=== block 1 ===
Block 1, sizing map:
Drawn at 1.5 px/um.
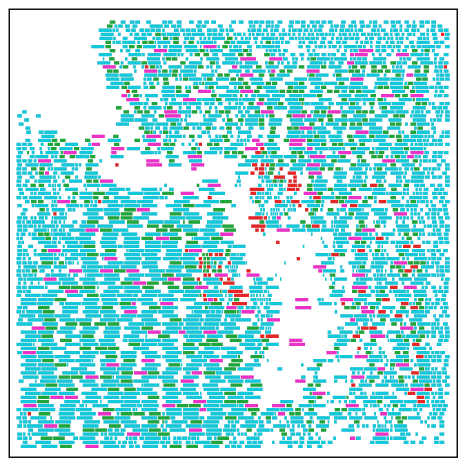

File: src/rtl/l2_cache_fill_engine.sv
// l2_cache_fill_engine
//
// Services L2 misses after they leave the L2 pipeline. Each miss is queued as
// {line address, duplicate flag}. For a non-duplicate head entry the engine
// issues one line read to system memory. It then assembles the returned
// 32-bit beats into a full line and re-injects the request into the L2
// pipeline as a fill. A duplicate head entry is re-injected straight away,
// with no data, so that the pipeline rereads the line from the cache. Fills
// leave strictly in enqueue order. Only the head entry is ever serviced, so
// at most one memory read is outstanding.
//
// Ports:
//   clk, reset            clock; asynchronous active-high reset
//   enqueue_valid/addr    miss request from the L2 miss path
//   enqueue_duplicate     a miss for this line is already pending (no read)
//   queue_almost_full     occupancy >= QUEUE_SIZE - ALMOST_FULL_MARGIN
//   mem_read_valid/ready  line read request handshake to system memory
//   mem_read_addr         line address being read
//   mem_data_valid/data   returned data beats, first beat = most significant word
//   fill_valid/ready      fill handshake towards the L2 arbiter
//   fill_addr/data        line address and assembled line (zero for duplicates)
//   fill_is_duplicate     fill carries no data
module l2_cache_fill_engine #(
  parameter int QUEUE_SIZE         = 16,
  parameter int ALMOST_FULL_MARGIN = 4,
  parameter int BEATS              = 16,
  parameter int LINE_INDEX_WIDTH   = 26
) (
  input  logic                        clk,
  input  logic                        reset,
  input  logic                        enqueue_valid,
  input  logic [LINE_INDEX_WIDTH-1:0] enqueue_addr,
  input  logic                        enqueue_duplicate,
  output logic                        queue_almost_full,
  output logic                        mem_read_valid,
  input  logic                        mem_read_ready,
  output logic [LINE_INDEX_WIDTH-1:0] mem_read_addr,
  input  logic                        mem_data_valid,
  input  logic [31:0]                 mem_data,
  output logic                        fill_valid,
  input  logic                        fill_ready,
  output logic [LINE_INDEX_WIDTH-1:0] fill_addr,
  output logic [BEATS*32-1:0]         fill_data,
  output logic                        fill_is_duplicate
);

  localparam int LINE_BITS = BEATS * 32;
  localparam int PTR_W     = $clog2(QUEUE_SIZE);
  localparam int BEAT_W    = $clog2(BEATS);

  localparam logic [PTR_W:0]    FULL_LEVEL = (PTR_W + 1)'(QUEUE_SIZE);
  localparam logic [PTR_W:0]    AF_LEVEL   = (PTR_W + 1)'(QUEUE_SIZE - ALMOST_FULL_MARGIN);
  localparam logic [BEAT_W-1:0] LAST_BEAT  = BEAT_W'(BEATS - 1);

  typedef enum logic [1:0] {IDLE, ADDR, DATA, FILL} state_t;

  state_t state, next_state;

  logic [LINE_INDEX_WIDTH-1:0] addr_mem [QUEUE_SIZE];
  logic                        dup_mem  [QUEUE_SIZE];
  logic [PTR_W-1:0]            wr_ptr, rd_ptr;
  logic [PTR_W:0]              count;
  logic [BEAT_W-1:0]           beat_count;
  logic [LINE_BITS-1:0]        line_buf;

  logic                        push, pop;
  logic [LINE_INDEX_WIDTH-1:0] head_addr;
  logic                        head_dup;

  // A push into a full queue is dropped, leaving the state untouched.
  // Popping is tied to the fill handshake, which can only happen in FILL,
  // and the queue is never empty in that state.
  assign push      = enqueue_valid && (count != FULL_LEVEL);
  assign pop       = (state == FILL) && fill_ready;
  assign head_addr = addr_mem[rd_ptr];
  assign head_dup  = dup_mem[rd_ptr];

  // The threshold is taken from the registered count only, so an enqueue
  // shows up in the cycle after the edge that captured it.
  assign queue_almost_full = (count >= AF_LEVEL);

  // The storage needs no reset, because entries are only read below the
  // count.
  always_ff @(posedge clk) begin
    if (push) begin
      addr_mem[wr_ptr] <= enqueue_addr;
      dup_mem[wr_ptr]  <= enqueue_duplicate;
    end
  end

  // The pointers wrap naturally because QUEUE_SIZE is a power of two.
  always_ff @(posedge clk or posedge reset) begin
    if (reset) begin
      wr_ptr <= '0;
      rd_ptr <= '0;
      count  <= '0;
    end else begin
      if (push) wr_ptr <= wr_ptr + 1'b1;
      if (pop)  rd_ptr <= rd_ptr + 1'b1;
      case ({push, pop})
        2'b10:   count <= count + 1'b1;
        2'b01:   count <= count - 1'b1;
        default: count <= count;
      endcase
    end
  end

  always_ff @(posedge clk or posedge reset) begin
    if (reset) state <= IDLE;
    else       state <= next_state;
  end

  always_comb begin
    next_state = state;
    case (state)
      IDLE: if (count != '0) next_state = head_dup ? FILL : ADDR;
      ADDR: if (mem_read_ready) next_state = DATA;
      DATA: if (mem_data_valid && beat_count == LAST_BEAT) next_state = FILL;
      FILL: if (fill_ready) next_state = IDLE;
      default: next_state = IDLE;
    endcase
  end

  // Beat 0 lands in the most significant word of the line. The counter
  // holds at the last beat because the engine leaves DATA on that beat.
  always_ff @(posedge clk or posedge reset) begin
    if (reset) begin
      beat_count <= '0;
      line_buf   <= '0;
    end else if (state == ADDR && mem_read_ready) begin
      beat_count <= '0;
    end else if (state == DATA && mem_data_valid) begin
      line_buf[LINE_BITS - 32 * (int'(beat_count) + 1) +: 32] <= mem_data;
      if (beat_count != LAST_BEAT) beat_count <= beat_count + 1'b1;
    end
  end

  // Outputs are gated by state, so they read as zero everywhere else,
  // including straight after reset.
  always_comb begin
    mem_read_valid    = 1'b0;
    mem_read_addr     = '0;
    fill_valid        = 1'b0;
    fill_addr         = '0;
    fill_data         = '0;
    fill_is_duplicate = 1'b0;
    case (state)
      ADDR: begin
        mem_read_valid = 1'b1;
        mem_read_addr  = head_addr;
      end
      FILL: begin
        fill_valid        = 1'b1;
        fill_addr         = head_addr;
        fill_is_duplicate = head_dup;
        fill_data         = head_dup ? '0 : line_buf;
      end
      default: ;
    endcase
  end

`ifndef SYNTHESIS
  // Upstream must honour queue_almost_full, so a push into a full queue is
  // a protocol error.
  push_while_full: assert property (@(posedge clk) disable iff (reset)
    !(enqueue_valid && count == FULL_LEVEL))
    else $error("enqueue dropped: pending-request queue is full");

  // Beats outside DATA are dropped. This is expected after a reset that
  // abandons a read, so it is reported as a warning only.
  stray_beat: assert property (@(posedge clk) disable iff (reset)
    mem_data_valid |-> state == DATA)
    else $warning("memory data beat outside DATA ignored");
`endif

endmodule

File: config.mk
export PLATFORM = sky130hd
export DESIGN_NAME = l2_cache_fill_engine
export DESIGN_NICKNAME = d
export VERILOG_FILES = /design/src/rtl/l2_cache_fill_engine.sv
export SDC_FILE = /design/constraint.sdc
export NUM_CORES = 2
export LEC_CHECK = 0
export CAP_MARGIN = 5
export CORE_MARGIN = 4
export CORE_UTILIZATION = 50
export CTS_CLUSTER_DIAMETER = 50
export DETAILED_ROUTE_END_ITERATION = 8
export PLACE_DENSITY = 0.75
export SLEW_MARGIN = 40
export SYNTH_ARGS = -nofsm -noshare
export SYNTH_HDL_FRONTEND = slang
export SYNTH_SLANG_ARGS = --single-unit
File: constraint.sdc
create_clock -name clk -period 35 [get_ports clk]
set_input_delay 3.5 -clock clk [delete_from_list [all_inputs] [get_ports clk]]
set_output_delay 3.5 -clock clk [all_outputs]
set_load 0.02 [all_outputs]
=== block 2 ===
File: src/rtl/pwm_pkg.sv
// Shared definitions for the PWM link: capture FSM state encoding and the
// idle timeout that separates a very long period from a dead input.
package pwm_pkg;

  typedef enum logic [2:0] {
    ST_SYNC  = 3'd0,
    ST_ARM   = 3'd1,
    ST_HIGH  = 3'd2,
    ST_LOW   = 3'd3,
    ST_STUCK = 3'd4
  } pwm_state_e;

  // One clock beyond the longest legal period of a top_width-bit generator.
  function automatic int pwm_timeout(input int top_width);
    return (1 << top_width) + 1;
  endfunction

endpackage

File: src/rtl/pwm_capture_sync_edge.sv
// Synchronizes an asynchronous level and produces registered one-cycle
// rise/fall pulses from the synchronized level.
module sync_edge #(
  parameter int SYNC_STAGES = 2
) (
  input  logic i_clk,
  input  logic i_reset,
  input  logic i_async,
  output logic o_level,
  output logic o_rise,
  output logic o_fall
);

  logic [SYNC_STAGES-1:0] sync_q;
  logic                   prev_q;
  logic                   rise_q;
  logic                   fall_q;

  always_ff @(posedge i_clk or posedge i_reset) begin
    if (i_reset) begin
      sync_q <= '0;
      prev_q <= 1'b0;
      rise_q <= 1'b0;
      fall_q <= 1'b0;
    end else begin
      sync_q <= {sync_q[SYNC_STAGES-2:0], i_async};
      prev_q <= sync_q[SYNC_STAGES-1];
      rise_q <= sync_q[SYNC_STAGES-1] & ~prev_q;
      fall_q <= ~sync_q[SYNC_STAGES-1] & prev_q;
    end
  end

  assign o_level = sync_q[SYNC_STAGES-1];
  assign o_rise  = rise_q;
  assign o_fall  = fall_q;

endmodule

File: src/rtl/pwm_capture.sv
// Recovers the top/compare pair of an incoming PWM waveform and flags a
// constant-level input as stuck.
module pwm_capture
  import pwm_pkg::*;
#(
  parameter int TOP_WIDTH   = 8,
  parameter int SYNC_STAGES = 2
) (
  input  logic                 i_clk,
  input  logic                 i_reset,
  input  logic                 i_pwm,
  output logic [TOP_WIDTH-1:0] o_top,
  output logic                 o_top_valid,
  output logic [TOP_WIDTH:0]   o_compare,
  output logic                 o_compare_valid,
  output logic                 o_stuck,
  output logic                 o_level
);

  localparam int CW = TOP_WIDTH + 1;
  localparam logic [CW-1:0] TIMEOUT = CW'(pwm_timeout(TOP_WIDTH));
  localparam logic [CW-1:0] PRIMED  = CW'(SYNC_STAGES + 2);
  localparam logic [CW-1:0] CNT_MAX = '1;

  function automatic logic [CW-1:0] sat_inc(input logic [CW-1:0] v);
    return (v == CNT_MAX) ? v : v + CW'(1);
  endfunction

  // Stuck high reports a compare one above top, i.e. 100% duty.
  function automatic logic [CW-1:0] stuck_compare(input logic lvl,
                                                  input logic [TOP_WIDTH-1:0] top);
    return lvl ? ({1'b0, top} + CW'(1)) : '0;
  endfunction

  logic lvl, rise, fall;

  sync_edge #(.SYNC_STAGES(SYNC_STAGES)) u_sync_edge (
    .i_clk   (i_clk),
    .i_reset (i_reset),
    .i_async (i_pwm),
    .o_level (lvl),
    .o_rise  (rise),
    .o_fall  (fall)
  );

  pwm_state_e           state_q;
  logic [CW-1:0]        count_q, count_d;
  logic [CW-1:0]        high_q;
  logic [TOP_WIDTH-1:0] rep_top_q;
  logic [CW-1:0]        rep_cmp_q;
  logic                 report_q;
  logic [TOP_WIDTH-1:0] top_q;
  logic [CW-1:0]        cmp_q;
  logic                 valid_q, stuck_q, level_q;
  logic                 timeout, stuck_go, stuck_lvl;

  assign count_d = rise ? CW'(1) : sat_inc(count_q);
  assign timeout = (count_q >= TIMEOUT);

  // An edge arriving on the timeout cycle takes priority over declaring stuck.
  always_comb begin
    stuck_go  = 1'b0;
    stuck_lvl = 1'b0;
    case (state_q)
      ST_SYNC: if (timeout && lvl && !rise) begin stuck_go = 1'b1; stuck_lvl = 1'b1; end
      ST_ARM:  if (timeout && !rise)        stuck_go = 1'b1;
      ST_HIGH: if (timeout && !fall)        begin stuck_go = 1'b1; stuck_lvl = 1'b1; end
      ST_LOW:  if (timeout && !rise)        stuck_go = 1'b1;
      default: ;
    endcase
  end

  always_ff @(posedge i_clk or posedge i_reset) begin
    if (i_reset) begin
      state_q   <= ST_SYNC;
      count_q   <= '0;
      high_q    <= '0;
      rep_top_q <= '0;
      rep_cmp_q <= '0;
      report_q  <= 1'b0;
      top_q     <= '0;
      cmp_q     <= '0;
      valid_q   <= 1'b0;
      stuck_q   <= 1'b0;
      level_q   <= 1'b0;
    end else begin
      count_q  <= count_d;
      report_q <= 1'b0;
      valid_q  <= 1'b0;
      case (state_q)
        // Leave SYNC only once the synchronizer and edge flops reflect the real input.
        ST_SYNC:  if (!lvl && count_q >= PRIMED) state_q <= ST_ARM;
                  else if (stuck_go)             state_q <= ST_STUCK;
        ST_ARM:   if (rise)          state_q <= ST_HIGH;
                  else if (stuck_go) state_q <= ST_STUCK;
        ST_HIGH:  if (fall) begin
                    high_q  <= count_q;
                    state_q <= ST_LOW;
                  end else if (stuck_go) state_q <= ST_STUCK;
        ST_LOW:   if (rise) begin
                    rep_top_q <= TOP_WIDTH'(count_q - CW'(1));
                    rep_cmp_q <= high_q;
                    report_q  <= 1'b1;
                    state_q   <= ST_HIGH;
                  end else if (stuck_go) state_q <= ST_STUCK;
        ST_STUCK: if (rise)      state_q <= ST_HIGH;
                  else if (fall) state_q <= ST_ARM;
        default:  state_q <= ST_SYNC;
      endcase
      if (report_q) begin
        top_q   <= rep_top_q;
        cmp_q   <= rep_cmp_q;
        stuck_q <= 1'b0;
        valid_q <= 1'b1;
      end else if (stuck_go && !stuck_q) begin
        stuck_q <= 1'b1;
        level_q <= stuck_lvl;
        cmp_q   <= stuck_compare(stuck_lvl, top_q);
        valid_q <= 1'b1;
      end
    end
  end

  assign o_top           = top_q;
  assign o_compare       = cmp_q;
  assign o_top_valid     = valid_q;
  assign o_compare_valid = valid_q;
  assign o_stuck         = stuck_q;
  assign o_level         = level_q;

endmodule

File: config.mk
export PLATFORM = sky130hd
export DESIGN_NAME = pwm_capture
export DESIGN_NICKNAME = d
export VERILOG_FILES = /design/src/rtl/pwm_pkg.sv /design/src/rtl/pwm_capture_sync_edge.sv /design/src/rtl/pwm_capture.sv
export SDC_FILE = /design/constraint.sdc
export NUM_CORES = 1
export LEC_CHECK = 0
export CAP_MARGIN = 10
export CORE_ASPECT_RATIO = 1.4
export CORE_MARGIN = 2
export CORE_UTILIZATION = 55
export CTS_BUF_LIST = sky130_fd_sc_hd__clkbuf_16
export CTS_CLUSTER_DIAMETER = 100
export CTS_CLUSTER_SIZE = 20
export DETAILED_ROUTE_END_ITERATION = 8
export GPL_TIMING_DRIVEN = 0
export PLACE_DENSITY_LB_ADDON = 0.1
export SLEW_MARGIN = 30
export SYNTH_ARGS = -nofsm -noshare
export SYNTH_HDL_FRONTEND = slang
export SYNTH_SLANG_ARGS = --single-unit
File: constraint.sdc
create_clock -name i_clk -period 2.55 [get_ports i_clk]
set_input_delay 0.255 -clock i_clk [delete_from_list [all_inputs] [get_ports i_clk]]
set_output_delay 0.255 -clock i_clk [all_outputs]
set_load 0.03 [all_outputs]
=== block 3 ===
$ cat config.mk
export PLATFORM = sky130hd
export DESIGN_NAME = uart_tx_core
export DESIGN_NICKNAME = d
export VERILOG_FILES = /design/src/rtl/uart_pkg.sv /design/src/rtl/uart_baud_cnt.sv /design/src/rtl/uart_tx_core.sv
export SDC_FILE = /design/constraint.sdc
export NUM_CORES = 1
export LEC_CHECK = 0
export ABC_AREA = 1
export CAP_MARGIN = 20
export CORE_UTILIZATION = 59
export CTS_CLUSTER_SIZE = 16
export DETAILED_ROUTE_END_ITERATION = 12
export GPL_ROUTABILITY_DRIVEN = 0
export GPL_TIMING_DRIVEN = 0
export PLACE_DENSITY = 0.84
export SLEW_MARGIN = 20
export SYNTH_ARGS = -nofsm -noshare
export SYNTH_HDL_FRONTEND = slang
export SYNTH_HIERARCHICAL = 1
export SYNTH_SLANG_ARGS = --single-unit
$ cat constraint.sdc
create_clock -name i_ref_clk -period 5.1 [get_ports i_ref_clk]
set_clock_uncertainty 0.2 [all_clocks]
set_input_delay 1.275 -clock i_ref_clk [delete_from_list [all_inputs] [get_ports i_ref_clk]]
set_output_delay 1.275 -clock i_ref_clk [all_outputs]
set_load 0.05 [all_outputs]
$ cat src/rtl/uart_pkg.sv
// Shared definitions for the UART transmit path: FSM encoding, default frame
// width, parity-type constants and the divider-to-bit-period mapping.
package uart_pkg;

   localparam int   UART_DATA_WIDTH = 8;
   localparam logic PAR_EVEN        = 1'b0;
   localparam logic PAR_ODD         = 1'b1;

   typedef enum logic [2:0] {
      ST_IDLE,
      ST_START,
      ST_DATA,
      ST_PARITY,
      ST_STOP
   } uart_state_e;

   // Dividers of 0 and 1 both mean one reference cycle per bit.
   function automatic logic [7:0] eff_period(input logic [7:0] div);
      return (div <= 8'd1) ? 8'd1 : div;
   endfunction

endpackage

$ cat src/rtl/uart_baud_cnt.sv
// Bit-period counter: counts 1..period and pulses bit_done on the last cycle of
// each bit, reloading to 1 so it never passes through 0 while a frame runs.
module uart_baud_cnt (
   input  logic       i_ref_clk,
   input  logic       i_ret_n,
   input  logic [7:0] period,
   input  logic       restart,
   output logic       bit_done
);

   logic [7:0] cnt;

   assign bit_done = (cnt == period);

   // NOTE: sequential state uses non-blocking assignments so every register
   // samples its inputs from before the edge, independent of statement order.
   always_ff @(posedge i_ref_clk) begin
      if (!i_ret_n) begin
         cnt <= '0;
      end else if (restart || bit_done) begin
         cnt <= 8'd1;
      end else begin
         cnt <= cnt + 8'd1;
      end
   end

endmodule

$ cat src/rtl/uart_tx_core.sv
// UART transmitter: start bit, DATA_WIDTH data bits LSB first, optional parity,
// one stop bit; every bit lasts P reference cycles; o_tx/o_busy are registered.
module uart_tx_core
   import uart_pkg::*;
#(
   parameter int DATA_WIDTH = UART_DATA_WIDTH
) (
   input  logic                  i_ref_clk,
   input  logic                  i_ret_n,
   input  logic [7:0]            i_div_ratio,
   input  logic [DATA_WIDTH-1:0] i_data,
   input  logic                  i_data_valid,
   input  logic                  i_par_en,
   input  logic                  i_par_typ,
   output logic                  o_tx,
   output logic                  o_busy
);

   localparam int              IDX_W    = (DATA_WIDTH > 1) ? $clog2(DATA_WIDTH) : 1;
   localparam logic [IDX_W-1:0] LAST_IDX = IDX_W'(DATA_WIDTH - 1);

   uart_state_e           state, state_nxt;
   logic [DATA_WIDTH-1:0] shreg, shreg_nxt;
   logic [IDX_W-1:0]      idx, idx_nxt;
   logic [7:0]            period_q;
   logic                  par_en_q, par_bit_q;
   logic                  accept, restart, bit_done;
   logic                  tx_nxt, busy_nxt;

   uart_baud_cnt u_baud_cnt (
      .i_ref_clk (i_ref_clk),
      .i_ret_n   (i_ret_n),
      .period    (period_q),
      .restart   (restart),
      .bit_done  (bit_done)
   );

   // NOTE: every signal driven here gets a default first, so no path can
   // leave one unassigned and infer a latch.
   always_comb begin
      state_nxt = state;
      shreg_nxt = shreg;
      idx_nxt   = idx;
      accept    = 1'b0;
      restart   = 1'b0;
      tx_nxt    = 1'b1;
      busy_nxt  = 1'b1;

      unique case (state)
         ST_IDLE: begin
            restart = 1'b1;
            if (i_data_valid && !o_busy) begin
               accept    = 1'b1;
               state_nxt = ST_START;
               shreg_nxt = i_data;
               idx_nxt   = '0;
            end
         end
         ST_START: if (bit_done) state_nxt = ST_DATA;
         ST_DATA: begin
            if (bit_done) begin
               shreg_nxt = shreg >> 1;
               if (idx == LAST_IDX) begin
                  idx_nxt   = '0;
                  state_nxt = par_en_q ? ST_PARITY : ST_STOP;
               end else begin
                  idx_nxt = idx + IDX_W'(1);
               end
            end
         end
         ST_PARITY: if (bit_done) state_nxt = ST_STOP;
         ST_STOP:   if (bit_done) state_nxt = ST_IDLE;
         default:   state_nxt = ST_IDLE;
      endcase

      // Outputs are decoded from the next state so the registers present the
      // new bit on the same edge the FSM moves.
      unique case (state_nxt)
         ST_IDLE:   busy_nxt = 1'b0;
         ST_START:  tx_nxt   = 1'b0;
         ST_DATA:   tx_nxt   = shreg_nxt[0];
         ST_PARITY: tx_nxt   = par_bit_q;
         default:   tx_nxt   = 1'b1;
      endcase
   end

   always_ff @(posedge i_ref_clk) begin
      if (!i_ret_n) begin
         state     <= ST_IDLE;
         shreg     <= '0;
         idx       <= '0;
         period_q  <= '0;
         par_en_q  <= 1'b0;
         par_bit_q <= 1'b0;
         o_tx      <= 1'b1;
         o_busy    <= 1'b0;
      end else begin
         state  <= state_nxt;
         shreg  <= shreg_nxt;
         idx    <= idx_nxt;
         o_tx   <= tx_nxt;
         o_busy <= busy_nxt;
         if (accept) begin
            period_q  <= eff_period(i_div_ratio);
            par_en_q  <= i_par_en;
            par_bit_q <= (i_par_typ == PAR_EVEN) ? ^i_data : ~^i_data;
         end
      end
   end

endmodule

Block 3, metal 3:
Drawn at 4 px/um.
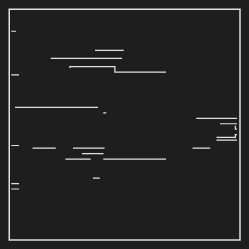
- share of all routed wire: 4.2%
- longest straight run: 20.5 um
- main direction: horizontal

==> flow_metrics.py, block 3 <==
# Physical implementation metrics
metrics = {
    "grt": {
        "global_route.usage.met3_pct": 7.029,
        "grt_antenna_before_repair": 0,
        "grt_usage_pct": 23.93,
    },
    "synthesis": {
        "synth_top_cell_by_area": "dfxtp_1",
        "netlist_top_cells_count": "nand2_1, dfxtp_1, nor2_1",
        "ys_seq_share_pct": 37.67,
        "netlist_instances": 263,
        "edf_count": 0,
    },
    "critical_path": {
        "cp-endpoint": "o_busy",
        "worstPathRequired_ps": 3620,
        "r2r-start": "u_baud_cnt/cnt[0]",
        "r2r_setup_slack_ps": 3000,
    },
    "status": {
        "violations": "design-rule violations",
        "status": "finished with violations",
    },
    "route": {
        "drc_errors": 1,
        "drt_iter0_markers": 52,
        "wl_met1_mm": 1.575,
    },
    "clock_network": {
        "cts_root_buffer": "clkbuf_4",
    },
    "power": {
        "pg_seq_uw": 325,
    },
    "finish": {
        "final_cells": 324,
    },
    "placed_design": {
        "place_area_um2": 2066,
    },
    "floorplanning": {
        "fp-utilization_pct": 63.87,
    },
    "job": {
        "warnings": 26,
    },
}
## block 3: final cells by class
| type | count | area, um2 |
|---|---|---|
| multi-input cells | 185 | 942.2 |
| fillers | 233 | 699.4 |
| flip-flops and latches | 34 | 680.7 |
| repair buffers | 22 | 220.2 |
| inverters | 38 | 145.1 |
| clock buffers | 6 | 51.30 |
| plain buffers | 6 | 38.79 |
| well taps | 31 | 38.79 |
| clock inverters | 2 | 12.51 |
## block 3: state kept, by name, summed over array words and instances, names as in the netlist
signal / flops
o_tx: 1
u_baud_cnt/cnt: 8
period_q: 8
par_bit_q: 1
par_en_q: 1
o_busy: 1
state: 3
shreg: 8
idx: 3
## block 3: cell families after synthesis
| logic type | share of synthesized area, % |
|---|---|
| adders and majority gates | 2.078 |
| DFF | 37.67 |
| buffers and inverters | 10.18 |
| AOI/OAI and AO/OA | 10.18 |
| and+or+nand+nor | 35.04 |
| xor gates and xnor gates | 4.847 |
## block 3: worst min-delay path, delay by kind of cell, from the launching register on
family / cells / cell delay, ps
flip-flops: 1 / 320
AND-OR/OR-AND: 1 / 50
AND/OR/NAND/NOR: 1 / 60
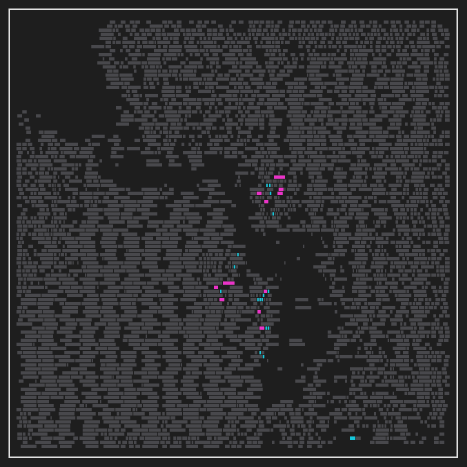
Block 1: selected gate families
Drawn at 1.5 px/um.
- AND-OR and OR-AND gates: magenta (cells 11)
- inverters: cyan (cells 17; most used inv_1)

Notes on 'sizing map' of block 1 above:
- drive 2: green (cells 569; share 16%; most used mux2_2)
- drive 6 and up: magenta (cells 151; share 4.4%; most used clkbuf_16)
- drive 1 or less: cyan (cells 2637; share 76%; most used clkdlybuf4s50_1)
- drive 3 to 4: red (cells 100; share 2.9%; most used buf_4)

==> flow_metrics.py, block 1 <==
# Physical implementation metrics
metrics = {
    "finish": {
        "fill_cells": 5798,
        "area_growth_pct": 25.83,
        "design.seq.count": 963,
        "final_util_pct": 63.91,
        "dominant_cells": "flip-flops and latches",
    },
    "critical_path": {
        "critPathBufInv": 4,
        "cp_top_family": "buffers and inverters",
        "arrival_ps": 5650,
    },
    "route": {
        "drtPass1Iterations": 7,
        "num_vias": 27900,
        "drc_errors": 0,
        "dr.max_layer_used": "met5",
        "drt_iter0_markers": 2598,
    },
    "synthesis": {
        "syn_avg_cell_area_um2": 14.86,
        "syn_nets": 2908,
        "synth_top_cell_by_area": "dfrtp_1",
        "ff_type": "dfrtp_1",
        "yosys_area_um2": 41970,
        "netlist_top_cells_count": "and3_1, dfrtp_1, edfxtp_1",
        "netlist_instances": 2825,
    },
    "status": {
        "status": "completed",
    },
    "grt": {
        "globalRoute.busiestLayer": "met2",
    },
    "power": {
        "power_leader": "sequential cells",
        "power_density_nw_per_um2": 75.00,
    },
    "final_timing": {
        "skew_ps": 46.87,
    },
    "job": {
        "warnings": 55,
    },
    "clock_network": {
        "post_cts_buffers": 0,
        "clock_latency_ps": 680,
    },
    "floorplanning": {
        "fp.dieW_um": 297.7,
        "core_um2": 82640,
        "ioPinCount": 633,
    },
}
## block 1: cell families (layout without fill, tap and decap cells)
logic type,Yosys count,after routing,synth area share (%)
fa+ha+maj,18,18,0.5545
mux,599,599,19.87
compound gates,143,143,2.307
simple gates,818,818,11.63
other cells,0,14,0
flops,963,963,62.56
buf+inv,269,901,2.742
xor+xnor,15,15,0.3309
## block 1: through the flow
step	cell area, um2	power [mW]	cells
2_1_floorplan	41970	2.383	2825
3_3_place_gp	49130	2.817	4324
3_5_place_dp	49360	2.890	4332
4_1_cts	52760	3.964	4527
5_1_grt	52790	4.134	4531
6_report	52810	3.961	4541
## block 1: path summary, 6_finish.rpt
| path | depth (start not counted) | startpoint | endpoint | slack [ps] |
|---|---|---|---|---|
| max in group asynchronous | 6 | reset | line_buf[2] | 28940 |
| setup reg to reg | 8 | beat_count[0] | line_buf[406] | 30760 |
| setup / recovery | 8 | rd_ptr[2] | fill_data[36] | 25850 |
| hold / removal | 1 | line_buf[343] | line_buf[343] | 480 |
| min in group asynchronous | 2 | reset | line_buf[494] | 3280 |
| hold reg to reg | 1 | line_buf[343] | line_buf[343] | 480 |
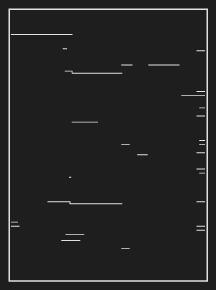
Block 2: metal 3
Drawn at 3 px/um.
- share of all routed wire: 2.7%
- main direction: horizontal
- nets with wire on the layer: 21

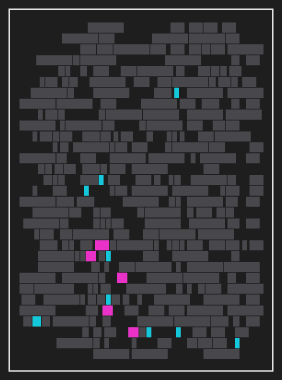
Block 2: selected gate families
Drawn at 4 px/um.
- AND-OR and OR-AND gates: magenta (cells 5; most used a21o_1)
- inverters: cyan (cells 9; most used inv_1)

==> flow_metrics.py, block 2 <==
# Physical implementation metrics
metrics = {
    "critical_path": {
        "critPathMaxFanout": 10,
        "worstPathRequired_ps": 2720,
        "worst_setup_path_start_kind": "flip-flop",
        "critical_path.startpoint": "count_q[1]",
        "r2r-start": "count_q[1]",
    },
    "grt": {
        "overflow": 0,
        "grt_use_met2_pct": 33.42,
        "global_route.usage.met3_pct": 4.881,
    },
    "synthesis": {
        "synth.distinct_cells": 39,
        "syn_avg_cell_area_um2": 11.84,
        "synth_top_cell_by_area": "dfrtp_1",
        "synth_top_cell_by_count": "dfrtp_1",
        "yosys_area_um2": 2912,
        "ys_sh_aoi_pct": 8.982,
        "yosys.area_share.simple_pct": 10.70,
    },
    "floorplanning": {
        "num_rows": 31,
    },
    "finish": {
        "nets": 290,
        "final_util_pct": 68.23,
    },
    "route": {
        "viasPerCell": 5.491,
        "route.antenna.remaining_nets": 0,
        "wl_per_cell_um": 15.56,
    },
    "power": {
        "pwr-share-comb_pct": 30.0,
        "p_sw_share_pct": 33.60,
        "clkPwrFrac_pct": 29.7,
        "p_seq_share_pct": 40.3,
    },
    "clock_network": {
        "post_cts_buffers": 0,
        "path_clk_slew_ps": 50,
        "cts_root_buffer": "clkbuf_16",
        "cts_resized": 0,
    },
    "final_timing": {
        "whs_ps": 212.3,
    },
    "status": {
        "status": "completed",
    },
    "placed_design": {
        "placed_cells": 336,
        "dpl.hpwl_mm": 3.805,
        "place_ws_ps": 368.8,
        "place_area_um2": 3254,
    },
}
-- block 2: area by class of cell --
type                            instances  area [um2]
Sequential cell                        64        1602
Buffer                                 15       76.32
Clock inverter                          7       40.04
Clock buffer                            9       225.2
Inverter                                9       36.28
Multi-Input combinational cell        158        1200
Tap cell                               66       82.58
Fill cell                             398        1639
Timing Repair Buffer                   24       257.7
-- block 2: path summary, 6_finish.rpt --
kind | to | slack (ps) | cells past startpoint
setup / recovery | o_compare[8] | 350 | 6
hold / removal | o_stuck | 210 | 2
setup reg to reg | o_compare[8] | 350 | 6
hold reg to reg | u_sync_edge.sync_q[1] | 350 | 0
max in group asynchronous | high_q[4] | 1840 | 3
min in group i_clk | u_sync_edge.sync_q[1] | 350 | 0
-- block 2: cells by family (layout without fill, tap and decap cells) --
group,count (synthesis),count (layout)
buffers and inverters,24,64
and+or+nand+nor,61,61
muxes,37,37
xor gates and xnor gates,17,17
adders and majority gates,6,6
AOI/OAI and AO/OA,37,37
DFF,64,64
-- block 2: worst max-delay path, stage by stage, from the launching register on --
cell and delay, ps:
dfrtp_1 460, inv_1 130, ha_1 150, nor3_1 40, a311o_1 440, a2111oi_4 650, o22ai_1 180

==> notes/layouts.md <==
Pictures saved along the way, in no particular order.

Track usage over the die.
image #1
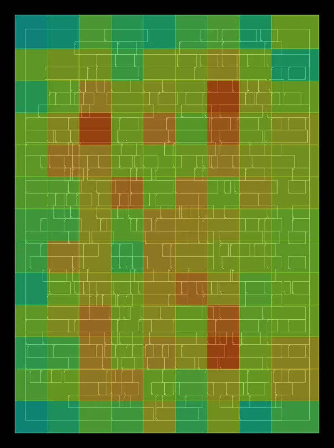
image #2
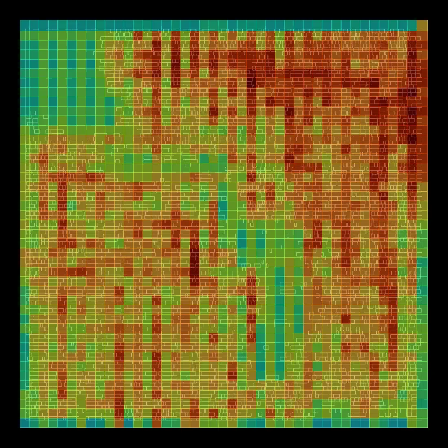
image #3
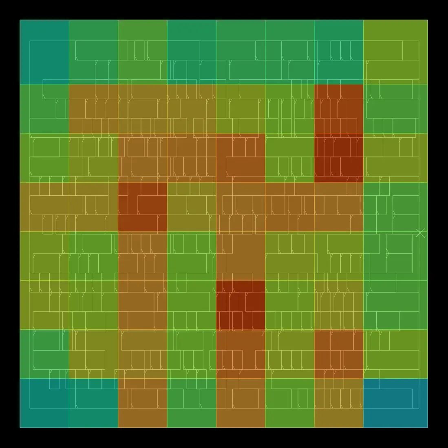
| picture | from |
|---|---|
| image #1 | block 2 |
| image #3 | block 3 |
| image #2 | block 1 |


=== block 4 ===
Block 4, signal wires on met2:
Drawn at 1 px/um. Cells faint in the background.
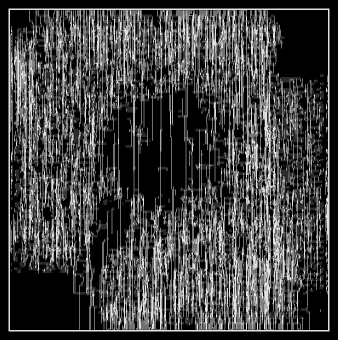

[config.mk]
export PLATFORM = sky130hd
export DESIGN_NAME = cic_row_readout
export DESIGN_NICKNAME = d
export VERILOG_FILES = /design/src/rtl/cic_row_readout.sv
export SDC_FILE = /design/constraint.sdc
export NUM_CORES = 1
export LEC_CHECK = 0
export ABC_AREA = 1
export CAP_MARGIN = 20
export CELL_PAD_IN_SITES_DETAIL_PLACEMENT = 0
export CELL_PAD_IN_SITES_GLOBAL_PLACEMENT = 2
export CORE_AREA = 4 4 314 316
export CTS_CLUSTER_SIZE = 40
export DETAILED_ROUTE_END_ITERATION = 10
export DIE_AREA = 0 0 318 320
export PLACE_DENSITY = 0.9
export SLEW_MARGIN = 20
export SYNTH_ARGS = -nofsm -noshare
export SYNTH_HDL_FRONTEND = slang
export SYNTH_SLANG_ARGS = --single-unit
export TNS_END_PERCENT = 20
[constraint.sdc]
create_clock -name clk -period 6.39 [get_ports clk]
set_input_delay 0.9585 -clock clk [delete_from_list [all_inputs] [get_ports clk]]
set_output_delay 0.9585 -clock clk [all_outputs]
set_load 0.02 [all_outputs]
[src/rtl/cic_row_readout.sv]
// Row readout for one CIC3 filter row: snapshots all channel outputs on a
// decimated-sample strobe and streams them channel 0 first over valid/ready.
module cic_row_readout #(
   parameter int unsigned NUM_CHANNELS    = 24,
   parameter int unsigned DATA_WIDTH      = 25,
   parameter int unsigned CH_ID_WIDTH     = 5,
   parameter int unsigned FRAME_CNT_WIDTH = 8
) (
   input  logic                               clk,
   input  logic                               reset_n,
   input  logic [NUM_CHANNELS*DATA_WIDTH-1:0] row_data,
   input  logic                               sample_strobe,
   input  logic                               enable,
   input  logic                               clr_overrun,
   output logic [DATA_WIDTH-1:0]              ch_data,
   output logic [CH_ID_WIDTH-1:0]             ch_id,
   output logic                               ch_valid,
   input  logic                               ch_ready,
   output logic                               sof,
   output logic                               eof,
   output logic [FRAME_CNT_WIDTH-1:0]         frame_id,
   output logic                               overrun,
   output logic [7:0]                         drop_cnt
);

   localparam logic [CH_ID_WIDTH-1:0] LAST_ID = CH_ID_WIDTH'(NUM_CHANNELS - 1);

   typedef enum logic {
      IDLE = 1'b0,
      SEND = 1'b1
   } state_t;

   state_t                            state, state_nxt;
   logic [NUM_CHANNELS*DATA_WIDTH-1:0] snap, snap_nxt;
   logic [CH_ID_WIDTH-1:0]            idx_nxt;
   logic [FRAME_CNT_WIDTH-1:0]        frame_nxt;
   logic [DATA_WIDTH-1:0]             data_nxt;
   logic                              strobe_ok;
   logic                              drop_evt;

   assign strobe_ok = sample_strobe && enable;
   assign ch_valid  = (state == SEND);

   always_comb begin
      state_nxt = state;
      snap_nxt  = snap;
      idx_nxt   = ch_id;
      frame_nxt = frame_id;
      drop_evt  = 1'b0;
      case (state)
         IDLE: begin
            if (strobe_ok) begin
               snap_nxt  = row_data;
               idx_nxt   = '0;
               state_nxt = SEND;
            end
         end
         SEND: begin
            if (ch_ready && (ch_id == LAST_ID)) begin
               frame_nxt = frame_id + FRAME_CNT_WIDTH'(1);
               // A strobe landing on the eof transfer chains straight into the next frame.
               if (strobe_ok) begin
                  snap_nxt = row_data;
                  idx_nxt  = '0;
               end else begin
                  state_nxt = IDLE;
               end
            end else begin
               if (ch_ready) begin
                  idx_nxt = ch_id + CH_ID_WIDTH'(1);
               end
               drop_evt = strobe_ok;
            end
         end
         default: state_nxt = IDLE;
      endcase

      data_nxt = '0;
      for (int unsigned k = 0; k < NUM_CHANNELS; k++) begin
         if (idx_nxt == CH_ID_WIDTH'(k)) begin
            data_nxt = snap_nxt[k*DATA_WIDTH +: DATA_WIDTH];
         end
      end
   end

   always_ff @(posedge clk or negedge reset_n) begin
      if (!reset_n) begin
         state    <= IDLE;
         snap     <= '0;
         ch_id    <= '0;
         ch_data  <= '0;
         sof      <= 1'b0;
         eof      <= 1'b0;
         frame_id <= '0;
         overrun  <= 1'b0;
         drop_cnt <= '0;
      end else begin
         state    <= state_nxt;
         snap     <= snap_nxt;
         ch_id    <= idx_nxt;
         ch_data  <= data_nxt;
         sof      <= (state_nxt == SEND) && (idx_nxt == '0);
         eof      <= (state_nxt == SEND) && (idx_nxt == LAST_ID);
         frame_id <= frame_nxt;
         // A drop in the same cycle as a clear restarts the count at one.
         if (drop_evt) begin
            overrun <= 1'b1;
            if (clr_overrun) begin
               drop_cnt <= 8'd1;
            end else if (drop_cnt != '1) begin
               drop_cnt <= drop_cnt + 8'd1;
            end
         end else if (clr_overrun) begin
            overrun  <= 1'b0;
            drop_cnt <= '0;
         end
      end
   end

endmodule

=== block 5 ===
## config.mk

```make
export PLATFORM = sky130hd
export DESIGN_NAME = alu_arbiter
export DESIGN_NICKNAME = d
export VERILOG_FILES = /design/src/rtl/alu_arbiter.sv
export SDC_FILE = /design/constraint.sdc
export NUM_CORES = 1
export LEC_CHECK = 0
export ABC_AREA = 0
export CAP_MARGIN = 20
export CORE_AREA = 2 2 90 92
export DETAILED_ROUTE_END_ITERATION = 8
export DIE_AREA = 0 0 92 94
export PLACE_DENSITY = 0.67
export SLEW_MARGIN = 20
export SYNTH_ARGS = -nofsm -noshare
export SYNTH_HDL_FRONTEND = slang
export SYNTH_SLANG_ARGS = --single-unit
```

## constraint.sdc

```tcl
create_clock -name i_clk -period 4.05 [get_ports i_clk]
set_input_delay 0.81 -clock i_clk [delete_from_list [all_inputs] [get_ports i_clk]]
set_output_delay 0.81 -clock i_clk [all_outputs]
set_load 0.01 [all_outputs]
```

## src/rtl/alu_arbiter.sv

```systemverilog
// Two-requester ownership arbiter in front of a shared ALU: grants, muxes the owner's
// strobes to the ALU and returns its result view. Optional forced release: ALU_ARB_TIMEOUT_EN.
module alu_arbiter #(
    parameter int unsigned TIMEOUT_CYCLES = 64
) (
    input  logic        i_clk,
    input  logic        i_rst_n,
    input  logic        i_req0,
    input  logic        i_req1,
    output logic        o_gnt0,
    output logic        o_gnt1,
    input  logic [1:0]  i_op0,
    input  logic [1:0]  i_op1,
    input  logic        i_data_valid0,
    input  logic        i_data_valid1,
    input  logic [31:0] i_data0,
    input  logic [31:0] i_data1,
    input  logic [1:0]  i_out_op0,
    input  logic [1:0]  i_out_op1,
    input  logic        i_result_empty0,
    input  logic        i_result_empty1,
    output logic        o_result_valid0,
    output logic        o_result_valid1,
    output logic [31:0] o_result0,
    output logic [31:0] o_result1,
    output logic [4:0]  o_result_flags0,
    output logic [4:0]  o_result_flags1,
    output logic [1:0]  o_alu_input_op,
    output logic        o_alu_data_valid,
    output logic [31:0] o_alu_data,
    output logic [1:0]  o_alu_output_op,
    output logic        o_alu_result_empty,
    input  logic        i_alu_result_valid,
    input  logic [31:0] i_alu_result,
    input  logic [4:0]  i_alu_result_flags
);

    typedef enum logic [1:0] {IDLE, OWN0, OWN1, DRAIN} state_t;

    state_t state_q, state_d;
    logic   last_q, last_d;   // 1: requester 1 was granted most recently
    logic   gnt0_q, gnt1_q;
    logic   timeout_c;

`ifdef ALU_ARB_TIMEOUT_EN
    localparam int unsigned CNT_W = $clog2(TIMEOUT_CYCLES + 1);

    logic [CNT_W-1:0] cnt_q, cnt_d;
    logic             other_req_c;

    // Counts owner cycles while the other requester is waiting.
    always_comb begin
        other_req_c = 1'b0;
        if (state_q == OWN0) other_req_c = i_req1;
        if (state_q == OWN1) other_req_c = i_req0;
        timeout_c = other_req_c && (cnt_q == CNT_W'(TIMEOUT_CYCLES - 1));
        cnt_d     = '0;
        if (other_req_c && (state_d == state_q)) cnt_d = cnt_q + CNT_W'(1);
    end

    always_ff @(posedge i_clk or negedge i_rst_n) begin
        if (!i_rst_n) cnt_q <= '0;
        else          cnt_q <= cnt_d;
    end
`else
    assign timeout_c = 1'b0;

    // Parameter kept so both builds share one interface.
    if (TIMEOUT_CYCLES == 0) begin : g_timeout_unused
    end
`endif

    // Next-state arbitration.
    always_comb begin
        state_d = state_q;
        last_d  = last_q;
        case (state_q)
            IDLE, DRAIN: begin
                state_d = IDLE;
                if (i_req0 && i_req1) state_d = last_q ? OWN0 : OWN1;
                else if (i_req0)      state_d = OWN0;
                else if (i_req1)      state_d = OWN1;
            end
            OWN0:    if (!i_req0 || timeout_c) state_d = DRAIN;
            OWN1:    if (!i_req1 || timeout_c) state_d = DRAIN;
            default: state_d = IDLE;
        endcase
        if ((state_d == OWN0) && (state_q != OWN0)) last_d = 1'b0;
        if ((state_d == OWN1) && (state_q != OWN1)) last_d = 1'b1;
    end

    always_ff @(posedge i_clk or negedge i_rst_n) begin
        if (!i_rst_n) begin
            state_q <= IDLE;
            last_q  <= 1'b1;
            gnt0_q  <= 1'b0;
            gnt1_q  <= 1'b0;
        end else begin
            state_q <= state_d;
            last_q  <= last_d;
            gnt0_q  <= (state_d == OWN0);
            gnt1_q  <= (state_d == OWN1);
        end
    end

    assign o_gnt0 = gnt0_q;
    assign o_gnt1 = gnt1_q;

    // Zero-latency ALU mux; DRAIN only flushes a pending stale result.
    always_comb begin
        o_alu_input_op     = '0;
        o_alu_data_valid   = 1'b0;
        o_alu_data         = '0;
        o_alu_output_op    = '0;
        o_alu_result_empty = 1'b0;
        o_result_valid0    = 1'b0;
        o_result0          = '0;
        o_result_flags0    = '0;
        o_result_valid1    = 1'b0;
        o_result1          = '0;
        o_result_flags1    = '0;
        case (state_q)
            OWN0: begin
                o_alu_input_op     = i_op0;
                o_alu_data_valid   = i_data_valid0;
                o_alu_data         = i_data0;
                o_alu_output_op    = i_out_op0;
                o_alu_result_empty = i_result_empty0;
                o_result_valid0    = i_alu_result_valid;
                o_result0          = i_alu_result;
                o_result_flags0    = i_alu_result_flags;
            end
            OWN1: begin
                o_alu_input_op     = i_op1;
                o_alu_data_valid   = i_data_valid1;
                o_alu_data         = i_data1;
                o_alu_output_op    = i_out_op1;
                o_alu_result_empty = i_result_empty1;
                o_result_valid1    = i_alu_result_valid;
                o_result1          = i_alu_result;
                o_result_flags1    = i_alu_result_flags;
            end
            DRAIN:   o_alu_result_empty = i_alu_result_valid;
            default: ;
        endcase
    end

endmodule

```


==> screenshots <==
Selected gate families.
(a)
Drawn at 1.5 px/um.
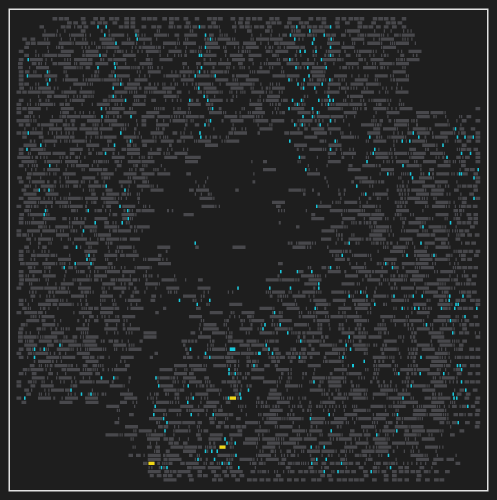
(b)
Drawn at 4 px/um.
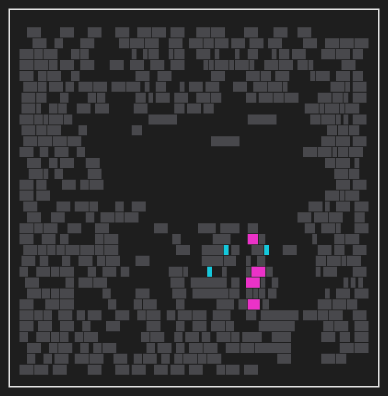
The one with the most cells is (a).
The one with the largest die is (a).
| picture | from |
|---|---|
| (b) | block 5 |
| (a) | block 4 |

Block 4, track usage over the die:
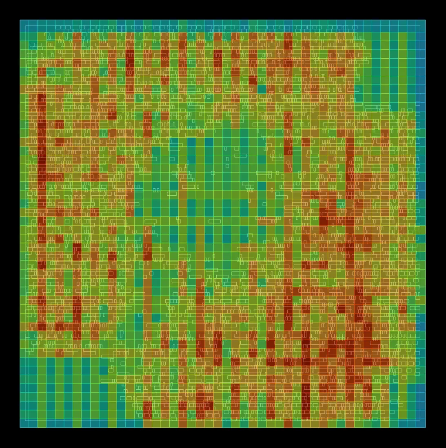
M1 GR Usage: 29.82%
met3 usage: 6.992%
GRT busiest layer: met2
per-cell routed wire length: 20.47 um
GRT Util Overall: 22.80%

Notes on 'signal wires on met2' of block 4 above:
- share of all routed wire: 45%
- wire length on this layer: 53.7 mm

==> flow_metrics.py, block 4 <==
# Physical implementation metrics
metrics = {
    "finish": {
        "design.seq.count": 650,
        "mi_logic_area_um2": 11270,
        "comb_share_pct": 28.28,
        "area_growth_pct": 35.01,
        "dominant_cells": "flip-flops and latches",
    },
    "clock_network": {
        "cts_buffers": 76,
    },
    "status": {
        "status": "completed",
    },
    "critical_path": {
        "worstPathRequired_ps": 6880,
        "cp_common_cell": "nand4_1",
        "r2r-end": "ch_data[14]",
    },
    "final_timing": {
        "clock.fmax_mhz": 215.0,
        "layout_setup_ws_ps": 1739,
        "rsz0062_at_grt": "false",
        "setup_viol": 0,
    },
    "floorplanning": {
        "fp-utilization_pct": 30.75,
        "tap_cells": 1276,
    },
    "route": {
        "drtPass1Iterations": 5,
        "route.antenna.remaining_nets": 0,
    },
    "grt": {
        "grt_use_met2_pct": 36.06,
        "grt_antenna_before_repair": 51,
    },
    "placed_design": {
        "place_ws_ps": 1232,
    },
    "synthesis": {
        "ys_cells": 3850,
        "synth.distinct_cells": 35,
    },
    "power": {
        "power_density_nw_per_um2": 453.9,
    },
}
-- block 4: report_power, final --
group	total (mW)	switching [mW]	internal [mW]
Clock	4.55	1.86	2.68
Combinational	6.80	4.61	2.19
Sequential	6.74	0.581	6.15
-- block 4: cells in the mapped netlist, drive strengths merged --
master  instances  area share, %
o21a            1          0.025
a22oi           2          0.051
nor2          212            2.9
ha              3           0.13
nor4            1          0.021
a221oi          1          0.030
nand3          84            1.5
xnor2           4           0.12
buf           139            2.6
a21oi          60            1.0
dfrtp         650             55
o21bai          2          0.089
clkbuf         53           0.67
clkinv          2          0.030
nand2        2036             26
o21ai         130            2.2
nand4         150            3.2
a31oi           4          0.085
nor3           17           0.29
or2             5           0.11
xor2            5           0.15
inv           289            3.7
-- block 4: cells by family (layout without fill, tap and decap cells) --
logic type                 Yosys count  after routing  synth area share [%]
AOI/OAI and AO/OA                  200            200                 3.501
buffers and inverters              483           1124                 7.015
adders and majority gates            3              3                0.1272
DFF                                650            650                 55.10
and+or+nand+nor                   2505           2505                 33.99
xor gates and xnor gates             9              9                0.2670
other                                0             29                     0
-- block 4: critical path, delay by kind of cell --
family / cells / cell delay [ps]
compound gates: 1 / 230
buf+inv: 2 / 910
simple gates: 14 / 3010
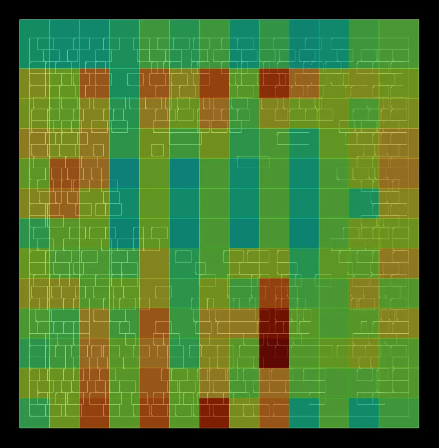
Block 5: track usage over the die
GRT Util Overall: 16.40%
M1 GR Usage: 15.89%

==> flow_metrics.py, block 5 <==
# Physical implementation metrics
metrics = {
    "final_timing": {
        "setup-tns-final_ps": 0,
        "hold_violations": 0,
        "rsz0062_at_grt": "false",
        "period_minus_slack_ps": 3302,
        "clock.fmax_mhz": 302.8,
        "skew_ps": 2.608,
        "finalCritPeriodShare_pct": 81.53,
        "drv_slew": 0,
    },
    "power": {
        "p_sw_share_pct": 44.12,
        "ir_drop_mv": 0.2483,
        "power_leader": "combinational cells",
        "p_int_mw": 1.247,
        "powerClk_uw": 94.8,
        "pg_seq_uw": 101,
    },
    "synthesis": {
        "synth_top_cell_by_count": "and2_1",
        "netlist_top_cells_count": "and2_1, nor2_1, a22oi_1",
        "synth.distinct_cells": 24,
        "synth_top_cell_by_area": "and2_1",
        "synth-async-reset-ratio_pct": 100.0,
        "ff_type": "dfrtp_1",
        "ys_cells": 211,
        "top_cells_by_area": "and2_1, a22oi_1, nor2_1",
    },
    "critical_path": {
        "r2r_setup_slack_ps": 2100,
        "cpPeakStageDelay_ps": 590,
        "worst_setup_path_start_kind": "flip-flop",
        "critPathBufInv": 3,
        "worstPathRequired_ps": 3240,
    },
    "status": {
        "status": "completed",
    },
    "worst_hold_path": {
        "min_to": "last_q",
    },
    "finish": {
        "final_util_pct": 50.69,
        "clk_share_pct": 1.168,
        "seq_share_pct": 3.277,
        "logic_gates": 182,
        "buffer_area_share_pct": 62.43,
        "nNonClkBuffers": 238,
    },
    "route": {
        "drtPass1Iterations": 4,
        "route.antenna.remaining_nets": 0,
        "num_vias": 2339,
        "drc_errors": 0,
    },
    "placed_design": {
        "port_buffers": 233,
    },
    "clock_network": {
        "cts_resized": 0,
        "path_clk_slew_ps": 40,
        "post_cts_buffers": 0,
    },
    "job": {
        "warnings": 31,
    },
    "floorplanning": {
        "fp.dieH_um": 94,
    },
}
-- block 5: state kept, by name (all words and copies together) (netlist names) --
register and flops:
o_gnt1 1, o_gnt0 1, state_q 2, last_q 1
-- block 5: metrics by stage --
stage,worst slack (ps),instance area [um2],total power [mW]
2_1_floorplan,1725,1358,1.045
3_3_place_gp,1041,3811,2.140
3_5_place_dp,955.5,3811,2.162
4_1_cts,718.7,3856,2.269
5_1_grt,568.7,3856,2.425
6_report,747.9,3856,2.231
-- block 5: routing by layer --
metal | GRT usage, % | vias up | routed length [um]
li1 | - | 1157 | -
met1 | 15.89 | 1039 | 2664
met2 | 32.84 | 137 | 4084
met3 | 6.260 | 6 | 950
met4 | 3.234 | 0 | 68
met5 | 0 | - | 0
-- block 5: cell usage in the layout, fill, tap and decap left out, types with 2 or more instances in the layout --
cell type	Yosys	final
a21oi_1	4	4
a22oi_1	37	37
and2_1	77	77
buf_12	0	3
buf_4	0	2
clkbuf_8	0	3
clkdlybuf4s50_1	0	233
dfrtp_1	4	4
ha_1	6	4
ha_2	0	2
inv_1	3	3
nand2_1	3	3
nand2b_1	4	4
nand3_1	2	2
nor2_1	39	39

=== block 6 ===
Block 6, signal wires on met2:
Drawn at 1.5 px/um. Cells faint in the background.
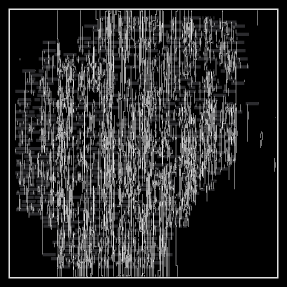

**config.mk**
```make
export PLATFORM = sky130hd
export DESIGN_NAME = serial_frame_decoder
export DESIGN_NICKNAME = d
export VERILOG_FILES = /design/src/rtl/serial_frame_decoder.sv
export SDC_FILE = /design/constraint.sdc
export NUM_CORES = 1
export LEC_CHECK = 0
export CORE_MARGIN = 3
export CORE_UTILIZATION = 45
export CTS_CLUSTER_DIAMETER = 120
export DETAILED_ROUTE_END_ITERATION = 7
export DONT_BUFFER_PORTS = 1
export PLACE_DENSITY = 0.7
export SETUP_SLACK_MARGIN = 0.5
export SYNTH_ARGS = -nofsm -noshare
export SYNTH_HDL_FRONTEND = slang
export SYNTH_SLANG_ARGS = --single-unit
export TNS_END_PERCENT = 30
```
**constraint.sdc**
```tcl
create_clock -name clk -period 5.85 [get_ports clk]
set_input_delay 1.4625 -clock clk [delete_from_list [all_inputs] [get_ports clk]]
set_output_delay 1.4625 -clock clk [all_outputs]
set_load 0.05 [all_outputs]
```
**src/rtl/serial_frame_decoder.sv**
```systemverilog
// Assembles big-endian serial command frames from the RS232 byte stream.
// UPLOAD payloads become external-memory writes. Other commands are reported through cmd_done.
module serial_frame_decoder #(
  parameter int unsigned MAX_WORDS      = 1024,
  parameter int unsigned TIMEOUT_CYCLES = 500000
) (
  input  logic        clk,
  input  logic        rst,
  input  logic [7:0]  rx_byte,
  input  logic        rx_valid,
  input  logic        rx_error,
  output logic        mem_we,
  output logic [31:0] mem_addr,
  output logic [31:0] mem_wdata,
  output logic        pause_req,
  output logic        cmd_done,
  output logic [7:0]  cmd_code,
  output logic [31:0] cmd_arg,
  output logic [31:0] cmd_words,
  output logic        busy,
  output logic        err,
  output logic [1:0]  err_code
);

  typedef enum logic [1:0] {S_LEN, S_CMD, S_PAY} state_t;

  localparam logic [7:0] CMD_UPLOAD = 8'd2;
  localparam logic [7:0] CMD_LAST   = 8'd3;

  state_t      state_q, state_d;
  logic [1:0]  byte_idx_q, byte_idx_d;
  logic [23:0] sr_q, sr_d;
  logic [31:0] idx_q, idx_d;
  logic [31:0] wr_addr_q, wr_addr_d;
  logic [31:0] tmo_cnt_q, tmo_cnt_d;
  logic        mem_we_q, mem_we_d;
  logic [31:0] mem_addr_q, mem_addr_d;
  logic [31:0] mem_wdata_q, mem_wdata_d;
  logic        pause_q, pause_d;
  logic        done_q, done_d;
  logic [7:0]  code_q, code_d;
  logic [31:0] arg_q, arg_d;
  logic [31:0] words_q, words_d;
  logic        err_q, err_d;
  logic [1:0]  err_code_q, err_code_d;

  logic [31:0] word;
  logic        abort;
  logic [1:0]  abort_code;
  logic        busy_w;

  // Only three bytes need storing: the fourth arrives on rx_byte in the completing cycle.
  assign word   = {sr_q, rx_byte};
  assign busy_w = (state_q != S_LEN) || (byte_idx_q != 2'd0);

  always_comb begin
    state_d     = state_q;
    byte_idx_d  = byte_idx_q;
    sr_d        = sr_q;
    idx_d       = idx_q;
    wr_addr_d   = wr_addr_q;
    tmo_cnt_d   = busy_w ? tmo_cnt_q + 32'd1 : '0;
    mem_we_d    = 1'b0;
    mem_addr_d  = mem_addr_q;
    mem_wdata_d = mem_wdata_q;
    pause_d     = pause_q;
    done_d      = 1'b0;
    code_d      = code_q;
    arg_d       = arg_q;
    words_d     = words_q;
    err_d       = 1'b0;
    err_code_d  = err_code_q;
    abort       = 1'b0;
    abort_code  = 2'd0;

    if (rx_error) begin
      abort      = 1'b1;
      abort_code = 2'd3;
    end else if (rx_valid) begin
      tmo_cnt_d  = '0;
      sr_d       = {sr_q[15:0], rx_byte};
      byte_idx_d = byte_idx_q + 2'd1;
      if (!busy_w) err_code_d = 2'd0;
      if (byte_idx_q == 2'd3) begin
        unique case (state_q)
          S_LEN: begin
            words_d = word;
            if (word > MAX_WORDS) begin
              abort      = 1'b1;
              abort_code = 2'd1;
            end else begin
              state_d = S_CMD;
            end
          end
          S_CMD: begin
            code_d = word[7:0];
            if ((word[31:8] != 24'd0) || (word[7:0] > CMD_LAST) ||
                ((word[7:0] == CMD_UPLOAD) && (words_q == 32'd0))) begin
              abort      = 1'b1;
              abort_code = 2'd1;
            end else if (words_q == 32'd0) begin
              done_d  = 1'b1;
              arg_d   = '0;
              state_d = S_LEN;
            end else begin
              idx_d   = '0;
              pause_d = (word[7:0] == CMD_UPLOAD);
              state_d = S_PAY;
            end
          end
          S_PAY: begin
            if (idx_q == 32'd0) begin
              arg_d     = word;
              wr_addr_d = word;
            end else if (code_q == CMD_UPLOAD) begin
              mem_we_d    = 1'b1;
              mem_addr_d  = wr_addr_q;
              mem_wdata_d = word;
              wr_addr_d   = wr_addr_q + 32'd4;
            end
            idx_d = idx_q + 32'd1;
            if (idx_q == words_q - 32'd1) begin
              done_d  = 1'b1;
              pause_d = 1'b0;
              state_d = S_LEN;
            end
          end
          default: state_d = S_LEN;
        endcase
      end
    end else if (busy_w && (tmo_cnt_q == TIMEOUT_CYCLES - 32'd1)) begin
      abort      = 1'b1;
      abort_code = 2'd2;
    end

    if (abort) begin
      err_d      = 1'b1;
      err_code_d = abort_code;
      pause_d    = 1'b0;
      mem_we_d   = 1'b0;
      done_d     = 1'b0;
      byte_idx_d = '0;
      tmo_cnt_d  = '0;
      state_d    = S_LEN;
    end
  end

  always_ff @(posedge clk or negedge rst) begin
    if (!rst) begin
      state_q     <= S_LEN;
      byte_idx_q  <= '0;
      sr_q        <= '0;
      idx_q       <= '0;
      wr_addr_q   <= '0;
      tmo_cnt_q   <= '0;
      mem_we_q    <= 1'b0;
      mem_addr_q  <= '0;
      mem_wdata_q <= '0;
      pause_q     <= 1'b0;
      done_q      <= 1'b0;
      code_q      <= '0;
      arg_q       <= '0;
      words_q     <= '0;
      err_q       <= 1'b0;
      err_code_q  <= '0;
    end else begin
      state_q     <= state_d;
      byte_idx_q  <= byte_idx_d;
      sr_q        <= sr_d;
      idx_q       <= idx_d;
      wr_addr_q   <= wr_addr_d;
      tmo_cnt_q   <= tmo_cnt_d;
      mem_we_q    <= mem_we_d;
      mem_addr_q  <= mem_addr_d;
      mem_wdata_q <= mem_wdata_d;
      pause_q     <= pause_d;
      done_q      <= done_d;
      code_q      <= code_d;
      arg_q       <= arg_d;
      words_q     <= words_d;
      err_q       <= err_d;
      err_code_q  <= err_code_d;
    end
  end

  assign mem_we    = mem_we_q;
  assign mem_addr  = mem_addr_q;
  assign mem_wdata = mem_wdata_q;
  assign pause_req = pause_q;
  assign cmd_done  = done_q;
  assign cmd_code  = code_q;
  assign cmd_arg   = arg_q;
  assign cmd_words = words_q;
  assign busy      = busy_w;
  assign err       = err_q;
  assign err_code  = err_code_q;

endmodule

```
=== block 7 ===
File: config.mk
export PLATFORM = sky130hd
export DESIGN_NAME = pc_pass_monitor
export DESIGN_NICKNAME = d
export VERILOG_FILES = /design/src/rtl/pc_pass_monitor.sv
export SDC_FILE = /design/constraint.sdc
export NUM_CORES = 1
export LEC_CHECK = 0
export CORE_MARGIN = 2
export CORE_UTILIZATION = 39
export CTS_BUF_LIST = sky130_fd_sc_hd__clkbuf_4 sky130_fd_sc_hd__clkbuf_8 sky130_fd_sc_hd__clkbuf_16
export CTS_CLUSTER_DIAMETER = 200
export DETAILED_ROUTE_END_ITERATION = 8
export PLACE_DENSITY = 0.71
export SETUP_SLACK_MARGIN = 0.15
export SYNTH_ARGS = -nofsm -noshare
export SYNTH_HDL_FRONTEND = slang
export SYNTH_SLANG_ARGS = --single-unit
File: constraint.sdc
create_clock -name clk -period 5.75 [get_ports clk]
set_clock_uncertainty 0.2 [all_clocks]
set_input_delay 0.575 -clock clk [delete_from_list [all_inputs] [get_ports clk]]
set_output_delay 0.575 -clock clk [all_outputs]
set_load 0.02 [all_outputs]
File: src/rtl/pc_pass_monitor.sv
// Watches the fetch PC of a core under test and reports how its program ended:
// pass signature, fail signature, PC hang, or cycle-budget timeout.
module pc_pass_monitor #(
    parameter int XLEN        = 32,
    parameter int MAX_CYCLES  = 2000,
    parameter int STALL_LIMIT = 64,
    parameter int CNT_W       = 16
) (
    input  logic             clk,
    input  logic             rst_n,
    input  logic             start,
    input  logic             pc_valid,
    input  logic [XLEN-1:0]  pc,
    input  logic [XLEN-1:0]  pass_addr,
    input  logic [XLEN-1:0]  pass_prev_addr,
    input  logic [XLEN-1:0]  fail_addr,
    input  logic             prev_check_en,
    input  logic             fail_en,
    output logic             busy,
    output logic             done,
    output logic             pass,
    output logic             fail,
    output logic             hang,
    output logic             timeout,
    output logic [CNT_W-1:0] cycle_count
);

    // state    | meaning
    // S_IDLE   | not armed since reset
    // S_RUN    | armed, evaluating one cycle per clock
    // S_PASS   | pass signature seen (terminal)
    // S_FAIL   | fail address fetched (terminal)
    // S_HANG   | PC stuck for STALL_LIMIT repeats (terminal)
    // S_TIMEOUT| MAX_CYCLES elapsed without a verdict (terminal)
    typedef enum logic [2:0] {
        S_IDLE,
        S_RUN,
        S_PASS,
        S_FAIL,
        S_HANG,
        S_TIMEOUT
    } state_t;

    localparam int SAME_W = (STALL_LIMIT > 0) ? $clog2(STALL_LIMIT + 1) : 1;
    localparam logic [SAME_W-1:0] SAME_MAX  = '1;
    localparam logic [SAME_W-1:0] STALL_LIM = SAME_W'(STALL_LIMIT);
    localparam logic [CNT_W-1:0]  MAX_CNT   = CNT_W'(MAX_CYCLES);

    state_t            state;
    state_t            state_nxt;
    logic              arm;
    logic [XLEN-1:0]   prev_pc;
    logic              prev_pc_valid;
    logic [SAME_W-1:0] same_cnt;
    logic [SAME_W-1:0] same_inc;
    logic [CNT_W-1:0]  cycle_k;
    logic              pc_same;
    logic              pass_hit;
    logic              fail_hit;
    logic              hang_hit;
    logic              timeout_hit;

    // Hit detection for evaluation cycle k = cycle_count + 1
    always_comb begin
        cycle_k     = cycle_count + 1'b1;
        pc_same     = pc_valid && prev_pc_valid && (pc == prev_pc);
        same_inc    = (same_cnt == SAME_MAX) ? same_cnt : same_cnt + 1'b1;
        pass_hit    = pc_valid && (pc == pass_addr) &&
                      (!prev_check_en || (prev_pc_valid && (prev_pc == pass_prev_addr)));
        fail_hit    = fail_en && pc_valid && (pc == fail_addr);
        hang_hit    = (STALL_LIMIT != 0) && pc_same && (same_inc == STALL_LIM);
        timeout_hit = (cycle_k == MAX_CNT);
    end

    always_comb begin
        state_nxt = state;
        arm       = 1'b0;
        case (state)
            S_RUN: begin
                if (pass_hit) begin
                    state_nxt = S_PASS;
                end else if (fail_hit) begin
                    state_nxt = S_FAIL;
                end else if (hang_hit) begin
                    state_nxt = S_HANG;
                end else if (timeout_hit) begin
                    state_nxt = S_TIMEOUT;
                end
            end
            default: begin
                if (start) begin
                    state_nxt = S_RUN;
                    arm       = 1'b1;
                end
            end
        endcase
    end

    always_ff @(posedge clk) begin
        if (!rst_n) begin
            state         <= S_IDLE;
            cycle_count   <= '0;
            prev_pc_valid <= 1'b0;
            same_cnt      <= '0;
        end else begin
            state <= state_nxt;
            if (arm) begin
                cycle_count   <= '0;
                prev_pc_valid <= 1'b0;
                same_cnt      <= '0;
            end else if (state == S_RUN) begin
                // Count ends at k even on the terminating edge, so it freezes at k
                cycle_count <= cycle_k;
                if (pc_valid) begin
                    prev_pc_valid <= 1'b1;
                    same_cnt      <= pc_same ? same_inc : '0;
                end
            end
        end
    end

    // prev_pc needs no reset: prev_pc_valid masks every use of it
    always_ff @(posedge clk) begin
        if (arm) begin
            prev_pc <= '0;
        end else if ((state == S_RUN) && pc_valid) begin
            prev_pc <= pc;
        end
    end

    always_ff @(posedge clk) begin
        if (!rst_n) begin
            busy    <= 1'b0;
            done    <= 1'b0;
            pass    <= 1'b0;
            fail    <= 1'b0;
            hang    <= 1'b0;
            timeout <= 1'b0;
        end else begin
            busy    <= (state_nxt == S_RUN);
            done    <= (state_nxt == S_PASS) || (state_nxt == S_FAIL) ||
                       (state_nxt == S_HANG) || (state_nxt == S_TIMEOUT);
            pass    <= (state_nxt == S_PASS);
            fail    <= (state_nxt == S_FAIL);
            hang    <= (state_nxt == S_HANG);
            timeout <= (state_nxt == S_TIMEOUT);
        end
    end

endmodule

Block 7, metal 3:
Drawn at 2 px/um.
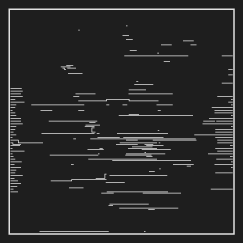
- wire length on this layer: 1290 um
- main direction: horizontal

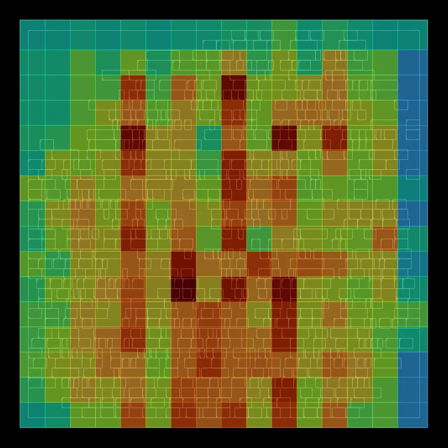
Block 7: track usage over the die
GRT Util Overall: 25.53%
M1 GR Usage: 35.46%
Final Util: 57.02%

==> flow_metrics.py, block 7 <==
# Physical implementation metrics
metrics = {
    "status": {
        "status": "completed",
    },
    "clock_network": {
        "path_clk_slew_ps": 60,
    },
    "final_timing": {
        "drv_slew": 0,
        "layout_setup_ws_ps": 2729,
    },
    "power": {
        "power_leakage_nw": 2.307,
    },
    "finish": {
        "seq_share_pct": 20.07,
        "area_growth_pct": 43.36,
        "final_layout_top_logic_cells": "clkdlybuf4s50_1, xor2_1, nand2_1",
    },
    "route": {
        "routed_wl_mm": 15.82,
    },
    "critical_path": {
        "r2r_setup_slack_ps": 2820,
        "crit_type": "in2reg",
        "worst_setup_path_start_kind": "primary input",
    },
    "synthesis": {
        "xor_share_pct": 27.67,
        "yosys_area_um2": 4522,
        "edf_count": 0,
    },
    "placed_design": {
        "place_ws_ps": 2419,
        "place_area_um2": 6196,
    },
}
==> block 7: cell families (layout without fill, tap and decap cells) <==
family / count (synthesis) / count (layout)
mux: 1 / 1
buf+inv: 25 / 178
simple gates: 254 / 254
compound gates: 83 / 83
fa+ha+maj: 3 / 3
flops: 65 / 65
xor+xnor: 142 / 142
==> block 7: synthesized netlist by cell type (all sizes together) (4+ instances only) <==
cell type / number / share of area (%)
or3: 7 / 0.97
xnor2: 42 / 8.1
nand3: 12 / 1.3
clkbuf: 16 / 1.4
nand2b: 5 / 0.69
a21oi: 49 / 5.4
nor4: 34 / 4.7
dfxtp: 65 / 29
xor2: 100 / 20
o211ai: 4 / 0.66
nor2: 30 / 2.5
and2: 5 / 0.69
nor3: 19 / 2.4
nand4: 22 / 3.0
buf: 6 / 0.58
o21ai: 9 / 1.0
nand2: 95 / 7.9
==> block 7: metal layers <==
metal | share of wire (%) | up-vias
met1 | 44 | 2234
met5 | 0 | -
met4 | 2.7 | 0
met3 | 8.2 | 29
met2 | 45 | 227
li1 | - | 2307
==> block 7: power breakdown <==
part           internal, mW  switching (mW)  total, mW
registers             0.464          0.0155      0.479
logic                 0.146           0.141      0.287
clock network         0.311           0.218      0.529
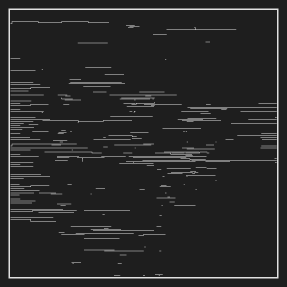
Block 6: metal 3
Drawn at 1.5 px/um.
- main direction: horizontal
- share of all routed wire: 8.4%
- nets with wire on the layer: 146
- longest straight run: 59.2 um
- wire length on this layer: 2910 um

About 'signal wires on met2' of block 6:
- longest straight run: 62.0 um
- share of all routed wire: 46%
- main direction: vertical

==> flow_metrics.py, block 6 <==
# Physical implementation metrics
metrics = {
    "critical_path": {
        "end_kind": "flip-flop",
        "r2r_cells": 8,
        "cp-endpoint": "idx_q[22]",
        "critPathSlowestCell": "nor4_1",
        "r2r-end": "idx_q[3]",
        "arrival_ps": 4640,
        "critPathMaxFanout": 16,
        "r2r_setup_slack_ps": 1710,
    },
    "finish": {
        "design.seq.count": 266,
        "antenna_cells": 0,
        "mi_logic_area_um2": 6152,
        "fill_cells": 2564,
        "area_growth_pct": 8.568,
        "clk_share_pct": 5.962,
    },
    "placed_design": {
        "place_ws_ps": 1196,
    },
    "worst_hold_path": {
        "min_to": "tmo_cnt_q[0]",
    },
    "clock_network": {
        "holdBufCountCts": 0,
        "cts_tree": "yes",
        "htreeDepth": 1,
        "cts_buffers": 28,
        "path_clk_slew_ps": 60,
    },
    "synthesis": {
        "ff_type": "dfrtp_1",
        "synth_top_cell_by_area": "dfrtp_1",
        "syn_avg_cell_area_um2": 10.27,
        "netlist_instances": 1297,
        "edf_count": 0,
        "ys_ff": 266,
        "synth-async-reset-ratio_pct": 100.0,
        "synth_area_um2": 13320,
        "syn_nets": 1320,
    },
    "grt": {
        "grt_pass1_vias": 9645,
        "grt_antenna_before_repair": 0,
        "overflow": 0,
    },
    "floorplanning": {
        "fp-utilization_pct": 46.03,
        "tap_cells": 384,
        "fp.dieH_um": 178.0,
    },
    "route": {
        "route.met3.wl_mm": 2.912,
        "dr.max_layer_used": "met4",
        "drtPass1Iterations": 5,
    },
    "final_timing": {
        "rsz0062_at_grt": "false",
        "hold_violations": 0,
        "finalCritPeriodShare_pct": 71.44,
    },
    "status": {
        "status": "completed",
    },
    "power": {
        "powerComb_uw": 929,
        "p_seq_share_pct": 48.3,
    },
}
block 6: synth_stat cells (3+ instances only):
| cell | instances |
|---|---|
| a211oi_1 | 3 |
| a21oi_1 | 48 |
| a22o_1 | 8 |
| a311oi_1 | 7 |
| a31o_2 | 3 |
| a31oi_1 | 5 |
| a41o_1 | 3 |
| a41oi_1 | 3 |
| and2_1 | 8 |
| and3_1 | 26 |
| and4_1 | 6 |
| buf_1 | 4 |
| buf_2 | 7 |
| buf_6 | 5 |
| clkbuf_1 | 52 |
| dfrtp_1 | 266 |
| ha_1 | 11 |
| inv_1 | 56 |
| mux2_2 | 131 |
| mux2i_1 | 5 |
| nand2_1 | 85 |
| nand2b_1 | 12 |
| nand3_1 | 85 |
| nand3b_1 | 5 |
| nand4_1 | 27 |
| nand4b_1 | 4 |
| nor2_1 | 118 |
| nor2b_1 | 3 |
| nor3_1 | 21 |
| nor3b_1 | 3 |
| nor4_1 | 30 |
| nor4b_1 | 5 |
| o211ai_1 | 5 |
| o21ai_0 | 64 |
| o21ai_1 | 3 |
| o21ai_2 | 4 |
| o22ai_1 | 9 |
| or2_2 | 7 |
| or3_1 | 9 |
| or4_1 | 9 |
| xnor2_1 | 36 |
| xor2_1 | 51 |

==> notes/layouts.md <==
Pictures saved along the way, in no particular order.

Sizing map.
Plate I
Drawn at 4 px/um.
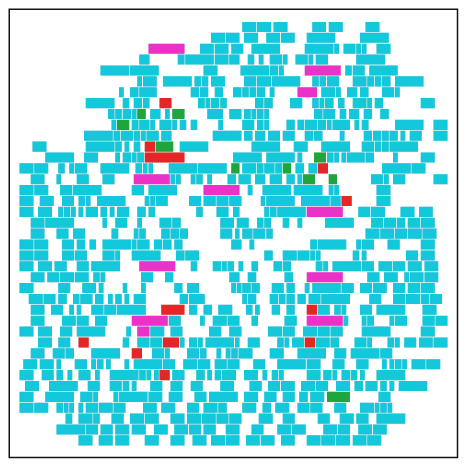
Plate II
Drawn at 3 px/um.
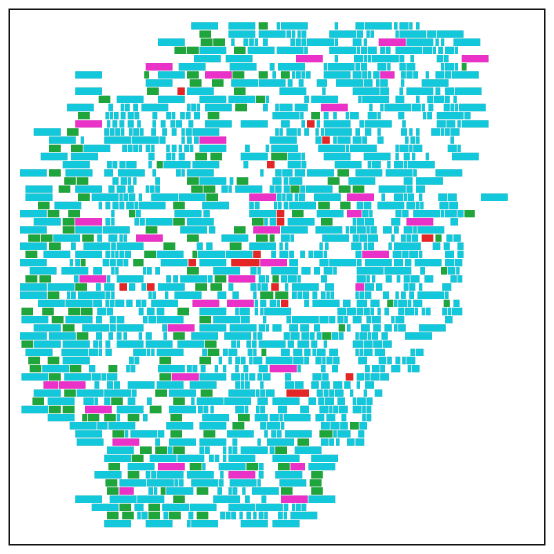
- most cells: Plate II
- largest die: Plate II
Block 7 is Plate I.
Block 6 is Plate II.


=== block 8 ===
Block 8, track usage over the die:
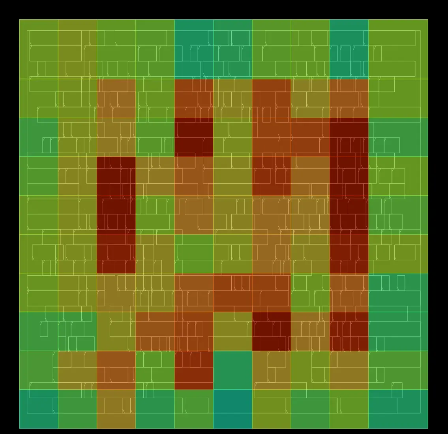

<file path="src/rtl/generador_tono.sv">
// Square-wave note generator: plays a latched note for DUR_CYCLES, then a silent GAP_CYCLES gap.
// Optional octave-up select is enabled by defining GENERADOR_TONO_OCTAVA_EN.
module generador_tono #(
    parameter int unsigned CLK_HZ     = 50000000,
    parameter int unsigned DUR_CYCLES = 12500000,
    parameter int unsigned GAP_CYCLES = 1250000
) (
    input  logic       clk,
    input  logic       reset,
    input  logic [2:0] notaEntrada,
    input  logic       contar,
`ifdef GENERADOR_TONO_OCTAVA_EN
    input  logic       octava,
    output logic       octavaActual,
`endif
    output logic       audio,
    output logic       sonando,
    output logic [2:0] notaActual
);

    localparam int unsigned HP1 = CLK_HZ / (2 * 262);
    localparam int unsigned HP2 = CLK_HZ / (2 * 294);
    localparam int unsigned HP3 = CLK_HZ / (2 * 330);
    localparam int unsigned HP4 = CLK_HZ / (2 * 349);
    localparam int unsigned HP5 = CLK_HZ / (2 * 392);
    localparam int unsigned HP6 = CLK_HZ / (2 * 440);
    localparam int unsigned HP7 = CLK_HZ / (2 * 494);

    // HP1 is the longest half-period, so it sizes the phase counter.
    localparam int unsigned PW      = $clog2(HP1);
    localparam int unsigned CNT_MAX = (DUR_CYCLES > GAP_CYCLES) ? DUR_CYCLES : GAP_CYCLES;
    localparam int unsigned CW      = $clog2(CNT_MAX + 1);

    localparam logic [CW-1:0] DUR_LAST = CW'(DUR_CYCLES - 1);
    localparam logic [CW-1:0] GAP_LAST = CW'(GAP_CYCLES - 1);

    typedef enum logic [1:0] {StIdle, StPlay, StGap} state_e;

    state_e          state_q;
    logic            contar_q;
    logic            audio_q;
    logic            sonando_q;
    logic [2:0]      nota_q;
    logic [PW-1:0]   phase_q;
    logic [CW-1:0]   cnt_q;
    logic            ev;
    logic [31:0]     hp_full;
    logic [PW-1:0]   hp_last;
`ifdef GENERADOR_TONO_OCTAVA_EN
    logic            octava_q;
`endif

    assign ev = contar & ~contar_q;

    always_comb begin
        hp_full = HP1;
        case (nota_q)
            3'd2:    hp_full = HP2;
            3'd3:    hp_full = HP3;
            3'd4:    hp_full = HP4;
            3'd5:    hp_full = HP5;
            3'd6:    hp_full = HP6;
            3'd7:    hp_full = HP7;
            default: hp_full = HP1;
        endcase
`ifdef GENERADOR_TONO_OCTAVA_EN
        if (octava_q) begin
            hp_full = hp_full >> 1;
        end
`endif
        hp_last = PW'(hp_full - 32'd1);
    end

    always_ff @(posedge clk or negedge reset) begin
        if (!reset) begin
            state_q   <= StIdle;
            contar_q  <= 1'b0;
            audio_q   <= 1'b0;
            sonando_q <= 1'b0;
            nota_q    <= 3'd0;
            phase_q   <= '0;
            cnt_q     <= '0;
`ifdef GENERADOR_TONO_OCTAVA_EN
            octava_q  <= 1'b0;
`endif
        end else begin
            contar_q <= contar;
            // A play request overrides any counter expiry on the same cycle.
            if (ev) begin
                phase_q <= '0;
                cnt_q   <= '0;
                audio_q <= 1'b0;
                if (notaEntrada != 3'd0) begin
                    state_q   <= StPlay;
                    sonando_q <= 1'b1;
                    nota_q    <= notaEntrada;
`ifdef GENERADOR_TONO_OCTAVA_EN
                    octava_q  <= octava;
`endif
                end else begin
                    state_q   <= StIdle;
                    sonando_q <= 1'b0;
                    nota_q    <= 3'd0;
`ifdef GENERADOR_TONO_OCTAVA_EN
                    octava_q  <= 1'b0;
`endif
                end
            end else begin
                case (state_q)
                    StPlay: begin
                        if (cnt_q == DUR_LAST) begin
                            state_q <= StGap;
                            cnt_q   <= '0;
                            phase_q <= '0;
                            audio_q <= 1'b0;
                        end else begin
                            cnt_q <= cnt_q + 1'b1;
                            if (phase_q == hp_last) begin
                                phase_q <= '0;
                                audio_q <= ~audio_q;
                            end else begin
                                phase_q <= phase_q + 1'b1;
                            end
                        end
                    end
                    StGap: begin
                        if (cnt_q == GAP_LAST) begin
                            state_q   <= StIdle;
                            cnt_q     <= '0;
                            sonando_q <= 1'b0;
                            nota_q    <= 3'd0;
`ifdef GENERADOR_TONO_OCTAVA_EN
                            octava_q  <= 1'b0;
`endif
                        end else begin
                            cnt_q <= cnt_q + 1'b1;
                        end
                    end
                    default: begin
                        state_q <= StIdle;
                    end
                endcase
            end
        end
    end

    assign audio      = audio_q;
    assign sonando    = sonando_q;
    assign notaActual = nota_q;
`ifdef GENERADOR_TONO_OCTAVA_EN
    assign octavaActual = octava_q;
`endif

endmodule

</file>
<file path="config.mk">
export PLATFORM = sky130hd
export DESIGN_NAME = generador_tono
export DESIGN_NICKNAME = d
export VERILOG_FILES = /design/src/rtl/generador_tono.sv
export SDC_FILE = /design/constraint.sdc
export NUM_CORES = 1
export LEC_CHECK = 0
export ABC_CLOCK_PERIOD_IN_PS = 2700
export CAP_MARGIN = 20
export CORE_UTILIZATION = 60
export DETAILED_ROUTE_END_ITERATION = 12
export GPL_TIMING_DRIVEN = 0
export MAX_ROUTING_LAYER = met4
export PLACE_DENSITY = 0.79
export SLEW_MARGIN = 20
export SYNTH_ARGS = -nofsm -noshare
export SYNTH_HDL_FRONTEND = slang
export SYNTH_SLANG_ARGS = --single-unit
</file>
<file path="constraint.sdc">
create_clock -name clk -period 2.7 [get_ports clk]
set_input_delay 0.27 -clock clk [delete_from_list [all_inputs] [get_ports clk]]
set_output_delay 0.27 -clock clk [all_outputs]
set_load 0.01 [all_outputs]
</file>
=== block 9 ===
## src/rtl/fetch_pc_ctrl.sv

```systemverilog
// Fetch-stage PC sequencer: next-PC arbitration, stall hold,
// redirect flush and instruction-memory timeout detection.
module fetch_pc_ctrl #(
  parameter logic [31:0] RESET_PC = 32'h0000_0000,
  parameter int unsigned MAX_WAIT = 15
) (
  input  logic        clk_i,
  input  logic        rst_i,
  input  logic        start_i,
  input  logic        stall_i,
  input  logic        branch_i,
  input  logic [31:0] branch_target_i,
  input  logic        jump_i,
  input  logic [31:0] jump_target_i,
  input  logic        imem_ack_i,
  output logic [31:0] pc_o,
  output logic        imem_req_o,
  output logic [31:0] imem_addr_o,
  output logic        if_valid_o,
  output logic        if_flush_o,
  output logic [1:0]  state_o,
  output logic        fetch_err_o
);

  typedef enum logic [1:0] {
    S_IDLE  = 2'd0,
    S_RUN   = 2'd1,
    S_STALL = 2'd2,
    S_ERROR = 2'd3
  } state_t;

  localparam logic [7:0] LP_WAIT_LAST = 8'(MAX_WAIT - 1);

  state_t      r_state;
  state_t      w_state_nxt;
  logic [31:0] r_pc;
  logic [31:0] w_pc_nxt;
  logic [7:0]  r_wait_cnt;
  logic [7:0]  w_wait_nxt;
  logic        r_err;
  logic        w_err_nxt;

  logic        w_run;
  logic        w_stall_st;
  logic        w_redirect;
  logic        w_accept;
  logic [31:0] w_raw_tgt;
  logic [31:0] w_target;

  assign w_run      = (r_state == S_RUN);
  assign w_stall_st = (r_state == S_STALL);
  assign w_redirect = (branch_i | jump_i) & (w_run | w_stall_st);
  assign w_accept   = w_run & ~stall_i & imem_ack_i;

  // Branch wins over jump; targets are word aligned.
  assign w_raw_tgt = branch_i ? branch_target_i : jump_target_i;
  assign w_target  = {w_raw_tgt[31:2], 2'b00};

  always_comb begin
    w_state_nxt = r_state;
    w_pc_nxt    = r_pc;
    w_wait_nxt  = r_wait_cnt;
    w_err_nxt   = r_err;
    if (!start_i) begin
      w_state_nxt = S_IDLE;
      w_pc_nxt    = RESET_PC;
      w_wait_nxt  = 8'd0;
      w_err_nxt   = 1'b0;
    end else if (w_redirect) begin
      w_state_nxt = S_RUN;
      w_pc_nxt    = w_target;
      w_wait_nxt  = 8'd0;
    end else begin
      unique case (r_state)
        S_IDLE: begin
          w_state_nxt = S_RUN;
          w_pc_nxt    = RESET_PC;
          w_wait_nxt  = 8'd0;
        end
        S_RUN: begin
          if (stall_i) begin
            w_state_nxt = S_STALL;
            w_wait_nxt  = 8'd0;
          end else if (imem_ack_i) begin
            w_pc_nxt   = r_pc + 32'd4;
            w_wait_nxt = 8'd0;
          end else if (r_wait_cnt == LP_WAIT_LAST) begin
            w_state_nxt = S_ERROR;
            w_err_nxt   = 1'b1;
          end else begin
            w_wait_nxt = r_wait_cnt + 8'd1;
          end
        end
        S_STALL: begin
          w_wait_nxt = 8'd0;
          if (!stall_i) begin
            w_state_nxt = S_RUN;
          end
        end
        S_ERROR: begin
          w_state_nxt = S_ERROR;
        end
        default: begin
          w_state_nxt = S_IDLE;
        end
      endcase
    end
  end

  always_ff @(posedge clk_i) begin
    if (rst_i) begin
      r_state    <= S_IDLE;
      r_pc       <= RESET_PC;
      r_wait_cnt <= 8'd0;
      r_err      <= 1'b0;
    end else begin
      r_state    <= w_state_nxt;
      r_pc       <= w_pc_nxt;
      r_wait_cnt <= w_wait_nxt;
      r_err      <= w_err_nxt;
    end
  end

  assign pc_o        = r_pc;
  assign imem_addr_o = r_pc;
  assign imem_req_o  = w_run & ~stall_i;
  assign if_valid_o  = w_accept & ~w_redirect;
  assign if_flush_o  = w_redirect;
  assign state_o     = r_state;
  assign fetch_err_o = r_err;

endmodule

```

## config.mk

```make
export PLATFORM = sky130hd
export DESIGN_NAME = fetch_pc_ctrl
export DESIGN_NICKNAME = d
export VERILOG_FILES = /design/src/rtl/fetch_pc_ctrl.sv
export SDC_FILE = /design/constraint.sdc
export NUM_CORES = 1
export LEC_CHECK = 0
export CAP_MARGIN = 15
export CORE_MARGIN = 1
export CORE_UTILIZATION = 43
export DETAILED_ROUTE_END_ITERATION = 10
export HOLD_SLACK_MARGIN = 0.08
export PLACE_DENSITY = 0.82
export SLEW_MARGIN = 10
export SYNTH_ARGS = -nofsm -noshare
export SYNTH_HDL_FRONTEND = slang
export SYNTH_SLANG_ARGS = --single-unit
```

## constraint.sdc

```tcl
create_clock -name clk_i -period 2.3 [get_ports clk_i]
set_input_delay 0.23 -clock clk_i [delete_from_list [all_inputs] [get_ports clk_i]]
set_output_delay 0.23 -clock clk_i [all_outputs]
set_load 0.005 [all_outputs]
```

=== block 10 ===
### src/rtl/button_repeat_if.sv
`default_nettype none
// ============================================================================
// button_repeat_if : button levels / tick enable in, strobes and levels out
// Revision 1.0
// ============================================================================
interface button_repeat_if #(
    parameter int CHANNELS = 3
);
    logic                clk_en;
    logic [CHANNELS-1:0] buttons;
    logic [CHANNELS-1:0] pulse;
    logic [CHANNELS-1:0] held;
    logic [CHANNELS-1:0] repeating;

    modport master (
        output clk_en,
        output buttons,
        input  pulse,
        input  held,
        input  repeating
    );

    modport slave (
        input  clk_en,
        input  buttons,
        output pulse,
        output held,
        output repeating
    );
endinterface
`default_nettype wire

### src/rtl/button_repeat.sv
`default_nettype none
// ============================================================================
// button_repeat : per-channel sync, debounce and accelerating auto-repeat
// Revision 1.0
// ============================================================================
module button_repeat #(
    parameter int                  CHANNELS    = 3,
    parameter int                  SYNC_STAGES = 2,
    parameter int                  DEBOUNCE    = 4,
    parameter int                  FIRST_DELAY = 16,
    parameter int                  MAX_COUNT   = 8,
    parameter int                  DEC_COUNT   = 2,
    parameter int                  MIN_COUNT   = 1,
    parameter logic [CHANNELS-1:0] REPEAT_MASK = '1
) (
    input  wire logic      clk,
    input  wire logic      reset_n,
    button_repeat_if.slave bus
);
    localparam int c_SPAN = (FIRST_DELAY > MAX_COUNT) ? FIRST_DELAY : MAX_COUNT;
    localparam int c_CW   = $clog2(c_SPAN + 1);
    localparam int c_DW   = $clog2(DEBOUNCE + 1);

    localparam logic [c_CW-1:0] c_COMP_INIT = c_CW'(MAX_COUNT - 1);
    localparam logic [c_CW-1:0] c_FD_LAST   = c_CW'(FIRST_DELAY - 1);
    localparam logic [c_CW-1:0] c_DEC       = c_CW'(DEC_COUNT);
    localparam logic [c_CW-1:0] c_MIN       = c_CW'(MIN_COUNT);
    localparam logic [c_DW-1:0] c_DEB_LAST  = c_DW'(DEBOUNCE - 1);

    localparam logic [1:0] c_IDLE   = 2'd0;
    localparam logic [1:0] c_DELAY  = 2'd1;
    localparam logic [1:0] c_HOLD   = 2'd2;
    localparam logic [1:0] c_REPEAT = 2'd3;

    logic [CHANNELS-1:0] w_pulse;
    logic [CHANNELS-1:0] w_held;
    logic [CHANNELS-1:0] w_repeating;

    genvar i;
    generate
        for (i = 0; i < CHANNELS; i++) begin : g_ch
            logic [SYNC_STAGES-1:0] sync_q;
            logic [c_DW-1:0]        deb_q, deb_d;
            logic                   held_q, held_d;
            logic [1:0]             state_q, state_d;
            logic [c_CW-1:0]        count_q, count_d;
            logic [c_CW-1:0]        comp_q, comp_d;
            logic                   pulse_q, pulse_d;
            logic                   rep_q, rep_d;
            logic                   w_s;
            logic                   w_rise;
            logic                   w_fall;
            logic                   w_comp_dec_ok;

            assign w_s           = sync_q[SYNC_STAGES-1];
            assign w_rise        = held_d & ~held_q;
            assign w_fall        = held_q & ~held_d;
            assign w_comp_dec_ok = 32'(comp_q) >= MIN_COUNT + DEC_COUNT;

            // The synchroniser runs on every clk, independent of the tick.
            always_ff @(posedge clk or negedge reset_n) begin
                if (!reset_n) begin
                    sync_q <= '0;
                end else begin
                    sync_q <= {sync_q[SYNC_STAGES-2:0], bus.buttons[i]};
                end
            end

            always_comb begin
                deb_d  = deb_q;
                held_d = held_q;
                if (bus.clk_en) begin
                    if (w_s != held_q) begin
                        if (deb_q == c_DEB_LAST) begin
                            deb_d  = '0;
                            held_d = ~held_q;
                        end else begin
                            deb_d = deb_q + c_DW'(1);
                        end
                    end else begin
                        deb_d = '0;
                    end
                end
            end

            always_ff @(posedge clk or negedge reset_n) begin
                if (!reset_n) begin
                    deb_q   <= '0;
                    held_q  <= 1'b0;
                    state_q <= c_IDLE;
                    count_q <= '0;
                    comp_q  <= c_COMP_INIT;
                    pulse_q <= 1'b0;
                    rep_q   <= 1'b0;
                end else begin
                    deb_q   <= deb_d;
                    held_q  <= held_d;
                    state_q <= state_d;
                    count_q <= count_d;
                    comp_q  <= comp_d;
                    pulse_q <= pulse_d;
                    rep_q   <= rep_d;
                end
            end

            // A falling debounced level overrides any pulse due on the same tick.
            always_comb begin
                state_d = state_q;
                count_d = count_q;
                comp_d  = comp_q;
                if (w_fall) begin
                    state_d = c_IDLE;
                    count_d = '0;
                    comp_d  = c_COMP_INIT;
                end else if (bus.clk_en) begin
                    case (state_q)
                        c_IDLE: begin
                            if (w_rise) begin
                                count_d = '0;
                                comp_d  = c_COMP_INIT;
                                state_d = REPEAT_MASK[i] ? c_DELAY : c_HOLD;
                            end
                        end
                        c_DELAY: begin
                            if (count_q == c_FD_LAST) begin
                                count_d = '0;
                                state_d = c_REPEAT;
                            end else begin
                                count_d = count_q + c_CW'(1);
                            end
                        end
                        c_REPEAT: begin
                            if (count_q == comp_q) begin
                                count_d = '0;
                                comp_d  = w_comp_dec_ok ? (comp_q - c_DEC) : c_MIN;
                            end else begin
                                count_d = count_q + c_CW'(1);
                            end
                        end
                        c_HOLD: begin
                        end
                        default: begin
                            state_d = c_IDLE;
                        end
                    endcase
                end
            end

            always_comb begin
                pulse_d = 1'b0;
                if (bus.clk_en && !w_fall) begin
                    pulse_d = ((state_q == c_IDLE)   && w_rise) ||
                              ((state_q == c_DELAY)  && (count_q == c_FD_LAST)) ||
                              ((state_q == c_REPEAT) && (count_q == comp_q));
                end
                rep_d = (state_d == c_REPEAT);
            end

            assign w_pulse[i]     = pulse_q;
            assign w_held[i]      = held_q;
            assign w_repeating[i] = rep_q;
        end
    endgenerate

    assign bus.pulse     = w_pulse;
    assign bus.held      = w_held;
    assign bus.repeating = w_repeating;
endmodule
`default_nettype wire

### src/flat_wrapper.sv
// flat-port wrapper written by rule: the top's interface ports become plain ports
module button_repeat_flat 
#(
    parameter int                  CHANNELS    = 3,
    parameter int                  SYNC_STAGES = 2,
    parameter int                  DEBOUNCE    = 4,
    parameter int                  FIRST_DELAY = 16,
    parameter int                  MAX_COUNT   = 8,
    parameter int                  DEC_COUNT   = 2,
    parameter int                  MIN_COUNT   = 1,
    parameter logic [CHANNELS-1:0] REPEAT_MASK = '1
)
  (clk, reset_n, bus_clk_en, bus_buttons, bus_pulse, bus_held, bus_repeating);
  button_repeat_if #(.CHANNELS(CHANNELS)) bus_i ();
  input  wire logic clk;
  input  wire logic reset_n;
  input wire logic [$bits(bus_i.clk_en)-1:0] bus_clk_en;
  input wire logic [$bits(bus_i.buttons)-1:0] bus_buttons;
  output wire logic [$bits(bus_i.pulse)-1:0] bus_pulse;
  output wire logic [$bits(bus_i.held)-1:0] bus_held;
  output wire logic [$bits(bus_i.repeating)-1:0] bus_repeating;
  assign bus_i.clk_en = bus_clk_en;
  assign bus_i.buttons = bus_buttons;
  assign bus_pulse = bus_i.pulse;
  assign bus_held = bus_i.held;
  assign bus_repeating = bus_i.repeating;
  button_repeat #(.CHANNELS(CHANNELS), .SYNC_STAGES(SYNC_STAGES), .DEBOUNCE(DEBOUNCE), .FIRST_DELAY(FIRST_DELAY), .MAX_COUNT(MAX_COUNT), .DEC_COUNT(DEC_COUNT), .MIN_COUNT(MIN_COUNT), .REPEAT_MASK(REPEAT_MASK)) u_core (.clk(clk), .reset_n(reset_n), .bus(bus_i));
endmodule
### config.mk
export PLATFORM = sky130hd
export DESIGN_NAME = button_repeat_flat
export DESIGN_NICKNAME = d
export VERILOG_FILES = /design/src/rtl/button_repeat_if.sv /design/src/rtl/button_repeat.sv /design/src/flat_wrapper.sv
export SDC_FILE = /design/constraint.sdc
export NUM_CORES = 1
export LEC_CHECK = 0
export CORE_UTILIZATION = 65
export CTS_BUF_LIST = sky130_fd_sc_hd__clkbuf_4
export DETAILED_ROUTE_END_ITERATION = 10
export MAX_ROUTING_LAYER = met4
export PLACE_DENSITY = 0.86
export SETUP_SLACK_MARGIN = 0.3
export SYNTH_ARGS = -nofsm -noshare
export SYNTH_HDL_FRONTEND = slang
export SYNTH_SLANG_ARGS = --single-unit
### constraint.sdc
create_clock -name clk -period 3.1 [get_ports clk]
set_clock_uncertainty 0.1 [all_clocks]
set_input_delay 0.62 -clock clk [delete_from_list [all_inputs] [get_ports clk]]
set_output_delay 0.62 -clock clk [all_outputs]
set_load 0.1 [all_outputs]
=== block 11 ===
--- config.mk ---
export PLATFORM = sky130hd
export DESIGN_NAME = branch_cmp_arbiter
export DESIGN_NICKNAME = d
export VERILOG_FILES = /design/src/rtl/branch_cmp_arbiter.sv
export SDC_FILE = /design/constraint.sdc
export NUM_CORES = 1
export LEC_CHECK = 0
export CORE_ASPECT_RATIO = 0.9
export CORE_MARGIN = 2
export CORE_UTILIZATION = 34
export DETAILED_ROUTE_END_ITERATION = 7
export PLACE_DENSITY = 0.81
export REMOVE_ABC_BUFFERS = 1
export SLEW_MARGIN = 0
export SYNTH_ARGS = -nofsm -noshare
export SYNTH_HDL_FRONTEND = slang
export SYNTH_SLANG_ARGS = --single-unit
--- constraint.sdc ---
create_clock -name clk -period 2.2 [get_ports clk]
set_input_delay 0.44 -clock clk [delete_from_list [all_inputs] [get_ports clk]]
set_output_delay 0.44 -clock clk [all_outputs]
set_load 0.01 [all_outputs]
--- src/rtl/branch_cmp_arbiter.sv ---
// Round-robin arbiter sharing one branch comparator between two requesters.
// Optional BRANCH_STATS_EN builds saturating taken/not-taken/illegal counters.
module branch_cmp_arbiter #(
    parameter int unsigned XLEN   = 32,
    parameter int unsigned TAG_W  = 4,
    parameter int unsigned STAT_W = 16
) (
    input  logic              clk,
    input  logic              rst_n,
    input  logic              req0_valid,
    output logic              req0_ready,
    input  logic [XLEN-1:0]   req0_a,
    input  logic [XLEN-1:0]   req0_b,
    input  logic [2:0]        req0_func,
    input  logic [TAG_W-1:0]  req0_tag,
    input  logic              req1_valid,
    output logic              req1_ready,
    input  logic [XLEN-1:0]   req1_a,
    input  logic [XLEN-1:0]   req1_b,
    input  logic [2:0]        req1_func,
    input  logic [TAG_W-1:0]  req1_tag,
    output logic [XLEN-1:0]   cmp_a,
    output logic [XLEN-1:0]   cmp_b,
    output logic [2:0]        cmp_func,
    input  logic              cmp_result,
    output logic              rsp_valid,
    input  logic              rsp_ready,
    output logic              rsp_taken,
    output logic              rsp_illegal,
    output logic              rsp_src,
    output logic [TAG_W-1:0]  rsp_tag,
    output logic [STAT_W-1:0] stat_taken,
    output logic [STAT_W-1:0] stat_ntaken,
    output logic [STAT_W-1:0] stat_illegal
);

    typedef enum logic [1:0] {StIdle, StEval, StHold} state_t;

    state_t             state_q, state_d;
    logic               last_grant_q;
    logic [XLEN-1:0]    cmp_a_q, cmp_b_q;
    logic [2:0]         cmp_func_q;
    logic [TAG_W-1:0]   tag_q;
    logic               src_q, illegal_q, taken_q, valid_q;
    logic               any_valid, grant_sel, grant, rsp_fire;
    logic [2:0]         sel_func;

    always_comb begin
        any_valid  = req0_valid | req1_valid;
        // Both pending: alternate away from the last winner; otherwise take whoever asks.
        grant_sel  = (req0_valid & req1_valid) ? ~last_grant_q : req1_valid;
        grant      = (state_q == StIdle) & any_valid;
        req0_ready = grant & ~grant_sel;
        req1_ready = grant & grant_sel;
        sel_func   = grant_sel ? req1_func : req0_func;
        rsp_fire   = valid_q & rsp_ready;
    end

    always_comb begin
        state_d = state_q;
        unique case (state_q)
            StIdle:  if (any_valid) state_d = StEval;
            StEval:  state_d = StHold;
            StHold:  if (rsp_fire) state_d = StIdle;
            default: state_d = StIdle;
        endcase
    end

    always_ff @(posedge clk or negedge rst_n) begin
        if (!rst_n) begin
            state_q      <= StIdle;
            last_grant_q <= 1'b1;
            cmp_a_q      <= '0;
            cmp_b_q      <= '0;
            cmp_func_q   <= '0;
            tag_q        <= '0;
            src_q        <= 1'b0;
            illegal_q    <= 1'b0;
            taken_q      <= 1'b0;
            valid_q      <= 1'b0;
        end else begin
            state_q <= state_d;
            if (grant) begin
                cmp_a_q      <= grant_sel ? req1_a : req0_a;
                cmp_b_q      <= grant_sel ? req1_b : req0_b;
                cmp_func_q   <= sel_func;
                tag_q        <= grant_sel ? req1_tag : req0_tag;
                src_q        <= grant_sel;
                illegal_q    <= (sel_func[2:1] == 2'b01);
                last_grant_q <= grant_sel;
            end
            if (state_q == StEval) begin
                taken_q <= cmp_result & ~illegal_q;
                valid_q <= 1'b1;
            end else if (rsp_fire) begin
                valid_q <= 1'b0;
            end
        end
    end

    assign cmp_a       = cmp_a_q;
    assign cmp_b       = cmp_b_q;
    assign cmp_func    = cmp_func_q;
    assign rsp_valid   = valid_q;
    assign rsp_taken   = taken_q;
    assign rsp_illegal = illegal_q;
    assign rsp_src     = src_q;
    assign rsp_tag     = tag_q;

`ifdef BRANCH_STATS_EN
    logic [STAT_W-1:0] cnt_taken_q, cnt_ntaken_q, cnt_illegal_q;

    always_ff @(posedge clk or negedge rst_n) begin
        if (!rst_n) begin
            cnt_taken_q   <= '0;
            cnt_ntaken_q  <= '0;
            cnt_illegal_q <= '0;
        end else if (rsp_fire) begin
            if (illegal_q) begin
                if (cnt_illegal_q != '1) cnt_illegal_q <= cnt_illegal_q + STAT_W'(1);
            end else if (taken_q) begin
                if (cnt_taken_q != '1) cnt_taken_q <= cnt_taken_q + STAT_W'(1);
            end else begin
                if (cnt_ntaken_q != '1) cnt_ntaken_q <= cnt_ntaken_q + STAT_W'(1);
            end
        end
    end

    assign stat_taken   = cnt_taken_q;
    assign stat_ntaken  = cnt_ntaken_q;
    assign stat_illegal = cnt_illegal_q;
`else
    assign stat_taken   = '0;
    assign stat_ntaken  = '0;
    assign stat_illegal = '0;
`endif

endmodule
=== block 12 ===
## src/rtl/cic_comb_decim.sv

```systemverilog
// CIC decimator rate-change and first comb stage.
// Consumes the wrap-around integrator output at the oversampled rate, keeps one
// sample every R = 2^os_sel clocks and emits the first difference of the kept
// samples (modulo 2^DW) together with a one-cycle valid strobe.
module cic_comb_decim #(
  parameter int DW = 23,
  parameter int CW = 6
) (
  input  logic          clk,
  input  logic          reset_n,
  input  logic [2:0]    os_sel,
  input  logic [DW-1:0] data_in,
  output logic [DW-1:0] data_out,
  output logic          out_valid,
  output logic          primed
);

  // Registered copy of os_sel; the ratio is always decoded from this copy so a
  // change is seen one cycle late and can be handled as a restart.
  logic [2:0]    os_sel_r;
  logic [CW-1:0] cnt_r;
  logic [DW-1:0] comb_r;

  logic [CW-1:0] ratio_m1_s;
  logic          chg_s;
  logic          tick_s;

  // Decode R-1 from the registered oversampling select; 0 and 7 mean R = 1.
  always_comb begin
    ratio_m1_s = '0;
    case (os_sel_r)
      3'd1:    ratio_m1_s = CW'(6'd1);
      3'd2:    ratio_m1_s = CW'(6'd3);
      3'd3:    ratio_m1_s = CW'(6'd7);
      3'd4:    ratio_m1_s = CW'(6'd15);
      3'd5:    ratio_m1_s = CW'(6'd31);
      3'd6:    ratio_m1_s = CW'(6'd63);
      default: ratio_m1_s = '0;
    endcase
  end

  // A select change suppresses the tick so no sample is taken with a stale ratio.
  always_comb begin
    chg_s  = (os_sel != os_sel_r);
    tick_s = 1'b0;
    if (chg_s) begin
      tick_s = 1'b0;
    end else begin
      tick_s = (cnt_r == ratio_m1_s);
    end
  end

  // Decimation counter, comb delay register and registered outputs.
  always_ff @(posedge clk or negedge reset_n) begin
    if (!reset_n) begin
      os_sel_r  <= 3'd0;
      cnt_r     <= '0;
      comb_r    <= '0;
      data_out  <= '0;
      out_valid <= 1'b0;
      primed    <= 1'b0;
    end else begin
      os_sel_r <= os_sel;
      if (chg_s) begin
        // Restart priming with the new ratio; held data is left untouched.
        cnt_r     <= '0;
        primed    <= 1'b0;
        out_valid <= 1'b0;
      end else if (tick_s) begin
        cnt_r  <= '0;
        comb_r <= data_in;
        if (primed) begin
          // Modular difference: integrator wrap-around cancels here.
          data_out  <= data_in - comb_r;
          out_valid <= 1'b1;
        end else begin
          // First kept sample only loads the delay register.
          primed    <= 1'b1;
          out_valid <= 1'b0;
        end
      end else begin
        cnt_r     <= cnt_r + CW'(1'b1);
        out_valid <= 1'b0;
      end
    end
  end

endmodule

```

## config.mk

```make
export PLATFORM = sky130hd
export DESIGN_NAME = cic_comb_decim
export DESIGN_NICKNAME = d
export VERILOG_FILES = /design/src/rtl/cic_comb_decim.sv
export SDC_FILE = /design/constraint.sdc
export NUM_CORES = 1
export LEC_CHECK = 0
export CORE_MARGIN = 1.5
export CORE_UTILIZATION = 45
export DETAILED_ROUTE_END_ITERATION = 12
export PLACE_DENSITY_LB_ADDON = 0.05
export SETUP_SLACK_MARGIN = 0.1
export SYNTH_ARGS = -nofsm -noshare
export SYNTH_HDL_FRONTEND = slang
export SYNTH_SLANG_ARGS = --single-unit
```

## constraint.sdc

```tcl
create_clock -name clk -period 6 [get_ports clk]
set_clock_uncertainty 0.2 [all_clocks]
set_input_delay 1.2 -clock clk [delete_from_list [all_inputs] [get_ports clk]]
set_output_delay 1.2 -clock clk [all_outputs]
set_load 0.05 [all_outputs]
```


## Gallery

Selected gate families.
shot_01.png
Drawn at 6 px/um.
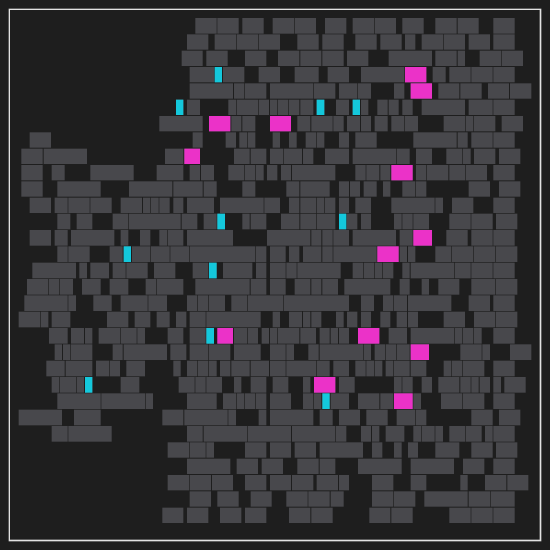
shot_02.png
Drawn at 6 px/um.
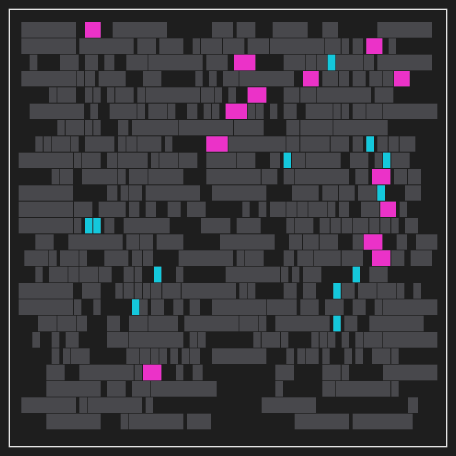
shot_03.png
Drawn at 4 px/um.
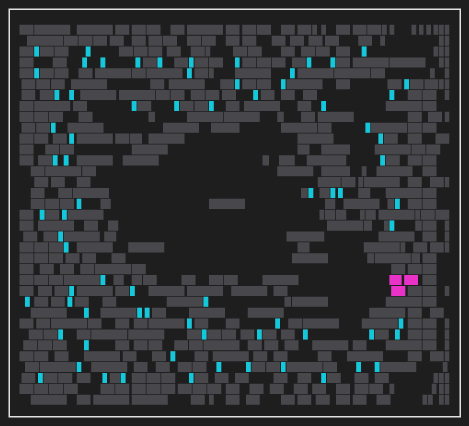
shot_04.png
Drawn at 4 px/um.
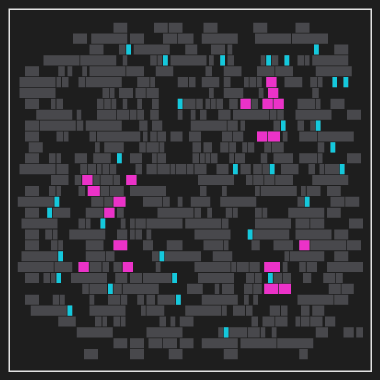
shot_05.png
Drawn at 6 px/um.
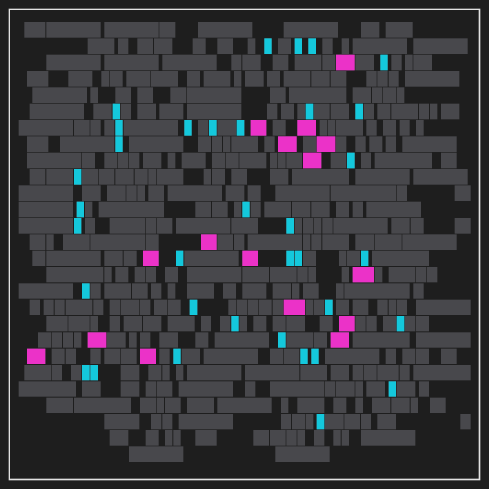
block 9: shot_01.png
block 12: shot_04.png
block 11: shot_03.png
block 10: shot_05.png
block 8: shot_02.png

Key to shot_02.png:
- AND-OR and OR-AND gates: magenta (cells 13; most used a21o_1)
- inverters: cyan (cells 12; most used inv_1)

Block 9, track usage over the die:
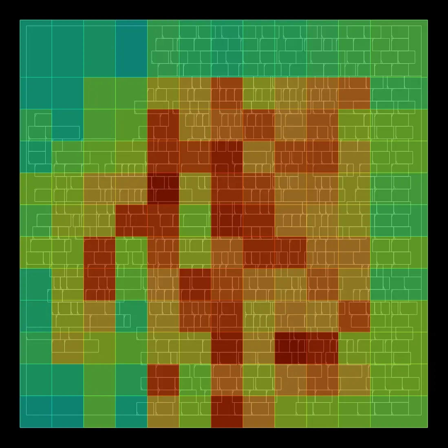
GRT Util Overall: 27.14%
per-cell routed wire length: 17.17 um

==> flow_metrics.py, block 9 <==
# Physical implementation metrics
metrics = {
    "route": {
        "drtPass1Iterations": 5,
        "dr.max_layer_used": "met4",
        "wl_met1_mm": 4.208,
        "drc_errors": 0,
        "route.antenna.remaining_nets": 0,
    },
    "power": {
        "p_switching_uw": 568.7,
        "clkPwrFrac_pct": 35.6,
        "power_leakage_nw": 1.675,
        "pg_seq_uw": 785,
        "power_density_nw_per_um2": 432.4,
    },
    "status": {
        "status": "completed",
    },
    "finish": {
        "antenna_cells": 0,
        "lay_top_count": "clkdlybuf4s50_1",
    },
    "clock_network": {
        "cts_resized": 6,
        "htreeDepth": 2,
        "cts_root_buffer": "clkbuf_8",
    },
    "synthesis": {
        "topCombFamilyByArea": "simple AND/OR/NAND/NOR gates",
        "netlist_instances": 416,
        "ys_ff": 43,
        "syn_nets": 494,
    },
    "placed_design": {
        "port_buffers": 136,
        "place_area_um2": 4558,
    },
    "critical_path": {
        "critPathMaxFanout": 10,
        "cpPeakStageDelay_ps": 490,
    },
    "floorplanning": {
        "fp.dieH_um": 88.31,
    },
    "final_timing": {
        "hold_violations": 0,
    },
}
block 9: layout make-up:
| type | instances | area share (%) |
|---|---|---|
| multi-input combinational | 305 | 41.94 |
| inverter | 11 | 0.8721 |
| clock buffer | 5 | 1.453 |
| clock inverter | 3 | 1.427 |
| timing repair buffer | 166 | 33.40 |
| tap | 99 | 2.616 |
| sequential | 43 | 18.29 |
block 9: flip-flops by register name, indices dropped and copies added (netlist names):
signal / flops
fetch_err_o: 1
imem_addr_o: 32
state_o: 2
r_wait_cnt: 8
block 9: Yosys cell counts, types with 5 or more instances:
cell type   n
nor2_1     26
ha_1        7
o21ai_0    25
buf_2       7
nor3_1      9
buf_4      32
a21oi_1    32
a31oi_1    14
a211oi_1   10
clkbuf_1   16
mux2_2      6
nand2_1    44
mux2i_1    18
dfxtp_1    43
nand3_1    22
and4_1      5
nor2b_1     5
nand4_1     6
inv_1      10
block 9: path summary, 6_finish.rpt:
path	from	endpoint	slack (ps)	cells after the start
max	state_o[0]	if_valid_o	80	7
min	branch_i	state_o[0]	490	4
max reg2reg	imem_addr_o[7]	imem_addr_o[21]	100	6
min reg2reg	imem_addr_o[0]	imem_addr_o[0]	500	1
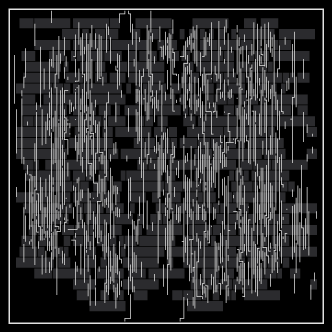
Block 10: signal wires on met2
Drawn at 4 px/um. Cells faint in the background.
- nets with wire on the layer: 390
- wire length on this layer: 3920 um

==> flow_metrics.py, block 10 <==
# Physical implementation metrics
metrics = {
    "finish": {
        "flop_area_um2": 1513,
        "mi_logic_area_um2": 2021,
        "n_all_inverters": 35,
        "lay_top_count": "dfrtp_1",
        "fin_area_um2": 4119,
        "logic_gates": 297,
        "layout-drive-gt1-share_pct": 13.02,
    },
    "grt": {
        "grt_antenna_before_repair": 0,
        "grt_pass1_vias": 3064,
        "grt_max_degree": 37,
        "globalRoute.busiestLayer": "met2",
        "grt_usage_pct": 29.85,
    },
    "synthesis": {
        "synth-async-reset-ratio_pct": 100.0,
        "xor_share_pct": 4.186,
        "yosys.area_share.simple_pct": 18.97,
        "synth_top_cell_by_area": "dfrtp_1",
        "ys_sh_aoi_pct": 20.63,
        "synth_warnings": 0,
        "topCombFamilyByArea": "AND-OR/OR-AND gates",
        "ff_type": "dfrtp_1",
    },
    "route": {
        "met2_length_mm": 3.920,
        "wl_per_cell_um": 15.96,
        "wl_met1_mm": 3.621,
        "drtPass1Iterations": 5,
        "dr.max_layer_used": "met4",
    },
    "final_timing": {
        "tightestPinTransition_ps": 465.4,
        "setup_viol": 0,
        "hold_violations": 0,
    },
    "power": {
        "ir_drop_mv": 0.8200,
    },
    "floorplanning": {
        "num_rows": 27,
        "tap_cells": 72,
        "fp-utilization_pct": 67.98,
    },
    "placed_design": {
        "port_buffers": 14,
        "dpl.hpwl_mm": 5.661,
        "placed_cells": 486,
        "gp_congestion": 0.8699,
    },
    "critical_path": {
        "crit_type": "in2reg",
        "end_kind": "flip-flop",
        "r2r-start": "u_core.g_ch[2].deb_q[0]",
        "critPathMaxFanout": 11,
        "worst_setup_path_start_kind": "primary input",
    },
    "job": {
        "drv_cap": 0,
    },
    "clock_network": {
        "post_cts_buffers": 0,
        "cts_root_buffer": "clkbuf_4",
    },
    "status": {
        "status": "completed",
    },
}
block 10: power by group:
group / leakage, nW / switching [mW] / total (mW) / internal, mW
clock: 0.0967 / 0.335 / 0.747 / 0.413
sequential: 0.747 / 0.197 / 1.16 / 0.964
combinational: 1.01 / 0.940 / 1.44 / 0.504
total: 1.86 / 1.47 / 3.35 / 1.88
block 10: how the worst min path moves through the flow:
stage	start	endpoint	cells after the start
floorplan	reset_n	u_core.g_ch[0].comp_q[3]	0
global placement	u_core.g_ch[0].sync_q[0]	u_core.g_ch[0].sync_q[1]	0
detailed placement	u_core.g_ch[0].sync_q[0]	u_core.g_ch[0].sync_q[1]	0
CTS	reset_n	u_core.g_ch[1].count_q[4]	2
global route	reset_n	u_core.g_ch[1].count_q[4]	2
finish	reset_n	u_core.g_ch[1].count_q[4]	2
block 10: flip-flops by register name, summed over array words and instances, names as in the netlist:
register,flops
u_core.g_ch.held_q,3
u_core.g_ch.rep_q,3
u_core.g_ch.count_q,15
u_core.g_ch.deb_q,9
u_core.g_ch.sync_q,6
u_core.g_ch.state_q,6
u_core.g_ch.comp_q,15
u_core.g_ch.pulse_q,3
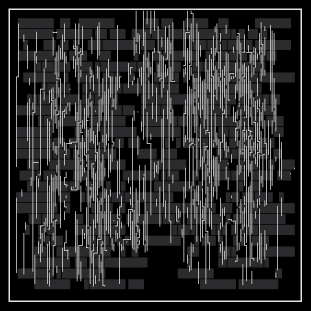
Block 8: signal wires on met2
Drawn at 4 px/um. Cells faint in the background.
- main direction: vertical
- nets with wire on the layer: 310

Notes on 'track usage over the die' of block 8 above:
Final Util: 71.79%
met2 usage: 46.94%
met3 usage: 4.420%
GRT busiest layer: met2
M1 GR Usage: 34.64%

==> flow_metrics.py, block 8 <==
# Physical implementation metrics
metrics = {
    "floorplanning": {
        "fp.dieW_um": 72.66,
        "num_rows": 25,
    },
    "finish": {
        "area_growth_pct": 13.95,
        "comb_share_pct": 49.34,
        "nNonClkBuffers": 29,
        "antenna_cells": 0,
        "nets": 365,
        "final_layout_top_logic_cells": "nor2_1, dfrtp_1, nand2_1",
    },
    "final_timing": {
        "hold_violations": 0,
        "relSlewSlack_pct": 52.57,
    },
    "route": {
        "drt_iter0_markers": 205,
        "num_vias": 2506,
    },
    "clock_network": {
        "cts_resized": 4,
        "cts_buffer_depth": 2,
        "clock_latency_ps": 300,
        "cts.sinks": 49,
    },
    "synthesis": {
        "edf_count": 0,
        "ff_type": "dfrtp_1",
        "syn_nets": 341,
        "synth_top_cell_by_count": "nor2_1",
        "ys_seq_share_pct": 40.94,
        "synth_top_area_share_pct": 40.94,
        "ys_sh_aoi_pct": 14.66,
    },
    "power": {
        "p_switching_uw": 514.4,
        "p_int_mw": 1.276,
        "ir_drop_mv": 0.3940,
        "powerComb_uw": 379,
    },
    "critical_path": {
        "cp_top_family": "simple AND/OR/NAND/NOR gates",
        "r2r-end": "audio",
        "r2r_setup_slack_ps": 90,
        "r2r_cells": 11,
    },
    "grt": {
        "grt_pass1_vias": 2427,
    },
    "placed_design": {
        "port_buffers": 10,
    },
    "status": {
        "status": "completed",
    },
}
block 8: layer usage:
metal,track usage [%],part of all wire [%]
met1,34.64,44
met2,46.94,51
met3,4.420,3.4
met4,11.11,1.6
met5,-,0
block 8: worst reg2reg max path, cell delays in order (launching register included):
cell      delay (ps)
dfrtp_2          460
buf_4            150
and3b_1          180
or2_4            250
ha_4             220
xnor2_1          120
a311oi_1         260
nand4_1          250
o21ai_4          240
buf_4            150
nand2_1           50
a22o_1           190
block 8: worst max path at each step:
stage,start,end,depth (start not counted)
3_5_place_dp,notaActual[0],phase_q[12],12
4_1_cts,notaActual[0],phase_q[12],12
6_report,notaActual[0],audio,11
3_3_place_gp,reset,cnt_q[1],1
2_1_floorplan,notaActual[0],phase_q[12],12
5_1_grt,notaActual[1],phase_q[7],11
block 8: per-stage QoR:
step                      area, um2  hold WS (ps)  util (%)  setup WS [ps]  instances
after floorplan                2995        -25.59         -          229.8        332
after global placement         3179         462.7     66.87         -40.17        409
after detailed placement       3202         367.6     67.34         -139.8        410
after CTS                      3363         41.30     70.74          1.497        422
after global routing           3413         65.23     71.79          31.21        424
final                          3413         18.76     71.79          86.02        424
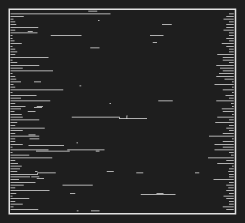
Block 11: metal 3
Drawn at 2 px/um.
- share of all routed wire: 9.6%
- wire length on this layer: 1050 um
- longest straight run: 49.7 um
- nets with wire on the layer: 166
- main direction: horizontal

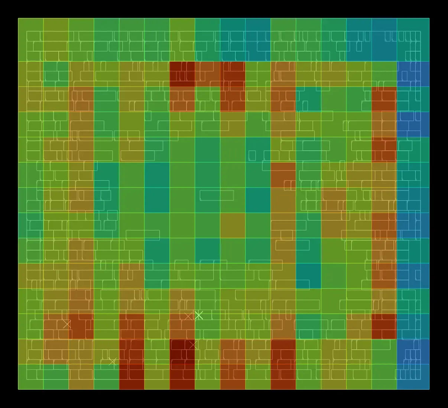
Block 11: track usage over the die
met2 usage: 31.23%
M1 GR Usage: 22.01%
GRT Util Overall: 18.28%

==> flow_metrics.py, block 11 <==
# Physical implementation metrics
metrics = {
    "final_timing": {
        "whs_ps": 93.34,
        "hold_violations": 0,
        "relSlewSlack_pct": 62.23,
        "drv_slew": 0,
        "rsz0062_at_grt": "false",
        "layout_setup_ws_ps": 129.2,
    },
    "route": {
        "routed_wl_mm": 10.94,
        "viasPerCell": 4.996,
        "drc_errors": 9,
        "wl_per_cell_um": 16.38,
    },
    "finish": {
        "seq_share_pct": 32.35,
        "flop_area_um2": 1953,
        "comb_share_pct": 17.14,
        "logic_gates": 139,
        "design.seq.count": 78,
        "fin_area_um2": 6038,
        "layout-drive-gt1-share_pct": 6.308,
        "area_growth_pct": 68.09,
        "fill_cells": 846,
    },
    "floorplanning": {
        "ioPinCount": 273,
        "num_rows": 35,
        "tap_cells": 129,
        "die_area_um2": 11400,
    },
    "clock_network": {
        "cts_buffers": 9,
        "post_cts_buffers": 0,
        "cts_root_buffer": "clkbuf_16",
    },
    "critical_path": {
        "cp-endpoint": "req1_ready",
        "r2r-end": "rsp_illegal",
        "path_cells": "clkdlybuf4s50_1, a21boi_1, and2_2, dlygate4sd2_1",
        "r2r_setup_slack_ps": 320,
        "worstPathRequired_ps": 1760,
        "critPathBufInv": 2,
    },
    "status": {
        "status": "finished with violations",
        "violations": "design-rule violations",
    },
    "synthesis": {
        "ys_sh_mux_pct": 0.2786,
        "ys_ff": 78,
        "netlist_instances": 314,
    },
    "placed_design": {
        "dpl.hpwl_mm": 8.094,
        "place_area_um2": 5768,
    },
    "grt": {
        "grt_antenna_before_repair": 0,
        "grt_pass1_vias": 3366,
        "grt_pass1_wl_mm": 16.66,
        "grt_max_degree": 73,
    },
    "power": {
        "ir_drop_mv": 0.5954,
    },
}
## block 11: Yosys cell counts
cell type and instances:
buf_4 48, a222oi_1 69, a21oi_1 1, and2_1 1
buf_2 16, dfrtp_1 77, a22o_2 2, nor2_1 3
o21ai_0 4, a21boi_0 1, inv_1 73, nand2b_1 2
buf_6 7, a21o_2 1, conb_1 1, nand3b_1 1
nand2_1 4, mux2i_1 1, dfstp_2 1, a2111oi_4 1
## block 11: power by group
part / total [mW] / switching [mW] / internal (mW)
logic: 3.83 / 1.70 / 2.13
clock network: 1.35 / 0.586 / 0.765
registers: 2.57 / 0.422 / 2.15
## block 11: metal layers
| metal | track usage [%] | vias up |
|---|---|---|
| li1 | - | 1487 |
| met1 | 22.01 | 1629 |
| met2 | 31.23 | 211 |
| met3 | 6.044 | 10 |
| met4 | 6.191 | 0 |
| met5 | 0 | - |
## block 11: registers in the layout, indices dropped and copies added (netlist names)
register / cells
cmp_b: 32
last_grant_q: 1
cmp_a: 32
state_q: 2
rsp_tag: 4
rsp_src: 1
rsp_illegal: 1
rsp_valid: 1
rsp_taken: 1
cmp_func: 3
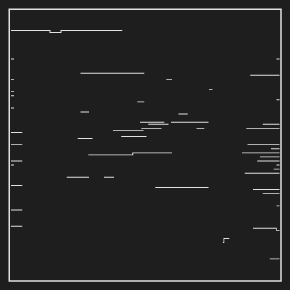
Block 12: metal 3
Drawn at 3 px/um.
- share of all routed wire: 4.3%
- main direction: horizontal
- longest straight run: 20.9 um
- nets with wire on the layer: 42
- wire length on this layer: 316 um

==> flow_metrics.py, block 12 <==
# Physical implementation metrics
metrics = {
    "route": {
        "wl_met1_mm": 3.668,
        "route.met3.wl_um": 316,
        "dr.max_layer_used": "met4",
        "wl_per_cell_um": 13.67,
    },
    "placed_design": {
        "placed_cells": 522,
        "port_buffers": 52,
    },
    "grt": {
        "globalRoute.busiestLayer": "met2",
        "met1_usage_pct": 27.42,
        "grt_max_degree": 58,
        "grt_pass1_wl_mm": 12.75,
    },
    "final_timing": {
        "clock.fmax_mhz": 262.0,
        "hold_violations": 0,
    },
    "clock_network": {
        "cts_buffer_depth": 2,
    },
    "synthesis": {
        "xor_share_pct": 7.182,
        "synth_area_um2": 3415,
        "syn_avg_cell_area_um2": 8.892,
        "ys_ff": 57,
    },
    "worst_hold_path": {
        "min_to": "data_out[0]",
    },
    "finish": {
        "logic_gates": 282,
        "buffer_area_share_pct": 12.64,
        "antenna_cells": 0,
        "final_layout_top_logic_cells": "nand2_1, dfrtp_1, clkdlybuf4s50_1",
    },
    "power": {
        "power_density_nw_per_um2": 331.0,
    },
    "floorplanning": {
        "fp.dieH_um": 90.11,
        "fp-utilization_pct": 46.83,
        "num_rows": 31,
        "tap_cells": 99,
    },
    "critical_path": {
        "path_cells": "clkdlybuf4s50_1, xor2_1, nor3_1, nor4b_4, buf_4, nand2_2, mux2_1",
        "r2r_cells": 7,
        "crit_type": "in2reg",
        "cpPeakStageDelay_ps": 530,
    },
    "status": {
        "status": "completed",
    },
}
-- block 12: where the power goes --
| group | internal (mW) | total (mW) | switching [mW] |
|---|---|---|---|
| Clock | 0.202 | 0.362 | 0.160 |
| Combinational | 0.243 | 0.573 | 0.330 |
| Sequential | 0.436 | 0.454 | 0.0184 |
-- block 12: synth_stat cells (2+ instances only) --
| library cell | number |
|---|---|
| nand2_1 | 61 |
| dfrtp_1 | 57 |
| o21ai_0 | 32 |
| inv_1 | 30 |
| ha_1 | 23 |
| o21ai_1 | 20 |
| a21oi_1 | 19 |
| nor2_1 | 16 |
| xnor2_1 | 15 |
| xor2_1 | 13 |
| a21o_1 | 9 |
| buf_2 | 7 |
| clkbuf_1 | 7 |
| nand2b_1 | 7 |
| nand3_1 | 6 |
| o31ai_1 | 6 |
| a31oi_1 | 4 |
| nand4_1 | 4 |
| nor3_1 | 4 |
| a211oi_1 | 3 |
| and3_1 | 3 |
| nor2b_1 | 3 |
| o21a_1 | 3 |
| o21bai_1 | 3 |
| and4_1 | 2 |
| mux2_2 | 2 |
| nand3b_1 | 2 |
-- block 12: registers in the layout (all words and copies together), names as in the netlist --
register,cells
cnt_r,6
comb_r,23
data_out,23
os_sel_r,3
out_valid,1
primed,1

=== block 13 ===
Block 13, track usage over the die:
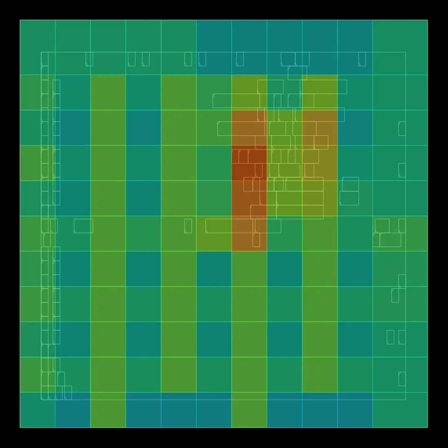

[config.mk]
export PLATFORM = sky130hd
export DESIGN_NAME = des_block_engine
export DESIGN_NICKNAME = d
export VERILOG_FILES = /design/src/rtl/des_block_engine.sv
export SDC_FILE = /design/constraint.sdc
export NUM_CORES = 1
export LEC_CHECK = 0
export CAP_MARGIN = 10
export CORE_MARGIN = 4
export CORE_UTILIZATION = 17
export DETAILED_ROUTE_END_ITERATION = 10
export GPL_TIMING_DRIVEN = 0
export PLACE_DENSITY = 0.89
export REMOVE_ABC_BUFFERS = 1
export SYNTH_ARGS = -nofsm -noshare
export SYNTH_HDL_FRONTEND = slang
export SYNTH_SLANG_ARGS = --single-unit
[constraint.sdc]
create_clock -name clk -period 1.7 [get_ports clk]
set_clock_uncertainty 0.15 [all_clocks]
set_input_delay 0.51 -clock clk [delete_from_list [all_inputs] [get_ports clk]]
set_output_delay 0.51 -clock clk [all_outputs]
set_load 0.03 [all_outputs]
[src/rtl/des_block_engine.sv]
// des_block_engine
// Iterative DES block cipher (encrypt and decrypt). One 64-bit block at a time
// with a valid/ready request port and a valid/ready response port.
// ROUNDS_PER_CYCLE Feistel rounds (1, 2, 4, 8 or 16) are evaluated combinationally
// each RUN cycle, so a block takes 16/ROUNDS_PER_CYCLE RUN cycles.
//
// Optional build macro: DES_KEY_PARITY_EN
//   defined   - each key byte is checked for odd parity on accept. A bad key skips
//               RUN and answers one cycle later with out_data=0 and out_err=1.
//   undefined - parity bits are ignored and out_err is tied to 0.
//
// Ports
//   clk, rst                  rising-edge clock, asynchronous active-high reset
//   in_valid / in_ready       request handshake (in_ready = engine idle)
//   in_decrypt                0 = encrypt, 1 = decrypt
//   in_data, in_key           64-bit block and key, DES bit 1 is [63]
//   out_valid / out_ready     response handshake (out_valid = result held)
//   out_data, out_err         result block and key-parity error flag
//   busy                      engine is not idle
module des_block_engine #(
  parameter int ROUNDS_PER_CYCLE = 1
) (
  input  logic        clk,
  input  logic        rst,
  input  logic        in_valid,
  output logic        in_ready,
  input  logic        in_decrypt,
  input  logic [63:0] in_data,
  input  logic [63:0] in_key,
  output logic        out_valid,
  input  logic        out_ready,
  output logic [63:0] out_data,
  output logic        out_err,
  output logic        busy
);

  if (ROUNDS_PER_CYCLE != 1 && ROUNDS_PER_CYCLE != 2 && ROUNDS_PER_CYCLE != 4 &&
      ROUNDS_PER_CYCLE != 8 && ROUNDS_PER_CYCLE != 16) begin : g_bad_rounds
    $error("des_block_engine: ROUNDS_PER_CYCLE must be 1, 2, 4, 8 or 16");
  end

  typedef enum logic [1:0] {IDLE = 2'd0, RUN = 2'd1, DONE = 2'd2} state_t;

  localparam logic [4:0] STEP = 5'(ROUNDS_PER_CYCLE);

  // DES tables, 1-based bit numbers with bit 1 = MSB of the source vector.
  localparam int unsigned IP_T [64] = '{
    58, 50, 42, 34, 26, 18, 10, 2, 60, 52, 44, 36, 28, 20, 12, 4,
    62, 54, 46, 38, 30, 22, 14, 6, 64, 56, 48, 40, 32, 24, 16, 8,
    57, 49, 41, 33, 25, 17,  9, 1, 59, 51, 43, 35, 27, 19, 11, 3,
    61, 53, 45, 37, 29, 21, 13, 5, 63, 55, 47, 39, 31, 23, 15, 7};
  localparam int unsigned FP_T [64] = '{
    40, 8, 48, 16, 56, 24, 64, 32, 39, 7, 47, 15, 55, 23, 63, 31,
    38, 6, 46, 14, 54, 22, 62, 30, 37, 5, 45, 13, 53, 21, 61, 29,
    36, 4, 44, 12, 52, 20, 60, 28, 35, 3, 43, 11, 51, 19, 59, 27,
    34, 2, 42, 10, 50, 18, 58, 26, 33, 1, 41,  9, 49, 17, 57, 25};
  localparam int unsigned PC1_T [56] = '{
    57, 49, 41, 33, 25, 17,  9,  1, 58, 50, 42, 34, 26, 18,
    10,  2, 59, 51, 43, 35, 27, 19, 11,  3, 60, 52, 44, 36,
    63, 55, 47, 39, 31, 23, 15,  7, 62, 54, 46, 38, 30, 22,
    14,  6, 61, 53, 45, 37, 29, 21, 13,  5, 28, 20, 12,  4};
  localparam int unsigned PC2_T [48] = '{
    14, 17, 11, 24,  1,  5,  3, 28, 15,  6, 21, 10,
    23, 19, 12,  4, 26,  8, 16,  7, 27, 20, 13,  2,
    41, 52, 31, 37, 47, 55, 30, 40, 51, 45, 33, 48,
    44, 49, 39, 56, 34, 53, 46, 42, 50, 36, 29, 32};
  localparam int unsigned E_T [48] = '{
    32,  1,  2,  3,  4,  5,  4,  5,  6,  7,  8,  9,
     8,  9, 10, 11, 12, 13, 12, 13, 14, 15, 16, 17,
    16, 17, 18, 19, 20, 21, 20, 21, 22, 23, 24, 25,
    24, 25, 26, 27, 28, 29, 28, 29, 30, 31, 32,  1};
  localparam int unsigned P_T [32] = '{
    16,  7, 20, 21, 29, 12, 28, 17,  1, 15, 23, 26,  5, 18, 31, 10,
     2,  8, 24, 14, 32, 27,  3,  9, 19, 13, 30,  6, 22, 11,  4, 25};

  // S-boxes: entry (row*16 + col) is the nibble at [255 - 4*entry -: 4].
  localparam logic [255:0] SBOX [8] = '{
    256'hE4D12FB83A6C5907_0F74E2D1A6CB9538_41E8D62BFC973A50_FC8249175B3EA06D,
    256'hF18E6B34972DC05A_3D47F28EC01A69B5_0E7BA4D158C6932F_D8A13F42B67C05E9,
    256'hA09E63F51DC7B428_D709346A285ECBF1_D6498F30B12C5AE7_1AD069874FE3B52C,
    256'h7DE3069A1285BC4F_D8B56F03472C1AE9_A690CB7DF13E5284_3F06A1D8945BC72E,
    256'h2C417AB6853FD0E9_EB2C47D150FA3986_421BAD78F9C5630E_B8C71E2D6F09A453,
    256'hC1AF92680D34E75B_AF427C9561DE0B38_9EF528C3704A1DB6_432C95FABE17608D,
    256'h4B2EF08D3C975A61_D0B7491AE35C2F86_14BDC37EAF680592_6BD814A7950FE23C,
    256'hD2846FB1A93E50C7_1FD8A374C56B0E92_7B419CE206ADF358_21E74A8DFC90356B};

  function automatic logic [63:0] perm_ip(input logic [63:0] x);
    logic [63:0] y;
    y = 64'd0;
    for (int i = 0; i < 64; i++) y[6'(63 - i)] = x[6'(64 - IP_T[6'(i)])];
    return y;
  endfunction

  function automatic logic [63:0] perm_fp(input logic [63:0] x);
    logic [63:0] y;
    y = 64'd0;
    for (int i = 0; i < 64; i++) y[6'(63 - i)] = x[6'(64 - FP_T[6'(i)])];
    return y;
  endfunction

  function automatic logic [55:0] perm_pc1(input logic [63:0] x);
    logic [55:0] y;
    y = 56'd0;
    for (int i = 0; i < 56; i++) y[6'(55 - i)] = x[6'(64 - PC1_T[6'(i)])];
    return y;
  endfunction

  function automatic logic [47:0] perm_pc2(input logic [55:0] x);
    logic [47:0] y;
    y = 48'd0;
    for (int i = 0; i < 48; i++) y[6'(47 - i)] = x[6'(56 - PC2_T[6'(i)])];
    return y;
  endfunction

  function automatic logic [47:0] e_expand(input logic [31:0] x);
    logic [47:0] y;
    y = 48'd0;
    for (int i = 0; i < 48; i++) y[6'(47 - i)] = x[5'(32 - E_T[6'(i)])];
    return y;
  endfunction

  function automatic logic [31:0] p_perm(input logic [31:0] x);
    logic [31:0] y;
    y = 32'd0;
    for (int i = 0; i < 32; i++) y[5'(31 - i)] = x[5'(32 - P_T[5'(i)])];
    return y;
  endfunction

  // DES f-function: expand, key mix, S-box substitution, P permutation.
  function automatic logic [31:0] eff(input logic [31:0] r, input logic [47:0] k);
    logic [47:0] x;
    logic [31:0] s;
    logic [5:0]  six;
    logic [5:0]  idx;
    logic [7:0]  base;
    x = e_expand(r) ^ k;
    s = 32'd0;
    for (int b = 0; b < 8; b++) begin
      six  = x[6'(47 - 6 * b) -: 6];
      idx  = {six[5], six[0], six[4:1]};  // row from outer bits, column from inner
      base = 8'd255 - {idx, 2'b00};
      s[5'(31 - 4 * b) -: 4] = SBOX[3'(b)][base -: 4];
    end
    return p_perm(s);
  endfunction

  // Rotate a 28-bit key half by 0..2 places, left for encrypt, right for decrypt.
  function automatic logic [27:0] rot28(input logic [27:0] h, input logic [1:0] amt,
                                        input logic right);
    logic [27:0] y;
    case ({right, amt})
      3'b001:  y = {h[26:0], h[27]};
      3'b010:  y = {h[25:0], h[27:26]};
      3'b101:  y = {h[0], h[27:1]};
      3'b110:  y = {h[1:0], h[27:2]};
      default: y = h;
    endcase
    return y;
  endfunction

  // Per-round rotate amount. Decrypt round 0 uses the unrotated key (K16 = C0||D0).
  function automatic logic [1:0] shift_amt(input logic [3:0] rnd, input logic dec);
    logic [1:0] a;
    case (rnd)
      4'd0:              a = dec ? 2'd0 : 2'd1;
      4'd1, 4'd8, 4'd15: a = 2'd1;
      default:           a = 2'd2;
    endcase
    return a;
  endfunction

  state_t      state_r;
  state_t      state_nxt_s;
  logic [31:0] l_r, r_r;
  logic [27:0] c_r, d_r;
  logic        mode_r;
  logic [4:0]  cnt_r;
  logic [63:0] out_data_r;
  logic [31:0] l_v_s, r_v_s, tmp_s;
  logic [27:0] c_v_s, d_v_s;
  logic [3:0]  rnd_s;
  logic [1:0]  amt_s;
  logic [47:0] sub_s;
  logic [4:0]  cnt_nxt_s;
  logic        accept_s;
  logic        run_last_s;
  logic        key_bad_s;

  assign accept_s   = in_valid && (state_r == IDLE);
  assign cnt_nxt_s  = cnt_r + STEP;
  assign run_last_s = (state_r == RUN) && (cnt_nxt_s == 5'd16);

`ifdef DES_KEY_PARITY_EN
  // True when every key byte has an odd number of ones.
  function automatic logic key_parity_ok(input logic [63:0] k);
    logic ok;
    ok = 1'b1;
    for (int b = 0; b < 8; b++) ok = ok & (^k[6'(8 * b) +: 8]);
    return ok;
  endfunction

  logic out_err_r;

  assign key_bad_s = !key_parity_ok(in_key);
  assign out_err   = out_err_r;

  // Error flag is captured at accept and held until the next accept.
  always_ff @(posedge clk or posedge rst) begin
    if (rst) begin
      out_err_r <= 1'b0;
    end else if (accept_s) begin
      out_err_r <= key_bad_s;
    end
  end
`else
  assign key_bad_s = 1'b0;
  assign out_err   = 1'b0;
`endif

  // Chain of ROUNDS_PER_CYCLE Feistel rounds starting at round cnt_r.
  always_comb begin
    l_v_s = l_r;
    r_v_s = r_r;
    c_v_s = c_r;
    d_v_s = d_r;
    rnd_s = 4'd0;
    amt_s = 2'd0;
    sub_s = 48'd0;
    tmp_s = 32'd0;
    for (int j = 0; j < ROUNDS_PER_CYCLE; j++) begin
      rnd_s = cnt_r[3:0] + 4'(j);
      amt_s = shift_amt(rnd_s, mode_r);
      c_v_s = rot28(c_v_s, amt_s, mode_r);
      d_v_s = rot28(d_v_s, amt_s, mode_r);
      sub_s = perm_pc2({c_v_s, d_v_s});
      tmp_s = r_v_s;
      r_v_s = l_v_s ^ eff(r_v_s, sub_s);
      l_v_s = tmp_s;
    end
  end

  // State register.
  always_ff @(posedge clk or posedge rst) begin
    if (rst) begin
      state_r <= IDLE;
    end else begin
      state_r <= state_nxt_s;
    end
  end

  // Next-state logic.
  always_comb begin
    state_nxt_s = state_r;
    case (state_r)
      IDLE: begin
        if (in_valid) begin
          state_nxt_s = key_bad_s ? DONE : RUN;
        end else begin
          state_nxt_s = IDLE;
        end
      end
      RUN: begin
        if (run_last_s) begin
          state_nxt_s = DONE;
        end else begin
          state_nxt_s = RUN;
        end
      end
      DONE: begin
        if (out_ready) begin
          state_nxt_s = IDLE;
        end else begin
          state_nxt_s = DONE;
        end
      end
      default: state_nxt_s = IDLE;
    endcase
  end

  // Block/key state load on accept, round update in RUN, result capture.
  always_ff @(posedge clk or posedge rst) begin
    if (rst) begin
      l_r        <= 32'd0;
      r_r        <= 32'd0;
      c_r        <= 28'd0;
      d_r        <= 28'd0;
      mode_r     <= 1'b0;
      cnt_r      <= 5'd0;
      out_data_r <= 64'd0;
    end else if (accept_s) begin
      {l_r, r_r} <= perm_ip(in_data);
      {c_r, d_r} <= perm_pc1(in_key);
      mode_r     <= in_decrypt;
      cnt_r      <= 5'd0;
      if (key_bad_s) begin
        out_data_r <= 64'd0;
      end
    end else if (state_r == RUN) begin
      l_r   <= l_v_s;
      r_r   <= r_v_s;
      c_r   <= c_v_s;
      d_r   <= d_v_s;
      cnt_r <= cnt_nxt_s;
      if (run_last_s) begin
        out_data_r <= perm_fp({r_v_s, l_v_s});  // halves swapped after round 16
      end
    end
  end

  assign in_ready  = (state_r == IDLE);
  assign out_valid = (state_r == DONE);
  assign busy      = (state_r != IDLE);
  assign out_data  = out_data_r;

endmodule
=== block 14 ===
===== src/rtl/mem_access_stage_pkg.sv =====
// Shared definitions for the MEM stage: funct3 access codes, FSM state
// encoding, default ack timeout, and the legality check for memory ops.
package mem_access_stage_pkg;

    localparam int XLEN_DEFAULT     = 32;
    localparam int MAX_WAIT_DEFAULT = 255;

    // funct3 access size / sign codes
    localparam logic [2:0] F3_B  = 3'b000;
    localparam logic [2:0] F3_H  = 3'b001;
    localparam logic [2:0] F3_W  = 3'b010;
    localparam logic [2:0] F3_BU = 3'b100;
    localparam logic [2:0] F3_HU = 3'b101;

    typedef enum logic {
        ST_IDLE   = 1'b0,
        ST_ACCESS = 1'b1
    } state_e;

    // True when a memory op may be issued: known size code and natural
    // alignment. Unsigned sizes only make sense for loads.
    function automatic logic mem_op_ok(input logic [2:0] f3,
                                       input logic       is_store,
                                       input logic [1:0] off);
        logic ok;
        case (f3)
            F3_B:    ok = 1'b1;
            F3_BU:   ok = !is_store;
            F3_H:    ok = !off[0];
            F3_HU:   ok = !is_store && !off[0];
            F3_W:    ok = (off == 2'b00);
            default: ok = 1'b0;
        endcase
        return ok;
    endfunction

endpackage


===== src/rtl/mem_access_stage_load_extend.sv =====
// Load data extraction: picks the addressed byte/half out of the read word
// and sign- or zero-extends it; words pass through.
//  rdata  : 32-bit word returned by data memory
//  off    : byte offset addr[1:0]
//  funct3 : access size/sign code
//  result : 32-bit value written back to the register file
module mem_access_stage_load_extend
    import mem_access_stage_pkg::*;
(
    input  logic [31:0] rdata,
    input  logic [1:0]  off,
    input  logic [2:0]  funct3,
    output logic [31:0] result
);

    logic [7:0]  byte_sel;
    logic [15:0] half_sel;

    always_comb begin
        byte_sel = rdata[7:0];
        case (off)
            2'd0:    byte_sel = rdata[7:0];
            2'd1:    byte_sel = rdata[15:8];
            2'd2:    byte_sel = rdata[23:16];
            default: byte_sel = rdata[31:24];
        endcase
        half_sel = off[1] ? rdata[31:16] : rdata[15:0];

        case (funct3)
            F3_B:    result = {{24{byte_sel[7]}}, byte_sel};
            F3_BU:   result = {24'b0, byte_sel};
            F3_H:    result = {{16{half_sel[15]}}, half_sel};
            F3_HU:   result = {16'b0, half_sel};
            default: result = rdata;
        endcase
    end

endmodule


===== src/rtl/mem_access_stage.sv =====
// MEM stage: turns EX results into data-memory req/ack transactions
// (store strobes, load extension), stalls upstream while an access is
// outstanding, and registers the MEM/WB payload.
//  clk, rst_n            : clock, asynchronous active-low reset
//  valid_in, flush       : incoming op qualifier / squash of incoming op
//  stall_out             : high while an access is in flight
//  alu_result_in ..      : EX outputs (address/result, store data, control)
//  dmem_*                : req/ack data-memory port
//  valid_out .. fault_out: registered MEM/WB payload
module mem_access_stage
    import mem_access_stage_pkg::*;
#(
    parameter int XLEN     = XLEN_DEFAULT,
    parameter int MAX_WAIT = MAX_WAIT_DEFAULT
) (
    input  logic            clk,
    input  logic            rst_n,
    input  logic            valid_in,
    input  logic            flush,
    output logic            stall_out,
    input  logic [XLEN-1:0] alu_result_in,
    input  logic [XLEN-1:0] store_data_in,
    input  logic [4:0]      rd_in,
    input  logic [2:0]      funct3_in,
    input  logic            MemREAD_in,
    input  logic [1:0]      MemWrite_in,
    input  logic            MemtoReg_in,
    input  logic            RegWrite_in,
    output logic            dmem_req,
    output logic            dmem_we,
    output logic [XLEN-1:0] dmem_addr,
    output logic [XLEN-1:0] dmem_wdata,
    output logic [3:0]      dmem_wstrb,
    input  logic            dmem_ack,
    input  logic [XLEN-1:0] dmem_rdata,
    output logic            valid_out,
    output logic [4:0]      rd_out,
    output logic            RegWrite_out,
    output logic            MemtoReg_out,
    output logic [XLEN-1:0] alu_result_out,
    output logic [XLEN-1:0] load_data_out,
    output logic            fault_out
);

    localparam logic [7:0] WAIT_LIMIT = 8'(MAX_WAIT - 1);

    state_e          state_reg, state_next;
    logic [7:0]      wait_reg, wait_next;

    // Op latched at the accept edge and replayed on the memory port
    logic [XLEN-1:0] addr_reg, wdata_reg;
    logic [3:0]      wstrb_reg;
    logic            we_reg, regwrite_reg, memtoreg_reg;
    logic [4:0]      rd_reg;
    logic [2:0]      funct3_reg;

    // MEM/WB payload
    logic            valid_out_reg, regwrite_out_reg, memtoreg_out_reg, fault_out_reg;
    logic [4:0]      rd_out_reg;
    logic [XLEN-1:0] alu_out_reg, load_out_reg;

    logic            accept, is_store, is_mem, op_ok, in_access;
    logic [3:0]      wstrb_next;
    logic [XLEN-1:0] wdata_next, ext_data;
    logic            latch_en, pay_en, pay_regwrite, pay_memtoreg, pay_fault;
    logic [4:0]      pay_rd;
    logic [XLEN-1:0] pay_alu, pay_load;

    mem_access_stage_load_extend u_load_extend (
        .rdata  (dmem_rdata),
        .off    (addr_reg[1:0]),
        .funct3 (funct3_reg),
        .result (ext_data)
    );

    assign in_access = (state_reg == ST_ACCESS);
    assign accept    = (state_reg == ST_IDLE) && valid_in && !flush;
    assign is_store  = (MemWrite_in != 2'b00);
    assign is_mem    = MemREAD_in || is_store;
    assign op_ok     = mem_op_ok(funct3_in, is_store, alu_result_in[1:0]);

    // Store lane replication and byte enables; loads carry no strobes
    always_comb begin
        wstrb_next = 4'b0000;
        wdata_next = store_data_in;
        if (is_store) begin
            case (funct3_in[1:0])
                2'b00: begin
                    wstrb_next = 4'b0001 << alu_result_in[1:0];
                    wdata_next = {4{store_data_in[7:0]}};
                end
                2'b01: begin
                    wstrb_next = 4'b0011 << alu_result_in[1:0];
                    wdata_next = {2{store_data_in[15:0]}};
                end
                default: wstrb_next = 4'b1111;
            endcase
        end
    end

    // Next state and payload selection
    always_comb begin
        state_next   = state_reg;
        wait_next    = wait_reg;
        latch_en     = 1'b0;
        pay_en       = 1'b0;
        pay_rd       = rd_in;
        pay_regwrite = RegWrite_in;
        pay_memtoreg = MemtoReg_in;
        pay_alu      = alu_result_in;
        pay_load     = '0;
        pay_fault    = 1'b0;
        case (state_reg)
            ST_IDLE: begin
                if (accept) begin
                    if (!is_mem) begin
                        pay_en = 1'b1;
                    end else if (!op_ok) begin
                        pay_en       = 1'b1;
                        pay_fault    = 1'b1;
                        pay_regwrite = 1'b0;
                    end else begin
                        latch_en   = 1'b1;
                        wait_next  = 8'd0;
                        state_next = ST_ACCESS;
                    end
                end
            end
            default: begin
                pay_rd       = rd_reg;
                pay_regwrite = regwrite_reg;
                pay_memtoreg = memtoreg_reg;
                pay_alu      = addr_reg;
                if (dmem_ack) begin
                    pay_en     = 1'b1;
                    pay_load   = we_reg ? '0 : ext_data;
                    state_next = ST_IDLE;
                end else if (wait_reg >= WAIT_LIMIT) begin
                    // This cycle is the MAX_WAIT-th without an ack
                    pay_en       = 1'b1;
                    pay_fault    = 1'b1;
                    pay_regwrite = 1'b0;
                    state_next   = ST_IDLE;
                end else if (wait_reg != 8'hFF) begin
                    wait_next = wait_reg + 8'd1;
                end
            end
        endcase
    end

    always_ff @(posedge clk or negedge rst_n) begin
        if (!rst_n) begin
            state_reg        <= ST_IDLE;
            wait_reg         <= '0;
            addr_reg         <= '0;
            wdata_reg        <= '0;
            wstrb_reg        <= '0;
            we_reg           <= 1'b0;
            rd_reg           <= '0;
            regwrite_reg     <= 1'b0;
            memtoreg_reg     <= 1'b0;
            funct3_reg       <= '0;
            valid_out_reg    <= 1'b0;
            rd_out_reg       <= '0;
            regwrite_out_reg <= 1'b0;
            memtoreg_out_reg <= 1'b0;
            alu_out_reg      <= '0;
            load_out_reg     <= '0;
            fault_out_reg    <= 1'b0;
        end else begin
            state_reg     <= state_next;
            wait_reg      <= wait_next;
            valid_out_reg <= pay_en;
            if (latch_en) begin
                addr_reg     <= alu_result_in;
                wdata_reg    <= wdata_next;
                wstrb_reg    <= wstrb_next;
                we_reg       <= is_store;
                rd_reg       <= rd_in;
                regwrite_reg <= RegWrite_in;
                memtoreg_reg <= MemtoReg_in;
                funct3_reg   <= funct3_in;
            end
            if (pay_en) begin
                rd_out_reg       <= pay_rd;
                regwrite_out_reg <= pay_regwrite;
                memtoreg_out_reg <= pay_memtoreg;
                alu_out_reg      <= pay_alu;
                load_out_reg     <= pay_load;
                fault_out_reg    <= pay_fault;
            end
        end
    end

    // Memory port is driven straight from state so reset drops req at once
    assign stall_out      = in_access;
    assign dmem_req       = in_access;
    assign dmem_we        = in_access && we_reg;
    assign dmem_addr      = in_access ? {addr_reg[XLEN-1:2], 2'b00} : '0;
    assign dmem_wdata     = in_access ? wdata_reg : '0;
    assign dmem_wstrb     = in_access ? wstrb_reg : 4'b0000;

    assign valid_out      = valid_out_reg;
    assign rd_out         = rd_out_reg;
    assign RegWrite_out   = regwrite_out_reg;
    assign MemtoReg_out   = memtoreg_out_reg;
    assign alu_result_out = alu_out_reg;
    assign load_data_out  = load_out_reg;
    assign fault_out      = fault_out_reg;

endmodule


===== config.mk =====
export PLATFORM = sky130hd
export DESIGN_NAME = mem_access_stage
export DESIGN_NICKNAME = d
export VERILOG_FILES = /design/src/rtl/mem_access_stage_pkg.sv /design/src/rtl/mem_access_stage_load_extend.sv /design/src/rtl/mem_access_stage.sv
export SDC_FILE = /design/constraint.sdc
export NUM_CORES = 1
export LEC_CHECK = 0
export ABC_AREA = 1
export CORE_MARGIN = 2
export CORE_UTILIZATION = 35
export CTS_CLUSTER_SIZE = 40
export DETAILED_ROUTE_END_ITERATION = 16
export GPL_ROUTABILITY_DRIVEN = 0
export MAX_ROUTING_LAYER = met4
export PLACE_DENSITY_LB_ADDON = 0.1
export SLEW_MARGIN = 20
export SYNTH_ARGS = -nofsm -noshare
export SYNTH_HDL_FRONTEND = slang
export SYNTH_SLANG_ARGS = --single-unit
export TNS_END_PERCENT = 20

===== constraint.sdc =====
create_clock -name clk -period 1.49 [get_ports clk]
set_input_delay 0.3725 -clock clk [delete_from_list [all_inputs] [get_ports clk]]
set_output_delay 0.3725 -clock clk [all_outputs]
set_load 0.03 [all_outputs]

=== block 15 ===
$ cat src/rtl/gates_bist.sv
// ---------------------------------------------------------------------------
// gates_bist
//   Built-in self-test controller for the two-input gate block. It walks the
//   gate inputs {b,a} through 00, 01, 10, 11, lets each vector settle for
//   SETTLE_CYCLES clocks, then checks y_and/y_or/y_xor against a&b, a|b and
//   a^b. It reports pass/fail, an error count and the first failing vector.
//
// Parameters
//   SETTLE_CYCLES  cycles between driving a vector and sampling (1..15)
//
// Ports
//   clk         in   system clock, rising edge
//   rst         in   synchronous active-high reset
//   start       in   one-cycle run request (ignored while busy)
//   y_and/or/xor in  gate block outputs (treated as combinational)
//   a, b        out  registered gate block inputs
//   busy        out  sequence in progress
//   done        out  sequence finished, held until next start/rst
//   pass        out  valid with done: no failing vectors
//   err_count   out  number of failing vectors in the last run (0..4)
//   fail_valid  out  a failure has been captured in this run
//   fail_vec    out  {b,a} of the first failing vector
//   fail_bits   out  {xor_mis, or_mis, and_mis} of the first failing vector
// ---------------------------------------------------------------------------
module gates_bist #(
    parameter int SETTLE_CYCLES = 2
) (
    input  logic       clk,
    input  logic       rst,
    input  logic       start,
    input  logic       y_and,
    input  logic       y_or,
    input  logic       y_xor,
    output logic       a,
    output logic       b,
    output logic       busy,
    output logic       done,
    output logic       pass,
    output logic [2:0] err_count,
    output logic       fail_valid,
    output logic [1:0] fail_vec,
    output logic [2:0] fail_bits
);

    typedef enum logic [1:0] {IDLE, SETTLE, CHECK, DONE} state_t;

    localparam logic [3:0] CNT_LAST = 4'(SETTLE_CYCLES - 1);

    state_t     r_state;
    logic [1:0] r_vec;
    logic [3:0] r_cnt;
    logic       r_a;
    logic       r_b;
    logic       r_busy;
    logic       r_done;
    logic       r_pass;
    logic [2:0] r_err;
    logic       r_fvld;
    logic [1:0] r_fvec;
    logic [2:0] r_fbits;

    logic [2:0] w_mis;
    logic [2:0] w_err_nxt;

    // Expected values come from the registered a/b, which is exactly what
    // the gate block has been seeing for the whole settle window.
    assign w_mis     = {y_xor ^ (r_a ^ r_b), y_or ^ (r_a | r_b), y_and ^ (r_a & r_b)};
    assign w_err_nxt = r_err + {2'b00, |w_mis};

    always_ff @(posedge clk) begin
        if (rst) begin
            r_state <= IDLE;
            r_vec   <= 2'd0;
            r_cnt   <= 4'd0;
            r_a     <= 1'b0;
            r_b     <= 1'b0;
            r_busy  <= 1'b0;
            r_done  <= 1'b0;
            r_pass  <= 1'b0;
            r_err   <= 3'd0;
            r_fvld  <= 1'b0;
            r_fvec  <= 2'd0;
            r_fbits <= 3'd0;
        end else begin
            case (r_state)
                IDLE, DONE: begin
                    // a/b are left alone here so they hold the last vector.
                    if (start) begin
                        r_state <= SETTLE;
                        r_vec   <= 2'd0;
                        r_cnt   <= 4'd0;
                        r_a     <= 1'b0;
                        r_b     <= 1'b0;
                        r_busy  <= 1'b1;
                        r_done  <= 1'b0;
                        r_pass  <= 1'b0;
                        r_err   <= 3'd0;
                        r_fvld  <= 1'b0;
                        r_fvec  <= 2'd0;
                        r_fbits <= 3'd0;
                    end
                end
                SETTLE: begin
                    r_cnt <= r_cnt + 4'd1;
                    if (r_cnt == CNT_LAST)
                        r_state <= CHECK;
                end
                CHECK: begin
                    r_err <= w_err_nxt;
                    // Only the first failure of a run is captured.
                    if (|w_mis && !r_fvld) begin
                        r_fvld  <= 1'b1;
                        r_fvec  <= {r_b, r_a};
                        r_fbits <= w_mis;
                    end
                    if (r_vec == 2'd3) begin
                        r_state <= DONE;
                        r_busy  <= 1'b0;
                        r_done  <= 1'b1;
                        r_pass  <= (w_err_nxt == 3'd0);
                    end else begin
                        r_state      <= SETTLE;
                        r_vec        <= r_vec + 2'd1;
                        {r_b, r_a}   <= r_vec + 2'd1;
                        r_cnt        <= 4'd0;
                    end
                end
                default: r_state <= IDLE;
            endcase
        end
    end

    assign a          = r_a;
    assign b          = r_b;
    assign busy       = r_busy;
    assign done       = r_done;
    assign pass       = r_pass;
    assign err_count  = r_err;
    assign fail_valid = r_fvld;
    assign fail_vec   = r_fvec;
    assign fail_bits  = r_fbits;

endmodule
$ cat config.mk
export PLATFORM = sky130hd
export DESIGN_NAME = gates_bist
export DESIGN_NICKNAME = d
export VERILOG_FILES = /design/src/rtl/gates_bist.sv
export SDC_FILE = /design/constraint.sdc
export NUM_CORES = 1
export LEC_CHECK = 0
export ABC_AREA = 1
export CORE_MARGIN = 2
export CORE_UTILIZATION = 50
export DETAILED_ROUTE_END_ITERATION = 12
export PLACE_DENSITY = 0.86
export SYNTH_ARGS = -nofsm -noshare
export SYNTH_HDL_FRONTEND = slang
export SYNTH_SLANG_ARGS = --single-unit
export TNS_END_PERCENT = 20
$ cat constraint.sdc
create_clock -name clk -period 2.5 [get_ports clk]
set_clock_uncertainty 0.05 [all_clocks]
set_input_delay 0.5 -clock clk [delete_from_list [all_inputs] [get_ports clk]]
set_output_delay 0.5 -clock clk [all_outputs]
set_load 0.005 [all_outputs]
=== block 16 ===
--- src/rtl/inst_fetch_queue_pkg.sv ---
// Shared definitions for the instruction fetch queue and the decode-side
// field slicer: RV32 instruction field positions/widths and the NOP word.
package inst_fetch_queue_pkg;

    localparam logic ON = 1'b1;

    localparam int OPCODE_LSB   = 0;
    localparam int OPCODE_WIDTH = 7;
    localparam int RD_LSB       = 7;
    localparam int RD_WIDTH     = 5;
    localparam int FUNCT3_LSB   = 12;
    localparam int FUNCT3_WIDTH = 3;
    localparam int RS1_LSB      = 15;
    localparam int RS1_WIDTH    = 5;
    localparam int RS2_LSB      = 20;
    localparam int RS2_WIDTH    = 5;
    localparam int FUNCT7_LSB   = 25;
    localparam int FUNCT7_WIDTH = 7;

    // ADDI x0,x0,0 -- what decode sees when the queue holds nothing.
    localparam logic [31:0] NOP_INST = 32'h0000_0013;

endpackage

--- src/rtl/inst_fetch_queue_field_split.sv ---
// Purely combinational slicer from a 32-bit RV32 instruction word to its
// fixed-position fields. Shared with the decode stage.
module inst_field_split
    import inst_fetch_queue_pkg::*;
(
    input  logic [31:0]             inst,
    output logic [OPCODE_WIDTH-1:0] opcode,
    output logic [RD_WIDTH-1:0]     rd,
    output logic [FUNCT3_WIDTH-1:0] funct3,
    output logic [RS1_WIDTH-1:0]    rs1,
    output logic [RS2_WIDTH-1:0]    rs2,
    output logic [FUNCT7_WIDTH-1:0] funct7
);

    assign opcode = inst[OPCODE_LSB +: OPCODE_WIDTH];
    assign rd     = inst[RD_LSB     +: RD_WIDTH];
    assign funct3 = inst[FUNCT3_LSB +: FUNCT3_WIDTH];
    assign rs1    = inst[RS1_LSB    +: RS1_WIDTH];
    assign rs2    = inst[RS2_LSB    +: RS2_WIDTH];
    assign funct7 = inst[FUNCT7_LSB +: FUNCT7_WIDTH];

endmodule

--- src/rtl/inst_fetch_queue.sv ---
// Decoupling FIFO between the fetch response path and decode. Holds
// (pc, inst) pairs, presents the head with its pre-split fields, and drives
// out_valid as the identifier enable. Flush discards everything queued.
module inst_fetch_queue
    import inst_fetch_queue_pkg::*;
#(
    parameter int DEPTH = 4,
    parameter int XLEN  = 32
) (
    input  logic                       clk,
    input  logic                       rst_n,
    input  logic                       flush,
    input  logic                       in_valid,
    output logic                       in_ready,
    input  logic [XLEN-1:0]            in_pc,
    input  logic [XLEN-1:0]            in_inst,
    output logic                       out_valid,
    input  logic                       out_ready,
    output logic [XLEN-1:0]            out_pc,
    output logic [XLEN-1:0]            out_inst,
    output logic [OPCODE_WIDTH-1:0]    out_opcode,
    output logic [RD_WIDTH-1:0]        out_rd,
    output logic [FUNCT3_WIDTH-1:0]    out_funct3,
    output logic [RS1_WIDTH-1:0]       out_rs1,
    output logic [RS2_WIDTH-1:0]       out_rs2,
    output logic [FUNCT7_WIDTH-1:0]    out_funct7,
    output logic [$clog2(DEPTH+1)-1:0] count
);

    localparam int PTR_W = $clog2(DEPTH);
    localparam int CNT_W = $clog2(DEPTH+1);

    logic [XLEN-1:0]  pc_mem   [DEPTH];
    logic [XLEN-1:0]  inst_mem [DEPTH];
    logic [PTR_W-1:0] wr_ptr;
    logic [PTR_W-1:0] rd_ptr;
    logic [CNT_W-1:0] count_q;
    logic             empty;
    logic             push;
    logic             pop;

    // Handshakes. A full queue refuses input even if the head leaves this
    // cycle, and flush masks both sides so nothing moves while redirecting.
    assign empty     = (count_q == '0);
    assign in_ready  = (count_q != CNT_W'(DEPTH));
    assign out_valid = ~empty & ~flush;
    assign push      = in_valid & in_ready & ~flush;
    assign pop       = out_valid & out_ready;
    assign count     = count_q;

    // Storage needs no reset; an entry is only ever read after being written.
    always_ff @(posedge clk) begin
        if (push) begin
            pc_mem[wr_ptr]   <= in_pc;
            inst_mem[wr_ptr] <= in_inst;
        end
    end

    // Pointers and occupancy; flush wins over any push or pop in the cycle.
    always_ff @(posedge clk or negedge rst_n) begin
        if (!rst_n) begin
            wr_ptr  <= '0;
            rd_ptr  <= '0;
            count_q <= '0;
        end else if (flush) begin
            wr_ptr  <= '0;
            rd_ptr  <= '0;
            count_q <= '0;
        end else begin
            if (push) wr_ptr <= wr_ptr + PTR_W'(1);
            if (pop)  rd_ptr <= rd_ptr + PTR_W'(1);
            case ({push, pop})
                2'b10:   count_q <= count_q + CNT_W'(1);
                2'b01:   count_q <= count_q - CNT_W'(1);
                default: count_q <= count_q;
            endcase
        end
    end

    // Head read; an empty queue shows a NOP at pc 0 instead of stale data.
    always_comb begin
        out_pc   = '0;
        out_inst = XLEN'(NOP_INST);
        if (!empty) begin
            out_pc   = pc_mem[rd_ptr];
            out_inst = inst_mem[rd_ptr];
        end
    end

    inst_field_split u_split (
        .inst   (out_inst[31:0]),
        .opcode (out_opcode),
        .rd     (out_rd),
        .funct3 (out_funct3),
        .rs1    (out_rs1),
        .rs2    (out_rs2),
        .funct7 (out_funct7)
    );

    // The handshake logic should make overflow and underflow impossible.
    a_no_push_full: assert property (@(posedge clk) disable iff (!rst_n)
        !(push && count_q == CNT_W'(DEPTH)));
    a_no_pop_empty: assert property (@(posedge clk) disable iff (!rst_n)
        !(pop && empty));

endmodule
--- config.mk ---
export PLATFORM = sky130hd
export DESIGN_NAME = inst_fetch_queue
export DESIGN_NICKNAME = d
export VERILOG_FILES = /design/src/rtl/inst_fetch_queue_pkg.sv /design/src/rtl/inst_fetch_queue_field_split.sv /design/src/rtl/inst_fetch_queue.sv
export SDC_FILE = /design/constraint.sdc
export NUM_CORES = 1
export LEC_CHECK = 0
export CAP_MARGIN = 20
export CORE_MARGIN = 2
export CORE_UTILIZATION = 35
export DETAILED_ROUTE_END_ITERATION = 10
export PLACE_DENSITY = 0.58
export SLEW_MARGIN = 25
export SYNTH_ARGS = -nofsm -noshare
export SYNTH_HDL_FRONTEND = slang
export SYNTH_SLANG_ARGS = --single-unit
--- constraint.sdc ---
create_clock -name clk -period 3.7 [get_ports clk]
set_input_delay 0.37 -clock clk [delete_from_list [all_inputs] [get_ports clk]]
set_output_delay 0.37 -clock clk [all_outputs]
set_load 0.01 [all_outputs]
Block 15, signal wires on met2:
Drawn at 6 px/um. Cells faint in the background.
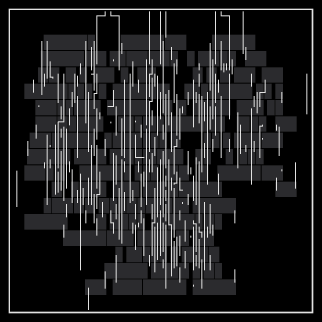
- longest straight run: 21.4 um
- main direction: vertical
- share of all routed wire: 49%

==> flow_metrics.py, block 15 <==
# Physical implementation metrics
metrics = {
    "status": {
        "status": "completed",
    },
    "power": {
        "p_seq_share_pct": 46.6,
        "pwr-share-comb_pct": 28.9,
        "p_switching_uw": 259.7,
        "clkPwrFrac_pct": 24.5,
    },
    "clock_network": {
        "holdBufCountCts": 0,
        "cts.sinks": 20,
        "path_clk_slew_ps": 110,
        "htreeDepth": 1,
    },
    "placed_design": {
        "placed_cells": 186,
        "place_ws_ps": 252.0,
        "port_buffers": 19,
        "gp_congestion": 0.8048,
    },
    "job": {
        "drv_cap": 0,
    },
    "finish": {
        "design.seq.count": 20,
        "largest_register_ffs": 4,
        "mi_logic_area_um2": 576.8,
        "fin_area_um2": 1331,
    },
    "floorplanning": {
        "die_area_um2": 2528,
        "fp.dieW_um": 50.28,
        "num_rows": 16,
        "fp-utilization_pct": 54.04,
    },
    "final_timing": {
        "layout_setup_ws_ps": 381.1,
    },
    "grt": {
        "grt_pass1_vias": 915,
        "grt_use_met2_pct": 34.65,
        "grt_usage_pct": 19.38,
        "grt_max_degree": 16,
        "globalRoute.busiestLayer": "met2",
    },
    "route": {
        "num_vias": 968,
        "met2_length_mm": 1.038,
        "drtPass1Iterations": 4,
    },
    "synthesis": {
        "yosys_area_um2": 1071,
        "edf_count": 0,
    },
    "critical_path": {
        "end_kind": "flip-flop",
        "path_cells": "inv_1, ha_1, inv_1, nand2_1, nand2_1, nand3_2, ha_1, ha_1, xnor2_1, nand3_1, a21oi_1",
    },
}
[block 15: kinds of logic after synthesis]
group	after synthesis
buf+inv	25
compound gates	26
xor+xnor	2
fa+ha+maj	10
simple gates	58
flops	20
[block 15: how the worst min path moves through the flow]
stage / from / endpoint / cells past startpoint
finish: fail_bits[1] / fail_bits[1] / 2
global route: fail_vec[0] / fail_vec[0] / 2
CTS: fail_vec[0] / fail_vec[0] / 2
detailed placement: fail_vec[0] / fail_vec[0] / 2
global placement: fail_bits[1] / fail_bits[1] / 2
floorplan: pass / pass / 2
[block 15: cells in the final DEF, fill, tap and decap left out, types with 2 or more instances in the layout]
cell type	netlist	final
a31oi_1	2	2
nor2_1	14	14
clkdlybuf4s50_1	0	19
inv_1	21	21
dfxtp_1	20	20
nor3_1	3	3
nor2_2	2	2
clkbuf_4	0	3
ha_1	10	10
nand2_2	2	2
inv_2	2	2
nand2_1	25	25
o21ai_0	5	5
a21oi_1	16	16
nand3b_1	3	3
nand3_1	4	4
[block 15: tightest hold or removal path, delay by kind of cell (launching register included)]
kind | cells | cell delay, ps
DFF | 1 | 330
and+or+nand+nor | 1 | 60
AOI/OAI and AO/OA | 1 | 50
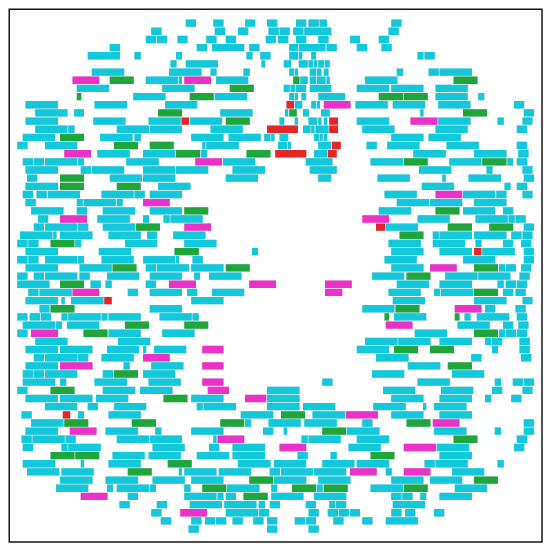
Block 16: sizing map
Drawn at 3 px/um.
- drive 2: green (cells 69; share 10%; most used mux4_2)
- drive 6 and up: magenta (cells 37; share 5.5%; most used clkbuf_16)
- drive 3 to 4: red (cells 12; share 1.8%; most used buf_4)
- drive 1 or less: cyan (cells 559; share 83%; most used edfxtp_1)

==> flow_metrics.py, block 16 <==
# Physical implementation metrics
metrics = {
    "grt": {
        "grt_pass1_vias": 5588,
        "grt_usage_pct": 12.89,
        "grt_antenna_before_repair": 0,
    },
    "power": {
        "powerClk_mw": 2.66,
    },
    "route": {
        "viasPerCell": 4.765,
        "wl_per_cell_um": 18.63,
    },
    "clock_network": {
        "htreeDepth": 1,
        "cts_buffers": 28,
        "path_clk_slew_ps": 60,
        "cts_buffer_depth": 3,
    },
    "final_timing": {
        "whs_ps": 117.3,
        "skew_ps": 24.33,
        "drv_slew": 0,
    },
    "finish": {
        "mi_logic_area_um2": 2215,
        "lay_top_count": "edfxtp_1",
        "final_util_pct": 44.98,
        "buffer_area_share_pct": 13.76,
        "seq_share_pct": 59.19,
        "area_growth_pct": 26.78,
    },
    "synthesis": {
        "ff_type": "edfxtp_1",
        "ys_ff": 263,
        "fa_ha_area_share_pct": 0.6681,
        "synth_area_um2": 10490,
        "synth_top_area_share_pct": 73.30,
    },
    "floorplanning": {
        "ioPinCount": 170,
        "num_rows": 63,
        "fp.dieW_um": 177.1,
    },
    "critical_path": {
        "worstPathRequired_ps": 3330,
        "critPathMaxFanout": 25,
        "crit_type": "reg2out",
        "critPathBufInv": 2,
        "cp_top_family": "buffers and inverters",
        "path_cells": "buf_4, mux4_2, or2_1, clkdlybuf4s50_1",
    },
    "placed_design": {
        "placed_cells": 1017,
        "place_ws_ps": 701.5,
        "dpl.hpwl_mm": 11.92,
    },
    "status": {
        "status": "completed",
    },
    "job": {
        "warnings": 29,
    },
}
block 16: logic make-up (layout without fill, tap and decap cells):
kind of cell             count (synthesis)  count (layout)
buffers and inverters                   62             232
XOR/XNOR                                 5               5
multiplexers                            64              64
AND-OR/OR-AND                           11              11
flip-flops                             263             263
AND/OR/NAND/NOR                         97              97
adder cells (fa/ha/maj)                  5               5
block 16: routing by layer:
layer | vias up | GRT usage (%) | part of all wire (%)
met2 | 144 | 23.04 | 51
met3 | 26 | 3.329 | 6.1
met5 | - | 0.1603 | 0
met1 | 2635 | 15.61 | 40
met4 | 0 | 2.893 | 2.1
li1 | 2279 | - | -
block 16: final timing paths:
path / cells past startpoint / from / slack, ps / to
min in group clk: 1 / in_pc[11] / 460 / pc_mem[2][11]
max reg2reg: 7 / count[0] / 960 / count[2]
min reg2reg: 2 / wr_ptr[1] / 590 / wr_ptr[1]
max: 4 / rd_ptr[0] / 420 / out_inst[4]
max in group asynchronous: 1 / rst_n / 3300 / rd_ptr[0]
min: 1 / rst_n / 120 / count[2]
block 16: sequential cells by signal, indices dropped and copies added (netlist names):
name      count
inst_mem    128
count         3
pc_mem      128
wr_ptr        2
rd_ptr        2
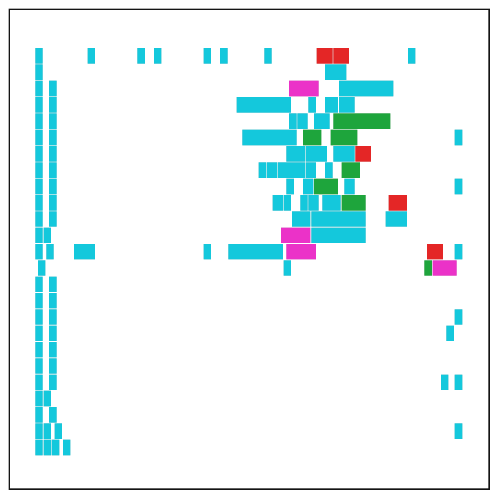
Block 13: sizing map
Drawn at 6 px/um.
- drive 2: green (cells 7; share 6.1%)
- drive 1 or less: cyan (cells 99; share 86%; most used conb_1)
- drive 3 to 4: red (cells 5; share 4.3%; most used buf_4)
- drive 6 and up: magenta (cells 4; share 3.5%; most used clkbuf_8)

About 'track usage over the die' of block 13:
M1 GR Usage: 4.283%
GRT busiest layer: met2
met3 usage: 2.483%

==> flow_metrics.py, block 13 <==
# Physical implementation metrics
metrics = {
    "status": {
        "status": "finished with violations",
        "violations": "negative setup slack",
    },
    "synthesis": {
        "top_cells_by_area": "buf_4, dfrtp_1, nand3_1",
        "fa_ha_area_share_pct": 1.431,
        "xor_share_pct": 0,
    },
    "route": {
        "num_vias": 516,
        "route.antenna.remaining_nets": 0,
        "viasPerCell": 2.835,
    },
    "clock_network": {
        "cts.sinks": 7,
        "cts_buffers": 3,
        "cts_tree": "yes",
        "holdBufCountCts": 0,
    },
    "floorplanning": {
        "fp-utilization_pct": 18.04,
        "num_rows": 25,
    },
    "critical_path": {
        "end_kind": "primary output",
        "arrival_ps": 1050,
        "r2r-end": "cnt_r[2]",
    },
    "final_timing": {
        "setup_viol": 2,
        "layout_setup_ws_ps": -11.46,
    },
    "power": {
        "pg_seq_uw": 340,
        "pwr-share-comb_pct": 52.4,
        "total_power_mw": 1.193,
    },
    "grt": {
        "grt_max_degree": 8,
    },
    "finish": {
        "area_growth_pct": -5.007,
    },
    "placed_design": {
        "dpl.hpwl_mm": 1.062,
    },
}
## block 13: routing by layer
layer / vias up / track usage [%] / routed length, um
li1: 227 / - / -
met1: 220 / 4.283 / 485
met2: 65 / 4.841 / 481
met3: 4 / 2.483 / 277
met4: 0 / 4.124 / 43
met5: - / 0 / 0
## block 13: stage by stage
step           instance area, um2  hold slack (ps)  setup TNS, ps  worst slack, ps
6_report                    830.8            390.6         -21.42           -11.46
4_1_cts                     828.3            407.8         -44.98           -23.23
2_1_floorplan               626.9            163.4         -13.94           -13.94
3_5_place_dp                770.7            400.8          -1059           -451.6
3_3_place_gp                770.7            388.0          -1050           -443.2
5_1_grt                     830.8            425.1         -98.02           -51.15
## block 13: final cells by class
type	instances	area, um2
clock buffer	4	45.04
fill	556	4018
inverter	3	11.26
multi-input combinational	93	442.9
sequential	7	176.4
tap	67	83.83
timing repair buffer	8	71.32
## block 13: registers in the layout, summed over array words and instances (netlist names)
name     cells
cnt_r        5
state_r      2
## block 13: what timing repair did
| action | 4_1_cts | 5_1_grt |
|---|---|---|
| gates cloned | 0 | 0 |
| resized | 21 | 2 |
| setup endpoints to repair | 3 | 3 |
| setup buffers | 2 | 0 |
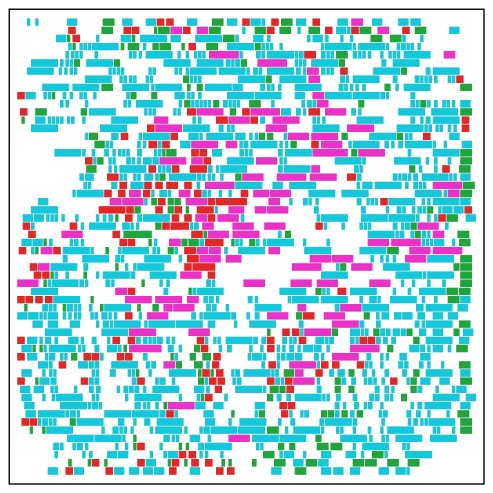
Block 14: sizing map
Drawn at 3 px/um.
- drive 2: green (cells 201; share 14%; most used clkdlybuf4s15_2)
- drive 1 or less: cyan (cells 1017; share 69%; most used nand2_1)
- drive 6 and up: magenta (cells 105; share 7.1%; most used buf_12)
- drive 3 to 4: red (cells 155; share 10%; most used buf_4)

==> flow_metrics.py, block 14 <==
# Physical implementation metrics
metrics = {
    "route": {
        "drt_iter0_markers": 356,
        "wl_met1_mm": 12.15,
        "viasPerCell": 4.632,
        "num_vias": 8324,
    },
    "floorplanning": {
        "fp.dieW_um": 157.7,
        "num_rows": 56,
        "core_um2": 23330,
        "fp-utilization_pct": 35.45,
    },
    "finish": {
        "lay_top_count": "nand2_1",
        "layout-drive-gt1-share_pct": 31.19,
        "buffer_area_share_pct": 31.42,
    },
    "synthesis": {
        "synth_area_um2": 8272,
        "ff_type": "dfrtp_1",
        "edf_count": 0,
        "syn_avg_cell_area_um2": 7.385,
        "synth_top_cell_by_area": "dfrtp_1",
        "ys_ff": 161,
    },
    "grt": {
        "grt_pass1_wl_mm": 42.27,
        "grt_usage_pct": 22.58,
    },
    "critical_path": {
        "crit_type": "reg2out",
        "end_kind": "primary output",
        "critPathMaxFanout": 16,
        "critPathBufInv": 3,
    },
    "placed_design": {
        "place_ws_ps": -945.9,
        "placed_cells": 1720,
    },
    "final_timing": {
        "setup_viol": 231,
        "hold_violations": 0,
        "drv_slew": 0,
        "layout_setup_ws_ps": -399.2,
    },
    "status": {
        "violations": "negative setup slack",
        "status": "finished with violations",
    },
    "clock_network": {
        "cts_tree": "yes",
    },
}
block 14: worst paths after layout:
check	startpoint	endpoint	slack (ps)	depth (start not counted)
worst max-delay path	dmem_req	dmem_addr[10]	-400	4
worst min-delay path	rst_n	alu_result_out[20]	420	2
worst max register to register	dmem_req	rd_out[2]	-320	12
worst min register to register	rd_out[1]	rd_out[1]	470	2
max in group asynchronous	rst_n	dmem_req	490	3
min in group clk	rd_out[1]	rd_out[1]	470	2
block 14: power by group:
group	switching (mW)	total, mW	internal (mW)
Clock	1.96	4.36	2.40
Sequential	0.650	6.00	5.35
Combinational	3.08	5.63	2.55
Total	5.69	16.0	10.3
block 14: metrics by stage:
step | TNS, ps | hold WS, ps
floorplan | -2300 | 76.91
global placement | -106850 | 299.5
detailed placement | -108770 | 295.8
CTS | -57740 | 419.3
global route | -73690 | 428.2
finish | -56790 | 415.8
block 14: routing by layer:
metal	track usage, %	vias up
met5	-	-
met4	5.281	0
met3	3.832	22
met2	37.08	197
met1	29.30	3935
li1	-	4170
block 14: what timing repair did:
item	CTS	global route
hold buffers	1	0
resized	243	58
setup endpoints to repair	288	283
pin swaps	14	11
hold endpoints to repair	27	0
gates cloned	13	1
buffers inserted	28	6

==> screenshots <==
Selected gate families.
picture 1
Drawn at 6 px/um.
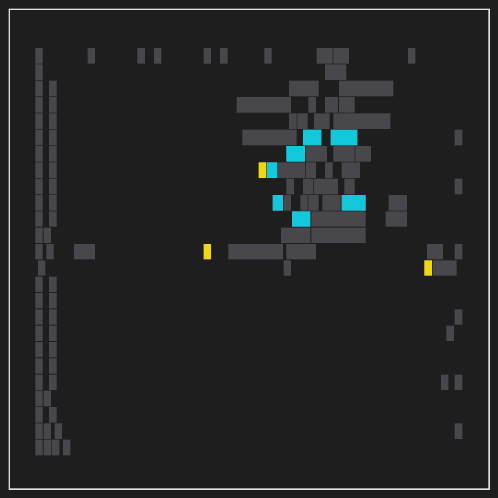
picture 2
Drawn at 3 px/um.
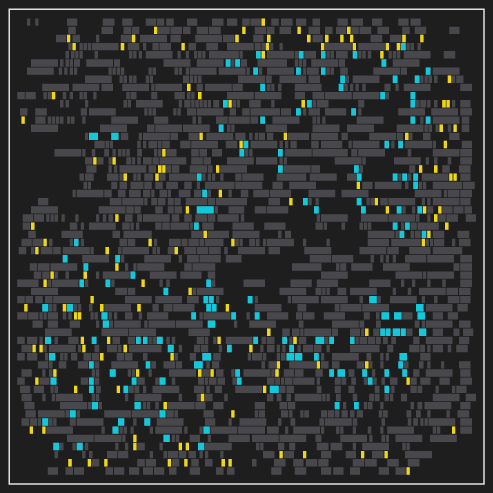
picture 3
Drawn at 10 px/um.
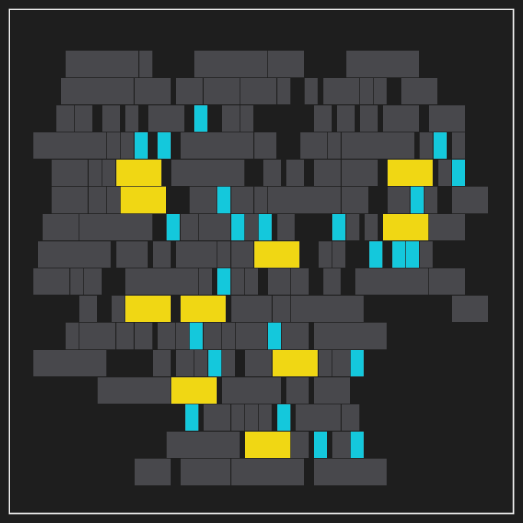
picture 4
Drawn at 3 px/um.
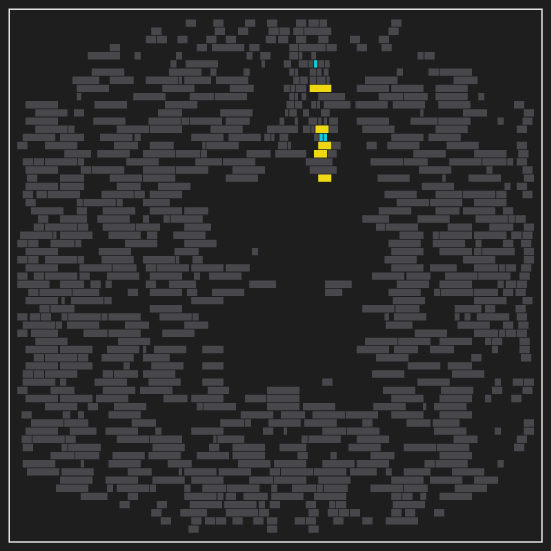
Picture 3 is block 15.
Picture 4 is block 16.
Picture 1 is block 13.
Picture 2 is block 14.

Key to picture 2:
- inverters: yellow (cells 136; most used inv_1; where all over the die)
- inverting AOI/OAI gates: cyan (cells 143; most used o21ai_0; where all over the die)



==> layout pictures side by side <==
Selected gate families.
panel A
Drawn at 8 px/um.
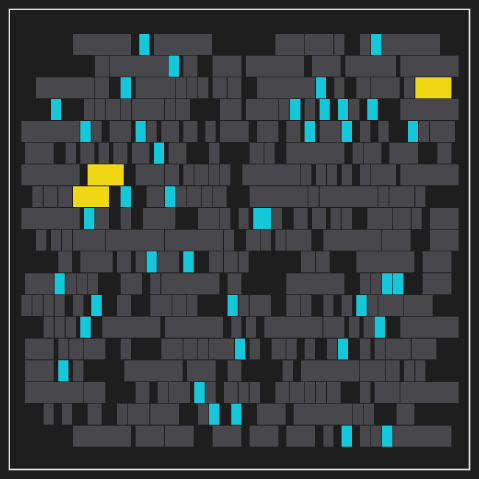
panel B
Drawn at 3 px/um.
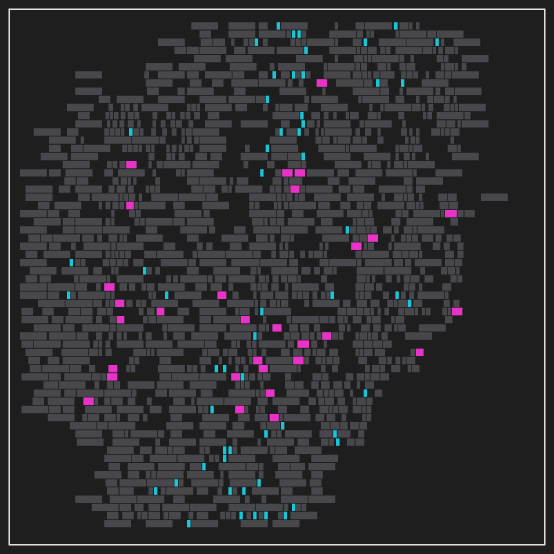
panel C
Drawn at 4 px/um.
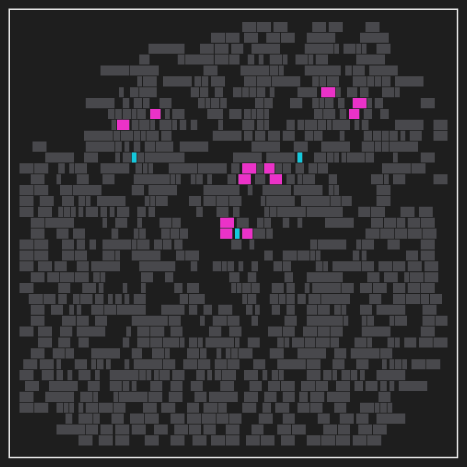
block 6: panel B
block 3: panel A
block 7: panel C

Key to panel A:
- adder and majority cells: yellow (cells 3; most used ha_1)
- inverters: cyan (cells 38; most used inv_1; where all over the die)


==> layout pictures side by side <==
Metal 3.
picture 1
Drawn at 1 px/um.
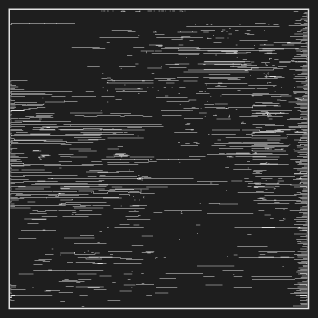
picture 2
Drawn at 4 px/um.
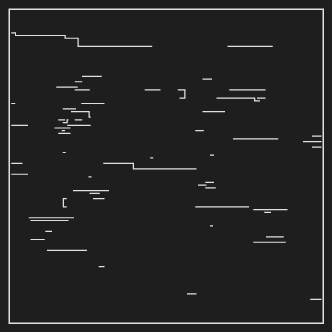
picture 3
Drawn at 6 px/um.
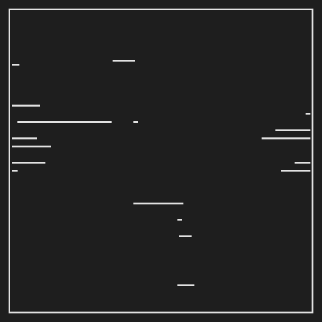
picture 4
Drawn at 1.5 px/um.
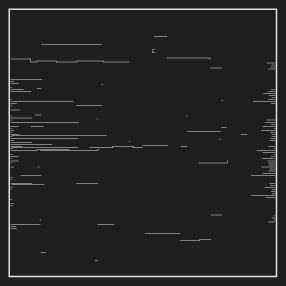
picture 5
Drawn at 1 px/um.
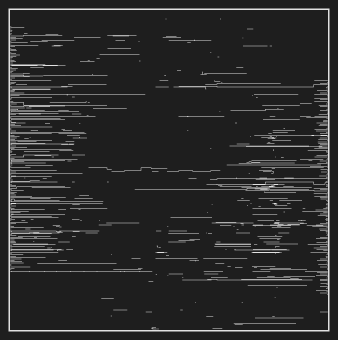
picture 6
Drawn at 3 px/um.
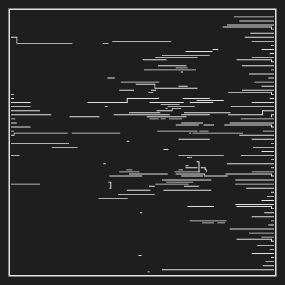
| from | picture |
|---|---|
| block 1 | picture 1 |
| block 10 | picture 2 |
| block 15 | picture 3 |
| block 4 | picture 5 |
| block 16 | picture 4 |
| block 9 | picture 6 |

Power figures rest on the tool's default switching activity, not on a simulated workload.
